# ---- obi_data_master ----
obi_data_master/met1.png
Drawn at 3 px/um. Supply wires on this layer in grey. Cells faint in the background.
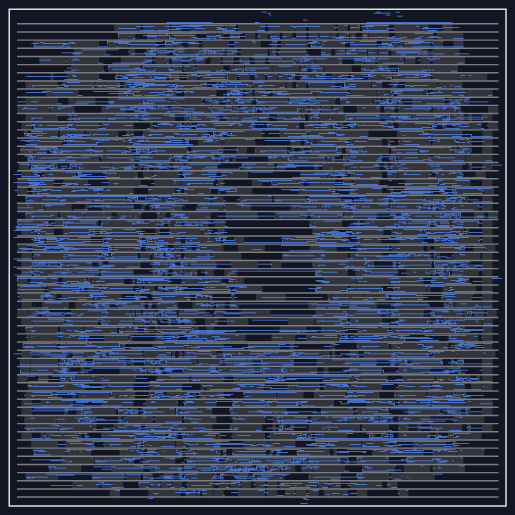
obi_data_master/met2.png
Drawn at 3 px/um.
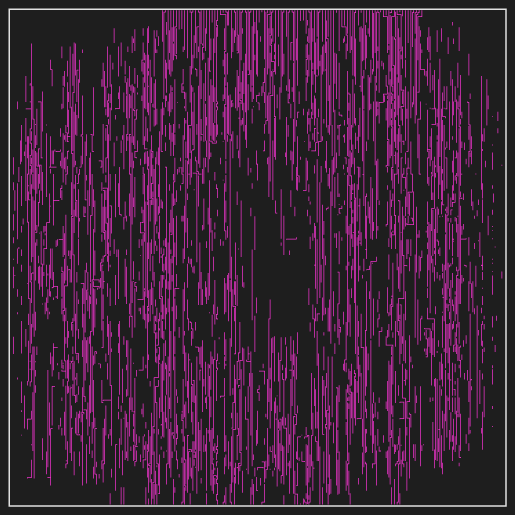
<file path="config.mk">
export PLATFORM = sky130hd
export DESIGN_NAME = obi_data_master
export DESIGN_NICKNAME = d
export VERILOG_FILES = /design/src/rtl/obi_master_pkg.sv /design/src/rtl/obi_sync_fifo.sv /design/src/rtl/obi_data_master.sv
export SDC_FILE = /design/constraint.sdc
export NUM_CORES = 1
export LEC_CHECK = 0
export CAP_MARGIN = 20
export CORE_MARGIN = 2
export CORE_UTILIZATION = 58
export CTS_CLUSTER_DIAMETER = 60
export DETAILED_ROUTE_END_ITERATION = 8
export GPL_TIMING_DRIVEN = 0
export HOLD_SLACK_MARGIN = 0.03
export MAX_ROUTING_LAYER = met4
export PLACE_DENSITY = 0.85
export SYNTH_ARGS = -nofsm -noshare
export SYNTH_HDL_FRONTEND = slang
export SYNTH_SLANG_ARGS = --single-unit
</file>
<file path="constraint.sdc">
create_clock -name clk_i -period 9.09 [get_ports clk_i]
set_input_delay 1.818 -clock clk_i [delete_from_list [all_inputs] [get_ports clk_i]]
set_output_delay 1.818 -clock clk_i [all_outputs]
set_load 0.05 [all_outputs]
</file>
<file path="src/rtl/obi_master_pkg.sv">
// Shared types and helpers for the OBI data-bus initiator.
//   obi_cmd_t       : one bus command (address, write enable, byte enables, write data)
//   obi_mst_state_e : address-phase FSM states
//   OBI_BE_WIDTH    : byte-enable width for the default 32-bit data bus
//   obi_be_width()  : byte-enable width for an arbitrary data width
package obi_master_pkg;

  localparam int OBI_ADDR_WIDTH = 32;
  localparam int OBI_DATA_WIDTH = 32;
  localparam int OBI_BE_WIDTH   = OBI_DATA_WIDTH / 8;

  typedef struct packed {
    logic [OBI_ADDR_WIDTH-1:0] addr;
    logic                      we;
    logic [OBI_BE_WIDTH-1:0]   be;
    logic [OBI_DATA_WIDTH-1:0] wdata;
  } obi_cmd_t;

  typedef enum logic {
    IDLE = 1'b0,
    REQ  = 1'b1
  } obi_mst_state_e;

  function automatic int obi_be_width(input int data_w);
    return data_w / 8;
  endfunction

endpackage

</file>
<file path="src/rtl/obi_sync_fifo.sv">
// Generic synchronous FIFO with first-word fall-through read port.
//   i_clk, i_rst : clock, asynchronous active-high reset (clears pointers/count)
//   i_push/i_wdata : write side; a push while full is dropped
//   i_pop          : read side; a pop while empty is ignored
//   o_rdata        : current head entry (valid while !o_empty)
//   o_full/o_empty : occupancy flags
// DEPTH need not be a power of two; the pointers wrap explicitly.
module obi_sync_fifo #(
  parameter int WIDTH = 8,
  parameter int DEPTH = 4
) (
  input  logic             i_clk,
  input  logic             i_rst,
  input  logic             i_push,
  input  logic [WIDTH-1:0] i_wdata,
  input  logic             i_pop,
  output logic [WIDTH-1:0] o_rdata,
  output logic             o_full,
  output logic             o_empty
);

  localparam int AW = (DEPTH > 1) ? $clog2(DEPTH) : 1;
  localparam int CW = $clog2(DEPTH + 1);

  logic [WIDTH-1:0] r_mem [DEPTH];
  logic [AW-1:0]    r_wptr;
  logic [AW-1:0]    r_rptr;
  logic [CW-1:0]    r_count;
  logic             w_push;
  logic             w_pop;

  function automatic logic [AW-1:0] ptr_inc(input logic [AW-1:0] p);
    return (p == AW'(DEPTH - 1)) ? '0 : p + 1'b1;
  endfunction

  assign o_full  = (r_count == CW'(DEPTH));
  assign o_empty = (r_count == '0);
  assign w_push  = i_push & ~o_full;
  assign w_pop   = i_pop & ~o_empty;
  assign o_rdata = r_mem[r_rptr];

  always_ff @(posedge i_clk or posedge i_rst) begin
    if (i_rst) begin
      r_wptr  <= '0;
      r_rptr  <= '0;
      r_count <= '0;
    end else begin
      if (w_push) r_wptr <= ptr_inc(r_wptr);
      if (w_pop)  r_rptr <= ptr_inc(r_rptr);
      case ({w_push, w_pop})
        2'b10:   r_count <= r_count + 1'b1;
        2'b01:   r_count <= r_count - 1'b1;
        default: r_count <= r_count;
      endcase
    end
  end

  // Storage carries no reset: entries are only read after being written.
  always_ff @(posedge i_clk) begin
    if (w_push) r_mem[r_wptr] <= i_wdata;
  end

endmodule

</file>
<file path="src/rtl/obi_data_master.sv">
// OBI data-bus initiator: buffers read/write commands and issues them as
// pipelined, in-order OBI transactions, returning one response per command.
//   clk_i, rst_i       : clock, asynchronous active-high reset
//   cmd_*              : valid/ready command port (addr, we, be, wdata)
//   rsp_*              : registered one-cycle response (we echo, read data)
//   data_*             : OBI req/gnt/rvalid master interface
//   busy_o             : work queued, requested or outstanding
//   protocol_err_o     : sticky flag for an rvalid with nothing outstanding
module obi_data_master
  import obi_master_pkg::*;
#(
  parameter int ADDR_WIDTH      = 32,
  parameter int DATA_WIDTH      = 32,
  parameter int CMD_FIFO_DEPTH  = 4,
  parameter int MAX_OUTSTANDING = 2
) (
  input  logic                    clk_i,
  input  logic                    rst_i,
  input  logic                    cmd_valid_i,
  output logic                    cmd_ready_o,
  input  logic [ADDR_WIDTH-1:0]   cmd_addr_i,
  input  logic                    cmd_we_i,
  input  logic [DATA_WIDTH/8-1:0] cmd_be_i,
  input  logic [DATA_WIDTH-1:0]   cmd_wdata_i,
  output logic                    rsp_valid_o,
  output logic                    rsp_we_o,
  output logic [DATA_WIDTH-1:0]   rsp_rdata_o,
  output logic                    data_req_o,
  input  logic                    data_gnt_i,
  output logic [ADDR_WIDTH-1:0]   data_addr_o,
  output logic                    data_we_o,
  output logic [DATA_WIDTH/8-1:0] data_be_o,
  output logic [DATA_WIDTH-1:0]   data_wdata_o,
  input  logic                    data_rvalid_i,
  input  logic [DATA_WIDTH-1:0]   data_rdata_i,
  output logic                    busy_o,
  output logic                    protocol_err_o
);

  localparam int BE_W  = obi_be_width(DATA_WIDTH);
  localparam int CMD_W = ADDR_WIDTH + 1 + BE_W + DATA_WIDTH;
  localparam int OW    = $clog2(MAX_OUTSTANDING + 1);

  obi_mst_state_e    r_state, w_state_nxt;
  logic [OW-1:0]     r_outst;
  logic [CMD_W-1:0]  w_cmd_in, w_fifo_rdata, w_head;
  logic              w_fifo_full, w_fifo_empty, w_fifo_push, w_fifo_pop;
  logic              w_accept, w_avail, w_take, w_req, w_grant;
  logic              w_credit, w_room_b2b;
  logic              w_we_head, w_we_full, w_we_empty;
  logic              w_spurious, w_rsp_take;
  logic              r_rsp_valid, r_rsp_we, r_err;
  logic [DATA_WIDTH-1:0] r_rsp_rdata;

  // Command intake
  assign w_cmd_in    = {cmd_addr_i, cmd_we_i, cmd_be_i, cmd_wdata_i};
  assign cmd_ready_o = ~w_fifo_full;
  assign w_accept    = cmd_valid_i & cmd_ready_o;

  // When the FIFO is empty the incoming command is the head, so an accepted
  // command can be loaded straight into the address registers and appear on
  // the bus the following cycle.
  assign w_avail     = ~w_fifo_empty | w_accept;
  assign w_head      = w_fifo_empty ? w_cmd_in : w_fifo_rdata;
  assign w_fifo_pop  = w_take & ~w_fifo_empty;
  assign w_fifo_push = w_accept & ~(w_take & w_fifo_empty);

  obi_sync_fifo #(
    .WIDTH (CMD_W),
    .DEPTH (CMD_FIFO_DEPTH)
  ) u_cmd_fifo (
    .i_clk   (clk_i),
    .i_rst   (rst_i),
    .i_push  (w_fifo_push),
    .i_wdata (w_cmd_in),
    .i_pop   (w_fifo_pop),
    .o_rdata (w_fifo_rdata),
    .o_full  (w_fifo_full),
    .o_empty (w_fifo_empty)
  );

  // Address phase FSM. Credit looks only at the registered count, so an
  // rvalid arriving this cycle does not free a slot until next cycle.
  assign w_credit   = (int'(r_outst) < MAX_OUTSTANDING);
  assign w_room_b2b = ((int'(r_outst) + 1) < MAX_OUTSTANDING);
  assign w_grant    = w_req & data_gnt_i;

  always_ff @(posedge clk_i or posedge rst_i) begin
    if (rst_i) r_state <= IDLE;
    else       r_state <= w_state_nxt;
  end

  always_comb begin
    w_state_nxt = r_state;
    case (r_state)
      IDLE:    if (w_avail && w_credit) w_state_nxt = REQ;
      REQ:     if (data_gnt_i) w_state_nxt = (w_avail && w_room_b2b) ? REQ : IDLE;
      default: w_state_nxt = IDLE;
    endcase
  end

  always_comb begin
    w_req  = 1'b0;
    w_take = 1'b0;
    case (r_state)
      IDLE: w_take = w_avail & w_credit;
      REQ: begin
        w_req  = 1'b1;
        w_take = data_gnt_i & w_avail & w_room_b2b;
      end
      default: ;
    endcase
  end

  always_ff @(posedge clk_i or posedge rst_i) begin
    if (rst_i) begin
      data_addr_o  <= '0;
      data_we_o    <= 1'b0;
      data_be_o    <= '0;
      data_wdata_o <= '0;
    end else if (w_take) begin
      {data_addr_o, data_we_o, data_be_o, data_wdata_o} <= w_head;
    end
  end

  assign data_req_o = w_req;

  // Outstanding tracking. The we-FIFO occupancy mirrors r_outst, so its
  // empty flag identifies an rvalid with nothing outstanding.
  assign w_spurious = data_rvalid_i & w_we_empty & ~w_grant;
  assign w_rsp_take = data_rvalid_i & ~w_spurious;

  always_ff @(posedge clk_i or posedge rst_i) begin
    if (rst_i) begin
      r_outst <= '0;
    end else begin
      case ({w_grant, w_rsp_take})
        2'b10:   r_outst <= r_outst + 1'b1;
        2'b01:   r_outst <= r_outst - 1'b1;
        default: r_outst <= r_outst;
      endcase
    end
  end

  obi_sync_fifo #(
    .WIDTH (1),
    .DEPTH (MAX_OUTSTANDING)
  ) u_we_fifo (
    .i_clk   (clk_i),
    .i_rst   (rst_i),
    .i_push  (w_grant),
    .i_wdata (data_we_o),
    .i_pop   (w_rsp_take),
    .o_rdata (w_we_head),
    .o_full  (w_we_full),
    .o_empty (w_we_empty)
  );

  // Response stage; we and rdata read as zero outside a response pulse.
  always_ff @(posedge clk_i or posedge rst_i) begin
    if (rst_i) begin
      r_rsp_valid <= 1'b0;
      r_rsp_we    <= 1'b0;
      r_rsp_rdata <= '0;
      r_err       <= 1'b0;
    end else begin
      r_rsp_valid <= w_rsp_take;
      r_rsp_we    <= w_rsp_take & w_we_head;
      r_rsp_rdata <= (w_rsp_take && !w_we_head) ? data_rdata_i : '0;
      r_err       <= r_err | w_spurious;
    end
  end

  assign rsp_valid_o    = r_rsp_valid;
  assign rsp_we_o       = r_rsp_we;
  assign rsp_rdata_o    = r_rsp_rdata;
  assign protocol_err_o = r_err;
  // A full we-FIFO means no credit; this is the same condition as !w_credit.
  assign busy_o         = ~w_fifo_empty | w_req | (r_outst != '0) | w_we_full;

endmodule

</file>
==> results.yml <==
# implementation run metrics
run_status:
  outcome: "finished, final reports clean"
yosys:
  postSynth.asyncResetShare: 0.298
  synth_flop_count: 396
  ys_area_sq_um: 15000
  yosys_most_used_dff: "sky130_fd_sc_hd__edfxtp_1"
critical_path:
  path_buffers: 3
  startpoint: "u_cmd_fifo.r_count[0]"
  timing.critical_path.from_type: "flop"
  cp.arrival_ns: 2.64
  critical_path_cell_count: 6
layout:
  nets: 1267
  layout.area.top_class: "registers"
  layout_top_cells_excl_fill_tap: "sky130_fd_sc_hd__edfxtp_1 (278), sky130_fd_sc_hd__clkdlybuf4s50_1 (212), sky130_fd_sc_hd__nand2_1 (140)"
placement:
  post-place-ws_ns: 4.89
  place_area_sq_um: 17700
power:
  clk-power_mw: 1.50
  report.power.total_mw: 6.92
  power.density_cell_area_nw_per_um2: 366
  share_seq_of_total_power: 0.382
flow_run:
  number_of_warnings_in_the_stage_logs: 29
floorplanning:
  rows: 58
  fp_density: 0.594
global_route:
  track_usage: 0.257
sta:
  clock.fmax_ghz: 0.224
  worst_slew_pin_slew_ns: 0.918
  fin_setup_tns_ns: 0
routing:
  final_antenna_net_count: 0
About obi_data_master/met1.png:
- main direction: horizontal
- wire length on this layer: 13000 um
- share of all routed wire: 39%

About obi_data_master/met2.png:
- wire length on this layer: 17100 um
- main direction: vertical

kinds of logic (layout without fill, tap and decap cells):
family | after synthesis | in the layout | synth area share
AND/OR/NAND/NOR | 265 | 265 | 0.0739
AND-OR/OR-AND | 76 | 76 | 0.0336
buffers and inverters | 61 | 350 | 0.0191
multiplexers | 75 | 75 | 0.108
other | 0 | 2 | 0
flip-flops | 396 | 396 | 0.751
adder cells (fa/ha/maj) | 9 | 9 | 0.00798
XOR/XNOR | 11 | 11 | 0.00640

# ---- input_port_multi_vc ----
input_port_multi_vc/final_congestion.png
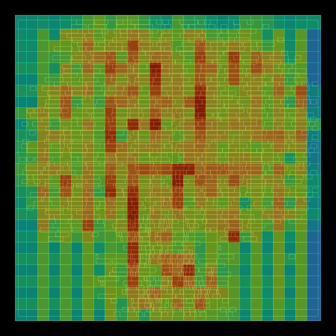
input_port_multi_vc/met2.png
Drawn at 2 px/um.
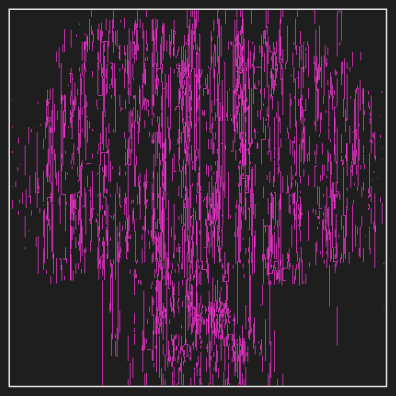
--- config.mk ---
export PLATFORM = sky130hd
export DESIGN_NAME = input_port_multi_vc
export DESIGN_NICKNAME = d
export VERILOG_FILES = /design/src/rtl/input_port_multi_vc.sv
export SDC_FILE = /design/constraint.sdc
export NUM_CORES = 1
export LEC_CHECK = 0
export CORE_MARGIN = 1.5
export CORE_UTILIZATION = 43
export CTS_CLUSTER_SIZE = 8
export DETAILED_ROUTE_END_ITERATION = 7
export GPL_ROUTABILITY_DRIVEN = 0
export PLACE_DENSITY = 0.69
export SLEW_MARGIN = 20
export SYNTH_ARGS = -nofsm -noshare
export SYNTH_HDL_FRONTEND = slang
export SYNTH_SLANG_ARGS = --single-unit
--- constraint.sdc ---
create_clock -name clk -period 13.17 [get_ports clk]
set_input_delay 2.634 -clock clk [delete_from_list [all_inputs] [get_ports clk]]
set_output_delay 2.634 -clock clk [all_outputs]
set_load 0.05 [all_outputs]
--- src/rtl/input_port_multi_vc.sv ---
// Multi-VC router input port.
// One circular flit FIFO per virtual channel. Each FIFO entry also stores the route
// that arrived with the flit, so back-to-back packets can share a VC. A per-VC FSM
// (IDLE/VA/SA) walks each packet through VC allocation and switch allocation.
//
// Flit layout (FLIT_W bits): {flit_label[1:0], vc_id[VC_SIZE-1:0], data[DATA_W-1:0]}
//   flit_label: HEAD=0, BODY=1, TAIL=2, HEADTAIL=3
// Port encoding (PORT_W bits): LOCAL=0, NORTH=1, SOUTH=2, WEST=3, EAST=4
//
// Ports:
//   clk, rst          clock, synchronous active-high reset
//   data_i            incoming flit; data_i.vc_id selects the target VC
//   valid_flit_i      data_i valid this cycle
//   out_port_i        route for data_i, stored alongside the flit
//   vc_valid_i        per-VC downstream VC grant
//   vc_new_i          granted downstream VC per input VC (VC_SIZE bits each)
//   read_i            per-VC switch grant, pops the front flit
//   data_o            front flit per VC with vc_id replaced by the downstream VC
//   out_port_o        route of the packet currently owning each VC
//   va_request_o      VC is in VA
//   sa_request_o      VC is in SA with a non-empty FIFO
//   is_empty_o        FIFO empty
//   is_full_o         FIFO full
//   on_off_o          1 = upstream may keep sending to this VC
//   error_o           sticky protocol-violation flag
module input_port_multi_vc #(
  parameter int unsigned VC_NUM         = 2,
  parameter int unsigned BUFFER_SIZE    = 8,
  parameter int unsigned PIPELINE_DEPTH = 5,
  parameter int unsigned DATA_W         = 16,
  parameter int unsigned VC_SIZE        = (VC_NUM > 1) ? $clog2(VC_NUM) : 1,
  parameter int unsigned PORT_W         = 3,
  parameter int unsigned FLIT_W         = 2 + VC_SIZE + DATA_W
) (
  input  logic                      clk,
  input  logic                      rst,
  input  logic [FLIT_W-1:0]         data_i,
  input  logic                      valid_flit_i,
  input  logic [PORT_W-1:0]         out_port_i,
  input  logic [VC_NUM-1:0]         vc_valid_i,
  input  logic [VC_NUM*VC_SIZE-1:0] vc_new_i,
  input  logic [VC_NUM-1:0]         read_i,
  output logic [VC_NUM*FLIT_W-1:0]  data_o,
  output logic [VC_NUM*PORT_W-1:0]  out_port_o,
  output logic [VC_NUM-1:0]         va_request_o,
  output logic [VC_NUM-1:0]         sa_request_o,
  output logic [VC_NUM-1:0]         is_empty_o,
  output logic [VC_NUM-1:0]         is_full_o,
  output logic [VC_NUM-1:0]         on_off_o,
  output logic                      error_o
);

  localparam int unsigned PtrW = $clog2(BUFFER_SIZE);
  localparam int unsigned CntW = PtrW + 1;

  localparam logic [1:0] LblHead     = 2'd0;
  localparam logic [1:0] LblTail     = 2'd2;
  localparam logic [1:0] LblHeadTail = 2'd3;
  localparam logic [PORT_W-1:0] PortLocal = '0;

  typedef enum logic [1:0] {StIdle, StVa, StSa} state_e;

  logic [FLIT_W-1:0]  r_mem      [VC_NUM][BUFFER_SIZE];
  logic [PORT_W-1:0]  r_route    [VC_NUM][BUFFER_SIZE];
  logic [PtrW-1:0]    r_rd_ptr   [VC_NUM];
  logic [PtrW-1:0]    r_wr_ptr   [VC_NUM];
  logic [CntW-1:0]    r_count    [VC_NUM];
  state_e             r_state    [VC_NUM];
  logic [PORT_W-1:0]  r_out_port [VC_NUM];
  logic [VC_SIZE-1:0] r_vc_new   [VC_NUM];
  logic               r_error;

  logic [FLIT_W-1:0]  w_front       [VC_NUM];
  logic [PORT_W-1:0]  w_front_route [VC_NUM];
  logic [VC_NUM-1:0]  w_empty, w_full, w_head, w_tail;
  logic [VC_NUM-1:0]  w_wr_sel, w_push, w_pop, w_sa_pop, w_drop_pop;
  logic               w_err_set;

  always_comb begin
    w_empty      = '0;
    w_full       = '0;
    w_head       = '0;
    w_tail       = '0;
    w_wr_sel     = '0;
    w_push       = '0;
    w_pop        = '0;
    w_sa_pop     = '0;
    w_drop_pop   = '0;
    w_err_set    = 1'b0;
    data_o       = '0;
    out_port_o   = '0;
    va_request_o = '0;
    sa_request_o = '0;
    is_empty_o   = '0;
    is_full_o    = '0;
    on_off_o     = '0;
    for (int v = 0; v < VC_NUM; v++) begin
      w_front[v]       = r_mem[v][r_rd_ptr[v]];
      w_front_route[v] = r_route[v][r_rd_ptr[v]];
      w_empty[v] = (r_count[v] == '0);
      w_full[v]  = (r_count[v] == CntW'(BUFFER_SIZE));
      w_head[v]  = (w_front[v][FLIT_W-1 -: 2] == LblHead) ||
                   (w_front[v][FLIT_W-1 -: 2] == LblHeadTail);
      w_tail[v]  = (w_front[v][FLIT_W-1 -: 2] == LblTail) ||
                   (w_front[v][FLIT_W-1 -: 2] == LblHeadTail);

      w_sa_pop[v]   = (r_state[v] == StSa) && read_i[v] && !w_empty[v];
      // A non-head flit at the front of an idle VC has no packet to belong to.
      w_drop_pop[v] = (r_state[v] == StIdle) && !w_empty[v] && !w_head[v];
      w_pop[v]      = w_sa_pop[v] || w_drop_pop[v];

      w_wr_sel[v] = valid_flit_i && (data_i[DATA_W +: VC_SIZE] == VC_SIZE'(v));
      // A full FIFO still accepts a write when it pops in the same cycle.
      w_push[v]   = w_wr_sel[v] && (!w_full[v] || w_pop[v]);

      if ((read_i[v] && !w_sa_pop[v]) || w_drop_pop[v] ||
          (w_wr_sel[v] && w_full[v] && !w_pop[v])) begin
        w_err_set = 1'b1;
      end

      data_o[v*FLIT_W +: FLIT_W] = {w_front[v][FLIT_W-1 -: 2], r_vc_new[v],
                                    w_front[v][DATA_W-1:0]};
      out_port_o[v*PORT_W +: PORT_W] = r_out_port[v];
      va_request_o[v] = (r_state[v] == StVa);
      sa_request_o[v] = (r_state[v] == StSa) && !w_empty[v];
      is_empty_o[v]   = w_empty[v];
      is_full_o[v]    = w_full[v];
      // Free space must cover every flit already in flight on the link.
      on_off_o[v]     = (CntW'(BUFFER_SIZE) - r_count[v]) > CntW'(PIPELINE_DEPTH);
    end
  end

  assign error_o = r_error;

  // Storage needs no reset; validity is tracked by the pointers and counts.
  always_ff @(posedge clk) begin
    for (int v = 0; v < VC_NUM; v++) begin
      if (w_push[v]) begin
        r_mem[v][r_wr_ptr[v]]   <= data_i;
        r_route[v][r_wr_ptr[v]] <= out_port_i;
      end
    end
  end

  always_ff @(posedge clk) begin
    if (rst) begin
      for (int v = 0; v < VC_NUM; v++) begin
        r_rd_ptr[v]   <= '0;
        r_wr_ptr[v]   <= '0;
        r_count[v]    <= '0;
        r_state[v]    <= StIdle;
        r_out_port[v] <= PortLocal;
        r_vc_new[v]   <= '0;
      end
      r_error <= 1'b0;
    end else begin
      for (int v = 0; v < VC_NUM; v++) begin
        if (w_push[v]) r_wr_ptr[v] <= r_wr_ptr[v] + PtrW'(1);
        if (w_pop[v])  r_rd_ptr[v] <= r_rd_ptr[v] + PtrW'(1);
        case ({w_push[v], w_pop[v]})
          2'b10:   r_count[v] <= r_count[v] + CntW'(1);
          2'b01:   r_count[v] <= r_count[v] - CntW'(1);
          default: r_count[v] <= r_count[v];
        endcase

        case (r_state[v])
          StIdle: begin
            if (!w_empty[v] && w_head[v]) begin
              r_out_port[v] <= w_front_route[v];
              r_state[v]    <= StVa;
            end
          end
          StVa: begin
            if (vc_valid_i[v]) begin
              r_vc_new[v] <= vc_new_i[v*VC_SIZE +: VC_SIZE];
              r_state[v]  <= StSa;
            end
          end
          StSa: begin
            // The next packet's head, if queued, is picked up from IDLE next cycle.
            if (w_sa_pop[v] && w_tail[v]) r_state[v] <= StIdle;
          end
          default: r_state[v] <= StIdle;
        endcase
      end
      if (w_err_set) r_error <= 1'b1;
    end
  end

endmodule

==> results.yml <==
# implementation run metrics
run_status:
  outcome: "finished, final reports clean"
clocking:
  clk_path_buf_depth: 3
  cts_inserted_buffers: 52
  cts.root.buffer_cell: "sky130_fd_sc_hd__clkbuf_16"
yosys:
  number_of_cell_instances_after_yosys_synthesis: 715
  proportion_of_synthesized_chip_area_in_sequential_cells: 0.753
  top_area_frac: 0.750
  synthCells: 715
  fp_nets: 760
  synthTopCellsByArea: "sky130_fd_sc_hd__edfxtp_1 (75%), sky130_fd_sc_hd__mux4_2 (13%), sky130_fd_sc_hd__mux2_2 (2.6%), sky130_fd_sc_hd__nor2_1 (1.2%), sky130_fd_sc_hd__ha_1 (1.2%)"
  unique_cell_type_count_in_the_yosys_netlist: 52
  synth-edff-count: 367
critical_path:
  slowest_stage: "sky130_fd_sc_hd__clkdlybuf4s50_1"
  critPathTopFamily: "buffers and inverters"
  startpoint: "r_rd_ptr[0][0]"
  crit_reg_reg_endpoint: "r_mem[0][270]"
  critical_path_cell_count: 5
  crit_type: "reg -> out"
  ff2ff_setup_slack_ns: 8.30
  path_buffers: 3
  cp_data_required_time_ns: 10.54
  r2r.worst_path.cells: 10
floorplanning:
  well_tap_count: 448
  core_area_sq_um: 33600
  fp_density: 0.437
min_path:
  min_to: "r_wr_ptr[0][3]"
  worst_hold_startpoint: "r_wr_ptr[0][3]"
layout:
  most_frequent_logic_cell_in_the_layout: "sky130_fd_sc_hd__edfxtp_1"
  final.signal_inverter_count: 17
  synthToLayoutAreaGrowth_pct: 19.7
  logic_gates: 297
  nets: 886
  final_core_area_utilization: 0.523
  final.signal_buffer_count: 104
power:
  power.density_cell_area_nw_per_um2: 226
  share_seq_of_total_power: 0.363
sta:
  rsz0062_at_grt: "false"
  setup_slack_ns: 7.21
  relative_slew_margins: 0.342
global_route:
  grt_start_max_net_pins: 45
  grt-ovfl-total: 0
  met1_usage: 0.219
routing:
  highest_layer: "met4"
  drt-met1-wl_mm: 12.0
  detailroute.wirelength.met2_mm: 14.4
  route.final.wire_length_mm: 28.3
placement:
  post-place-cells: 1235
  port_buf_inserts: 85
  place_area_sq_um: 16200
## Picture notes: input_port_multi_vc/final_congestion.png
M3 GR Usage: 0.0245
average wire per cell in the routed design: 21.8 um
met2 layer usage reported by global route: 0.272

## Picture notes: input_port_multi_vc/met2.png
- share of all routed wire: 51%
- main direction: vertical

-- cell families after synthesis --
kind of cell	after synthesis	synth area share
simple gates	112	0.0381
fa+ha+maj	14	0.0119
xor+xnor	8	0.00477
flops	369	0.753
mux	128	0.162
compound gates	35	0.0179
buf+inv	49	0.0132
-- power groups by stage --
stage                     registers, mW  clock network [mW]  logic (mW)
after floorplan                    1.48                   0       0.988
after global placement             1.46                   0        1.39
after detailed placement           1.47                   0        1.40
after CTS                          1.44                1.17        1.40
after global routing               1.45                1.22        1.47
final                              1.44                1.15        1.38

# ---- uart_rx_cfg ----
File: src/rtl/uart_rx_cfg.sv
// uart_rx_cfg: configurable UART receiver.
// Features: two-flop input synchroniser, 3-sample majority vote per bit and
// false-start rejection. It flags parity and framing errors and delivers each
// word on a valid/ready output. If an unread word is replaced, overrun pulses.

module uart_rx_cfg #(
    parameter int DATA_BITS  = 8,
    parameter int OVERSAMPLE = 16,
    parameter int CLK_DIV    = 1,
    parameter int PARITY     = 0,
    parameter int STOP_BITS  = 1
) (
    input  logic                 clk,
    input  logic                 reset,
    input  logic                 rx,
    output logic [DATA_BITS-1:0] data_out,
    output logic                 data_valid,
    input  logic                 data_ready,
    output logic                 parity_err,
    output logic                 frame_err,
    output logic                 overrun,
    output logic                 busy
);

    localparam int CD_W = (CLK_DIV > 1) ? $clog2(CLK_DIV) : 1;
    localparam int OS_W = $clog2(OVERSAMPLE);
    localparam int BC_W = $clog2(DATA_BITS + 1);

    localparam logic [CD_W-1:0] PRE_LAST  = CD_W'(CLK_DIV - 1);
    localparam logic [OS_W-1:0] OS_S0     = OS_W'(OVERSAMPLE / 2 - 2);
    localparam logic [OS_W-1:0] OS_S1     = OS_W'(OVERSAMPLE / 2 - 1);
    localparam logic [OS_W-1:0] OS_DEC    = OS_W'(OVERSAMPLE / 2);
    localparam logic [OS_W-1:0] OS_LAST   = OS_W'(OVERSAMPLE - 1);
    localparam logic [BC_W-1:0] DATA_LAST = BC_W'(DATA_BITS - 1);
    localparam logic [BC_W-1:0] STOP_LAST = BC_W'(STOP_BITS - 1);
    localparam logic            PAR_EN    = (PARITY != 0);
    localparam logic            PAR_ODD   = (PARITY == 1);

    typedef enum logic [2:0] {
        S_IDLE,
        S_START,
        S_DATA,
        S_PARITY,
        S_STOP
    } state_t;

    state_t state, state_next;

    logic                 rx_meta, rx_s, rx_prev;
    logic [CD_W-1:0]      pre_cnt;
    logic [OS_W-1:0]      os_cnt;
    logic [BC_W-1:0]      bit_cnt;
    logic                 s0, s1;
    logic [DATA_BITS-1:0] shreg;
    logic                 par_bit;
    logic                 stop_bad;
    logic                 complete;
    logic                 tick, at_s0, at_s1, at_dec, at_end;
    logic                 maj;
    logic                 par_calc;

    // The in-bit tick position (os_cnt + 1) selects the sample, decide and end-of-bit points.
    assign tick     = (state != S_IDLE) && (pre_cnt == PRE_LAST);
    assign at_s0    = tick && (os_cnt == OS_S0);
    assign at_s1    = tick && (os_cnt == OS_S1);
    assign at_dec   = tick && (os_cnt == OS_DEC);
    assign at_end   = tick && (os_cnt == OS_LAST);
    assign maj      = (s0 & s1) | (s0 & rx_s) | (s1 & rx_s);
    assign par_calc = PAR_EN ? ((^shreg) ^ par_bit ^ PAR_ODD) : 1'b0;
    assign busy     = (state != S_IDLE);

    // Synchronise the asynchronous line and keep its previous value for falling-edge detection.
    always_ff @(posedge clk or posedge reset) begin
        if (reset) begin
            rx_meta <= 1'b1;
            rx_s    <= 1'b1;
            rx_prev <= 1'b1;
        end else begin
            rx_meta <= rx;
            rx_s    <= rx_meta;
            rx_prev <= rx_s;
        end
    end

    // State register.
    always_ff @(posedge clk or posedge reset) begin
        if (reset) begin
            state <= S_IDLE;
        end else begin
            state <= state_next;
        end
    end

    // Next-state logic; complete marks the final stop-bit decision.
    always_comb begin
        state_next = state;
        complete   = 1'b0;
        case (state)
            S_IDLE: begin
                if (!rx_s && rx_prev) begin
                    state_next = S_START;
                end
            end
            S_START: begin
                if (at_dec && maj) begin
                    state_next = S_IDLE;
                end else if (at_end) begin
                    state_next = S_DATA;
                end
            end
            S_DATA: begin
                if (at_end && (bit_cnt == DATA_LAST)) begin
                    state_next = PAR_EN ? S_PARITY : S_STOP;
                end
            end
            S_PARITY: begin
                if (at_end) begin
                    state_next = S_STOP;
                end
            end
            S_STOP: begin
                if (at_dec && (bit_cnt == STOP_LAST)) begin
                    state_next = S_IDLE;
                    complete   = 1'b1;
                end
            end
            default: begin
                state_next = S_IDLE;
            end
        endcase
    end

    // Prescaler and tick counter; both stay at zero while idle so the start edge is E0.
    always_ff @(posedge clk or posedge reset) begin
        if (reset) begin
            pre_cnt <= '0;
            os_cnt  <= '0;
        end else if (state == S_IDLE) begin
            pre_cnt <= '0;
            os_cnt  <= '0;
        end else begin
            pre_cnt <= (pre_cnt == PRE_LAST) ? '0 : pre_cnt + CD_W'(1);
            if (tick) begin
                os_cnt <= (os_cnt == OS_LAST) ? '0 : os_cnt + OS_W'(1);
            end
        end
    end

    // Capture the three votes, shift data, and collect parity and stop-bit results.
    always_ff @(posedge clk or posedge reset) begin
        if (reset) begin
            s0       <= 1'b1;
            s1       <= 1'b1;
            bit_cnt  <= '0;
            shreg    <= '0;
            par_bit  <= 1'b0;
            stop_bad <= 1'b0;
        end else if (state == S_IDLE) begin
            bit_cnt  <= '0;
            stop_bad <= 1'b0;
        end else begin
            if (at_s0) begin
                s0 <= rx_s;
            end
            if (at_s1) begin
                s1 <= rx_s;
            end
            if (at_end) begin
                bit_cnt <= (state_next != state) ? '0 : bit_cnt + BC_W'(1);
            end
            if (at_dec && (state == S_DATA)) begin
                shreg <= {maj, shreg[DATA_BITS-1:1]};
            end
            if (at_dec && (state == S_PARITY)) begin
                par_bit <= maj;
            end
            if (at_dec && (state == S_STOP) && !maj) begin
                stop_bad <= 1'b1;
            end
        end
    end

    // Output register with valid/ready handshake; a completion into an unread word pulses overrun.
    always_ff @(posedge clk or posedge reset) begin
        if (reset) begin
            data_out   <= '0;
            data_valid <= 1'b0;
            parity_err <= 1'b0;
            frame_err  <= 1'b0;
            overrun    <= 1'b0;
        end else begin
            overrun <= 1'b0;
            if (complete) begin
                data_out   <= shreg;
                parity_err <= par_calc;
                frame_err  <= stop_bad | ~maj;
                data_valid <= 1'b1;
                overrun    <= data_valid && !data_ready;
            end else if (data_valid && data_ready) begin
                data_valid <= 1'b0;
            end
        end
    end

endmodule

File: config.mk
export PLATFORM = sky130hd
export DESIGN_NAME = uart_rx_cfg
export DESIGN_NICKNAME = d
export VERILOG_FILES = /design/src/rtl/uart_rx_cfg.sv
export SDC_FILE = /design/constraint.sdc
export NUM_CORES = 1
export LEC_CHECK = 0
export CORE_AREA = 8 8 63 65
export CTS_CLUSTER_SIZE = 30
export DETAILED_ROUTE_END_ITERATION = 8
export DIE_AREA = 0 0 71 73
export PLACE_DENSITY = 0.77
export REMOVE_ABC_BUFFERS = 1
export SETUP_SLACK_MARGIN = 0.3
export SYNTH_ARGS = -nofsm -noshare
export SYNTH_HDL_FRONTEND = slang
export SYNTH_SLANG_ARGS = --single-unit
File: constraint.sdc
create_clock -name clk -period 1.8 [get_ports clk]
set_input_delay 0.45 -clock clk [delete_from_list [all_inputs] [get_ports clk]]
set_output_delay 0.45 -clock clk [all_outputs]
set_load 0.02 [all_outputs]
==> results.yml <==
# implementation run metrics
routing:
  drt-vias-per-instance: 5.56
  average_wire_per_cell_in_the_routed_design_um: 17.1
clocking:
  cts_clk_pin_slew_worst_paths_ns: 0.11
  cts_tree: "yes"
  cts_max_level: 2
global_route:
  track_usage: 0.128
  met1_usage: 0.131
min_path:
  timing.hold.worst_path_depth: 0
  min-delay-path-class: "reg -> reg"
  worst_hold_startpoint: "rx_meta"
sta:
  timing.clock.skew_ns: 0.00829
  report.final.setup_viol: 0
placement:
  place_hpwl_mm: 2.11
critical_path:
  cp_data_required_time_ns: 2.02
  critical_path_cell_count: 6
  cp_endpoint_kind: "flop"
  ff2ff_setup_slack_ns: 0.16
  critPathTopFamily: "AND-OR/OR-AND gates"
power:
  clk-power_uw: 571
  power.density_cell_area_nw_per_um2: 1110
  switching_share: 0.326
  power.clock.fraction: 0.237
yosys:
  post_synth_fa_ha_maj_area_fraction: 0.0390
  unique_cell_type_count_in_the_yosys_netlist: 39
  synth-edff-count: 0
floorplanning:
  dieHeight_um: 73
  rows: 20
layout:
  layout_top_cells_excl_fill_tap: "sky130_fd_sc_hd__dfrtp_1 (30), sky130_fd_sc_hd__buf_4 (20), sky130_fd_sc_hd__mux2_2 (12)"
  instances_no_fill: 209
run_status:
  outcome: "finished, final reports clean"
-- layout make-up --
cell class	count	area, sq um
flip-flops and latches	36	908
fillers	219	787
multi-input cells	85	762
repair buffers	39	344
clock inverters	3	42.5
well taps	33	41.3
clock buffers	5	37.5
inverters	8	30.0
-- state kept, by name, indices dropped and copies added, names as in the netlist --
name,count
rx_prev,1
s1,1
bit_cnt,4
data_out,8
rx_meta,1
os_cnt,4
stop_bad,1
data_valid,1
frame_err,1
rx_s,1
overrun,1
state,3
s0,1
shreg,8
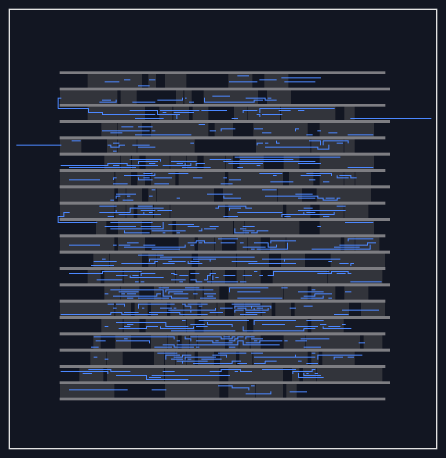
uart_rx_cfg/met1.png
Drawn at 6 px/um. Supply wires on this layer in grey. Cells faint in the background.
- nets with wire on the layer: 163
- share of all routed wire: 38%
- longest straight run: 17.5 um

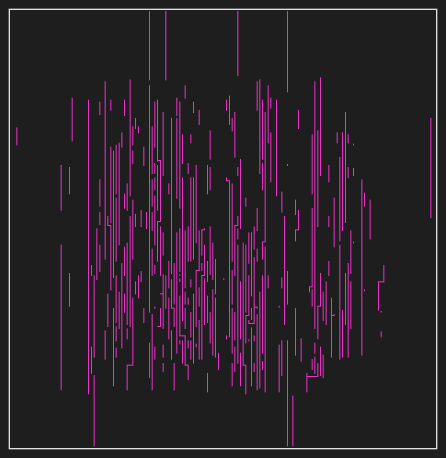
uart_rx_cfg/met2.png
Drawn at 6 px/um.
- main direction: vertical
- longest straight run: 49.0 um
- nets with wire on the layer: 168

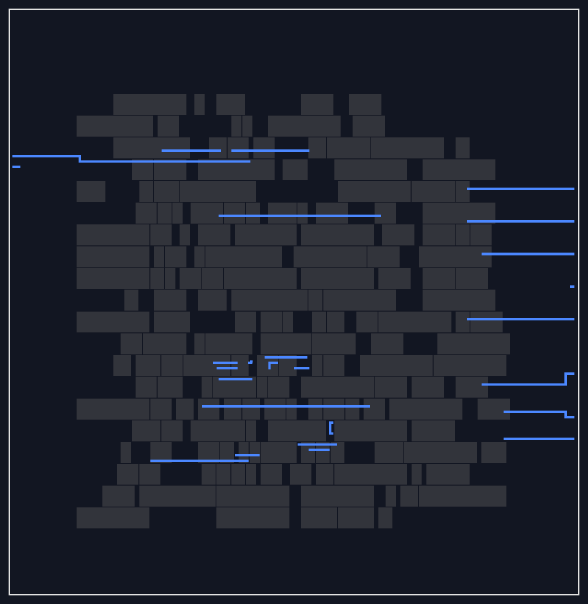
uart_rx_cfg/met3.png
Drawn at 8 px/um. Cells faint in the background.
- nets with wire on the layer: 21
- main direction: horizontal
- share of all routed wire: 5.9%
- longest straight run: 21.2 um
- wire length on this layer: 210 um


# ---- song_reader ----
song_reader/final_congestion.png
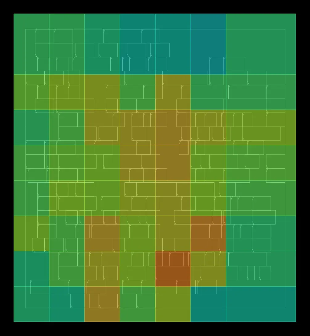
song_reader/met3.png
Drawn at 10 px/um. Cells faint in the background.
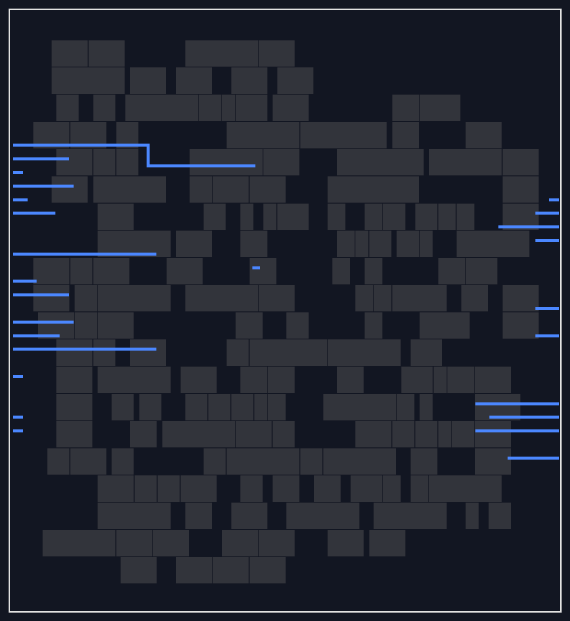
`src/rtl/song_reader.sv`:
```
// song_reader: steps through a per-song note table held in an external
// synchronous ROM and hands each {note, duration} pair to the note player.
// The table for song S lives at ROM words {S, 0 .. 2^ADDR_W-1}; a zero
// duration marks the end of the song, as does running off the last index.
//
// Handshake with the note player: new_note is a one-cycle strobe meaning
// "note/duration are valid now, start playing"; the player answers with a
// one-cycle note_done pulse when that note has finished. note_done is only
// consumed while waiting for it (WAIT_DONE) and is ignored at any other time.
module song_reader #(
  parameter int SONG_W = 2,
  parameter int ADDR_W = 5,
  parameter int NOTE_W = 6,
  parameter int DUR_W  = 6
) (
  input  logic                      clk,
  input  logic                      reset,
  input  logic                      play,
  input  logic                      reset_play,
  input  logic                      nextsong,
  input  logic                      note_done,
  input  logic [NOTE_W+DUR_W-1:0]   rom_data,
  output logic [SONG_W+ADDR_W-1:0]  rom_addr,
  output logic [NOTE_W-1:0]         note,
  output logic [DUR_W-1:0]          duration,
  output logic                      new_note,
  output logic                      song_done,
  output logic [SONG_W-1:0]         song,
  output logic [2:0]                dbg_state
);

  typedef enum logic [2:0] {
    S_IDLE      = 3'd0,
    S_FETCH     = 3'd1,
    S_WAIT_ROM  = 3'd2,
    S_NEW_NOTE  = 3'd3,
    S_WAIT_DONE = 3'd4,
    S_END       = 3'd5
  } state_t;

  localparam logic [ADDR_W-1:0] ADDR_LAST = '1;

  state_t              state_q;
  logic [SONG_W-1:0]   song_q;
  logic [ADDR_W-1:0]   addr_q;
  logic [NOTE_W-1:0]   note_q;
  logic [DUR_W-1:0]    duration_q;
  logic                new_note_q;
  logic                song_done_q;

  logic [NOTE_W-1:0]   rom_note;
  logic [DUR_W-1:0]    rom_dur;

  // Split the ROM word into its note and duration fields.
  always_comb begin
    rom_note = rom_data[NOTE_W+DUR_W-1:DUR_W];
    rom_dur  = rom_data[DUR_W-1:0];
  end

  // Sequencer FSM. The strobes are registered one state early so that
  // new_note / song_done are high exactly while in the state that owns them:
  // the WAIT_ROM decision lands in NEW_NOTE, the last-index decision in END.
  always_ff @(posedge clk) begin
    if (reset) begin
      state_q     <= S_IDLE;
      song_q      <= '0;
      addr_q      <= '0;
      note_q      <= '0;
      duration_q  <= '0;
      new_note_q  <= 1'b0;
      song_done_q <= 1'b0;
    end else begin
      new_note_q  <= 1'b0;
      song_done_q <= 1'b0;
      if (reset_play || nextsong) begin
        // Restart from note 0; note/duration keep their last values.
        addr_q  <= '0;
        state_q <= S_IDLE;
        if (nextsong) begin
          song_q <= song_q + 1'b1;
        end
      end else begin
        case (state_q)
          S_IDLE: begin
            if (play) begin
              state_q <= S_FETCH;
            end
          end
          S_FETCH: begin
            state_q <= S_WAIT_ROM;
          end
          S_WAIT_ROM: begin
            note_q     <= rom_note;
            duration_q <= rom_dur;
            if (rom_dur == '0) begin
              song_done_q <= 1'b1;
            end else begin
              new_note_q <= 1'b1;
            end
            state_q <= S_NEW_NOTE;
          end
          S_NEW_NOTE: begin
            state_q <= (duration_q == '0) ? S_END : S_WAIT_DONE;
          end
          S_WAIT_DONE: begin
            if (note_done) begin
              if (addr_q == ADDR_LAST) begin
                // Table exhausted: no wrap, finish the song.
                song_done_q <= 1'b1;
                state_q     <= S_END;
              end else begin
                addr_q  <= addr_q + 1'b1;
                state_q <= S_IDLE;
              end
            end
          end
          S_END: begin
            state_q <= S_END;
          end
          default: begin
            state_q <= S_IDLE;
          end
        endcase
      end
    end
  end

  // Outputs are straight from registers; the ROM address is their concatenation.
  always_comb begin
    rom_addr  = {song_q, addr_q};
    note      = note_q;
    duration  = duration_q;
    new_note  = new_note_q;
    song_done = song_done_q;
    song      = song_q;
    dbg_state = state_q;
  end

endmodule
```
`config.mk`:
```
export PLATFORM = sky130hd
export DESIGN_NAME = song_reader
export DESIGN_NICKNAME = d
export VERILOG_FILES = /design/src/rtl/song_reader.sv
export SDC_FILE = /design/constraint.sdc
export NUM_CORES = 1
export LEC_CHECK = 0
export ABC_AREA = 0
export CORE_ASPECT_RATIO = 1.1
export CORE_MARGIN = 2
export CORE_UTILIZATION = 40
export CTS_BUF_LIST = sky130_fd_sc_hd__clkbuf_4 sky130_fd_sc_hd__clkbuf_8
export CTS_CLUSTER_SIZE = 10
export DETAILED_ROUTE_END_ITERATION = 12
export PLACE_DENSITY_LB_ADDON = 0.3
export SYNTH_ARGS = -nofsm -noshare
export SYNTH_HDL_FRONTEND = slang
export SYNTH_SLANG_ARGS = --single-unit
export TNS_END_PERCENT = 1
```
`constraint.sdc`:
```
create_clock -name clk -period 2.1 [get_ports clk]
set_input_delay 0.21 -clock clk [delete_from_list [all_inputs] [get_ports clk]]
set_output_delay 0.21 -clock clk [all_outputs]
set_load 0.05 [all_outputs]
```
==> results.yml <==
# implementation run metrics
run_status:
  outcome: "finished, final reports clean"
yosys:
  synth_compound_gate_area_share: 0.0820
  proportion_of_synthesized_chip_area_in_sequential_cells: 0.420
  synth_area_per_inst_sq_um: 9.31
  most_frequent_cells_after_synthesis: "sky130_fd_sc_hd__nand2b_1 (25), sky130_fd_sc_hd__dfxtp_1 (24), sky130_fd_sc_hd__mux2i_1 (12), sky130_fd_sc_hd__a21oi_1 (6)"
  synth.area.mux_share: 0.105
  synthCells: 123
  synth_area_sq_um: 1140
critical_path:
  cp.arrival_ns: 2.31
  timing.critical_path.from_type: "flop"
  slowest_stage: "sky130_fd_sc_hd__or4b_4"
  critical_path_cell_count: 6
routing:
  drc: 0
  highest_layer: "met4"
global_route:
  global_route_wire_length_before_repair_mm: 4.00
  met1_usage: 0.211
flow_run:
  drv.max_cap_violation_count: 0
sta:
  period_utilization_post_route: 0.979
  report.final.hold_viol_count: 0
  report.final.setup_viol: 0
floorplanning:
  fp_density: 0.416
power:
  switching_share: 0.254
layout:
  area_share_nonclk_buffers: 0.285
  clkbuf_count: 3
  finalInstanceArea_sq_um: 1680
Notes on song_reader/final_congestion.png above:
gr usage total: 0.160
met2 layer usage reported by global route: 0.264
M3 GR Usage: 0.0325
grt peak-use layer: met2

Notes on song_reader/met3.png above:
- nets with wire on the layer: 25
- share of all routed wire: 5.4%
- main direction: horizontal

[per-stage QoR]
step,TNS (ns),utilization,instances,hold slack [ns]
6_report,0,0.610,199,0.452
5_1_grt,-0.00939,0.610,199,0.461
4_1_cts,0,0.598,196,0.441
3_5_place_dp,0,0.587,192,0.466
3_3_place_gp,0,0.587,192,0.459
2_1_floorplan,0,-,123,0.347
[sequential cells by signal, summed over array words and instances (netlist names)]
register / count
duration: 6
note: 6
addr_q: 5
dbg_state: 3
song: 2
new_note: 1
song_done: 1

# ---- fir_ntap_sum_pipe_flat ----
fir_ntap_sum_pipe_flat/met1.png
Drawn at 4 px/um. Supply wires on this layer in grey. Cells faint in the background.
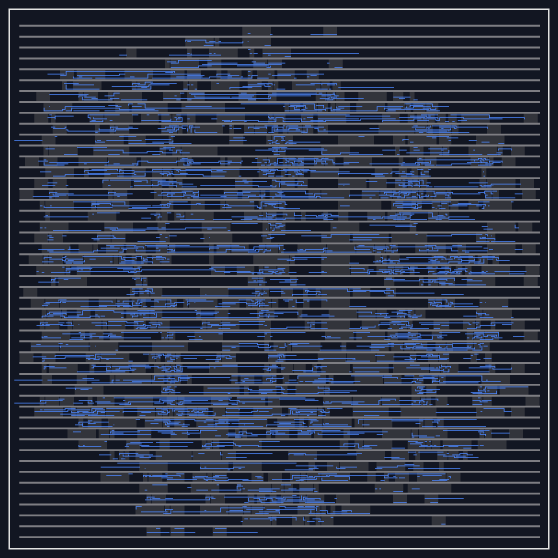
fir_ntap_sum_pipe_flat/met2.png
Drawn at 4 px/um.
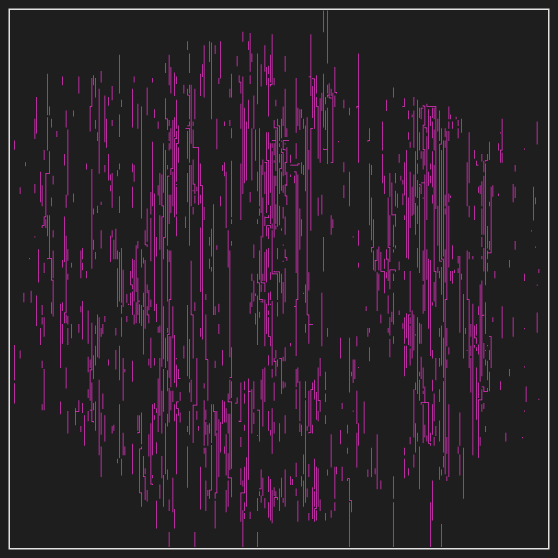
fir_ntap_sum_pipe_flat/met3.png
Drawn at 4 px/um. Cells faint in the background.
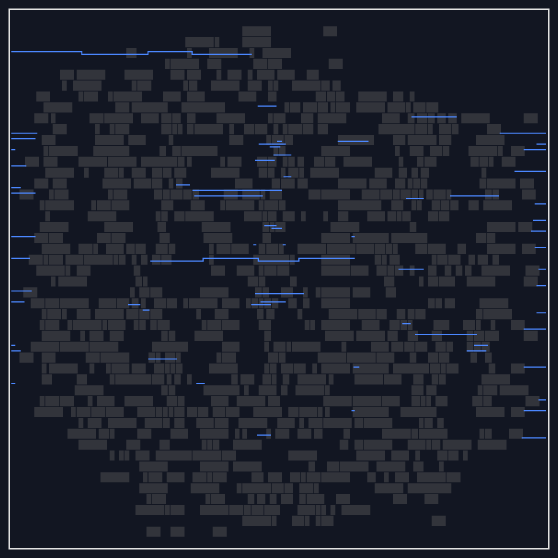
==> src/rtl/fir_ntap_sum_pipe_pkg.sv <==
// Shared definitions for the N-tap summing FIR: tap limit, fill-counter type
// and the elaboration helper used to validate the TAPS parameter.
package fir_pkg;

  localparam int MAX_TAPS = 16;

  typedef logic [$clog2(MAX_TAPS):0] fir_cnt_t;

  function automatic bit is_pow2(input int n);
    return (n > 0) && ((n & (n - 1)) == 0);
  endfunction

endpackage

==> src/rtl/fir_ntap_sum_pipe_if.sv <==
// Sample/sum bus of the N-tap summing FIR. The avg signal exists only when
// FIR_AVG_OUT_EN is defined.
interface fir_ntap_sum_pipe_if #(
  parameter int W    = 16,
  parameter int TAPS = 4
);
  localparam int L = $clog2(TAPS);

  logic                  clr;
  logic                  in_valid;
  logic signed [W-1:0]   a;
  logic                  out_valid;
  logic signed [W+L-1:0] s;
  logic                  primed;
`ifdef FIR_AVG_OUT_EN
  logic signed [W-1:0]   avg;

  modport master (output clr, in_valid, a, input out_valid, s, primed, avg);
  modport slave  (input clr, in_valid, a, output out_valid, s, primed, avg);
`else
  modport master (output clr, in_valid, a, input out_valid, s, primed);
  modport slave  (input clr, in_valid, a, output out_valid, s, primed);
`endif

endinterface

==> src/rtl/fir_ntap_sum_pipe_add_stage.sv <==
// One registered adder-tree level: N signed IW-bit operands in, N/2 signed
// (IW+1)-bit pairwise sums out, with a valid bit travelling alongside.
module fir_add_stage #(
  parameter int IW   = 16,
  parameter int N    = 4,
  parameter bit HOLD = 1'b0
) (
  input  logic                      clk,
  input  logic                      reset,
  input  logic                      clr,
  input  logic [N*IW-1:0]           d,
  input  logic                      in_v,
  output logic [(N/2)*(IW+1)-1:0]   q,
  output logic                      out_v
);

  logic [(N/2)*(IW+1)-1:0] sum;

  // Each operand is sign-extended by one bit first, so the add cannot overflow.
  for (genvar i = 0; i < N / 2; i++) begin : g_pair
    logic [IW-1:0] x;
    logic [IW-1:0] y;
    assign x = d[(2*i)*IW +: IW];
    assign y = d[(2*i+1)*IW +: IW];
    assign sum[i*(IW+1) +: IW+1] = {x[IW-1], x} + {y[IW-1], y};
  end

  // The final level only loads on a valid window so the sum holds between pulses.
  always_ff @(posedge clk) begin
    if (reset || clr) begin
      q     <= '0;
      out_v <= 1'b0;
    end else begin
      out_v <= in_v;
      if (!HOLD || in_v) q <= sum;
    end
  end

endmodule

==> src/rtl/fir_ntap_sum_pipe.sv <==
// Sums the last TAPS accepted signed samples through an L-level pipelined tree.
// Optional window average output enabled by defining FIR_AVG_OUT_EN.
module fir_ntap_sum_pipe
  import fir_pkg::*;
#(
  parameter int W    = 16,
  parameter int TAPS = 4
) (
  input logic               clk,
  input logic               reset,
  fir_ntap_sum_pipe_if.slave bus
);

  localparam int       L    = $clog2(TAPS);
  localparam fir_cnt_t FULL = fir_cnt_t'(TAPS);

  if (!is_pow2(TAPS) || TAPS < 2 || TAPS > MAX_TAPS) begin : g_bad_taps
    $fatal(1, "fir_ntap_sum_pipe: TAPS must be a power of two in 2..16");
  end
  if (W < 2 || W > 32) begin : g_bad_w
    $fatal(1, "fir_ntap_sum_pipe: W must be in 2..32");
  end

  // Delay line packed with tap[0] in the low W bits.
  logic [TAPS*W-1:0] line;
  fir_cnt_t          cnt;
  fir_cnt_t          cnt_nxt;
  logic              win_v;
  logic              primed;

  assign cnt_nxt = (cnt == FULL) ? cnt : cnt + fir_cnt_t'(1);

  // NOTE: state registers use non-blocking assignments so every flop samples
  // pre-edge values; blocking here would make tap[i] see the new tap[i-1].
  always_ff @(posedge clk) begin
    if (reset || bus.clr) begin
      line   <= '0;
      cnt    <= '0;
      primed <= 1'b0;
      win_v  <= 1'b0;
    end else begin
      win_v <= 1'b0;
      if (bus.in_valid) begin
        line   <= {line[(TAPS-1)*W-1:0], bus.a};
        cnt    <= cnt_nxt;
        primed <= (cnt_nxt == FULL);
        win_v  <= (cnt_nxt == FULL);
      end
    end
  end

  assign bus.primed = primed;

  for (genvar j = 0; j < L; j++) begin : g_lvl
    localparam int IW = W + j;
    localparam int N  = TAPS >> j;

    logic [(N/2)*(IW+1)-1:0] q;
    logic                    v;

    if (j == 0) begin : g_in
      fir_add_stage #(.IW(IW), .N(N), .HOLD(j == L - 1)) u_stage (
        .clk   (clk),
        .reset (reset),
        .clr   (bus.clr),
        .d     (line),
        .in_v  (win_v),
        .q     (q),
        .out_v (v)
      );
    end else begin : g_in
      fir_add_stage #(.IW(IW), .N(N), .HOLD(j == L - 1)) u_stage (
        .clk   (clk),
        .reset (reset),
        .clr   (bus.clr),
        .d     (g_lvl[j-1].q),
        .in_v  (g_lvl[j-1].v),
        .q     (q),
        .out_v (v)
      );
    end
  end

  assign bus.s         = g_lvl[L-1].q;
  assign bus.out_valid = g_lvl[L-1].v;

`ifdef FIR_AVG_OUT_EN
  // Arithmetic shift by L realised as a slice: floor division by TAPS.
  assign bus.avg = bus.s[W+L-1:L];
`endif

endmodule

==> src/flat_wrapper.sv <==
// flat-port wrapper written by rule: the top's interface ports become plain ports
module fir_ntap_sum_pipe_flat import fir_pkg::*;
#(
  parameter int W    = 16,
  parameter int TAPS = 4
)
  (clk, reset, bus_clr, bus_in_valid, bus_a, bus_out_valid, bus_s, bus_primed);
  fir_ntap_sum_pipe_if #(.W(W), .TAPS(TAPS)) bus_i ();
  input logic clk;
  input logic reset;
  input wire logic [$bits(bus_i.clr)-1:0] bus_clr;
  input wire logic [$bits(bus_i.in_valid)-1:0] bus_in_valid;
  input wire logic [$bits(bus_i.a)-1:0] bus_a;
  output wire logic [$bits(bus_i.out_valid)-1:0] bus_out_valid;
  output wire logic [$bits(bus_i.s)-1:0] bus_s;
  output wire logic [$bits(bus_i.primed)-1:0] bus_primed;
  assign bus_i.clr = bus_clr;
  assign bus_i.in_valid = bus_in_valid;
  assign bus_i.a = bus_a;
  assign bus_out_valid = bus_i.out_valid;
  assign bus_s = bus_i.s;
  assign bus_primed = bus_i.primed;
  fir_ntap_sum_pipe #(.W(W), .TAPS(TAPS)) u_core (.clk(clk), .reset(reset), .bus(bus_i));
endmodule
==> config.mk <==
export PLATFORM = sky130hd
export DESIGN_NAME = fir_ntap_sum_pipe_flat
export DESIGN_NICKNAME = d
export VERILOG_FILES = /design/src/rtl/fir_ntap_sum_pipe_pkg.sv /design/src/rtl/fir_ntap_sum_pipe_if.sv /design/src/rtl/fir_ntap_sum_pipe_add_stage.sv /design/src/rtl/fir_ntap_sum_pipe.sv /design/src/flat_wrapper.sv
export SDC_FILE = /design/constraint.sdc
export NUM_CORES = 1
export LEC_CHECK = 0
export CAP_MARGIN = 20
export CELL_PAD_IN_SITES_DETAIL_PLACEMENT = 0
export CELL_PAD_IN_SITES_GLOBAL_PLACEMENT = 2
export CORE_MARGIN = 2
export CORE_UTILIZATION = 38
export CTS_CLUSTER_DIAMETER = 120
export DETAILED_ROUTE_END_ITERATION = 10
export GPL_ROUTABILITY_DRIVEN = 0
export PLACE_DENSITY = 0.86
export SLEW_MARGIN = 30
export SYNTH_ARGS = -nofsm -noshare
export SYNTH_HDL_FRONTEND = slang
export SYNTH_SLANG_ARGS = --single-unit
==> constraint.sdc <==
create_clock -name clk -period 2.65 [get_ports clk]
set_input_delay 0.53 -clock clk [delete_from_list [all_inputs] [get_ports clk]]
set_output_delay 0.53 -clock clk [all_outputs]
set_load 0.05 [all_outputs]
==> results.yml <==
# implementation run metrics
clocking:
  postCtsSetupRepairBufs: 0
  cts_max_level: 4
  cts_inserted_buffers: 17
  cts.root.buffer_cell: "sky130_fd_sc_hd__clkbuf_16"
  clock.latency.late_pin_ns: 0.41
yosys:
  ys_area_sq_um: 6470
  synth.area.mux_share: 0.113
  synthesis.yosys.warnings: 0
  synth_area_sq_um: 6470
  synth-edff-count: 0
  yosys_most_used_dff: "sky130_fd_sc_hd__dfxtp_1"
  synth_area_leader: "sky130_fd_sc_hd__dfxtp_1"
sta:
  report.final.setup_viol: 0
  maxSlewViolCount: 0
  hold_slack_ns: 0.428
  rsz0062_at_grt: "false"
  relative_slew_margins: 0.508
  report.final.hold_viol_count: 0
  fin_setup_tns_ns: 0
layout:
  largest-register: "u_core.line"
  comb_area_frac: 0.494
  finalInstanceArea_sq_um: 7700
  final-clk-cell-share: 0.0777
  largest_registers: "u_core.line: 64 flops, u_core.g_lvl.g_in.u_stage.q: 52 flops, u_core.cnt: 5 flops"
  final.signal_buffer_count: 46
  final_core_area_utilization: 0.462
  final.signal_inverter_count: 17
power:
  power.density_cell_area_nw_per_um2: 576
  switching_share: 0.219
  logic_gate_share_of_total_power: 0.044
  netSwitchingPower_uw: 972
  report.power.total_mw: 4.44
  internal-power_mw: 3.46
critical_path:
  path_max_fanout: 3
  critical_path_cell_by_cell: "ha_1, fa_1, a211oi_2, o211ai_1, a21o_1, a211oi_1, o21bai_1, mux2i_1"
  timing.rr.start: "u_core.line[0]"
  timing.critical_path.from_type: "flop"
routing:
  drt_iter0_markers: 268
  drt-met1-wl_mm: 7.40
  drt_pass1_iterations: 4
global_route:
  global_route.usage.met2: 0.249
  grt.met3_usage: 0.0342
  busiest_layer: "met2"
floorplanning:
  die_w_um: 135
  core_area_sq_um: 16600
flow_run:
  drv.max_cap_violation_count: 0
run_status:
  outcome: "finished, final reports clean"
placement:
  place_hpwl_mm: 10.4
## Picture notes: fir_ntap_sum_pipe_flat/met1.png
- longest straight run: 44.6 um
- wire length on this layer: 7400 um
- main direction: horizontal
- share of all routed wire: 52%

## Picture notes: fir_ntap_sum_pipe_flat/met2.png
- share of all routed wire: 44%
- longest straight run: 49.3 um

## Picture notes: fir_ntap_sum_pipe_flat/met3.png
- wire length on this layer: 404 um
- share of all routed wire: 2.9%
- main direction: horizontal
- longest straight run: 22.1 um

## cells in the final DEF (no fill, tap or decap), drive strengths merged, types with 3 or more instances in the layout
cell and n:
nand3 19, xnor2 21, inv 19, o21bai 3
nor3 14, a21o 16, o211ai 11, nand4 6
o21ai 28, clkbuf 19, dfxtp 125, clkdlybuf4s50 38
and3 6, bufinv 3, nor2 119, a21oi 36
clkinvlp 4, mux2i 73, a2111oi 3, nor3b 4
and4 4, a31oi 6, or3 11, nor2b 6
fa 3, clkinv 4, buf 8, o22ai 4
o31ai 5, nand2b 3, nand2 29, ha 51
and2 6, o21a 10, a211oi 11, xor2 7
or2 4

# ---- delayed_branch_resolver ----
--- src/rtl/kl_branch_pkg.sv ---
// Shared branch types for the split-branch scheme (branch_decode, branch unit,
// delayed_branch_resolver).
//   cond_t      : 3-bit delayed-branch condition code
//   dly_entry_t : one delayed-pipe slot {ind, dest, cond, vld}
//   cond_met()  : evaluates a condition against the N/V/Z flags
package kl_branch_pkg;

    localparam int unsigned DESTW   = 8;
    localparam int unsigned COND_W  = 3;

    typedef enum logic [COND_W-1:0] {
        COND_NV = 3'd0,
        COND_AL = 3'd1,
        COND_EQ = 3'd2,
        COND_NE = 3'd3,
        COND_LT = 3'd4,
        COND_LE = 3'd5,
        COND_GT = 3'd6,
        COND_GE = 3'd7
    } cond_t;

    typedef struct packed {
        logic             ind;   // target comes from the target-branch register
        logic [DESTW-1:0] dest;
        cond_t            cond;
        logic             vld;
    } dly_entry_t;

    localparam int unsigned ENTRY_W = $bits(dly_entry_t);

    // Condition evaluation against the flags of the pair completing stage 3
    function automatic logic cond_met(cond_t cond, logic n, logic v, logic z);
        logic lt;
        logic met;
        lt  = n ^ v;
        met = 1'b0;
        case (cond)
            COND_NV: met = 1'b0;
            COND_AL: met = 1'b1;
            COND_EQ: met = z;
            COND_NE: met = ~z;
            COND_LT: met = lt;
            COND_LE: met = z | lt;
            COND_GT: met = ~z & ~lt;
            COND_GE: met = ~lt;
            default: met = 1'b0;
        endcase
        return met;
    endfunction

endpackage

--- src/rtl/dbr_cond_eval.sv ---
// Combinational two-slot evaluator for the stage-3 delayed entries.
// Slot 0 is the older instruction, so it has priority over slot 1.
//   slot0_i, slot1_i : packed dly_entry_t of the stage-3 slots
//   n_i, v_i, z_i    : flags of the pair completing stage 3
//   tbr_i            : target-branch register for indirect entries
//   hit0_c_o         : slot 0 valid and condition met
//   hit1_c_o         : slot 1 valid, condition met, slot 0 not taken
//   target_c_o       : destination of the winning slot
module dbr_cond_eval
    import kl_branch_pkg::*;
(
    input  logic [ENTRY_W-1:0] slot0_i,
    input  logic [ENTRY_W-1:0] slot1_i,
    input  logic               n_i,
    input  logic               v_i,
    input  logic               z_i,
    input  logic [DESTW-1:0]   tbr_i,
    output logic               hit0_c_o,
    output logic               hit1_c_o,
    output logic [DESTW-1:0]   target_c_o
);

    dly_entry_t e0;
    dly_entry_t e1;

    assign e0 = dly_entry_t'(slot0_i);
    assign e1 = dly_entry_t'(slot1_i);

    // Priority hit selection and target mux
    always_comb begin
        hit0_c_o   = e0.vld & cond_met(e0.cond, n_i, v_i, z_i);
        hit1_c_o   = e1.vld & cond_met(e1.cond, n_i, v_i, z_i) & ~hit0_c_o;
        target_c_o = '0;
        if (hit0_c_o) begin
            target_c_o = e0.ind ? tbr_i : e0.dest;
        end else if (hit1_c_o) begin
            target_c_o = e1.ind ? tbr_i : e1.dest;
        end
    end

endmodule

--- src/rtl/delayed_branch_resolver.sv ---
// Consumer end of the split-branch scheme. Carries the delayed halves of
// branches (dest + cond, per slot p0/p1) two pipeline advances to stage 3,
// evaluates them against N/V/Z and issues a one-cycle PC redirect + flush.
// Optional build macro: DELAYED_BRANCH_STATS_EN adds taken_cnt_out.
// Ports:
//   clk, rst                      clock, synchronous active-high reset
//   advance                       pipeline advance; low holds all state
//   pX_dly_b_in/cond_in/vld_in    slot X delayed entry ([15]=indirect)
//   N, V, Z                       flags of the pair completing stage 3
//   tbr_in                        target-branch register
//   redirect_out, flush_out       one-cycle pulse after a taken resolve
//   redirect_pc_out, odd_start_out  even-aligned fetch PC and dest[0]
//   busy_out                      any stage-2/stage-3 entry valid
//   taken_cnt_out (optional)      wrapping count of delayed hits
module delayed_branch_resolver
    import kl_branch_pkg::*;
#(
    parameter int unsigned PCW = 9
) (
    input  logic           clk,
    input  logic           rst,
    input  logic           advance,
    input  logic [15:0]    p0_dly_b_in,
    input  logic [2:0]     p0_dly_cond_in,
    input  logic           p0_dly_vld_in,
    input  logic [15:0]    p1_dly_b_in,
    input  logic [2:0]     p1_dly_cond_in,
    input  logic           p1_dly_vld_in,
    input  logic           N,
    input  logic           V,
    input  logic           Z,
    input  logic [7:0]     tbr_in,
    output logic           redirect_out,
    output logic [PCW-1:0] redirect_pc_out,
    output logic           odd_start_out,
    output logic           flush_out,
    output logic           busy_out
`ifdef DELAYED_BRANCH_STATS_EN
    ,
    output logic [15:0]    taken_cnt_out
`endif
);

    localparam int unsigned SLOTS = 2;
    localparam int unsigned CNT_W = 16;

    dly_entry_t       in_ent [SLOTS];
    dly_entry_t       s2_q   [SLOTS];
    dly_entry_t       s2_d   [SLOTS];
    dly_entry_t       s3_q   [SLOTS];
    dly_entry_t       s3_d   [SLOTS];

    logic             redirect_q, redirect_d;
    logic [PCW-1:0]   pc_q, pc_d;
    logic             odd_q, odd_d;
    logic             busy_q, busy_d;

    logic             hit0, hit1, hit;
    logic [DESTW-1:0] target;

    // Bits [14:8] of the delayed-B word carry nothing for the resolver
    logic             unused_b_bits;
    assign unused_b_bits = ^{p0_dly_b_in[14:8], p1_dly_b_in[14:8]};

    // Unpack incoming slots into entries
    always_comb begin
        in_ent[0] = '{ind: p0_dly_b_in[15], dest: p0_dly_b_in[DESTW-1:0],
                      cond: cond_t'(p0_dly_cond_in), vld: p0_dly_vld_in};
        in_ent[1] = '{ind: p1_dly_b_in[15], dest: p1_dly_b_in[DESTW-1:0],
                      cond: cond_t'(p1_dly_cond_in), vld: p1_dly_vld_in};
    end

    dbr_cond_eval u_eval (
        .slot0_i    (s3_q[0]),
        .slot1_i    (s3_q[1]),
        .n_i        (N),
        .v_i        (V),
        .z_i        (Z),
        .tbr_i      (tbr_in),
        .hit0_c_o   (hit0),
        .hit1_c_o   (hit1),
        .target_c_o (target)
    );

    // Resolution only happens on an advance edge
    assign hit = advance & (hit0 | hit1);

    // Pipe advance, wrong-path squash and output next-state
    always_comb begin
        s2_d       = s2_q;
        s3_d       = s3_q;
        redirect_d = 1'b0;
        pc_d       = pc_q;
        odd_d      = odd_q;
        if (advance) begin
            s3_d = s2_q;
            s2_d = in_ent;
            if (hit) begin
                // Everything younger than the taken entry is wrong-path
                for (int i = 0; i < SLOTS; i++) begin
                    s2_d[i].vld = 1'b0;
                    s3_d[i].vld = 1'b0;
                end
                redirect_d = 1'b1;
                pc_d       = PCW'({target[DESTW-1:1], 1'b0});
                odd_d      = target[0];
            end
        end
        busy_d = s2_d[0].vld | s2_d[1].vld | s3_d[0].vld | s3_d[1].vld;
    end

    // State and output registers
    always_ff @(posedge clk) begin
        if (rst) begin
            s2_q       <= '{default: '0};
            s3_q       <= '{default: '0};
            redirect_q <= 1'b0;
            pc_q       <= '0;
            odd_q      <= 1'b0;
            busy_q     <= 1'b0;
        end else begin
            s2_q       <= s2_d;
            s3_q       <= s3_d;
            redirect_q <= redirect_d;
            pc_q       <= pc_d;
            odd_q      <= odd_d;
            busy_q     <= busy_d;
        end
    end

    assign redirect_out    = redirect_q;
    assign flush_out       = redirect_q;
    assign redirect_pc_out = pc_q;
    assign odd_start_out   = odd_q;
    assign busy_out        = busy_q;

`ifdef DELAYED_BRANCH_STATS_EN
    logic [CNT_W-1:0] taken_cnt_q, taken_cnt_d;

    // Taken-delayed-branch counter, wraps naturally
    always_comb begin
        taken_cnt_d = taken_cnt_q;
        if (hit) begin
            taken_cnt_d = taken_cnt_q + CNT_W'(1);
        end
    end

    always_ff @(posedge clk) begin
        if (rst) begin
            taken_cnt_q <= '0;
        end else begin
            taken_cnt_q <= taken_cnt_d;
        end
    end

    assign taken_cnt_out = taken_cnt_q;
`endif

endmodule

--- config.mk ---
export PLATFORM = sky130hd
export DESIGN_NAME = delayed_branch_resolver
export DESIGN_NICKNAME = d
export VERILOG_FILES = /design/src/rtl/kl_branch_pkg.sv /design/src/rtl/dbr_cond_eval.sv /design/src/rtl/delayed_branch_resolver.sv
export SDC_FILE = /design/constraint.sdc
export NUM_CORES = 1
export LEC_CHECK = 0
export CORE_ASPECT_RATIO = 0.9
export CORE_MARGIN = 2
export CORE_UTILIZATION = 45
export DETAILED_ROUTE_END_ITERATION = 8
export GPL_ROUTABILITY_DRIVEN = 0
export PLACE_DENSITY_LB_ADDON = 0.08
export SLEW_MARGIN = 20
export SYNTH_ARGS = -nofsm -noshare
export SYNTH_HDL_FRONTEND = slang
export SYNTH_SLANG_ARGS = --single-unit
--- constraint.sdc ---
create_clock -name clk -period 2.1 [get_ports clk]
set_clock_uncertainty 0.05 [all_clocks]
set_input_delay 0.42 -clock clk [delete_from_list [all_inputs] [get_ports clk]]
set_output_delay 0.42 -clock clk [all_outputs]
set_load 0.02 [all_outputs]
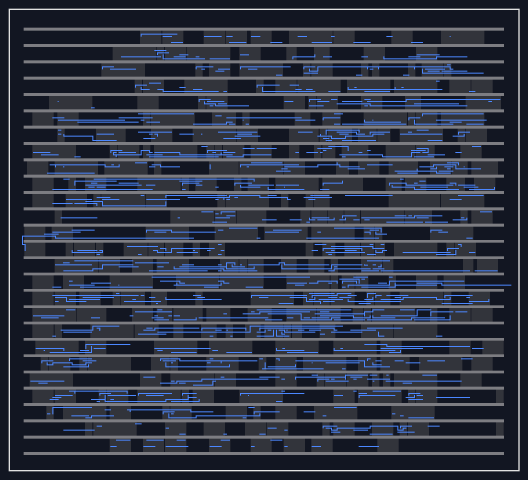
delayed_branch_resolver/met1.png
Drawn at 6 px/um. Supply wires on this layer in grey. Cells faint in the background.
- longest straight run: 26.7 um
- nets with wire on the layer: 318
- share of all routed wire: 46%
- main direction: horizontal
- wire length on this layer: 2430 um

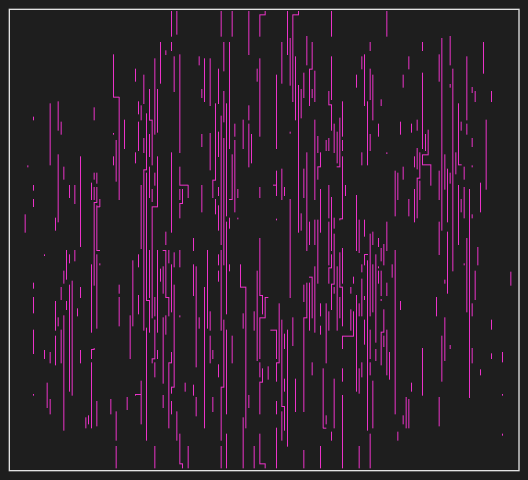
delayed_branch_resolver/met2.png
Drawn at 6 px/um.
- wire length on this layer: 2430 um
- longest straight run: 34.7 um

==> results.yml <==
# implementation run metrics
critical_path:
  critical_path_cell_count: 7
  ff2ff_setup_slack_ns: 0.36
  timing.rr.start: "s3_q[14]"
  cp_endpoint_kind: "flop"
  r2r.worst_path.cells: 6
  slowest_stage: "sky130_fd_sc_hd__clkdlybuf4s50_1"
  critPathCapture: "redirect_pc_out[5]"
  cpPeakStageDelay_ns: 0.44
  startpoint: "N"
  cp_data_required_time_ns: 2.28
  path_buffers: 2
  crit_type: "in -> reg"
  cp.arrival_ns: 2.20
routing:
  final_antenna_net_count: 0
  average_wire_per_cell_in_the_routed_design_um: 13.7
  drc: 0
  route.final.wire_length_mm: 5.27
  drt_iter0_markers: 78
  num_vias: 1992
  drt-met1-wl_mm: 2.43
yosys:
  synth-edff-count: 0
  yosys_most_used_dff: "sky130_fd_sc_hd__dfxtp_1"
  unique_cell_type_count_in_the_yosys_netlist: 35
  synth_area_leader: "sky130_fd_sc_hd__dfxtp_1"
  post_synth_fa_ha_maj_area_fraction: 0
  proportion_of_synthesized_chip_area_in_sequential_cells: 0.470
  yosys.area_share.xor_xnor: 0.00616
  synth_top_cell_by_count: "sky130_fd_sc_hd__dfxtp_1"
sta:
  clock.fmax_ghz: 0.494
  setup_slack_ns: 0.0774
  rsz0062_at_grt: "true"
  fin_setup_tns_ns: 0
  worst_slew_pin_slew_ns: 0.555
  minimum_clock_period_ns: 2.02
global_route:
  first_global_vias: 1893
  track_usage: 0.171
  global_route.usage.met2: 0.258
  met1_usage: 0.221
  busiest_layer: "met2"
  global_route_wire_length_before_repair_mm: 8.79
power:
  power.density_cell_area_nw_per_um2: 687
  power.static_leakage_nw: 1.40
  report.power.total_mw: 2.34
layout:
  final.signal_buffer_count: 62
  tally_of_filler_cells_in_the_layout: 518
  final-clk-cell-share: 0.0419
  logic_gates: 169
  synthToLayoutAreaGrowth_pct: 28.9
  final.signal_inverter_count: 10
  clkbuf_count: 10
  final_core_area_utilization: 0.601
  layout_top_cells_excl_fill_tap: "sky130_fd_sc_hd__dfxtp_1 (62), sky130_fd_sc_hd__mux2i_1 (57), sky130_fd_sc_hd__nor2_1 (50)"
  number_of_diodes_added_for_antenna_fixing: 0
min_path:
  min-delay-path-class: "in -> reg"
  timing.hold.worst_path_depth: 2
floorplanning:
  core_area_sq_um: 5660
  ios: 67
  rows: 26
clocking:
  cts_max_level: 3
  cts_tree: "yes"
  cts.root.buffer_cell: "sky130_fd_sc_hd__clkbuf_8"
placement:
  port_buf_inserts: 50
  post-place-ws_ns: -0.393
run_status:
  outcome: "finished, final reports clean"
flow_run:
  drv.max_cap_violation_count: 0
[sequential cells by signal, summed over array words and instances, names as in the netlist]
| name | count |
|---|---|
| odd_start_out | 1 |
| flush_out | 1 |
| s2_q | 26 |
| s3_q | 26 |
| redirect_pc_out | 7 |
| busy_out | 1 |
[where the power goes]
part / internal, mW / switching, mW / leakage (nW)
logic: 0.155 / 0.115 / 0.820
registers: 1.23 / 0.0342 / 0.507
clock network: 0.401 / 0.404 / 0.0776
total: 1.78 / 0.554 / 1.40
[timing repair]
action	in CTS	in global routing
setup endpoints to repair	8	9
hold buffers	0	0
gates resized	1	5
setup buffers	0	2
pin swaps	0	1

# ---- popcount_select ----
### src/rtl/popcount_select_pkg.sv
// Shared math-library definitions for popcount_select: state encoding and
// the width derivations used by the rank/index ports.
package popcount_select_pkg;

    // FSM state encoding, kept as plain constants for legacy compatibility.
    localparam logic [1:0] ST_IDLE = 2'd0;
    localparam logic [1:0] ST_SCAN = 2'd1;
    localparam logic [1:0] ST_DONE = 2'd2;

    // Bit-index width for a vector of in_size bits.
    function automatic int levels_of(input int in_size);
        return $clog2(in_size);
    endfunction

    // Rank width: one more bit than the index so that rank == in_size fits.
    function automatic int rank_width(input int in_size);
        return $clog2(in_size) + 1;
    endfunction

endpackage

### src/rtl/chunk_select.sv
// Combinational per-chunk helper: popcount of one slice, whether the
// requested rank lands inside it, and the offset of that set bit.
module chunk_select #(
    parameter int CHUNK  = 8,
    parameter int RANK_W = 7,
    parameter int CNT_W  = $clog2(CHUNK) + 1,
    parameter int OFF_W  = $clog2(CHUNK)
) (
    input  logic [CHUNK-1:0]  chunk,
    input  logic [RANK_W-1:0] rank_in,
    output logic [CNT_W-1:0]  count,
    output logic              hit,
    output logic [OFF_W-1:0]  offset
);

    logic seen;

    // Ripple through the slice counting ones and latching the position of
    // the rank_in-th one the first time the running count reaches it.
    always_comb begin
        // NOTE: every output gets a default first so no path leaves it
        // unassigned; otherwise synthesis would infer a latch.
        count  = '0;
        offset = '0;
        seen   = 1'b0;
        for (int i = 0; i < CHUNK; i++) begin
            if (chunk[i]) begin
                count = count + CNT_W'(1);
                if (!seen && (RANK_W'(count) == rank_in)) begin
                    offset = OFF_W'(i);
                    seen   = 1'b1;
                end
            end
        end
    end

    // A zero rank never hits; otherwise hit when the slice holds enough ones.
    assign hit = (rank_in != '0) && (RANK_W'(count) >= rank_in);

endmodule

### src/rtl/popcount_select.sv
// Sequential rank-to-position unit: returns the index of the k-th set bit
// (k from 1, counted from the LSB), scanning one CHUNK-bit slice per cycle.
module popcount_select
    import popcount_select_pkg::*;
#(
    parameter int IN_SIZE  = 64,
    parameter int CHUNK    = 8,
    parameter int LEVELS   = levels_of(IN_SIZE),
    parameter int OUT_SIZE = rank_width(IN_SIZE)
) (
    input  logic                clk,
    input  logic                rst,
    input  logic                in_valid,
    output logic                in_ready,
    input  logic [IN_SIZE-1:0]  in_bits,
    input  logic [OUT_SIZE-1:0] in_rank,
    output logic                out_valid,
    input  logic                out_ready,
    output logic [LEVELS-1:0]   out_index,
    output logic                out_found
);

    localparam int CLOG_CHUNK = $clog2(CHUNK);
    localparam int N_CHUNKS   = IN_SIZE / CHUNK;
    localparam int PTR_W      = (LEVELS > CLOG_CHUNK) ? LEVELS - CLOG_CHUNK : 1;
    localparam int CNT_W      = CLOG_CHUNK + 1;
    localparam int OFF_W      = (CLOG_CHUNK > 0) ? CLOG_CHUNK : 1;

    logic [1:0]          state;
    logic [IN_SIZE-1:0]  bits_q;
    logic [OUT_SIZE-1:0] rank_q;
    logic [PTR_W-1:0]    ptr;

    logic [LEVELS-1:0]   base;
    logic [CHUNK-1:0]    cur_chunk;
    logic [CNT_W-1:0]    chunk_cnt;
    logic                chunk_hit;
    logic [OFF_W-1:0]    chunk_off;
    logic                rank_bad;
    logic                last_chunk;

    // Handshake flags decode straight from state: no out_ready -> in_ready path.
    assign in_ready  = (state == ST_IDLE);
    assign out_valid = (state == ST_DONE);

    // Slice currently under examination and scan bookkeeping.
    assign base       = LEVELS'(ptr) << CLOG_CHUNK;
    assign cur_chunk  = bits_q[base +: CHUNK];
    assign last_chunk = (ptr == PTR_W'(N_CHUNKS - 1));
    // Out-of-range ranks are rejected on the first scan cycle so every
    // result, good or bad, appears at least one edge after acceptance.
    assign rank_bad   = (rank_q == '0) || (rank_q > OUT_SIZE'(IN_SIZE));

    chunk_select #(
        .CHUNK  (CHUNK),
        .RANK_W (OUT_SIZE),
        .CNT_W  (CNT_W),
        .OFF_W  (OFF_W)
    ) u_chunk_select (
        .chunk   (cur_chunk),
        .rank_in (rank_q),
        .count   (chunk_cnt),
        .hit     (chunk_hit),
        .offset  (chunk_off)
    );

    // FSM, operand capture, residual-rank walk and result registers.
    always_ff @(posedge clk or posedge rst) begin
        if (rst) begin
            // NOTE: the operand register is reset along with control state;
            // it is only one vector wide, so a deterministic power-up value
            // costs nothing worth saving.
            state     <= ST_IDLE;
            bits_q    <= '0;
            rank_q    <= '0;
            ptr       <= '0;
            out_index <= '0;
            out_found <= 1'b0;
        end else begin
            // NOTE: non-blocking assignments throughout, so every branch
            // reads the pre-edge values of state, rank_q and ptr.
            case (state)
                ST_IDLE: begin
                    if (in_valid) begin
                        bits_q <= in_bits;
                        rank_q <= in_rank;
                        ptr    <= '0;
                        state  <= ST_SCAN;
                    end
                end
                ST_SCAN: begin
                    if (rank_bad) begin
                        out_index <= '0;
                        out_found <= 1'b0;
                        state     <= ST_DONE;
                    end else if (chunk_hit) begin
                        out_index <= base + LEVELS'(chunk_off);
                        out_found <= 1'b1;
                        state     <= ST_DONE;
                    end else if (last_chunk) begin
                        out_index <= '0;
                        out_found <= 1'b0;
                        state     <= ST_DONE;
                    end else begin
                        // Only reached when rank_q > chunk_cnt: no underflow.
                        rank_q <= rank_q - OUT_SIZE'(chunk_cnt);
                        ptr    <= ptr + PTR_W'(1);
                    end
                end
                ST_DONE: begin
                    if (out_ready) begin
                        state <= ST_IDLE;
                    end
                end
                default: begin
                    state <= ST_IDLE;
                end
            endcase
        end
    end

endmodule

### config.mk
export PLATFORM = sky130hd
export DESIGN_NAME = popcount_select
export DESIGN_NICKNAME = d
export VERILOG_FILES = /design/src/rtl/popcount_select_pkg.sv /design/src/rtl/chunk_select.sv /design/src/rtl/popcount_select.sv
export SDC_FILE = /design/constraint.sdc
export NUM_CORES = 1
export LEC_CHECK = 0
export CORE_UTILIZATION = 59
export DETAILED_ROUTE_END_ITERATION = 6
export PLACE_DENSITY_LB_ADDON = 0.08
export SLEW_MARGIN = 25
export SYNTH_ARGS = -nofsm -noshare
export SYNTH_HDL_FRONTEND = slang
export SYNTH_SLANG_ARGS = --single-unit
### constraint.sdc
create_clock -name clk -period 16.4 [get_ports clk]
set_input_delay 4.1 -clock clk [delete_from_list [all_inputs] [get_ports clk]]
set_output_delay 4.1 -clock clk [all_outputs]
set_load 0.005 [all_outputs]
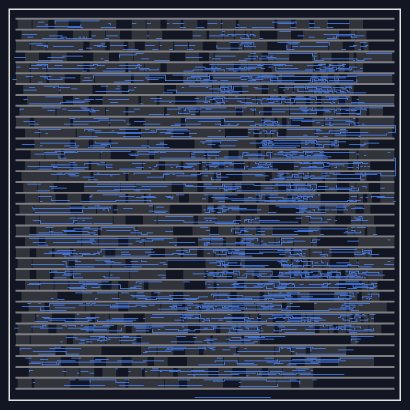
popcount_select/met1.png
Drawn at 4 px/um. Supply wires on this layer in grey. Cells faint in the background.
- longest straight run: 34.0 um
- share of all routed wire: 44%
- nets with wire on the layer: 562
- wire length on this layer: 5320 um
- main direction: horizontal

==> results.yml <==
# implementation run metrics
yosys:
  synth_area_leader: "sky130_fd_sc_hd__dfrtp_1"
  number_of_cell_instances_after_yosys_synthesis: 475
  synth-edff-count: 0
  synth_top_cell_by_count: "sky130_fd_sc_hd__dfrtp_1"
  top_area_frac: 0.387
  postSynth.asyncResetShare: 1.00
  synth_area_per_inst_sq_um: 11.3
  post_synth_fa_ha_maj_area_fraction: 0.0387
  synth_area_sq_um: 5370
  synthesis.yosys.warnings: 0
  post_synth_and_or_nand_nor_area_fraction: 0.101
sta:
  hold_slack_ns: 0.509
  timing.clock.skew_ns: 0.0161
  report.final.setup_viol: 0
global_route:
  grt_antenna_before_repair: 0
  met1_usage: 0.362
  global_route.usage.met2: 0.444
  track_usage: 0.266
routing:
  drc: 0
  drt_iter0_markers: 145
  route.final.wire_length_mm: 12.0
  num_vias: 3972
  drt-vias-per-instance: 6.03
placement:
  place_hpwl_mm: 8.79
  post-place-cells: 643
layout:
  logic_area_sq_um: 3120
  finalInstanceArea_sq_um: 6430
  comb_area_frac: 0.485
  layout_top_cells_excl_fill_tap: "sky130_fd_sc_hd__clkdlybuf4s50_1 (83), sky130_fd_sc_hd__dfrtp_1 (82), sky130_fd_sc_hd__mux2_2 (70)"
  nets: 637
  final_core_area_utilization: 0.734
  final.signal_buffer_count: 88
  flops: 83
  logic_gates: 353
  most_frequent_logic_cell_in_the_layout: "sky130_fd_sc_hd__clkdlybuf4s50_1"
  final.signal_inverter_count: 11
min_path:
  min-delay-path-class: "reg -> reg"
  worst_hold_startpoint: "bits_q[54]"
critical_path:
  slowest_stage: "sky130_fd_sc_hd__dfrtp_2"
  cpPeakStageDelay_ns: 0.97
  critPathTopFamily: "AND-OR/OR-AND gates"
  path_max_fanout: 32
  path_buffers: 0
  cp_endpoint_kind: "flop"
floorplanning:
  well_tap_count: 108
  fp_density: 0.613
  dieHeight_um: 97.4
  rows: 34
clocking:
  cts_clk_pin_slew_worst_paths_ns: 0.10
  cts_tree: "yes"
  cts_num_sinks: 83
  postCtsResizedCells: 0
  clock.latency.late_pin_ns: 0.35
  cts_max_level: 3
run_status:
  outcome: "finished, final reports clean"
cells by family after synthesis:
kind of cell,Yosys count
buf+inv,39
xor+xnor,46
compound gates,69
simple gates,111
mux,111
fa+ha+maj,16
flops,83
final timing paths:
kind	end	slack (ns)	cells after the start
setup / recovery	rank_q[6]	8.62	25
hold / removal	bits_q[54]	0.51	1
setup reg to reg	rank_q[6]	8.62	25
hold reg to reg	bits_q[54]	0.51	1
max in group asynchronous	ptr[0]	11.62	3
min in group asynchronous	bits_q[56]	4.27	3
flip-flops by register name (all words and copies together), names as in the netlist:
name       cells
bits_q        64
out_found      1
ptr            3
out_index      6
rank_q         7
state          2

# ---- downcounter_timer_flat ----
downcounter_timer_flat/clock_map.png
Drawn at 6 px/um.
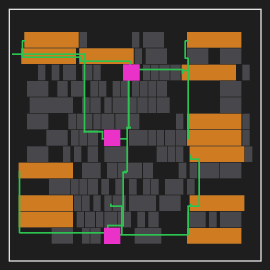
downcounter_timer_flat/met3.png
Drawn at 12 px/um. Cells faint in the background.
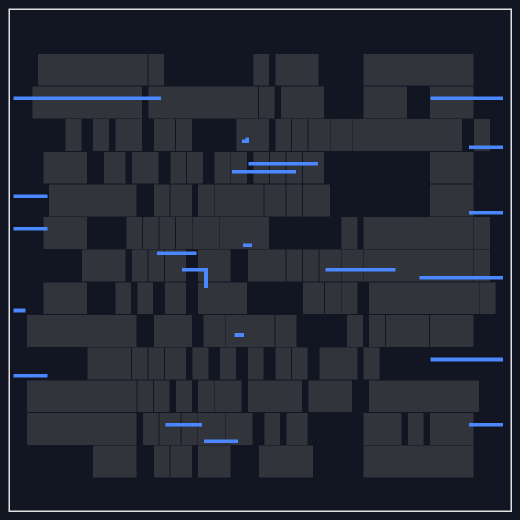
### config.mk
export PLATFORM = sky130hd
export DESIGN_NAME = downcounter_timer_flat
export DESIGN_NICKNAME = d
export VERILOG_FILES = /design/src/rtl/downcounter_timer_if.sv /design/src/rtl/downcounter_timer.sv /design/src/flat_wrapper.sv
export SDC_FILE = /design/constraint.sdc
export NUM_CORES = 1
export LEC_CHECK = 0
export ABC_AREA = 1
export ABC_CLOCK_PERIOD_IN_PS = 3450
export CAP_MARGIN = 10
export CORE_UTILIZATION = 50
export DETAILED_ROUTE_END_ITERATION = 8
export PLACE_DENSITY_LB_ADDON = 0.05
export SLEW_MARGIN = 20
export SYNTH_ARGS = -nofsm -noshare
export SYNTH_HDL_FRONTEND = slang
export SYNTH_SLANG_ARGS = --single-unit
### constraint.sdc
create_clock -name clk -period 3.45 [get_ports clk]
set_input_delay 0.69 -clock clk [delete_from_list [all_inputs] [get_ports clk]]
set_output_delay 0.69 -clock clk [all_outputs]
set_load 0.01 [all_outputs]
### src/rtl/downcounter_timer_if.sv
// Control/status bundle for downcounter_timer: load/start/hold requests in,
// count and handshake status out.
interface downcounter_timer_if #(
   parameter int WIDTH = 4
);
   logic [0:WIDTH-1] d;
   logic             load;
   logic             start;
   logic             hold;
   logic             auto_reload;
   logic [0:WIDTH-1] q;
   logic             busy;
   logic             tc;
   logic             done;

   modport master (
      output d, load, start, hold, auto_reload,
      input  q, busy, tc, done
   );

   modport slave (
      input  d, load, start, hold, auto_reload,
      output q, busy, tc, done
   );
endinterface

### src/rtl/downcounter_timer.sv
// Loadable programmable interval timer: counts down from a loaded value with a
// start/busy/done handshake, terminal-count pulse, hold and optional auto-reload.
module downcounter_timer #(
   parameter int WIDTH = 4
) (
   input  logic                 clk,
   input  logic                 rst,
   downcounter_timer_if.slave   bus
);

   typedef enum logic [1:0] {
      IDLE = 2'd0,
      RUN  = 2'd1,
      DONE = 2'd2
   } state_e;

   state_e           state;
   logic [0:WIDTH-1] q_r;
   logic [0:WIDTH-1] reload_r;
   logic             busy_r;
   logic             tc_r;
   logic             done_r;

   wire q_zero = (q_r == '0);
   wire q_one  = (q_r == WIDTH'(1));

   // NOTE: all state lives in one clocked block with non-blocking assignments,
   // so every read below sees the pre-edge value regardless of statement order.
   always_ff @(posedge clk or posedge rst) begin
      if (rst) begin
         state    <= IDLE;
         q_r      <= '0;
         reload_r <= '0;
         busy_r   <= 1'b0;
         tc_r     <= 1'b0;
         done_r   <= 1'b0;
      end else begin
         // tc and done are single-cycle pulses; they only rise where set below.
         tc_r   <= 1'b0;
         done_r <= 1'b0;

         if (bus.load) begin
            q_r      <= bus.d;
            reload_r <= bus.d;
            state    <= IDLE;
            busy_r   <= 1'b0;
         end else begin
            case (state)
               IDLE: begin
                  if (bus.start) begin
                     if (q_zero) begin
                        state  <= DONE;
                        done_r <= 1'b1;
                     end else begin
                        state  <= RUN;
                        busy_r <= 1'b1;
                     end
                  end
               end

               RUN: begin
                  if (!bus.hold) begin
                     if (!q_zero) begin
                        q_r  <= q_r - 1'b1;
                        tc_r <= q_one;
                     end else if (bus.auto_reload && (reload_r != '0)) begin
                        q_r <= reload_r;
                     end else begin
                        state  <= DONE;
                        busy_r <= 1'b0;
                        done_r <= 1'b1;
                     end
                  end
               end

               DONE: state <= IDLE;

               default: begin
                  state  <= IDLE;
                  busy_r <= 1'b0;
               end
            endcase
         end
      end
   end

   assign bus.q    = q_r;
   assign bus.busy = busy_r;
   assign bus.tc   = tc_r;
   assign bus.done = done_r;

endmodule

### src/flat_wrapper.sv
// flat-port wrapper written by rule: the top's interface ports become plain ports
module downcounter_timer_flat 
#(
   parameter int WIDTH = 4
)
  (clk, rst, bus_d, bus_load, bus_start, bus_hold, bus_auto_reload, bus_q, bus_busy, bus_tc, bus_done);
  downcounter_timer_if #(.WIDTH(WIDTH)) bus_i ();
  input  logic clk;
  input  logic rst;
  input wire logic [$bits(bus_i.d)-1:0] bus_d;
  input wire logic [$bits(bus_i.load)-1:0] bus_load;
  input wire logic [$bits(bus_i.start)-1:0] bus_start;
  input wire logic [$bits(bus_i.hold)-1:0] bus_hold;
  input wire logic [$bits(bus_i.auto_reload)-1:0] bus_auto_reload;
  output wire logic [$bits(bus_i.q)-1:0] bus_q;
  output wire logic [$bits(bus_i.busy)-1:0] bus_busy;
  output wire logic [$bits(bus_i.tc)-1:0] bus_tc;
  output wire logic [$bits(bus_i.done)-1:0] bus_done;
  assign bus_i.d = bus_d;
  assign bus_i.load = bus_load;
  assign bus_i.start = bus_start;
  assign bus_i.hold = bus_hold;
  assign bus_i.auto_reload = bus_auto_reload;
  assign bus_q = bus_i.q;
  assign bus_busy = bus_i.busy;
  assign bus_tc = bus_i.tc;
  assign bus_done = bus_i.done;
  downcounter_timer #(.WIDTH(WIDTH)) u_core (.clk(clk), .rst(rst), .bus(bus_i));
endmodule
==> results.yml <==
# implementation run metrics
run_status:
  outcome: "finished, final reports clean"
sta:
  setup_slack_ns: 1.47
  period_utilization_post_route: 0.574
  minimum_clock_period_ns: 1.98
  fin_setup_tns_ns: 0
  report.final.hold_viol_count: 0
  clock.fmax_ghz: 0.505
  rsz0062_at_grt: "false"
  hold_slack_ns: 0.493
clocking:
  clk_path_buf_depth: 2
  cts_max_level: 1
  cts.root.buffer_cell: "sky130_fd_sc_hd__clkbuf_4"
  cts_clk_pin_slew_worst_paths_ns: 0.08
  cts_tree: "yes"
  clock.latency.late_pin_ns: 0.27
  hold_buffers: 0
layout:
  tally_of_filler_cells_in_the_layout: 117
  clkbuf_count: 4
  logic_gates: 76
  final.signal_buffer_count: 16
  ratio_of_cells_with_drive_above_1_in_the_final_layout: 0.123
  final_core_area_utilization: 0.715
  comb_area_frac: 0.406
  layout_top_cells_excl_fill_tap: "sky130_fd_sc_hd__nand2_1 (32), sky130_fd_sc_hd__clkdlybuf4s50_1 (16), sky130_fd_sc_hd__dfrtp_1 (13)"
global_route:
  grt_start_max_net_pins: 14
  first_global_vias: 654
  grt_antenna_before_repair: 0
  global_route_wire_length_before_repair_mm: 2.77
  track_usage: 0.211
power:
  internal-power_uw: 373
  power_leader: "combinational cells"
  clk-power_uw: 92.8
  seq-power_uw: 222
  power.clock.fraction: 0.145
placement:
  port_buf_inserts: 16
  place_hpwl_mm: 1.27
  post-place-cells: 133
yosys:
  synth_area_per_inst_sq_um: 7.65
  top_area_frac: 0.413
  post_synth_fa_ha_maj_area_fraction: 0.0317
  synth.area.mux_share: 0
  synthesis.yosys.warnings: 0
  proportion_of_synthesized_chip_area_in_sequential_cells: 0.413
  synth_area_leader: "sky130_fd_sc_hd__dfrtp_1"
  synth_top_cell_by_count: "sky130_fd_sc_hd__nand2_1"
  synthTopCellsByArea: "sky130_fd_sc_hd__dfrtp_1 (41%), sky130_fd_sc_hd__nand2_1 (15%), sky130_fd_sc_hd__nand3_1 (6.3%), sky130_fd_sc_hd__nand2_4 (5.7%), sky130_fd_sc_hd__nor2_1 (4.8%)"
critical_path:
  cp_endpoint_kind: "output pin"
  r2r.worst_path.cells: 9
  critical_path_cell_count: 1
  cp_data_required_time_ns: 2.76
  timing.critical_path.from_type: "flop"
  path_buffers: 1
routing:
  final_antenna_net_count: 0
  drt_iter0_markers: 22
floorplanning:
  chip_area_sq_um: 1740
  dieHeight_um: 41.7
  core_area_sq_um: 1380
min_path:
  worst_hold_startpoint: "u_core.bus.busy"
Notes on downcounter_timer_flat/clock_map.png above:
- green: clock wires (length 173 um)
- orange: flip-flops (count 13)
- magenta: cells driving clock nets (count 3)
- routed clock nets: 4
- flops lie: all over the die

Notes on downcounter_timer_flat/met3.png above:
- share of all routed wire: 4.7%
- nets with wire on the layer: 17
- main direction: horizontal
- longest straight run: 12.0 um
- wire length on this layer: 74.4 um

==> layer usage <==
layer,share of wire,vias to the layer above,GRT usage
li1,-,374,-
met1,0.49,317,0.283
met2,0.45,25,0.325
met3,0.046,6,0.0304
met4,0.019,0,0.116
met5,0,-,0
==> cell families (layout without fill, tap and decap cells) <==
| family | count (synthesis) | after routing |
|---|---|---|
| AND-OR/OR-AND | 9 | 9 |
| XOR/XNOR | 1 | 1 |
| adder cells (fa/ha/maj) | 2 | 2 |
| buffers and inverters | 14 | 33 |
| flip-flops | 13 | 13 |
| AND/OR/NAND/NOR | 64 | 64 |

# ---- mvm_operand_loader ----
<file path="config.mk">
export PLATFORM = sky130hd
export DESIGN_NAME = mvm_operand_loader
export DESIGN_NICKNAME = d
export VERILOG_FILES = /design/src/rtl/mvm_operand_loader.sv
export SDC_FILE = /design/constraint.sdc
export NUM_CORES = 1
export LEC_CHECK = 0
export ABC_AREA = 1
export CORE_AREA = 3 3 71 73
export CTS_BUF_LIST = sky130_fd_sc_hd__clkbuf_4 sky130_fd_sc_hd__clkbuf_8
export DETAILED_ROUTE_END_ITERATION = 8
export DIE_AREA = 0 0 74 76
export GPL_TIMING_DRIVEN = 0
export HOLD_SLACK_MARGIN = 0.15
export PLACE_DENSITY = 0.77
export SLEW_MARGIN = 20
export SYNTH_ARGS = -nofsm -noshare
export SYNTH_HDL_FRONTEND = slang
export SYNTH_SLANG_ARGS = --single-unit
export TNS_END_PERCENT = 20
</file>
<file path="constraint.sdc">
create_clock -name clk -period 1.8 [get_ports clk]
set_input_delay 0.36 -clock clk [delete_from_list [all_inputs] [get_ports clk]]
set_output_delay 0.36 -clock clk [all_outputs]
set_load 0.02 [all_outputs]
</file>
<file path="src/rtl/mvm_operand_loader.sv">
// Operand loader for the 2x2 matrix-vector multiplier: packs three input bytes into one matrix/vector frame.
// Optional delivered-frame counter enabled by defining MVM_LOADER_FRAME_CNT_EN.
module mvm_operand_loader #(
  parameter int DATA_W = 8
) (
  input  logic                clk,
  input  logic                rst,
  input  logic                flush,
  input  logic [DATA_W-1:0]   in_data,
  input  logic                in_valid,
  output logic                in_ready,
  output logic [2*DATA_W-1:0] matrix,
  output logic [DATA_W-1:0]   vector,
  output logic                out_valid,
  input  logic                out_ready,
  output logic [7:0]          frame_cnt
);

  typedef enum logic [1:0] {
    S_ROW0 = 2'd0,
    S_ROW1 = 2'd1,
    S_VEC  = 2'd2,
    S_HOLD = 2'd3
  } state_t;

  state_t            state;
  state_t            state_next;
  logic [DATA_W-1:0] stage_row0;
  logic [DATA_W-1:0] stage_row1;
  logic [DATA_W-1:0] stage_vec;
  logic              slot_free;
  logic              accept;
  logic              load_out;
  logic              consume;

  assign in_ready  = (state != S_HOLD);
  assign slot_free = !out_valid || out_ready;
  assign accept    = in_valid && in_ready && !flush;
  assign consume   = out_valid && out_ready;

  always_ff @(posedge clk or posedge rst) begin
    if (rst) state <= S_ROW0;
    else     state <= state_next;
  end

  // Frame sequencing; flush overrides every handshake decision.
  always_comb begin
    state_next = state;
    load_out   = 1'b0;
    case (state)
      S_ROW0: if (accept) state_next = S_ROW1;
      S_ROW1: if (accept) state_next = S_VEC;
      S_VEC: begin
        if (accept) begin
          state_next = slot_free ? S_ROW0 : S_HOLD;
          load_out   = slot_free;
        end
      end
      S_HOLD: begin
        if (slot_free) begin
          state_next = S_ROW0;
          load_out   = 1'b1;
        end
      end
      default: state_next = S_ROW0;
    endcase
    if (flush) begin
      state_next = S_ROW0;
      load_out   = 1'b0;
    end
  end

  always_ff @(posedge clk or posedge rst) begin
    if (rst) begin
      stage_row0 <= '0;
      stage_row1 <= '0;
      stage_vec  <= '0;
    end else if (flush) begin
      stage_row0 <= '0;
      stage_row1 <= '0;
      stage_vec  <= '0;
    end else if (accept) begin
      case (state)
        S_ROW0:  stage_row0 <= in_data;
        S_ROW1:  stage_row1 <= in_data;
        S_VEC:   stage_vec  <= in_data;
        default: stage_vec  <= stage_vec;
      endcase
    end
  end

  // A direct load from S_VEC takes the last byte straight off the input bus.
  always_ff @(posedge clk or posedge rst) begin
    if (rst) begin
      matrix    <= '0;
      vector    <= '0;
      out_valid <= 1'b0;
    end else begin
      if (load_out) begin
        matrix <= {stage_row1, stage_row0};
        vector <= (state == S_HOLD) ? stage_vec : in_data;
      end
      if (flush)         out_valid <= 1'b0;
      else if (load_out) out_valid <= 1'b1;
      else if (consume)  out_valid <= 1'b0;
    end
  end

`ifdef MVM_LOADER_FRAME_CNT_EN
  always_ff @(posedge clk or posedge rst) begin
    if (rst)          frame_cnt <= 8'h00;
    else if (consume) frame_cnt <= frame_cnt + 8'h01;
  end
`else
  assign frame_cnt = 8'h00;
`endif

endmodule
</file>
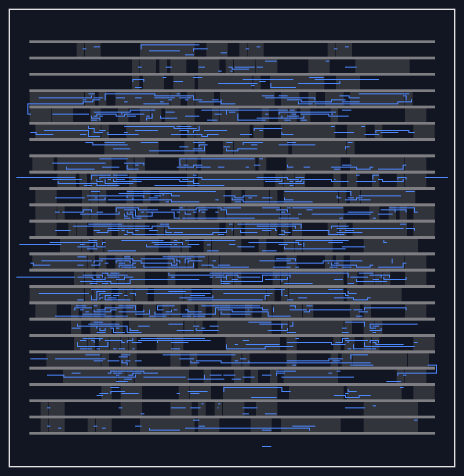
mvm_operand_loader/met1.png
Drawn at 6 px/um. Supply wires on this layer in grey. Cells faint in the background.
- main direction: horizontal
- longest straight run: 32.2 um
- wire length on this layer: 2120 um

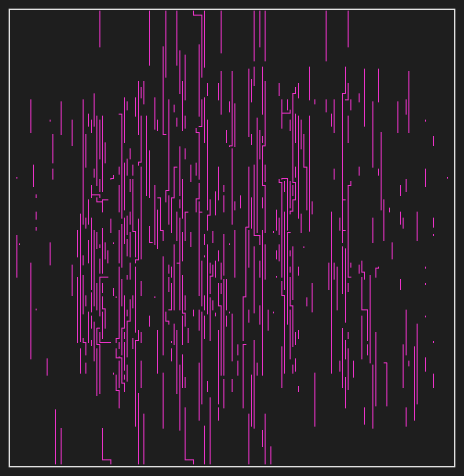
mvm_operand_loader/met2.png
Drawn at 6 px/um.
- wire length on this layer: 2240 um
- nets with wire on the layer: 249

==> results.yml <==
# implementation run metrics
run_status:
  outcome: "finished, final reports clean"
routing:
  route.final.wire_length_mm: 4.72
  highest_layer: "met4"
  num_vias: 1824
  final_antenna_net_count: 0
power:
  report.power.total_mw: 3.68
  reported_combinational_group_power_mw: 1.31
  share_seq_of_total_power: 0.432
  clk-power_uw: 777
  seq-power_mw: 1.59
  power.density_cell_area_nw_per_um2: 1300
  netSwitchingPower_mw: 1.22
layout:
  seq-cell-share: 0.451
  most_frequent_logic_cell_in_the_layout: "sky130_fd_sc_hd__nand2_1"
  logic_gates: 163
  instances_no_fill: 363
  area.sequential_sq_um: 1280
  final_core_area_utilization: 0.642
clocking:
  postCtsSetupRepairBufs: 0
  clock.latency.late_pin_ns: 0.30
  postCtsResizedCells: 2
  cts_inserted_buffers: 5
sta:
  report.final.hold_viol_count: 0
  clock.fmax_ghz: 0.595
  setup_slack_ns: 0.119
critical_path:
  slowest_stage: "sky130_fd_sc_hd__dfrtp_1"
  r2r.worst_path.cells: 7
  cpPeakStageDelay_ns: 0.45
  critPathTopFamily: "flip-flops"
  cp_data_required_time_ns: 1.44
  timing.rr.start: "state[0]"
  ff2ff_setup_slack_ns: 0.37
  cp_endpoint_kind: "output pin"
yosys:
  synth_top_cell_by_count: "sky130_fd_sc_hd__nand2_1"
  number_of_cell_instances_after_yosys_synthesis: 260
  post_synth_fa_ha_maj_area_fraction: 0
  top_area_frac: 0.570
  synth_compound_gate_area_share: 0.130
  synth_area_per_inst_sq_um: 8.61
  synth_area_leader: "sky130_fd_sc_hd__dfrtp_1"
global_route:
  first_global_vias: 1803
  global_route_wire_length_before_repair_mm: 8.20
  met1_usage: 0.252
placement:
  post-place-cells: 357
  place_area_sq_um: 2730
  place_hpwl_mm: 3.45
min_path:
  min-delay-path-class: "in -> async"
flow_run:
  drv.max_cap_violation_count: 0
[logic make-up (layout without fill, tap and decap cells)]
| group | after synthesis | after routing |
|---|---|---|
| simple gates | 102 | 102 |
| compound gates | 53 | 53 |
| buf+inv | 53 | 97 |
| flops | 51 | 51 |
| other cells | 1 | 8 |
[worst max-delay path by stage]
stage	to	slack, ns	cells past startpoint
after floorplan	matrix[0]	0.21	1
after global placement	vector[3]	-0.69	2
after detailed placement	in_ready	-0.09	3
after CTS	in_ready	0.12	2
after global routing	in_ready	0.05	2
final	in_ready	0.12	2

# ---- credit_rom_sequencer ----
credit_rom_sequencer/met1.png
Drawn at 8 px/um. Supply wires on this layer in grey. Cells faint in the background.
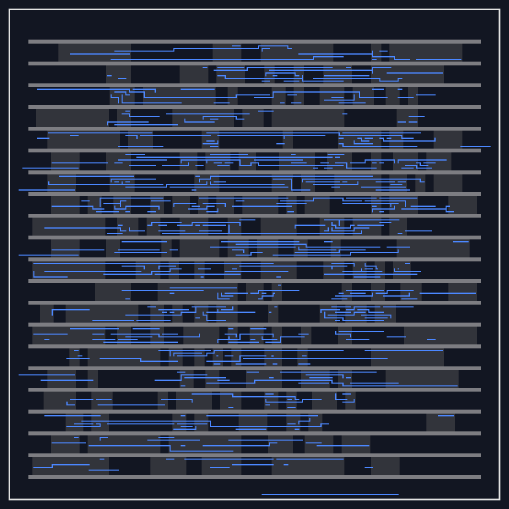
credit_rom_sequencer/met2.png
Drawn at 8 px/um.
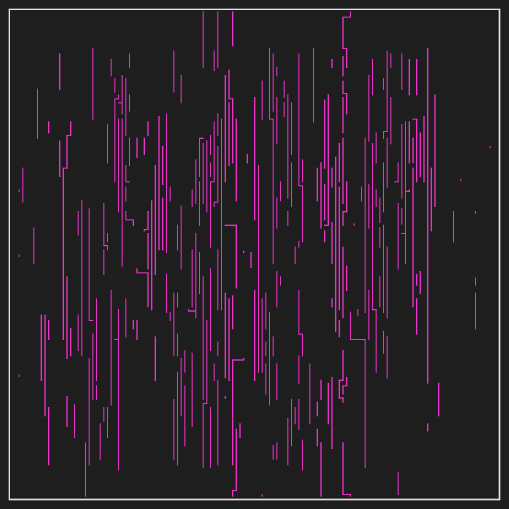
==> src/rtl/vending_pkg.sv <==
// Shared definitions for the credit micro-sequencer: command codes, micro-op encoding,
// digit selects, FSM state type and the BCD increment helper.
package vending_pkg;

    localparam logic [2:0] CMD_ONE  = 3'd0;
    localparam logic [2:0] CMD_TEN  = 3'd1;
    localparam logic [2:0] CMD_HUN  = 3'd2;
    localparam logic [2:0] CMD_RST  = 3'd3;
    localparam logic [2:0] CMD_IDLE = 3'd4;

    localparam logic [1:0] OP_INC   = 2'd0;
    localparam logic [1:0] OP_CARRY = 2'd1;
    localparam logic [1:0] OP_CLR   = 2'd2;
    localparam logic [1:0] OP_END   = 2'd3;

    localparam logic [1:0] DSEL_ONES  = 2'd0;
    localparam logic [1:0] DSEL_TENS  = 2'd1;
    localparam logic [1:0] DSEL_HUNDS = 2'd2;

    typedef enum logic {StIdle, StRun} seq_state_e;

    // Returns {carry_out, next_digit}; anything >= 9 rolls over to keep digits in 0..9.
    function automatic logic [4:0] bcd_inc(input logic [3:0] digit);
        if (digit >= 4'd9) begin
            return {1'b1, 4'd0};
        end
        return {1'b0, digit + 4'd1};
    endfunction

endpackage

==> src/rtl/credit_micro_rom.sv <==
// Combinational 16x4 micro-program store; each command owns a 4-word slot at
// {cmd[1:0], offset[1:0]}.
module credit_micro_rom (
    input  logic [3:0] addr_i,
    output logic [1:0] op_o,
    output logic [1:0] dsel_o
);
    import vending_pkg::*;

    logic [3:0] word;

    always_comb begin
        word = {OP_END, DSEL_ONES};
        case (addr_i)
            {CMD_ONE[1:0], 2'd0}: word = {OP_INC,   DSEL_ONES};
            {CMD_ONE[1:0], 2'd1}: word = {OP_CARRY, DSEL_TENS};
            {CMD_ONE[1:0], 2'd2}: word = {OP_CARRY, DSEL_HUNDS};
            {CMD_TEN[1:0], 2'd0}: word = {OP_INC,   DSEL_TENS};
            {CMD_TEN[1:0], 2'd1}: word = {OP_CARRY, DSEL_HUNDS};
            {CMD_HUN[1:0], 2'd0}: word = {OP_INC,   DSEL_HUNDS};
            {CMD_RST[1:0], 2'd0}: word = {OP_CLR,   DSEL_ONES};
            default:              word = {OP_END,   DSEL_ONES};
        endcase
    end

    assign op_o   = word[3:2];
    assign dsel_o = word[1:0];

endmodule

==> src/rtl/credit_rom_sequencer.sv <==
// Runs one micro-program per key press against a 3-digit BCD credit balance,
// one micro-op per clock, with edge-triggered (re-arm on idle code) acceptance.
module credit_rom_sequencer
    import vending_pkg::*;
#(
    parameter int unsigned IDLE_CODE = 32'(CMD_IDLE),
    parameter int unsigned STRIDE    = 4,
    parameter int unsigned SATURATE  = 1
) (
    input  logic       clk,
    input  logic       rst_n,
    input  logic [2:0] rom_num,
    output logic [3:0] hundreds,
    output logic [3:0] tens,
    output logic [3:0] ones,
    output logic       busy,
    output logic       done,
    output logic       overflow
);

    seq_state_e state_q, state_d;
    logic [3:0] pc_q, pc_d;
    logic       armed_q, armed_d;
    logic       carry_q, carry_d;
    logic [3:0] ones_q, ones_d;
    logic [3:0] tens_q, tens_d;
    logic [3:0] hund_q, hund_d;
    logic       ovf_q, ovf_d;
    logic       done_q, done_d;

    logic [1:0] rom_op;
    logic [1:0] rom_dsel;
    logic       is_cmd;
    logic [3:0] cur_digit;
    logic [4:0] inc_res;

    credit_micro_rom u_rom (
        .addr_i (pc_q),
        .op_o   (rom_op),
        .dsel_o (rom_dsel)
    );

    assign is_cmd = 32'(rom_num) < IDLE_CODE;

    always_comb begin
        case (rom_dsel)
            DSEL_TENS:  cur_digit = tens_q;
            DSEL_HUNDS: cur_digit = hund_q;
            default:    cur_digit = ones_q;
        endcase
    end

    assign inc_res = bcd_inc(cur_digit);

    always_comb begin
        state_d = state_q;
        pc_d    = pc_q;
        armed_d = armed_q;
        carry_d = carry_q;
        ones_d  = ones_q;
        tens_d  = tens_q;
        hund_d  = hund_q;
        ovf_d   = ovf_q;
        done_d  = 1'b0;

        unique case (state_q)
            StIdle: begin
                if (armed_q && is_cmd) begin
                    pc_d    = 4'(32'(rom_num) * STRIDE);
                    armed_d = 1'b0;
                    state_d = StRun;
                end else if (!is_cmd) begin
                    armed_d = 1'b1;
                end
            end
            StRun: begin
                pc_d = pc_q + 4'd1;
                if (rom_op == OP_END) begin
                    state_d = StIdle;
                    done_d  = 1'b1;
                end else if (rom_op == OP_CLR) begin
                    ones_d  = 4'd0;
                    tens_d  = 4'd0;
                    hund_d  = 4'd0;
                    carry_d = 1'b0;
                    ovf_d   = 1'b0;
                end else if (rom_op == OP_INC || carry_q) begin
                    carry_d = inc_res[4];
                    case (rom_dsel)
                        DSEL_ONES: ones_d = inc_res[3:0];
                        DSEL_TENS: tens_d = inc_res[3:0];
                        DSEL_HUNDS: begin
                            hund_d = inc_res[3:0];
                            // Carry leaving the hundreds digit is a balance overflow.
                            if (inc_res[4]) begin
                                ovf_d = 1'b1;
                                if (SATURATE != 0) begin
                                    ones_d = 4'd9;
                                    tens_d = 4'd9;
                                    hund_d = 4'd9;
                                end
                            end
                        end
                        default: ;
                    endcase
                end
            end
        endcase
    end

    always_ff @(posedge clk or negedge rst_n) begin
        if (!rst_n) begin
            state_q <= StIdle;
            pc_q    <= 4'd0;
            armed_q <= 1'b1;
            carry_q <= 1'b0;
            ones_q  <= 4'd0;
            tens_q  <= 4'd0;
            hund_q  <= 4'd0;
            ovf_q   <= 1'b0;
            done_q  <= 1'b0;
        end else begin
            state_q <= state_d;
            pc_q    <= pc_d;
            armed_q <= armed_d;
            carry_q <= carry_d;
            ones_q  <= ones_d;
            tens_q  <= tens_d;
            hund_q  <= hund_d;
            ovf_q   <= ovf_d;
            done_q  <= done_d;
        end
    end

    assign hundreds = hund_q;
    assign tens     = tens_q;
    assign ones     = ones_q;
    assign busy     = (state_q == StRun);
    assign done     = done_q;
    assign overflow = ovf_q;

endmodule

==> config.mk <==
export PLATFORM = sky130hd
export DESIGN_NAME = credit_rom_sequencer
export DESIGN_NICKNAME = d
export VERILOG_FILES = /design/src/rtl/vending_pkg.sv /design/src/rtl/credit_micro_rom.sv /design/src/rtl/credit_rom_sequencer.sv
export SDC_FILE = /design/constraint.sdc
export NUM_CORES = 1
export LEC_CHECK = 0
export CELL_PAD_IN_SITES_DETAIL_PLACEMENT = 1
export CELL_PAD_IN_SITES_GLOBAL_PLACEMENT = 1
export CORE_MARGIN = 2
export CORE_UTILIZATION = 45
export CTS_CLUSTER_DIAMETER = 150
export DETAILED_ROUTE_END_ITERATION = 10
export PLACE_DENSITY_LB_ADDON = 0.15
export SLEW_MARGIN = 10
export SYNTH_ARGS = -nofsm -noshare
export SYNTH_HDL_FRONTEND = slang
export SYNTH_SLANG_ARGS = --single-unit
==> constraint.sdc <==
create_clock -name clk -period 4.8 [get_ports clk]
set_input_delay 0.72 -clock clk [delete_from_list [all_inputs] [get_ports clk]]
set_output_delay 0.72 -clock clk [all_outputs]
set_load 0.005 [all_outputs]
==> results.yml <==
# implementation run metrics
layout:
  flops: 21
  final-clk-cell-share: 0.0159
  area.sequential_sq_um: 527
  number_of_diodes_added_for_antenna_fixing: 0
global_route:
  global_route.usage.met2: 0.334
  met1_usage: 0.343
run_status:
  outcome: "finished, final reports clean"
sta:
  rsz0062_at_grt: "false"
  minimum_clock_period_ns: 3.71
  maxSlewViolCount: 0
  fin_setup_tns_ns: 0
yosys:
  proportion_of_synthesized_chip_area_in_sequential_cells: 0.359
  synth_flop_count: 21
  synthTopCellsByArea: "sky130_fd_sc_hd__dfrtp_1 (34%), sky130_fd_sc_hd__ha_1 (7.7%), sky130_fd_sc_hd__a21oi_1 (4.1%), sky130_fd_sc_hd__buf_6 (3.8%), sky130_fd_sc_hd__o21ai_0 (3.1%)"
  synthCells: 153
clocking:
  cts_inserted_buffers: 3
  cts_num_sinks: 21
critical_path:
  path_max_fanout: 16
  timing.rr.start: "pc_q[0]"
floorplanning:
  dieHeight_um: 61.1
## Picture notes: credit_rom_sequencer/met1.png
- main direction: horizontal
- nets with wire on the layer: 161

## Picture notes: credit_rom_sequencer/met2.png
- main direction: vertical
- share of all routed wire: 46%

[worst max-delay path by stage]
stage,startpoint,endpoint,slack [ns],cells past startpoint
floorplan,pc_q[0],tens[3],1.82,16
global placement,pc_q[0],tens[3],1.39,13
finish,pc_q[0],tens[3],1.09,14
detailed placement,pc_q[0],tens[3],1.12,14
global route,pc_q[0],ones[3],0.81,15
CTS,pc_q[0],tens[3],1.11,14
[routing by layer]
metal | vias up | wire length (um)
met5 | - | 0
met4 | 0 | 35
met3 | 4 | 68
met2 | 15 | 1640
met1 | 591 | 1810
li1 | 575 | -

# ---- ring_counter_n_flat ----
--- config.mk ---
export PLATFORM = sky130hd
export DESIGN_NAME = ring_counter_n_flat
export DESIGN_NICKNAME = d
export VERILOG_FILES = /design/src/rtl/ring_counter_n_if.sv /design/src/rtl/ring_counter_n.sv /design/src/flat_wrapper.sv
export SDC_FILE = /design/constraint.sdc
export NUM_CORES = 1
export LEC_CHECK = 0
export CORE_MARGIN = 1
export CORE_UTILIZATION = 59
export DETAILED_ROUTE_END_ITERATION = 7
export MAX_ROUTING_LAYER = met4
export PLACE_DENSITY = 0.86
export SLEW_MARGIN = 0
export SYNTH_ARGS = -nofsm -noshare
export SYNTH_HDL_FRONTEND = slang
export SYNTH_SLANG_ARGS = --single-unit
export TNS_END_PERCENT = 5
--- constraint.sdc ---
create_clock -name clock -period 11.7 [get_ports clock]
set_clock_uncertainty 0.05 [all_clocks]
set_input_delay 2.34 -clock clock [delete_from_list [all_inputs] [get_ports clock]]
set_output_delay 2.34 -clock clock [all_outputs]
set_load 0.005 [all_outputs]
--- src/rtl/ring_counter_n_if.sv ---
// ring_counter_n_if: control/status bundle for ring_counter_n.
//   master : drives enable, dir, mode, load, load_value; observes Q, step, wrap, error
//   slave  : the counter side (inverse directions)
// step is $clog2(2*WIDTH) bits wide so it can hold every Johnson step index.
interface ring_counter_n_if #(
  parameter int unsigned WIDTH = 4
);
  localparam int unsigned SW = $clog2(2 * WIDTH);

  logic             enable;
  logic             dir;
  logic             mode;
  logic             load;
  logic [WIDTH-1:0] load_value;
  logic [WIDTH-1:0] Q;
  logic [SW-1:0]    step;
  logic             wrap;
  logic             error;

  modport master (
    output enable, dir, mode, load, load_value,
    input  Q, step, wrap, error
  );

  modport slave (
    input  enable, dir, mode, load, load_value,
    output Q, step, wrap, error
  );
endinterface

--- src/rtl/ring_counter_n.sv ---
// ring_counter_n: WIDTH-stage rotating phase selector, one-hot ring or Johnson
// sequence selected at runtime, with up/down shifting, count enable, checked
// parallel load, combinational step index and registered wrap/error pulses.
//   clock : rising-edge clock
//   reset : synchronous active-high reset (Q -> 0..01)
//   bus   : ring_counter_n_if.slave (enable, dir, mode, load, load_value in;
//           Q, step, wrap, error out)
module ring_counter_n #(
  parameter int unsigned WIDTH = 4
) (
  input  logic             clock,
  input  logic             reset,
  ring_counter_n_if.slave  bus
);
  localparam int unsigned SW = $clog2(2 * WIDTH);

  typedef logic [WIDTH-1:0] vec_t;
  typedef logic [SW-1:0]    step_t;

  localparam vec_t ONE = vec_t'(1);

  vec_t  q;
  logic  mode_q;
  logic  wrap_q;
  logic  error_q;
  vec_t  shift_q;
  logic  wrap_hit;
  logic  load_ok;
  logic  q_ok;

  // Ring: exactly one bit set. Johnson: a run of ones anchored at bit 0
  // (thermometer) or its complement, including all-zero and all-one.
  function automatic logic is_legal(input vec_t v, input logic m);
    logic ok;
    vec_t lo;
    ok = 1'b0;
    if (!m) begin
      ok = $onehot(v);
    end else begin
      for (int unsigned k = 0; k <= WIDTH; k++) begin
        lo = '0;
        for (int unsigned j = 0; j < WIDTH; j++) lo[j] = (j < k);
        if (v == lo || v == ~lo) ok = 1'b1;
      end
    end
    return ok;
  endfunction

  function automatic step_t step_of(input vec_t v, input logic m);
    step_t s;
    int    pop;
    s = '0;
    if (!m) begin
      // downward scan leaves the lowest set bit's index
      for (int i = int'(WIDTH) - 1; i >= 0; i--) begin
        if (v[i]) s = step_t'(i);
      end
    end else begin
      pop = $countones(v);
      if (v == '0)  s = '0;
      else if (v[0]) s = step_t'(pop);
      else           s = step_t'(int'(2 * WIDTH) - pop);
    end
    return s;
  endfunction

  function automatic step_t max_step(input logic m);
    return m ? step_t'(2 * WIDTH - 1) : step_t'(WIDTH - 1);
  endfunction

  // Shift and wrap detection both use the incoming mode so a mode change
  // with enable takes effect on the same edge.
  always_comb begin
    shift_q  = q;
    wrap_hit = 1'b0;
    if (bus.mode) begin
      shift_q = bus.dir ? {~q[0], q[WIDTH-1:1]} : {q[WIDTH-2:0], ~q[WIDTH-1]};
    end else begin
      shift_q = bus.dir ? {q[0], q[WIDTH-1:1]} : {q[WIDTH-2:0], q[WIDTH-1]};
    end
    if (bus.dir) begin
      wrap_hit = (step_of(q, bus.mode) == '0) &&
                 (step_of(shift_q, bus.mode) == max_step(bus.mode));
    end else begin
      wrap_hit = (step_of(q, bus.mode) == max_step(bus.mode)) &&
                 (step_of(shift_q, bus.mode) == '0);
    end
    load_ok = is_legal(bus.load_value, bus.mode);
    q_ok    = is_legal(q, bus.mode);
  end

  always_ff @(posedge clock) begin
    mode_q <= bus.mode;
    if (reset) begin
      q       <= ONE;
      wrap_q  <= 1'b0;
      error_q <= 1'b0;
    end else begin
      wrap_q  <= 1'b0;
      error_q <= 1'b0;
      if (bus.load) begin
        if (load_ok) begin
          q <= bus.load_value;
        end else begin
          q       <= ONE;
          error_q <= 1'b1;
        end
      end else if (!q_ok) begin
        // state made illegal by a mode switch is recovered silently;
        // otherwise it indicates corruption and is flagged
        q       <= ONE;
        error_q <= (bus.mode == mode_q);
      end else if (bus.enable) begin
        q      <= shift_q;
        wrap_q <= wrap_hit;
      end
    end
  end

  assign bus.Q     = q;
  assign bus.step  = step_of(q, mode_q);
  assign bus.wrap  = wrap_q;
  assign bus.error = error_q;
endmodule

--- src/flat_wrapper.sv ---
// flat-port wrapper written by rule: the top's interface ports become plain ports
module ring_counter_n_flat 
#(
  parameter int unsigned WIDTH = 4
)
  (clock, reset, bus_enable, bus_dir, bus_mode, bus_load, bus_load_value, bus_Q, bus_step, bus_wrap, bus_error);
  ring_counter_n_if #(.WIDTH(WIDTH)) bus_i ();
  input  logic clock;
  input  logic reset;
  input wire logic [$bits(bus_i.enable)-1:0] bus_enable;
  input wire logic [$bits(bus_i.dir)-1:0] bus_dir;
  input wire logic [$bits(bus_i.mode)-1:0] bus_mode;
  input wire logic [$bits(bus_i.load)-1:0] bus_load;
  input wire logic [$bits(bus_i.load_value)-1:0] bus_load_value;
  output wire logic [$bits(bus_i.Q)-1:0] bus_Q;
  output wire logic [$bits(bus_i.step)-1:0] bus_step;
  output wire logic [$bits(bus_i.wrap)-1:0] bus_wrap;
  output wire logic [$bits(bus_i.error)-1:0] bus_error;
  assign bus_i.enable = bus_enable;
  assign bus_i.dir = bus_dir;
  assign bus_i.mode = bus_mode;
  assign bus_i.load = bus_load;
  assign bus_i.load_value = bus_load_value;
  assign bus_Q = bus_i.Q;
  assign bus_step = bus_i.step;
  assign bus_wrap = bus_i.wrap;
  assign bus_error = bus_i.error;
  ring_counter_n #(.WIDTH(WIDTH)) u_core (.clock(clock), .reset(reset), .bus(bus_i));
endmodule
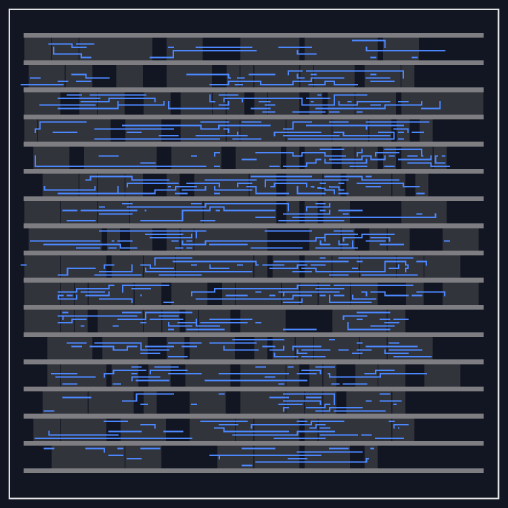
ring_counter_n_flat/met1.png
Drawn at 10 px/um. Supply wires on this layer in grey. Cells faint in the background.
- wire length on this layer: 1260 um
- main direction: horizontal
- share of all routed wire: 44%

==> results.yml <==
# implementation run metrics
run_status:
  outcome: "finished, final reports clean"
sta:
  worst_slew_pin_slew_ns: 0.548
  fin_setup_tns_ns: 0
floorplanning:
  fp_density: 0.645
  chip_area_sq_um: 2380
  die_w_um: 48.8
global_route:
  busiest_layer: "met2"
  grt_antenna_before_repair: 0
  global_route_wire_length_before_repair_mm: 5.16
  first_global_vias: 1181
  grt_start_max_net_pins: 16
layout:
  finalInstanceArea_sq_um: 1510
  area.sequential_sq_um: 140
  logic_area_sq_um: 1050
  final.signal_buffer_count: 18
yosys:
  synthTopCellsByArea: "sky130_fd_sc_hd__ha_1 (30%), sky130_fd_sc_hd__dfxtp_1 (11%), sky130_fd_sc_hd__inv_1 (6.4%), sky130_fd_sc_hd__fa_1 (4.7%), sky130_fd_sc_hd__a211oi_1 (2.9%)"
  number_of_cell_instances_after_yosys_synthesis: 150
  proportion_of_synthesized_chip_area_in_sequential_cells: 0.109
  synth_compound_gate_area_share: 0.254
  most_frequent_cells_after_synthesis: "sky130_fd_sc_hd__ha_1 (31), sky130_fd_sc_hd__inv_1 (22), sky130_fd_sc_hd__nand2_1 (9), sky130_fd_sc_hd__nor2_1 (8)"
  yosys.area_share.xor_xnor: 0.0262
placement:
  place_area_sq_um: 1490
clocking:
  postCtsSetupRepairBufs: 0
  cts_max_level: 1
routing:
  average_wire_per_cell_in_the_routed_design_um: 14.7
  drt_iter0_markers: 42
  drt_pass1_iterations: 5
power:
  irDropWorstVdd_v: 0.000124
critical_path:
  critical_path_cell_by_cell: "clkdlybuf4s50_1, xnor2_1, nor2_1, a21oi_1, inv_1, ha_1, inv_1, ha_1, inv_1, fa_1, ha_1, a22oi_1, o21ai_0, a211oi_1, o2111ai_1, a2111oi_2"
==> worst paths after layout <==
check	from	endpoint	slack, ns	cells past startpoint
hold reg to reg	u_core.bus.Q[2]	u_core.bus.Q[2]	0.70	2
setup / recovery	bus_mode	u_core.bus.wrap	5.77	16
hold / removal	u_core.bus.Q[2]	u_core.bus.Q[2]	0.70	2
setup reg to reg	u_core.bus.Q[0]	u_core.bus.wrap	7.97	15
==> registers in the layout (all words and copies together) (netlist names) <==
signal / flops
u_core.bus.Q: 4
u_core.bus.wrap: 1
u_core.bus.error: 1
u_core.mode_q: 1

# ---- hmm_seq_gen ----
### src/rtl/hmm_pkg.sv
// Purpose : shared constants for the HMM sequence generator (LFSR, FSM encoding, widths).
// Latency : n/a (package).
// Backpressure: n/a (package).
package hmm_pkg;

  // Default model dimensions.
  localparam int HMM_N = 16;  // max sequence length
  localparam int HMM_I = 3;   // hidden states
  localparam int HMM_K = 3;   // observation symbols
  localparam int HMM_P = 16;  // random-draw width

  // Width helpers derived from the default dimensions.
  localparam int LEN_W   = $clog2(HMM_N + 1);
  localparam int STATE_W = $clog2(HMM_I);
  localparam int OBS_W   = $clog2(HMM_K);

  // Probability 1.0 in the P+1 bit CDF format.
  localparam logic [HMM_P:0] CDF_ONE = {1'b1, {HMM_P{1'b0}}};

  // Galois LFSR, right-shifting; taps x^32 + x^22 + x^2 + x + 1.
  localparam logic [31:0] LFSR_MASK  = 32'h8020_0003;
  localparam logic [31:0] LFSR_RESET = 32'h0000_0001;

  // FSM encoding.
  localparam logic [2:0] ST_IDLE  = 3'd0;
  localparam logic [2:0] ST_INIT  = 3'd1;
  localparam logic [2:0] ST_EMIT  = 3'd2;
  localparam logic [2:0] ST_HOLD  = 3'd3;
  localparam logic [2:0] ST_TRANS = 3'd4;
  localparam logic [2:0] ST_DONE  = 3'd5;

  // One LFSR step: shift right, fold the mask in when a 1 falls out.
  function automatic logic [31:0] lfsr_step(input logic [31:0] v);
    return v[0] ? ((v >> 1) ^ LFSR_MASK) : (v >> 1);
  endfunction

endpackage

### src/rtl/hmm_cdf_select.sv
// Purpose : picks the smallest index j with r < cdf[j]; falls back to the last index.
// Latency : combinational.
// Backpressure: none (pure function of its inputs).
// Ports   : cdf - M cumulative entries of P+1 bits; r - P-bit draw; sel - chosen index.
module hmm_cdf_select #(
  parameter int M = 3,
  parameter int P = 16,
  parameter int W = $clog2(M)
) (
  input  logic [M-1:0][P:0] cdf,
  input  logic [P-1:0]      r,
  output logic [W-1:0]      sel
);

  // Scan from the top down so the lowest qualifying index wins; no monotonicity
  // is assumed, so non-monotonic rows still resolve deterministically.
  always_comb begin
    sel = W'(M - 1);
    for (int j = M - 1; j >= 0; j--) begin
      if ({1'b0, r} < cdf[j]) sel = W'(j);
    end
  end

endmodule

### src/rtl/hmm_seq_gen.sv
// Purpose : samples an HMM hidden-state path and streams one observation per beat.
// Latency : first obs_valid 3 cycles after start; one beat per 3 cycles with obs_ready high.
// Backpressure: obs_out/state_out held while obs_valid && !obs_ready; LFSR only advances on draws.
// Ports   : clk, rst_n (async, active-low); start/length/seed_load/seed control;
//           cdfC/cdfA/cdfB model CDFs (must be stable while busy);
//           obs_out/obs_valid/obs_ready stream; state_out, path_true ground truth; busy, done status.
module hmm_seq_gen
  import hmm_pkg::*;
#(
  parameter int N = HMM_N,
  parameter int I = HMM_I,
  parameter int K = HMM_K,
  parameter int P = HMM_P
) (
  input  logic                              clk,
  input  logic                              rst_n,
  input  logic                              start,
  input  logic [$clog2(N+1)-1:0]            length,
  input  logic                              seed_load,
  input  logic [31:0]                       seed,
  input  logic [I-1:0][P:0]                 cdfC,
  input  logic [I*I-1:0][P:0]               cdfA,
  input  logic [I*K-1:0][P:0]               cdfB,
  output logic [$clog2(K)-1:0]              obs_out,
  output logic                              obs_valid,
  input  logic                              obs_ready,
  output logic [$clog2(I)-1:0]              state_out,
  output logic [N-1:0][$clog2(I)-1:0]       path_true,
  output logic                              busy,
  output logic                              done
);

  localparam int LW = $clog2(N + 1);
  localparam int SW = $clog2(I);
  localparam int OW = $clog2(K);

  logic [2:0]        state;
  logic [31:0]       lfsr;
  logic [LW-1:0]     t;
  logic [LW-1:0]     len_q;
  logic [SW-1:0]     cur_s;

  logic [P-1:0]      r;
  logic              draw;
  logic [I-1:0][P:0] row_a;
  logic [K-1:0][P:0] row_b;
  logic [SW-1:0]     sel_c;
  logic [SW-1:0]     sel_a;
  logic [OW-1:0]     sel_b;

  assign r    = lfsr[P-1:0];
  assign draw = (state == ST_INIT) || (state == ST_EMIT) || (state == ST_TRANS);

  // Row mux: transition and emission rows for the current hidden state.
  always_comb begin
    row_a = '0;
    row_b = '0;
    for (int i = 0; i < I; i++) begin
      if (cur_s == SW'(i)) begin
        row_a = cdfA[i*I +: I];
        row_b = cdfB[i*K +: K];
      end
    end
  end

  hmm_cdf_select #(.M(I), .P(P), .W(SW)) u_sel_c (.cdf(cdfC),  .r(r), .sel(sel_c));
  hmm_cdf_select #(.M(I), .P(P), .W(SW)) u_sel_a (.cdf(row_a), .r(r), .sel(sel_a));
  hmm_cdf_select #(.M(K), .P(P), .W(OW)) u_sel_b (.cdf(row_b), .r(r), .sel(sel_b));

  // LFSR: seeded in IDLE only, stepped exactly once per draw so stalls in HOLD
  // never change the generated sequence. A zero seed would lock up, so use 1.
  always_ff @(posedge clk or negedge rst_n) begin
    if (!rst_n) begin
      lfsr <= LFSR_RESET;
    end else if (state == ST_IDLE && seed_load) begin
      lfsr <= (seed == 32'd0) ? LFSR_RESET : seed;
    end else if (draw) begin
      lfsr <= lfsr_step(lfsr);
    end
  end

  always_ff @(posedge clk or negedge rst_n) begin
    if (!rst_n) begin
      state     <= ST_IDLE;
      t         <= '0;
      len_q     <= '0;
      cur_s     <= '0;
      obs_out   <= '0;
      obs_valid <= 1'b0;
      state_out <= '0;
      path_true <= '0;
      busy      <= 1'b0;
      done      <= 1'b0;
    end else begin
      done <= 1'b0;
      case (state)
        ST_IDLE: begin
          if (start) begin
            if (length == '0) begin
              // Empty sequence: report completion without ever going busy.
              done <= 1'b1;
            end else begin
              len_q <= length;
              t     <= '0;
              busy  <= 1'b1;
              state <= ST_INIT;
            end
          end
        end
        ST_INIT: begin
          cur_s        <= sel_c;
          path_true[0] <= sel_c;
          state        <= ST_EMIT;
        end
        ST_EMIT: begin
          obs_out   <= sel_b;
          state_out <= cur_s;
          obs_valid <= 1'b1;
          state     <= ST_HOLD;
        end
        ST_HOLD: begin
          if (obs_ready) begin
            obs_valid <= 1'b0;
            t         <= t + LW'(1);
            if (t == len_q - LW'(1)) begin
              // Registered here so the pulse is visible during the DONE cycle.
              done  <= 1'b1;
              state <= ST_DONE;
            end else begin
              state <= ST_TRANS;
            end
          end
        end
        ST_TRANS: begin
          cur_s <= sel_a;
          // t was already incremented by the handshake that led here.
          for (int i = 0; i < N; i++) begin
            if (t == LW'(i)) path_true[i] <= sel_a;
          end
          state <= ST_EMIT;
        end
        ST_DONE: begin
          busy  <= 1'b0;
          state <= ST_IDLE;
        end
        default: state <= ST_IDLE;
      endcase
    end
  end

endmodule

### config.mk
export PLATFORM = sky130hd
export DESIGN_NAME = hmm_seq_gen
export DESIGN_NICKNAME = d
export VERILOG_FILES = /design/src/rtl/hmm_pkg.sv /design/src/rtl/hmm_cdf_select.sv /design/src/rtl/hmm_seq_gen.sv
export SDC_FILE = /design/constraint.sdc
export NUM_CORES = 1
export LEC_CHECK = 0
export ABC_AREA = 1
export CORE_AREA = 2 2 168 170
export DETAILED_ROUTE_END_ITERATION = 10
export DIE_AREA = 0 0 170 172
export GPL_TIMING_DRIVEN = 0
export HOLD_SLACK_MARGIN = 0.08
export PLACE_DENSITY_LB_ADDON = 0.05
export RECOVER_POWER = 50
export SLEW_MARGIN = 20
export SYNTH_ARGS = -nofsm -noshare
export SYNTH_HDL_FRONTEND = slang
export SYNTH_SLANG_ARGS = --single-unit
export TNS_END_PERCENT = 1
### constraint.sdc
create_clock -name clk -period 6.7 [get_ports clk]
set_input_delay 1.34 -clock clk [delete_from_list [all_inputs] [get_ports clk]]
set_output_delay 1.34 -clock clk [all_outputs]
set_load 0.01 [all_outputs]
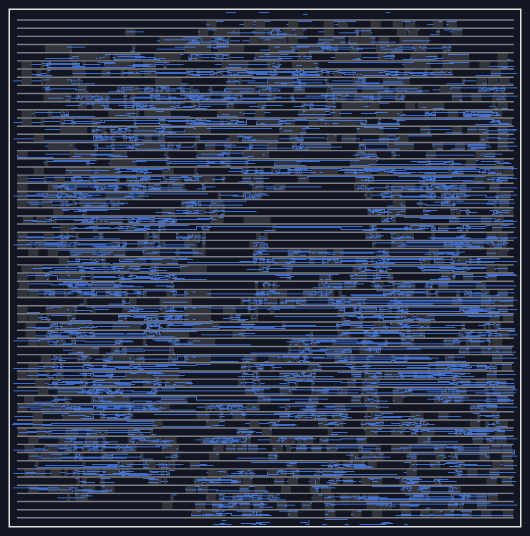
hmm_seq_gen/met1.png
Drawn at 3 px/um. Supply wires on this layer in grey. Cells faint in the background.
- longest straight run: 57.5 um
- nets with wire on the layer: 1583
- main direction: horizontal

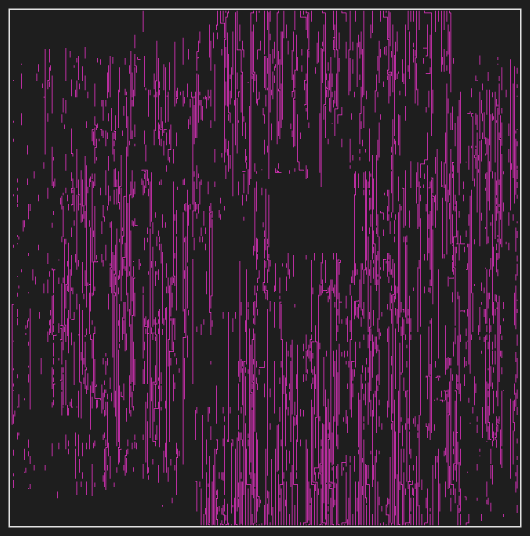
hmm_seq_gen/met2.png
Drawn at 3 px/um.
- wire length on this layer: 14300 um
- nets with wire on the layer: 1401
- main direction: vertical
- longest straight run: 72.4 um
- share of all routed wire: 46%

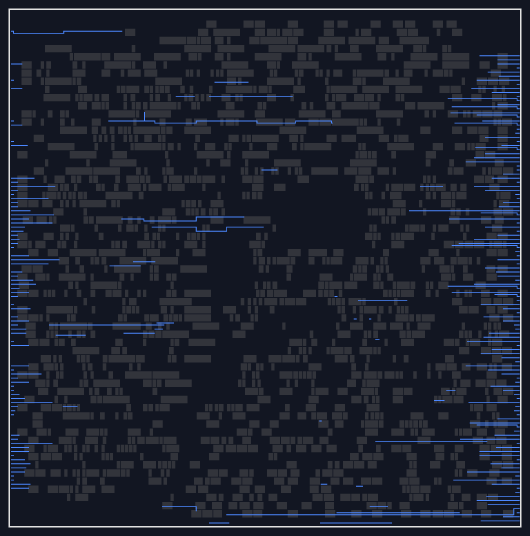
hmm_seq_gen/met3.png
Drawn at 3 px/um. Cells faint in the background.
- wire length on this layer: 1940 um
- share of all routed wire: 6.2%
- main direction: horizontal
- longest straight run: 95.7 um

==> results.yml <==
# implementation run metrics
yosys:
  synthCells: 1078
  synth_area_leader: "sky130_fd_sc_hd__dfrtp_1"
  postSynth.asyncResetShare: 1.00
  synth_compound_gate_area_share: 0.200
  synth_area_sq_um: 7690
  synth-edff-count: 0
  ys_area_sq_um: 7690
  proportion_of_synthesized_chip_area_in_sequential_cells: 0.280
power:
  share_seq_of_total_power: 0.219
  seq-power_uw: 996
  clk-power_uw: 533
  netSwitchingPower_mw: 2.29
  report.power.total_mw: 4.54
  irDropWorstVdd_v: 0.000150
  power_leader: "combinational cells"
routing:
  route.final.wire_length_mm: 31.4
  drt_pass1_iterations: 4
  final_antenna_net_count: 0
  detailroute.wirelength.met2_mm: 14.3
  detailroute.wirelength.met3_mm: 1.94
  drc: 0
  highest_layer: "met5"
placement:
  post-place-cells: 1743
  place_hpwl_mm: 25.9
run_status:
  outcome: "finished, final reports clean"
clocking:
  cts_inserted_buffers: 9
  cts_clk_pin_slew_worst_paths_ns: 0.07
  cts_max_level: 3
  cts_tree: "yes"
  clk_path_buf_depth: 2
  postCtsResizedCells: 0
critical_path:
  cp_data_required_time_ns: 6.97
  timing.critical_path.from_type: "flop"
  cpPeakStageDelay_ns: 0.49
  critPathTopFamily: "buffers and inverters"
layout:
  layout_top_cells_excl_fill_tap: "sky130_fd_sc_hd__clkdlybuf4s50_1 (314), sky130_fd_sc_hd__nand2_1 (305), sky130_fd_sc_hd__inv_1 (108)"
  logic_gates: 840
  layout.area.top_class: "combinational gates"
  seq-cell-share: 0.185
  tally_of_filler_cells_in_the_layout: 2899
floorplanning:
  well_tap_count: 346
  chip_area_sq_um: 29200
global_route:
  grt.met3_usage: 0.0481
  grt-ovfl-total: 0
min_path:
  min-delay-path-class: "reg -> reg"
flow_run:
  drv.max_cap_violation_count: 0
==> path summary, 6_finish.rpt <==
| check | from | endpoint | slack [ns] | cells past startpoint |
|---|---|---|---|---|
| max in group asynchronous | rst_n | lfsr[0] | 4.75 | 2 |
| max reg2reg | cur_s[1] | path_true[23] | 3.24 | 16 |
| min reg2reg | obs_valid | obs_valid | 0.48 | 2 |
| min | obs_valid | obs_valid | 0.48 | 2 |
| min in group asynchronous | rst_n | path_true[10] | 1.06 | 1 |
| max | cur_s[1] | path_true[23] | 3.24 | 16 |

# ---- ram_port_arbiter ----
ram_port_arbiter/met1.png
Drawn at 4 px/um. Supply wires on this layer in grey. Cells faint in the background.
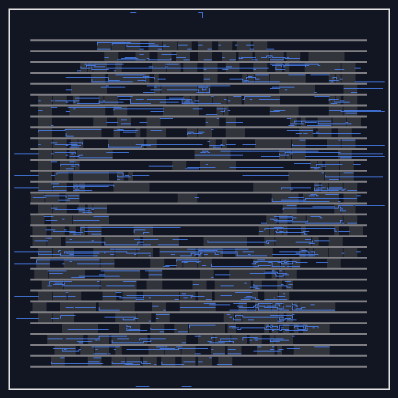
ram_port_arbiter/met2.png
Drawn at 4 px/um.
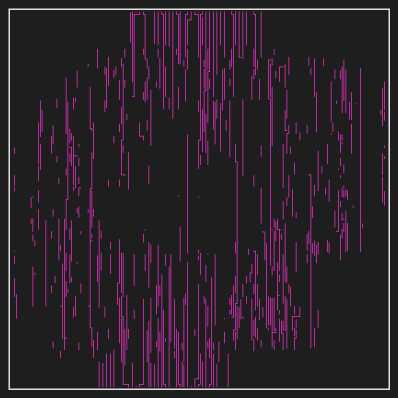
`src/rtl/ram_port_arbiter.sv`:
```
// Two-requester arbiter for a single RAM port: instruction cache on side 0, data cache on side 1.
// Round-robin on ties, latched command, fixed RAM_LAT access window, one-cycle done pulse.
module ram_port_arbiter #(
  parameter int ADDR_W  = 8,
  parameter int DATA_W  = 16,
  parameter int RAM_LAT = 2
) (
  input  logic              clk,
  input  logic              clr,
  input  logic              req0,
  input  logic              we0,
  input  logic [ADDR_W-1:0] addr0,
  input  logic [DATA_W-1:0] wdata0,
  input  logic              req1,
  input  logic              we1,
  input  logic [ADDR_W-1:0] addr1,
  input  logic [DATA_W-1:0] wdata1,
  output logic              gnt0,
  output logic              gnt1,
  output logic              done0,
  output logic              done1,
  output logic [DATA_W-1:0] rdata,
  output logic [ADDR_W-1:0] ramAddr,
  output logic [DATA_W-1:0] ramDataOut,
  output logic              ramReadEnable,
  output logic              ramWriteEnable,
  input  logic [DATA_W-1:0] ramDataIn
);

  localparam int CNT_W = 4;

  typedef enum logic [2:0] {
    IDLE   = 3'b001,
    ACCESS = 3'b010,
    DONE   = 3'b100
  } state_e;

  state_e              state_q, state_d;
  logic [CNT_W-1:0]    cnt_q, cnt_d;
  logic                owner_q, owner_d;
  logic                last_gnt_q, last_gnt_d;
  logic                we_q, we_d;
  logic [ADDR_W-1:0]   addr_q, addr_d;
  logic [DATA_W-1:0]   wdata_q, wdata_d;
  logic [DATA_W-1:0]   rdata_q, rdata_d;
  logic                winner;

  // NOTE: every signal assigned here gets a default first, so no path can infer a latch.
  always_comb begin
    state_d    = state_q;
    cnt_d      = cnt_q;
    owner_d    = owner_q;
    last_gnt_d = last_gnt_q;
    we_d       = we_q;
    addr_d     = addr_q;
    wdata_d    = wdata_q;
    rdata_d    = rdata_q;
    winner     = 1'b0;

    unique case (state_q)
      IDLE: begin
        if (req0 || req1) begin
          // A lone request wins outright; a tie goes to whoever was not served last.
          winner  = (req0 && req1) ? ~last_gnt_q : req1;
          owner_d = winner;
          we_d    = winner ? we1    : we0;
          addr_d  = winner ? addr1  : addr0;
          wdata_d = winner ? wdata1 : wdata0;
          cnt_d   = CNT_W'(RAM_LAT - 1);
          state_d = ACCESS;
        end
      end
      ACCESS: begin
        if (cnt_q == '0) begin
          state_d = DONE;
          if (!we_q) rdata_d = ramDataIn;
        end else begin
          cnt_d = cnt_q - 1'b1;
        end
      end
      DONE: begin
        last_gnt_d = owner_q;
        state_d    = IDLE;
      end
      default: state_d = IDLE;
    endcase
  end

  // NOTE: sequential state uses non-blocking assignments so all flops update from pre-edge values.
  // NOTE: the datapath registers are reset too, since ramAddr/ramDataOut/rdata must read 0 out of reset.
  always_ff @(posedge clk or negedge clr) begin
    if (!clr) begin
      state_q    <= IDLE;
      cnt_q      <= '0;
      owner_q    <= 1'b0;
      last_gnt_q <= 1'b1;
      we_q       <= 1'b0;
      addr_q     <= '0;
      wdata_q    <= '0;
      rdata_q    <= '0;
    end else begin
      state_q    <= state_d;
      cnt_q      <= cnt_d;
      owner_q    <= owner_d;
      last_gnt_q <= last_gnt_d;
      we_q       <= we_d;
      addr_q     <= addr_d;
      wdata_q    <= wdata_d;
      rdata_q    <= rdata_d;
    end
  end

  // Outputs decode straight from the state register, so an async reset drops them at once.
  logic in_access, owns_port, in_done;
  assign in_access = (state_q == ACCESS);
  assign in_done   = (state_q == DONE);
  assign owns_port = in_access || in_done;

  assign ramReadEnable  = in_access & ~we_q;
  assign ramWriteEnable = in_access &  we_q;
  assign ramAddr        = addr_q;
  assign ramDataOut     = wdata_q;
  assign gnt0           = owns_port & ~owner_q;
  assign gnt1           = owns_port &  owner_q;
  assign done0          = in_done & ~owner_q;
  assign done1          = in_done &  owner_q;
  assign rdata          = rdata_q;

endmodule

```
`config.mk`:
```
export PLATFORM = sky130hd
export DESIGN_NAME = ram_port_arbiter
export DESIGN_NICKNAME = d
export VERILOG_FILES = /design/src/rtl/ram_port_arbiter.sv
export SDC_FILE = /design/constraint.sdc
export NUM_CORES = 1
export LEC_CHECK = 0
export ABC_CLOCK_PERIOD_IN_PS = 3250
export CELL_PAD_IN_SITES_DETAIL_PLACEMENT = 0
export CELL_PAD_IN_SITES_GLOBAL_PLACEMENT = 1
export CORE_MARGIN = 5
export CORE_UTILIZATION = 32
export CTS_CLUSTER_DIAMETER = 200
export DETAILED_ROUTE_END_ITERATION = 8
export PLACE_DENSITY = 0.86
export SYNTH_ARGS = -nofsm -noshare
export SYNTH_HDL_FRONTEND = slang
export SYNTH_SLANG_ARGS = --single-unit
```
`constraint.sdc`:
```
create_clock -name clk -period 3.25 [get_ports clk]
set_clock_uncertainty 0.2 [all_clocks]
set_input_delay 0.65 -clock clk [delete_from_list [all_inputs] [get_ports clk]]
set_output_delay 0.65 -clock clk [all_outputs]
set_load 0.02 [all_outputs]
```
==> results.yml <==
# implementation run metrics
sta:
  report.final.hold_viol_count: 0
  worst_slew_pin_slew_ns: 0.520
  maxSlewViolCount: 0
  rsz0062_at_grt: "false"
  setup_slack_ns: 0.295
yosys:
  post_synth_and_or_nand_nor_area_fraction: 0.120
  topCombFamilyByArea: "multiplexers"
  proportion_of_synthesized_chip_area_in_sequential_cells: 0.547
  number_of_cell_instances_after_yosys_synthesis: 195
  synthesis.yosys.warnings: 0
  synth_area_per_inst_sq_um: 11.7
  synth.area.mux_share: 0.204
  unique_cell_type_count_in_the_yosys_netlist: 33
  postSynth.asyncResetShare: 1.00
  yosys_most_used_dff: "sky130_fd_sc_hd__dfrtp_1"
  synth_area_sq_um: 2290
  synth_area_leader: "sky130_fd_sc_hd__dfrtp_1"
  synthCells: 195
run_status:
  outcome: "finished, final reports clean"
power:
  switching_share: 0.380
  power.static_leakage_nw: 1.58
  irDropWorstVdd_v: 0.000418
  reported_combinational_group_power_mw: 1.72
  report.power.total_mw: 3.28
  internal-power_mw: 2.03
  share_seq_of_total_power: 0.341
  seq-power_mw: 1.12
  power.density_cell_area_nw_per_um2: 892
layout:
  most_frequent_logic_cell_in_the_layout: "sky130_fd_sc_hd__clkdlybuf4s50_1"
  nets: 383
  finalInstanceArea_sq_um: 3670
  instances_no_fill: 408
  final_core_area_utilization: 0.535
critical_path:
  critPathTopFamily: "simple AND/OR/NAND/NOR gates"
  path_buffers: 1
  cp_endpoint_kind: "output pin"
  timing.critical_path.from_type: "flop"
  critical_path_cell_by_cell: "nor3b_1, and2_1, clkdlybuf4s50_1"
  cp_data_required_time_ns: 2.40
global_route:
  busiest_layer: "met2"
  grt_start_max_net_pins: 40
  grt.met3_usage: 0.0558
  grt_antenna_before_repair: 0
  grt-ovfl-total: 0
  first_global_vias: 1870
routing:
  drt_pass1_iterations: 4
  highest_layer: "met4"
  route.final.wire_length_mm: 5.83
  final_antenna_net_count: 0
  drt_iter0_markers: 56
  drt-vias-per-instance: 4.52
  num_vias: 1846
  drc: 0
floorplanning:
  core_area_sq_um: 6870
  fp_density: 0.334
  rows: 30
  die_w_um: 94.6
  ios: 116
clocking:
  cts_clk_pin_slew_worst_paths_ns: 0.09
  cts.root.buffer_cell: "sky130_fd_sc_hd__clkbuf_8"
  postCtsSetupRepairBufs: 0
  clock.latency.late_pin_ns: 0.30
  cts_max_level: 2
flow_run:
  number_of_warnings_in_the_stage_logs: 27
min_path:
  min-delay-path-class: "in -> async"
Notes on ram_port_arbiter/met1.png above:
- main direction: horizontal
- nets with wire on the layer: 335
- longest straight run: 40.5 um
- wire length on this layer: 2310 um

Notes on ram_port_arbiter/met2.png above:
- longest straight run: 45.9 um
- nets with wire on the layer: 332
- main direction: vertical
- wire length on this layer: 2900 um

-- final timing paths --
kind | start | end | depth (start not counted)
setup / recovery | state_q[2] | ramWriteEnable | 3
min in group clk | rdata[6] | rdata[6] | 1
hold / removal | clr | rdata[0] | 1
setup reg to reg | state_q[2] | rdata[3] | 4
hold reg to reg | rdata[6] | rdata[6] | 1
max in group asynchronous | clr | last_gnt_q | 2
-- area by class of cell --
type / instances / area [sq um]
clock buffer: 5 / 68.8
tap: 96 / 120
sequential: 50 / 1250
multi-input combinational: 132 / 987
fill: 635 / 3190
inverter: 3 / 11.3
clock inverter: 3 / 45.0
timing repair buffer: 119 / 1190

# ---- mem_arbiter ----
[src/rtl/mem_arbiter_pkg.sv]
// Shared types and constants for the instruction/data cache memory arbiter.
// The address window is also used by the data-memory stage error check.
package mem_arbiter_pkg;

    // Legal memory window: [DMEM_ADDR_LO, DMEM_ADDR_HI)
    localparam logic [31:0] DMEM_ADDR_LO = 32'h8000_0000;
    localparam logic [31:0] DMEM_ADDR_HI = 32'h8004_0000;

    // Width of the ISSUE+WAIT timeout counter
    localparam int CNT_W = 8;

    typedef enum logic [1:0] {
        IDLE,
        ISSUE,
        WAIT,
        RESP
    } ArbState;

    typedef struct packed {
        logic         we;
        logic [31:0]  addr;
        logic [127:0] wdata;
        logic [15:0]  wmask;
    } MemReq;

    // True when an address is misaligned or outside [lo, hi)
    function automatic logic addr_bad(input logic [31:0] addr,
                                      input logic [31:0] lo,
                                      input logic [31:0] hi);
        return (addr[1:0] != 2'b00) || (addr < lo) || (addr >= hi);
    endfunction

endpackage

[src/rtl/mem_arbiter_rr_arbiter2.sv]
// Two-way round-robin pick. Purely combinational; the caller owns the
// "last granted" history and updates it only when a grant is accepted.
module rr_arbiter2 (
    input  logic [1:0] valid_i,
    input  logic       last_i,   // index of the requester granted last
    output logic [1:0] grant_o   // one-hot, zero when nobody requests
);

    // Single requester wins outright; on a tie the one not granted last wins
    always_comb begin
        // NOTE: every combinational output gets a default first so no path leaves it unassigned (no latch).
        grant_o = 2'b00;
        case (valid_i)
            2'b01:   grant_o = 2'b01;
            2'b10:   grant_o = 2'b10;
            2'b11:   grant_o = last_i ? 2'b01 : 2'b10;
            default: grant_o = 2'b00;
        endcase
    end

endmodule

[src/rtl/mem_arbiter.sv]
// Shares one downstream memory port between the instruction cache
// (requester 0) and the data cache (requester 1). Bad addresses and
// downstream timeouts are answered locally with an error response.
module mem_arbiter
    import mem_arbiter_pkg::*;
#(
    parameter logic [31:0] ADDR_LO = DMEM_ADDR_LO,
    parameter logic [31:0] ADDR_HI = DMEM_ADDR_HI,
    parameter int unsigned TIMEOUT = 255          // 1..255
) (
    input  logic             clk,
    input  logic             rst,                 // synchronous, active low

    // Requester side (index 0 = icache, 1 = dcache)
    input  logic [1:0]        m_valid,
    input  logic [1:0]        m_we,
    input  logic [1:0][31:0]  m_addr,
    input  logic [1:0][127:0] m_wdata,
    input  logic [1:0][15:0]  m_wmask,
    output logic [1:0]        m_ready,
    output logic [1:0]        m_rvalid,
    output logic [127:0]      m_rdata,
    output logic              m_err,

    // Downstream memory port
    output logic              s_valid,
    output logic              s_we,
    output logic [31:0]       s_addr,
    output logic [127:0]      s_wdata,
    output logic [15:0]       s_wmask,
    input  logic              s_ready,
    input  logic              s_rvalid,
    input  logic [127:0]      s_rdata
);

    localparam logic [CNT_W-1:0] TIMEOUT_CNT = CNT_W'(TIMEOUT);

    ArbState          state_q, state_d;
    logic             last_q, last_d;         // requester granted last
    logic             gnt_idx_q, gnt_idx_d;   // owner of the current transaction
    logic             err_q, err_d;           // current transaction will answer with error
    MemReq            req_q, req_d;
    logic [CNT_W-1:0] cnt_q, cnt_d;
    logic [127:0]     rdata_q, rdata_d;
    logic [1:0]       rvalid_q, rvalid_d;
    logic             merr_q, merr_d;

    logic [1:0]       grant;
    logic             accept;
    logic             acc_idx;
    logic             acc_err;
    logic             timed_out;
    MemReq            sel_req;

    rr_arbiter2 u_rr (
        .valid_i (m_valid),
        .last_i  (last_q),
        .grant_o (grant)
    );

    assign accept    = |m_ready;
    assign acc_idx   = grant[1];
    assign sel_req   = '{we:    m_we[acc_idx],
                         addr:  m_addr[acc_idx],
                         wdata: m_wdata[acc_idx],
                         wmask: m_wmask[acc_idx]};
    assign acc_err   = addr_bad(sel_req.addr, ADDR_LO, ADDR_HI);
    // ">=" also covers WAIT entered by a handshake that beat the timeout
    assign timed_out = (cnt_q >= TIMEOUT_CNT);

    // FSM state register
    always_ff @(posedge clk) begin
        // NOTE: clocked state uses non-blocking assignments so every register samples pre-edge values.
        if (!rst) begin
            state_q <= IDLE;
        end else begin
            state_q <= state_d;
        end
    end

    // FSM next state; a downstream handshake beats a same-cycle timeout
    always_comb begin
        state_d = state_q;
        case (state_q)
            IDLE: begin
                if (accept) state_d = acc_err ? RESP : ISSUE;
            end
            ISSUE: begin
                if (s_ready)        state_d = WAIT;
                else if (timed_out) state_d = RESP;
            end
            WAIT: begin
                if (s_rvalid)       state_d = RESP;
                else if (timed_out) state_d = RESP;
            end
            RESP: begin
                state_d = IDLE;
            end
            default: state_d = IDLE;
        endcase
    end

    // FSM outputs: accept strobe only in IDLE out of reset, request valid in ISSUE
    always_comb begin
        m_ready = 2'b00;
        s_valid = 1'b0;
        if (state_q == IDLE && rst) m_ready = grant;
        if (state_q == ISSUE)       s_valid = 1'b1;
    end

    // Transaction datapath: latch on accept, count ISSUE+WAIT, capture response
    always_comb begin
        last_d    = last_q;
        gnt_idx_d = gnt_idx_q;
        err_d     = err_q;
        req_d     = req_q;
        cnt_d     = cnt_q;
        rdata_d   = rdata_q;
        case (state_q)
            IDLE: begin
                if (accept) begin
                    last_d    = acc_idx;
                    gnt_idx_d = acc_idx;
                    err_d     = acc_err;
                    req_d     = sel_req;
                    cnt_d     = '0;
                    if (acc_err) rdata_d = '0;
                end
            end
            ISSUE: begin
                if (cnt_q != '1) cnt_d = cnt_q + 1'b1;
                if (!s_ready && timed_out) begin
                    err_d   = 1'b1;
                    rdata_d = '0;
                end
            end
            WAIT: begin
                if (cnt_q != '1) cnt_d = cnt_q + 1'b1;
                if (s_rvalid) begin
                    err_d   = 1'b0;
                    rdata_d = s_rdata;
                end else if (timed_out) begin
                    err_d   = 1'b1;
                    rdata_d = '0;
                end
            end
            default: ;
        endcase
    end

    // Response strobe is registered: it fires in the single RESP cycle
    always_comb begin
        rvalid_d = 2'b00;
        merr_d   = 1'b0;
        if (state_d == RESP) begin
            rvalid_d = gnt_idx_d ? 2'b10 : 2'b01;
            merr_d   = err_d;
        end
    end

    // Datapath registers; reset abandons any transaction without a response
    always_ff @(posedge clk) begin
        if (!rst) begin
            last_q    <= 1'b1;
            gnt_idx_q <= 1'b0;
            err_q     <= 1'b0;
            req_q     <= '0;
            cnt_q     <= '0;
            rdata_q   <= '0;
            rvalid_q  <= 2'b00;
            merr_q    <= 1'b0;
        end else begin
            last_q    <= last_d;
            gnt_idx_q <= gnt_idx_d;
            err_q     <= err_d;
            req_q     <= req_d;
            cnt_q     <= cnt_d;
            rdata_q   <= rdata_d;
            rvalid_q  <= rvalid_d;
            merr_q    <= merr_d;
        end
    end

    assign s_we     = req_q.we;
    assign s_addr   = req_q.addr;
    assign s_wdata  = req_q.wdata;
    assign s_wmask  = req_q.wmask;
    assign m_rvalid = rvalid_q;
    assign m_rdata  = rdata_q;
    assign m_err    = merr_q;

endmodule

[config.mk]
export PLATFORM = sky130hd
export DESIGN_NAME = mem_arbiter
export DESIGN_NICKNAME = d
export VERILOG_FILES = /design/src/rtl/mem_arbiter_pkg.sv /design/src/rtl/mem_arbiter_rr_arbiter2.sv /design/src/rtl/mem_arbiter.sv
export SDC_FILE = /design/constraint.sdc
export NUM_CORES = 1
export LEC_CHECK = 0
export CORE_AREA = 2 2 311 313
export CTS_CLUSTER_DIAMETER = 200
export DETAILED_ROUTE_END_ITERATION = 8
export DIE_AREA = 0 0 313 315
export MAX_ROUTING_LAYER = met4
export PLACE_DENSITY = 0.39
export REMOVE_ABC_BUFFERS = 1
export SYNTH_ARGS = -nofsm -noshare
export SYNTH_HDL_FRONTEND = slang
export SYNTH_SLANG_ARGS = --single-unit
export TNS_END_PERCENT = 5
[constraint.sdc]
create_clock -name clk -period 2.1 [get_ports clk]
set_input_delay 0.42 -clock clk [delete_from_list [all_inputs] [get_ports clk]]
set_output_delay 0.42 -clock clk [all_outputs]
set_load 0.05 [all_outputs]
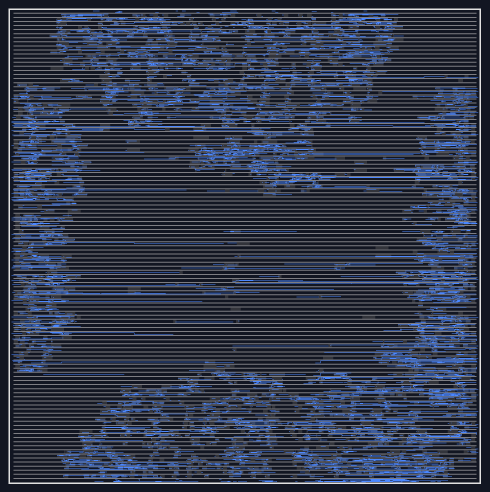
mem_arbiter/met1.png
Drawn at 1.5 px/um. Supply wires on this layer in grey. Cells faint in the background.
- longest straight run: 124 um
- wire length on this layer: 27.7 mm

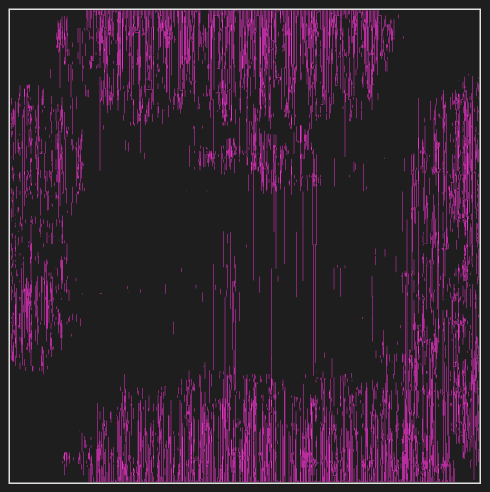
mem_arbiter/met2.png
Drawn at 1.5 px/um.
- wire length on this layer: 35.2 mm
- nets with wire on the layer: 2334
- main direction: vertical
- share of all routed wire: 50%
- longest straight run: 124 um

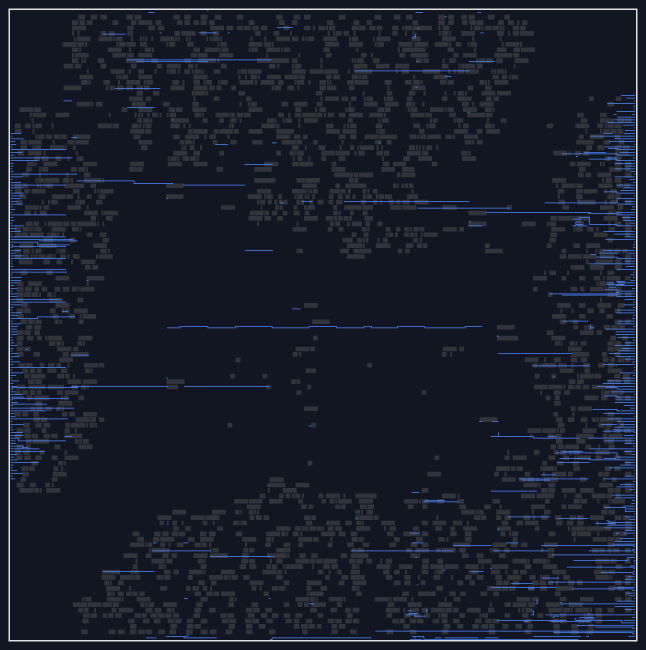
mem_arbiter/met3.png
Drawn at 2 px/um. Cells faint in the background.
- wire length on this layer: 4970 um
- nets with wire on the layer: 397
- main direction: horizontal

-- final cells by class --
class	instances	area, sq um	share of cell area
Antenna cell	7	17.5	0.000712
Clock buffer	69	1350	0.0548
Clock inverter	10	169	0.00687
Inverter	9	38.8	0.00158
Multi-Input combinational cell	914	6200	0.252
Sequential cell	321	6430	0.261
Tap cell	1276	1600	0.0649
Timing Repair Buffer	916	8800	0.358
-- repair_timing --
item	CTS	global route
endpoints found under the hold margin	0	0
setup endpoints to repair	393	142
resized	314	20
hold buffers	0	0
gates cloned	5	1
buffers inserted	10	2
pin swaps	11	3
==> results.yml <==
# implementation run metrics
run_status:
  outcome: "finished, violations left"
  failed_checks: "design-rule violations, negative setup slack"
power:
  share_seq_of_total_power: 0.291
  power.static_leakage_nw: 10.4
  internal-power_mw: 15.6
  netSwitchingPower_mw: 9.05
sta:
  setup_slack_ns: -0.116
  fin_setup_tns_ns: -0.202
  period_utilization_post_route: 1.06
  report.final.setup_viol: 2
global_route:
  first_global_vias: 14200
routing:
  final_antenna_net_count: 0
  drc: 2
yosys:
  number_of_cell_instances_after_yosys_synthesis: 1368
floorplanning:
  ios: 799
clocking:
  cts_num_sinks: 321
critical_path:
  critPathCapture: "m_ready[1]"
placement:
  place_area_sq_um: 22900
layout:
  most_frequent_logic_cell_in_the_layout: "sky130_fd_sc_hd__clkdlybuf4s50_1"

# ---- bcd_counter_7seg ----
bcd_counter_7seg/final_congestion.png
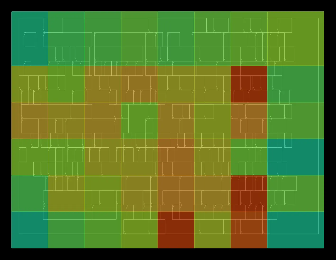
bcd_counter_7seg/met2.png
Drawn at 8 px/um.
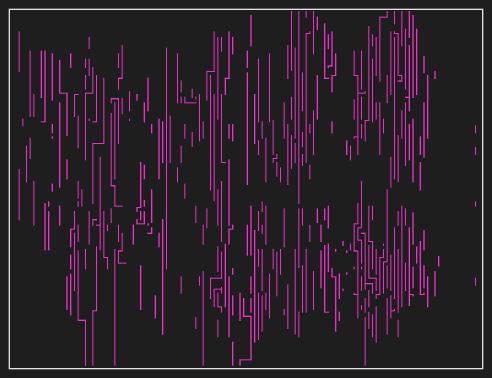
<file path="src/rtl/bcd_counter_pkg.sv">
// Shared constants and helpers for the multi-digit BCD/hex counter.
// Segment patterns are active-high, bit order a (MSB) down to g (LSB).
package bcd_counter_pkg;

    typedef logic [3:0] digit_t;
    typedef logic [6:0] seg_t;

    localparam seg_t SEG_0     = 7'b1111110;
    localparam seg_t SEG_1     = 7'b0110000;
    localparam seg_t SEG_2     = 7'b1101101;
    localparam seg_t SEG_3     = 7'b1111001;
    localparam seg_t SEG_4     = 7'b0110011;
    localparam seg_t SEG_5     = 7'b1011011;
    localparam seg_t SEG_6     = 7'b1011111;
    localparam seg_t SEG_7     = 7'b1110000;
    localparam seg_t SEG_8     = 7'b1111111;
    localparam seg_t SEG_9     = 7'b1110011;
    localparam seg_t SEG_A     = 7'b1110111;
    localparam seg_t SEG_B     = 7'b0011111;
    localparam seg_t SEG_C     = 7'b1001110;
    localparam seg_t SEG_D     = 7'b0111101;
    localparam seg_t SEG_E     = 7'b1001111;
    localparam seg_t SEG_F     = 7'b1000111;
    localparam seg_t SEG_BLANK = 7'b0000000;

    // Largest value a single digit reaches before wrapping.
    function automatic digit_t digit_max(input int hex);
        return (hex != 0) ? 4'd15 : 4'd9;
    endfunction

    // Limit a loaded digit to the legal range; in hex mode nothing is clipped.
    function automatic digit_t clamp_digit(input digit_t value, input digit_t max);
        return (value > max) ? max : value;
    endfunction

endpackage

</file>
<file path="src/rtl/seg7_decode.sv">
// Single-digit 4-bit to 7-segment decoder, active-high outputs.
module seg7_decode
    import bcd_counter_pkg::*;
(
    input  logic [3:0] value,
    output logic [6:0] pattern
);

    // Map every nibble value to its glyph; hex letters use the b/d lowercase forms.
    always_comb begin
        pattern = SEG_BLANK;
        case (value)
            4'h0:    pattern = SEG_0;
            4'h1:    pattern = SEG_1;
            4'h2:    pattern = SEG_2;
            4'h3:    pattern = SEG_3;
            4'h4:    pattern = SEG_4;
            4'h5:    pattern = SEG_5;
            4'h6:    pattern = SEG_6;
            4'h7:    pattern = SEG_7;
            4'h8:    pattern = SEG_8;
            4'h9:    pattern = SEG_9;
            4'hA:    pattern = SEG_A;
            4'hB:    pattern = SEG_B;
            4'hC:    pattern = SEG_C;
            4'hD:    pattern = SEG_D;
            4'hE:    pattern = SEG_E;
            4'hF:    pattern = SEG_F;
            default: pattern = SEG_BLANK;
        endcase
    end

endmodule

</file>
<file path="src/rtl/bcd_counter_7seg.sv">
// Multi-digit up/down counter (BCD or hex per digit) with load, enable,
// terminal count, sticky wrap flag and per-digit 7-segment outputs with
// optional leading-zero blanking.
module bcd_counter_7seg
    import bcd_counter_pkg::*;
#(
    parameter int DIGITS = 2,
    parameter int HEX    = 0
)
(
    input  logic                  CLK,
    input  logic                  CLR,
    input  logic                  EN,
    input  logic                  UP,
    input  logic                  LOAD,
    input  logic [4*DIGITS-1:0]   D,
    input  logic                  BLANK_LZ,
    output logic [4*DIGITS-1:0]   Q,
    output logic                  TC,
    output logic                  OVF,
    output logic [7*DIGITS-1:0]   seg
);

    localparam digit_t MAX = digit_max(HEX);

    logic [4*DIGITS-1:0] count_q;
    logic [4*DIGITS-1:0] count_next;
    logic [4*DIGITS-1:0] load_value;
    logic                ovf_q;
    logic [DIGITS-1:0]   at_limit;
    logic [DIGITS-1:0]   step;
    logic [DIGITS:1]     zero_from;
    logic [DIGITS-1:0]   blank;
    logic [7*DIGITS-1:0] seg_raw;

    // Carry/borrow chain: a digit steps when enabled and every lower digit sits at its wrap point.
    always_comb begin
        at_limit = '0;
        step     = '0;
        for (int k = 0; k < DIGITS; k++) begin
            at_limit[k] = UP ? (count_q[4*k +: 4] == MAX) : (count_q[4*k +: 4] == 4'd0);
        end
        step[0] = EN;
        for (int k = 1; k < DIGITS; k++) begin
            step[k] = step[k-1] & at_limit[k-1];
        end
    end

    // The whole count wraps exactly when the top digit steps while at its own wrap point.
    always_comb begin
        TC = step[DIGITS-1] & at_limit[DIGITS-1];
    end

    // Per-digit increment/decrement with wrap between MAX and zero.
    always_comb begin
        count_next = count_q;
        for (int k = 0; k < DIGITS; k++) begin
            if (step[k]) begin
                if (UP) begin
                    count_next[4*k +: 4] = (count_q[4*k +: 4] == MAX) ? 4'd0 : count_q[4*k +: 4] + 4'd1;
                end else begin
                    count_next[4*k +: 4] = (count_q[4*k +: 4] == 4'd0) ? MAX : count_q[4*k +: 4] - 4'd1;
                end
            end
        end
    end

    // Loaded digits are clipped into the legal range so BCD mode never holds A-F.
    always_comb begin
        load_value = '0;
        for (int k = 0; k < DIGITS; k++) begin
            load_value[4*k +: 4] = clamp_digit(D[4*k +: 4], MAX);
        end
    end

    // Count and sticky wrap flag registers; load takes precedence over counting.
    always_ff @(posedge CLK or negedge CLR) begin
        if (!CLR) begin
            count_q <= '0;
            ovf_q   <= 1'b0;
        end else if (LOAD) begin
            count_q <= load_value;
            ovf_q   <= 1'b0;
        end else if (EN) begin
            count_q <= count_next;
            if (TC) begin
                ovf_q <= 1'b1;
            end
        end
    end

    // A digit is a leading zero when it and every digit above it are zero; digit 0 always shows.
    always_comb begin
        zero_from         = '0;
        blank             = '0;
        zero_from[DIGITS] = 1'b1;
        for (int k = DIGITS - 1; k >= 1; k--) begin
            if (k == DIGITS - 1) begin
                zero_from[k] = (count_q[4*k +: 4] == 4'd0);
            end else begin
                zero_from[k] = zero_from[k+1] & (count_q[4*k +: 4] == 4'd0);
            end
        end
        for (int k = 1; k < DIGITS; k++) begin
            blank[k] = BLANK_LZ & zero_from[k];
        end
    end

    genvar g;
    generate
        for (g = 0; g < DIGITS; g++) begin : g_digit
            seg7_decode u_decode (
                .value   (count_q[4*g +: 4]),
                .pattern (seg_raw[7*g +: 7])
            );
            assign seg[7*g +: 7] = blank[g] ? SEG_BLANK : seg_raw[7*g +: 7];
        end
    endgenerate

    assign Q   = count_q;
    assign OVF = ovf_q;

endmodule

</file>
<file path="config.mk">
export PLATFORM = sky130hd
export DESIGN_NAME = bcd_counter_7seg
export DESIGN_NICKNAME = d
export VERILOG_FILES = /design/src/rtl/bcd_counter_pkg.sv /design/src/rtl/seg7_decode.sv /design/src/rtl/bcd_counter_7seg.sv
export SDC_FILE = /design/constraint.sdc
export NUM_CORES = 1
export LEC_CHECK = 0
export ABC_AREA = 1
export CAP_MARGIN = 20
export CORE_ASPECT_RATIO = 0.75
export CORE_MARGIN = 1
export CORE_UTILIZATION = 55
export CTS_CLUSTER_SIZE = 25
export DETAILED_ROUTE_END_ITERATION = 7
export DONT_BUFFER_PORTS = 1
export PLACE_DENSITY = 0.7
export REMOVE_ABC_BUFFERS = 1
export SLEW_MARGIN = 5
export SYNTH_ARGS = -nofsm -noshare
export SYNTH_HDL_FRONTEND = slang
export SYNTH_SLANG_ARGS = --single-unit
</file>
<file path="constraint.sdc">
create_clock -name CLK -period 2.15 [get_ports CLK]
set_input_delay 0.43 -clock CLK [delete_from_list [all_inputs] [get_ports CLK]]
set_output_delay 0.43 -clock CLK [all_outputs]
set_load 0.005 [all_outputs]
</file>
==> results.yml <==
# implementation run metrics
run_status:
  outcome: "finished, final reports clean"
layout:
  comb_area_frac: 0.678
power:
  switching_share: 0.511
  report.power.total_mw: 1.02
  power.density_cell_area_nw_per_um2: 719
yosys:
  synth.area.mux_share: 0
  synthesis.yosys.warnings: 0
floorplanning:
  core_area_sq_um: 2310
critical_path:
  timing.rr.start: "Q[4]"
  path_buffers: 2
global_route:
  grt.met3_usage: 0.0115
  grt_antenna_before_repair: 0
min_path:
  min-delay-path-class: "in -> reg"
placement:
  routabilityCongestion: 0.943
clocking:
  postCtsSetupRepairBufs: 0
routing:
  highest_layer: "met3"
sta:
  timing.clock.skew_ns: 0.00408
About bcd_counter_7seg/final_congestion.png:
average wire per cell in the routed design: 13.5 um
met2 layer usage reported by global route: 0.350
GR met1 Demand/Resource: 0.436

About bcd_counter_7seg/met2.png:
- longest straight run: 27.5 um
- main direction: vertical
- wire length on this layer: 1370 um
- nets with wire on the layer: 184
- share of all routed wire: 42%

## worst max-delay path by stage
stage | depth (start not counted) | slack (ns) | start | endpoint
2_1_floorplan | 5 | 0.39 | Q[4] | seg[12]
3_3_place_gp | 5 | 0.34 | Q[0] | seg[3]
3_5_place_dp | 5 | 0.29 | Q[0] | seg[3]
4_1_cts | 5 | 0.004 | Q[0] | seg[3]
5_1_grt | 6 | -0.04 | Q[0] | TC
6_report | 6 | 0.07 | Q[0] | TC
## sequential cells by signal, indices dropped and copies added, names as in the netlist
signal and count:
OVF 1, Q 8

# ---- mem_access_ctrl ----
## config.mk

```make
export PLATFORM = sky130hd
export DESIGN_NAME = mem_access_ctrl
export DESIGN_NICKNAME = d
export VERILOG_FILES = /design/src/rtl/mem_access_ctrl_pkg.sv /design/src/rtl/mem_access_ctrl_data_align.sv /design/src/rtl/mem_access_ctrl.sv
export SDC_FILE = /design/constraint.sdc
export NUM_CORES = 1
export LEC_CHECK = 0
export CAP_MARGIN = 20
export CORE_ASPECT_RATIO = 1.25
export CORE_MARGIN = 2
export CORE_UTILIZATION = 38
export CTS_BUF_LIST = sky130_fd_sc_hd__clkbuf_4 sky130_fd_sc_hd__clkbuf_8 sky130_fd_sc_hd__clkbuf_16
export DETAILED_ROUTE_END_ITERATION = 16
export PLACE_DENSITY = 0.72
export SYNTH_ARGS = -nofsm -noshare
export SYNTH_HDL_FRONTEND = slang
export SYNTH_HIERARCHICAL = 1
export SYNTH_SLANG_ARGS = --single-unit
```

## constraint.sdc

```tcl
create_clock -name clk -period 7.4 [get_ports clk]
set_clock_uncertainty 0.05 [all_clocks]
set_input_delay 1.11 -clock clk [delete_from_list [all_inputs] [get_ports clk]]
set_output_delay 1.11 -clock clk [all_outputs]
set_load 0.01 [all_outputs]
```

## src/rtl/mem_access_ctrl_pkg.sv

```systemverilog
// Shared types and constants for the Mem-stage access controller.
// Holds the access-size encoding, the controller states and the byte-lane helpers.
package mem_access_ctrl_pkg;

  typedef enum logic [2:0] {
    MSize_zero  = 3'd0,
    MSize_byte  = 3'd1,
    MSize_half  = 3'd2,
    MSize_word  = 3'd3,
    MSize_dword = 3'd4
  } MemSizeType;

  typedef logic [1:0] mem_state_t;

  localparam mem_state_t IDLE = 2'd0;
  localparam mem_state_t BUSY = 2'd1;
  localparam mem_state_t DONE = 2'd2;

  localparam logic [7:0] MASK_BYTE  = 8'h01;
  localparam logic [7:0] MASK_HALF  = 8'h03;
  localparam logic [7:0] MASK_WORD  = 8'h0F;
  localparam logic [7:0] MASK_DWORD = 8'hFF;

  function automatic logic [7:0] size_mask(input logic [2:0] size);
    case (size)
      MSize_byte:  size_mask = MASK_BYTE;
      MSize_half:  size_mask = MASK_HALF;
      MSize_word:  size_mask = MASK_WORD;
      MSize_dword: size_mask = MASK_DWORD;
      default:     size_mask = 8'h00;
    endcase
  endfunction

  // An access is aligned when the low address bits covered by its size are zero.
  function automatic logic is_misaligned(input logic [2:0] size, input logic [2:0] off);
    case (size)
      MSize_half:  is_misaligned = off[0];
      MSize_word:  is_misaligned = |off[1:0];
      MSize_dword: is_misaligned = |off;
      default:     is_misaligned = 1'b0;
    endcase
  endfunction

endpackage

```

## src/rtl/mem_access_ctrl_data_align.sv

```systemverilog
// mem_data_align: combinational byte-lane steering for the data bus.
// Places store data/strobes on their lanes and extracts/extends load data.
module mem_data_align
  import mem_access_ctrl_pkg::*;
(
  input  logic [2:0]  size,
  input  logic [2:0]  off,
  input  logic        write,
  input  logic        load_unsigned,
  input  logic [63:0] store_data,
  input  logic [63:0] bus_rdata,
  output logic [7:0]  strobe,
  output logic [63:0] lane_wdata,
  output logic [63:0] load_data
);

  logic [63:0] shifted;

  assign shifted    = bus_rdata >> {off, 3'b000};
  assign lane_wdata = store_data << {off, 3'b000};
  // Mask bits pushed past lane 7 fall off the 8-bit result.
  assign strobe     = write ? (size_mask(size) << off) : 8'h00;

  always_comb begin
    load_data = shifted;
    case (size)
      MSize_byte:
        load_data = load_unsigned ? {56'b0, shifted[7:0]}
                                  : {{56{shifted[7]}}, shifted[7:0]};
      MSize_half:
        load_data = load_unsigned ? {48'b0, shifted[15:0]}
                                  : {{48{shifted[15]}}, shifted[15:0]};
      MSize_word:
        load_data = load_unsigned ? {32'b0, shifted[31:0]}
                                  : {{32{shifted[31]}}, shifted[31:0]};
      default:
        load_data = shifted;
    endcase
  end

endmodule

```

## src/rtl/mem_access_ctrl.sv

```systemverilog
// mem_access_ctrl: sequences Mem-stage loads/stores onto the data bus and stalls until done.
// Optional MEM_MISALIGN_CHECK_EN: misaligned accesses skip the bus and flag misalign.
module mem_access_ctrl
  import mem_access_ctrl_pkg::*;
(
  input  logic        clk,
  input  logic        reset,
  input  logic        req_valid,
  input  logic        req_read,
  input  logic        req_write,
  input  logic [2:0]  req_size,
  input  logic [2:0]  req_funct3,
  input  logic [63:0] req_addr,
  input  logic [63:0] req_wdata,
  output logic        stall,
  output logic        done,
  output logic [63:0] rdata,
  output logic        misalign,
  output logic        dbus_valid,
  output logic [63:0] dbus_addr,
  output logic [2:0]  dbus_size,
  output logic [7:0]  dbus_strobe,
  output logic [63:0] dbus_wdata,
  input  logic        dbus_data_ok,
  input  logic [63:0] dbus_rdata
);

  mem_state_t  state;
  logic [63:0] addr_q;
  logic [2:0]  size_q;
  logic        unsigned_q;
  logic        write_q;
  logic [63:0] wdata_q;
  logic [63:0] rdata_q;
  logic        mem_req;
  logic [7:0]  lane_strobe;
  logic [63:0] load_data;
  logic        unused_funct3;

  assign unused_funct3 = &req_funct3[1:0];

  assign mem_req     = req_valid & (req_read | req_write);
  assign stall       = mem_req & (state != DONE);
  assign done        = (state == DONE);
  assign dbus_valid  = (state == BUSY);
  assign dbus_addr   = addr_q;
  assign dbus_size   = size_q;
  assign dbus_strobe = lane_strobe & {8{dbus_valid}};
  assign rdata       = rdata_q;

`ifdef MEM_MISALIGN_CHECK_EN
  logic misalign_q;
  assign misalign = misalign_q;
`else
  assign misalign = 1'b0;
`endif

  mem_data_align u_align (
    .size          (size_q),
    .off           (addr_q[2:0]),
    .write         (write_q),
    .load_unsigned (unsigned_q),
    .store_data    (wdata_q),
    .bus_rdata     (dbus_rdata),
    .strobe        (lane_strobe),
    .lane_wdata    (dbus_wdata),
    .load_data     (load_data)
  );

  // Request registers keep the bus fields stable for the whole transaction;
  // a read+write request is demoted to a plain read.
  always_ff @(posedge clk or posedge reset) begin
    if (reset) begin
      state      <= IDLE;
      addr_q     <= '0;
      size_q     <= MSize_zero;
      unsigned_q <= 1'b0;
      write_q    <= 1'b0;
      wdata_q    <= '0;
      rdata_q    <= '0;
`ifdef MEM_MISALIGN_CHECK_EN
      misalign_q <= 1'b0;
`endif
    end else begin
      case (state)
        IDLE: begin
          if (mem_req) begin
            addr_q     <= req_addr;
            size_q     <= req_size;
            unsigned_q <= req_funct3[2];
            write_q    <= req_write & ~req_read;
            wdata_q    <= req_wdata;
            state      <= BUSY;
`ifdef MEM_MISALIGN_CHECK_EN
            if (is_misaligned(req_size, req_addr[2:0])) begin
              state      <= DONE;
              rdata_q    <= '0;
              misalign_q <= 1'b1;
            end
`endif
          end
        end
        BUSY: begin
          if (dbus_data_ok) begin
            rdata_q <= load_data;
            state   <= DONE;
          end
        end
        default: begin
          state <= IDLE;
`ifdef MEM_MISALIGN_CHECK_EN
          misalign_q <= 1'b0;
`endif
        end
      endcase
    end
  end

endmodule
```

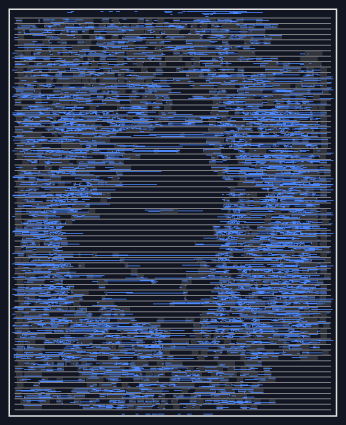
mem_access_ctrl/met1.png
Drawn at 2 px/um. Supply wires on this layer in grey. Cells faint in the background.
- share of all routed wire: 37%
- main direction: horizontal

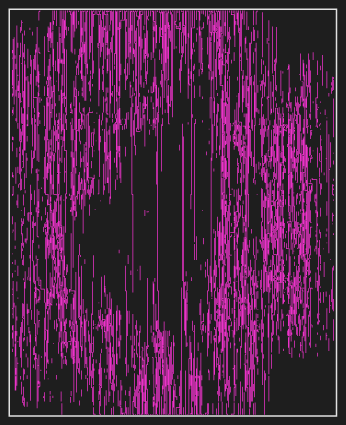
mem_access_ctrl/met2.png
Drawn at 2 px/um.
- longest straight run: 89.2 um
- nets with wire on the layer: 1403
- wire length on this layer: 20.6 mm

[layer usage]
metal | up-vias | track usage | routed length (um)
li1 | 4353 | - | -
met5 | - | 0 | 0
met2 | 447 | 0.419 | 20600
met3 | 80 | 0.0656 | 3180
met4 | 0 | 0.128 | 1960
met1 | 4867 | 0.283 | 15300
[stage by stage]
step,total power [mW],utilization
finish,6.52,0.542
global route,6.88,0.542
CTS,6.56,0.541
detailed placement,5.55,0.521
global placement,5.51,0.521
floorplan,3.87,-
==> results.yml <==
# implementation run metrics
run_status:
  outcome: "finished, final reports clean"
layout:
  final.signal_buffer_count: 425
  area.sequential_sq_um: 4990
  logic_area_sq_um: 6380
  number_of_diodes_added_for_antenna_fixing: 0
  area_share_nonclk_buffers: 0.252
yosys:
  synthTopCellsByArea: "sky130_fd_sc_hd__dfrtp_1 (42%), sky130_fd_sc_hd__mux2_2 (14%), sky130_fd_sc_hd__mux2_4 (8.6%), sky130_fd_sc_hd__mux4_2 (6.8%), sky130_fd_sc_hd__mux2i_1 (6.0%)"
  yosys.area_share.xor_xnor: 0.000731
  synth-edff-count: 0
power:
  share_seq_of_total_power: 0.291
  power.density_cell_area_nw_per_um2: 388
  logic_gate_share_of_total_power: 0.558
critical_path:
  critPathTopFamily: "buffers and inverters"
  r2r.worst_path.cells: 7
clocking:
  cts_tree: "yes"
  cts_inserted_buffers: 17
placement:
  port_buf_inserts: 407
sta:
  report.final.hold_viol_count: 0
  maxSlewViolCount: 0
  clock.fmax_ghz: 0.219
  rsz0062_at_grt: "false"
floorplanning:
  rows: 72
routing:
  drt_iter0_markers: 704
  average_wire_per_cell_in_the_routed_design_um: 23.1
global_route:
  first_global_vias: 10100
min_path:
  min-delay-path-class: "reg -> reg"

# ---- regfile_write_arbiter ----
regfile_write_arbiter/final_congestion.png
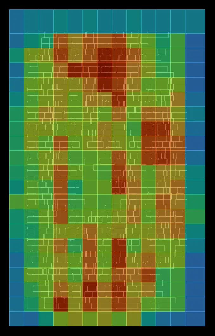
regfile_write_arbiter/met2.png
Drawn at 4 px/um.
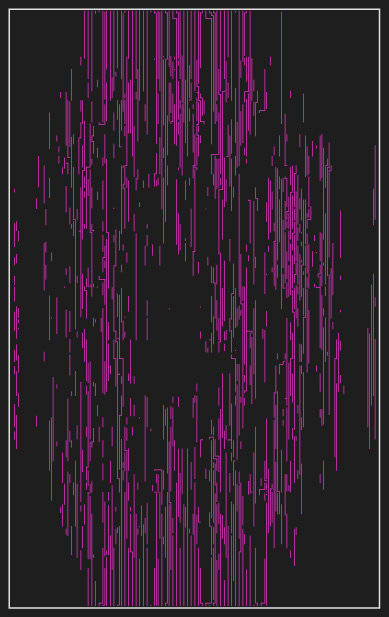
regfile_write_arbiter/met1.png
Drawn at 4 px/um. Supply wires on this layer in grey. Cells faint in the background.
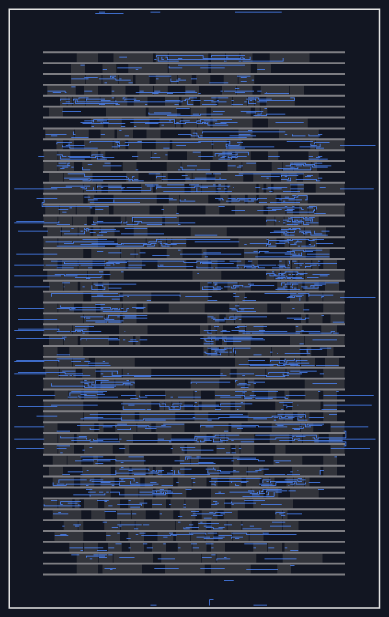
[src/rtl/regfile_arb_pkg.sv]
// Shared widths, FSM encoding and index helper for the register-file write arbiter.
package regfile_arb_pkg;

    localparam int REG_ADDR_W = 5;
    localparam int DATA_W     = 32;
    localparam int BEAT_CNT_W = 4;

    typedef enum logic {
        ST_IDLE   = 1'b0,
        ST_LOCKED = 1'b1
    } arb_state_e;

    // Requester index that follows idx, wrapping back to 0 after n-1.
    function automatic int wrap_inc(input int idx, input int n);
        return (idx + 1 >= n) ? 0 : idx + 1;
    endfunction

endpackage

[src/rtl/rr_pick.sv]
// Combinational N-way round-robin picker: first set request at or after ptr, modulo N.
module rr_pick #(
    parameter int N = 3,
    localparam int IDX_W = $clog2(N)
) (
    input  logic [N-1:0]     req,
    input  logic [IDX_W-1:0] ptr,
    output logic [N-1:0]     grant,
    output logic [IDX_W-1:0] idx
);

    logic             found;
    logic [IDX_W-1:0] cand;

    always_comb begin
        grant = '0;
        idx   = '0;
        found = 1'b0;
        cand  = '0;
        for (int k = 0; k < N; k++) begin
            cand = IDX_W'((int'(ptr) + k) % N);
            if (!found && req[cand]) begin
                found       = 1'b1;
                grant[cand] = 1'b1;
                idx         = cand;
            end
        end
    end

endmodule

[src/rtl/regfile_write_arbiter.sv]
// Round-robin arbiter for the single register-file write port, with bounded atomic
// lock bursts and a registered write stage that drives the register file directly.
module regfile_write_arbiter
    import regfile_arb_pkg::*;
#(
    parameter int N        = 3,
    parameter int LOCK_MAX = 4,
    localparam int IDX_W   = $clog2(N)
) (
    input  logic                    clk,
    input  logic                    rst,
    input  logic [N-1:0]            ReqValid,
    input  logic [REG_ADDR_W*N-1:0] ReqReg,
    input  logic [DATA_W*N-1:0]     ReqData,
    input  logic [N-1:0]            ReqLock,
    output logic [N-1:0]            ReqReady,
    output logic                    RegWrite,
    output logic [REG_ADDR_W-1:0]   WriteReg,
    output logic [DATA_W-1:0]       WriteData,
    output logic                    Busy,
    output logic [IDX_W-1:0]        LockOwner
);

    localparam logic [BEAT_CNT_W-1:0] LOCK_LIMIT = BEAT_CNT_W'(LOCK_MAX);
    localparam logic                  LOCK_ALLOWED = (LOCK_MAX > 1);

    arb_state_e              state_reg, state_next;
    logic [IDX_W-1:0]        ptr_reg, ptr_next;
    logic [IDX_W-1:0]        owner_reg, owner_next;
    logic [BEAT_CNT_W-1:0]   beat_cnt_reg, beat_cnt_next;
    logic [BEAT_CNT_W-1:0]   beat_inc;

    logic                    reg_write_reg;
    logic [REG_ADDR_W-1:0]   write_reg_reg;
    logic [DATA_W-1:0]       write_data_reg;

    logic [N-1:0]            pick_grant;
    logic [IDX_W-1:0]        pick_idx;
    logic [N-1:0]            grant;
    logic [IDX_W-1:0]        grant_idx;
    logic                    accept;
    logic [N-1:0]            owner_onehot;

    logic [REG_ADDR_W-1:0]   req_reg_arr  [N];
    logic [DATA_W-1:0]       req_data_arr [N];

    generate
        for (genvar gi = 0; gi < N; gi++) begin : g_unpack
            assign req_reg_arr[gi]  = ReqReg[gi*REG_ADDR_W +: REG_ADDR_W];
            assign req_data_arr[gi] = ReqData[gi*DATA_W +: DATA_W];
            assign owner_onehot[gi] = (owner_reg == IDX_W'(gi));
        end
    endgenerate

    rr_pick #(.N(N)) u_pick (
        .req   (ReqValid),
        .ptr   (ptr_reg),
        .grant (pick_grant),
        .idx   (pick_idx)
    );

    // While locked only the owner can be granted; everyone else simply waits.
    always_comb begin
        grant     = '0;
        grant_idx = '0;
        if (!rst) begin
            if (state_reg == ST_IDLE) begin
                grant     = pick_grant;
                grant_idx = pick_idx;
            end else begin
                grant     = ReqValid & owner_onehot;
                grant_idx = owner_reg;
            end
        end
    end

    assign ReqReady = grant;
    assign accept   = |grant;
    assign beat_inc = beat_cnt_reg + BEAT_CNT_W'(1);

    always_comb begin
        state_next    = state_reg;
        ptr_next      = ptr_reg;
        owner_next    = owner_reg;
        beat_cnt_next = beat_cnt_reg;
        if (accept) begin
            if (state_reg == ST_IDLE) begin
                ptr_next = IDX_W'(wrap_inc(int'(grant_idx), N));
                if (ReqLock[grant_idx] && LOCK_ALLOWED) begin
                    state_next    = ST_LOCKED;
                    owner_next    = grant_idx;
                    beat_cnt_next = BEAT_CNT_W'(1);
                end
            end else if (!ReqLock[grant_idx] || beat_inc == LOCK_LIMIT) begin
                // Forced release still writes this beat; it is simply the last one.
                state_next    = ST_IDLE;
                ptr_next      = IDX_W'(wrap_inc(int'(owner_reg), N));
                beat_cnt_next = '0;
            end else begin
                beat_cnt_next = beat_inc;
            end
        end
    end

    always_ff @(posedge clk) begin
        if (rst) begin
            state_reg      <= ST_IDLE;
            ptr_reg        <= '0;
            owner_reg      <= '0;
            beat_cnt_reg   <= '0;
            reg_write_reg  <= 1'b0;
            write_reg_reg  <= '0;
            write_data_reg <= '0;
        end else begin
            state_reg    <= state_next;
            ptr_reg      <= ptr_next;
            owner_reg    <= owner_next;
            beat_cnt_reg <= beat_cnt_next;
            if (accept) begin
                // r0 beats are consumed but never reach the register file.
                reg_write_reg  <= (req_reg_arr[grant_idx] != '0);
                write_reg_reg  <= req_reg_arr[grant_idx];
                write_data_reg <= req_data_arr[grant_idx];
            end else begin
                reg_write_reg <= 1'b0;
            end
        end
    end

    assign RegWrite  = reg_write_reg;
    assign WriteReg  = write_reg_reg;
    assign WriteData = write_data_reg;
    assign Busy      = (state_reg == ST_LOCKED);
    assign LockOwner = owner_reg;

endmodule

[config.mk]
export PLATFORM = sky130hd
export DESIGN_NAME = regfile_write_arbiter
export DESIGN_NICKNAME = d
export VERILOG_FILES = /design/src/rtl/regfile_arb_pkg.sv /design/src/rtl/rr_pick.sv /design/src/rtl/regfile_write_arbiter.sv
export SDC_FILE = /design/constraint.sdc
export NUM_CORES = 1
export LEC_CHECK = 0
export CAP_MARGIN = 40
export CELL_PAD_IN_SITES_DETAIL_PLACEMENT = 0
export CELL_PAD_IN_SITES_GLOBAL_PLACEMENT = 1
export CORE_ASPECT_RATIO = 1.75
export CORE_MARGIN = 8
export CORE_UTILIZATION = 30
export DETAILED_ROUTE_END_ITERATION = 8
export GPL_ROUTABILITY_DRIVEN = 1
export PLACE_DENSITY_LB_ADDON = 0.15
export SETUP_SLACK_MARGIN = 0.3
export SYNTH_ARGS = -nofsm -noshare
export SYNTH_HDL_FRONTEND = slang
export SYNTH_SLANG_ARGS = --single-unit
[constraint.sdc]
create_clock -name clk -period 5 [get_ports clk]
set_input_delay 1.25 -clock clk [delete_from_list [all_inputs] [get_ports clk]]
set_output_delay 1.25 -clock clk [all_outputs]
set_load 0.1 [all_outputs]
==> results.yml <==
# implementation run metrics
layout:
  nets: 646
  largest_reg_flops: 32
  logic_gates: 249
  comb_area_frac: 0.321
  final.signal_buffer_count: 211
  area.sequential_sq_um: 941
  layout_top_cells_excl_fill_tap: "sky130_fd_sc_hd__clkdlybuf4s50_1 (158), sky130_fd_sc_hd__dfxtp_1 (47), sky130_fd_sc_hd__nor2_1 (44)"
  final.signal_inverter_count: 7
  flops: 47
  layout.area.top_class: "buffers"
power:
  reported_combinational_group_power_mw: 3.02
  irDropWorstVdd_v: 0.000468
  internal-power_mw: 2.01
  seq-power_uw: 585
yosys:
  yosys_most_used_dff: "sky130_fd_sc_hd__dfxtp_1"
  synthCells: 334
  synth_top_cell_by_count: "sky130_fd_sc_hd__dfxtp_1"
  ys_area_sq_um: 3050
  synthTopCellsByArea: "sky130_fd_sc_hd__dfxtp_1 (31%), sky130_fd_sc_hd__mux2_2 (14%), sky130_fd_sc_hd__a221oi_1 (7.5%), sky130_fd_sc_hd__a221oi_2 (5.4%), sky130_fd_sc_hd__nor2_1 (5.4%)"
  unique_cell_type_count_in_the_yosys_netlist: 49
  synth_flop_count: 47
  synth_area_per_inst_sq_um: 9.12
  proportion_of_synthesized_chip_area_in_sequential_cells: 0.309
  top_area_frac: 0.309
  synth_area_sq_um: 3050
  number_of_cell_instances_after_yosys_synthesis: 334
critical_path:
  cpPeakStageDelay_ns: 0.58
  slowest_stage: "sky130_fd_sc_hd__clkdlybuf4s50_1"
  timing.rr.start: "ptr_reg[0]"
  critical_path_cell_by_cell: "clkdlybuf4s50_1, nor4b_1, a32o_1, o21ai_0, a221oi_2, buf_12"
sta:
  worst_slew_pin_slew_ns: 0.666
  period_utilization_post_route: 0.908
  fin_setup_tns_ns: 0
  report.final.setup_viol: 0
  report.final.hold_viol_count: 0
  clock.fmax_ghz: 0.220
routing:
  detailroute.wirelength.met3_um: 698
  route.final.wire_length_mm: 12.5
  highest_layer: "met4"
  drt_pass1_iterations: 4
placement:
  routabilityCongestion: 0.843
  post-place-ws_ns: 0.517
  place_area_sq_um: 5830
floorplanning:
  rows: 48
  dieHeight_um: 149
  die_w_um: 92.2
global_route:
  global_route_wire_length_before_repair_mm: 19.6
min_path:
  worst_hold_startpoint: "WriteReg[1]"
  timing.hold.worst_path_depth: 2
clocking:
  clock.latency.late_pin_ns: 0.29
  postCtsResizedCells: 0
  clk_path_buf_depth: 2
  cts_inserted_buffers: 5
run_status:
  outcome: "finished, final reports clean"
About regfile_write_arbiter/final_congestion.png:
met2 layer usage reported by global route: 0.347
M3 GR Usage: 0.0444
GR met1 Demand/Resource: 0.170
average wire per cell in the routed design: 19.3 um
grt peak-use layer: met2

About regfile_write_arbiter/met2.png:
- share of all routed wire: 57%
- longest straight run: 49.6 um

About regfile_write_arbiter/met1.png:
- nets with wire on the layer: 571
- share of all routed wire: 34%
- wire length on this layer: 4310 um

==> how the worst max path moves through the flow <==
| stage | end | cells past startpoint |
|---|---|---|
| global placement | ReqReady[2] | 6 |
| global route | ReqReady[1] | 7 |
| detailed placement | ReqReady[2] | 6 |
| finish | ReqReady[2] | 6 |
| floorplan | ReqReady[2] | 5 |
| CTS | ReqReady[2] | 6 |
==> kinds of logic after synthesis <==
kind of cell               Yosys count  share of synthesized area
adders and majority gates            6                     0.0247
DFF                                 47                      0.309
buffers and inverters               38                     0.0657
AOI/OAI and AO/OA                   78                      0.226
muxes                               44                      0.161
and+or+nand+nor                    121                      0.214


## Gallery

Track usage over the die.
(a)
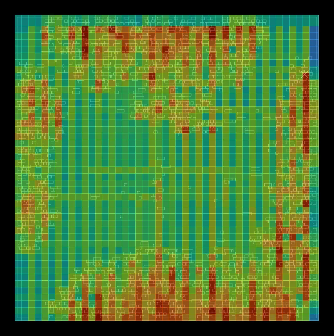
(b)
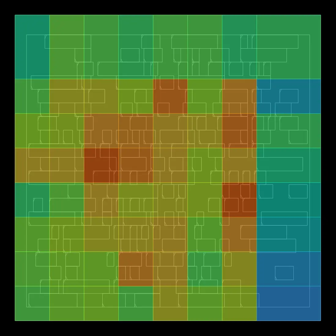
(c)
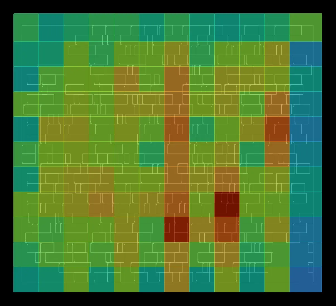
(d)
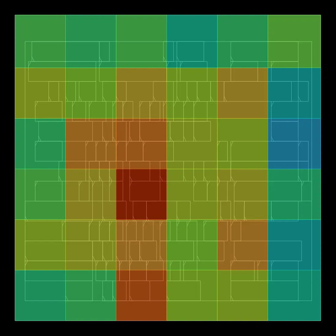
(e)
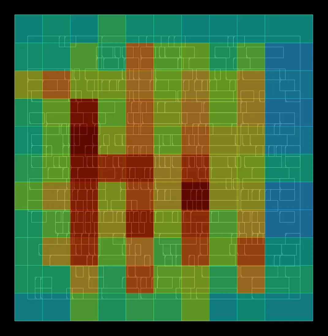
(f)
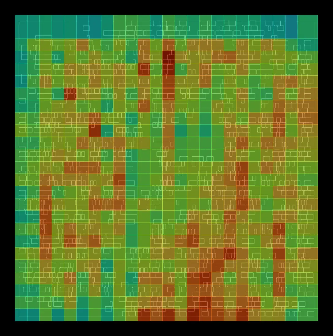
(c) -> delayed_branch_resolver
(b) -> credit_rom_sequencer
(e) -> mvm_operand_loader
(f) -> hmm_seq_gen
(a) -> mem_arbiter
(d) -> downcounter_timer_flat


==> layout pictures side by side <==
Signal wires on met4.
shot_01.png
Drawn at 1 px/um. Supply wires on this layer in grey. Cells faint in the background.
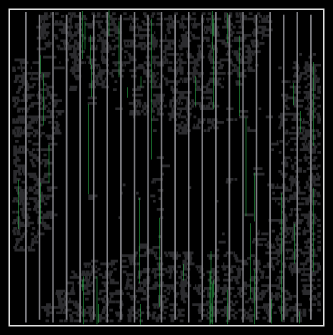
shot_02.png
Drawn at 4 px/um. Supply wires on this layer in grey. Cells faint in the background.
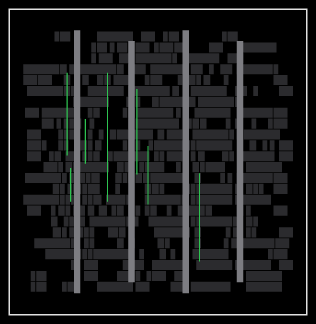
shot_03.png
Drawn at 3 px/um. Supply wires on this layer in grey. Cells faint in the background.
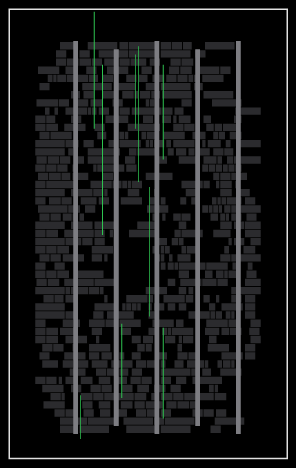
shot_04.png
Drawn at 2 px/um. Supply wires on this layer in grey. Cells faint in the background.
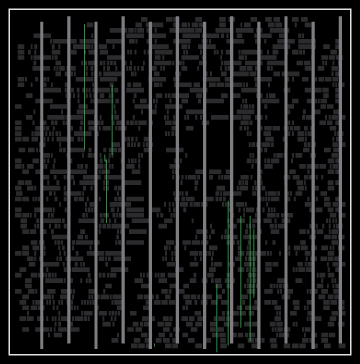
shot_05.png
Drawn at 2 px/um. Supply wires on this layer in grey. Cells faint in the background.
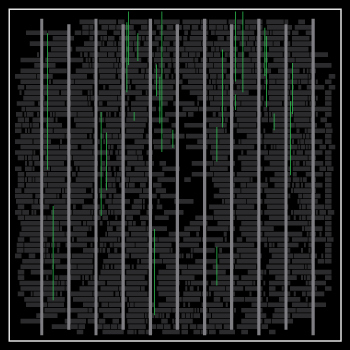
shot_06.png
Drawn at 3 px/um. Supply wires on this layer in grey. Cells faint in the background.
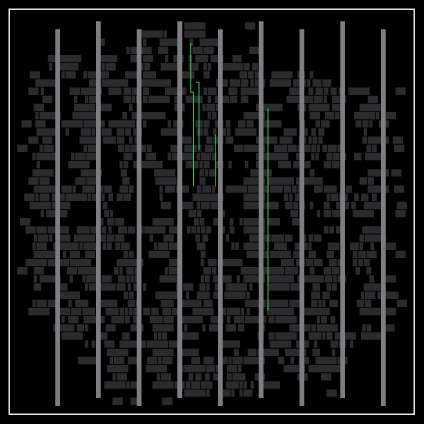
hmm_seq_gen: shot_04.png
mem_arbiter: shot_01.png
regfile_write_arbiter: shot_03.png
mvm_operand_loader: shot_02.png
obi_data_master: shot_05.png
fir_ntap_sum_pipe_flat: shot_06.png
- largest die: shot_01.png
- smallest die: shot_02.png

Key to shot_06.png:
- share of all routed wire: 1.1%
- wire length on this layer: 156 um
- main direction: vertical
- nets with wire on the layer: 4

No activity file was given, so power comes from the tool's default toggle rates.
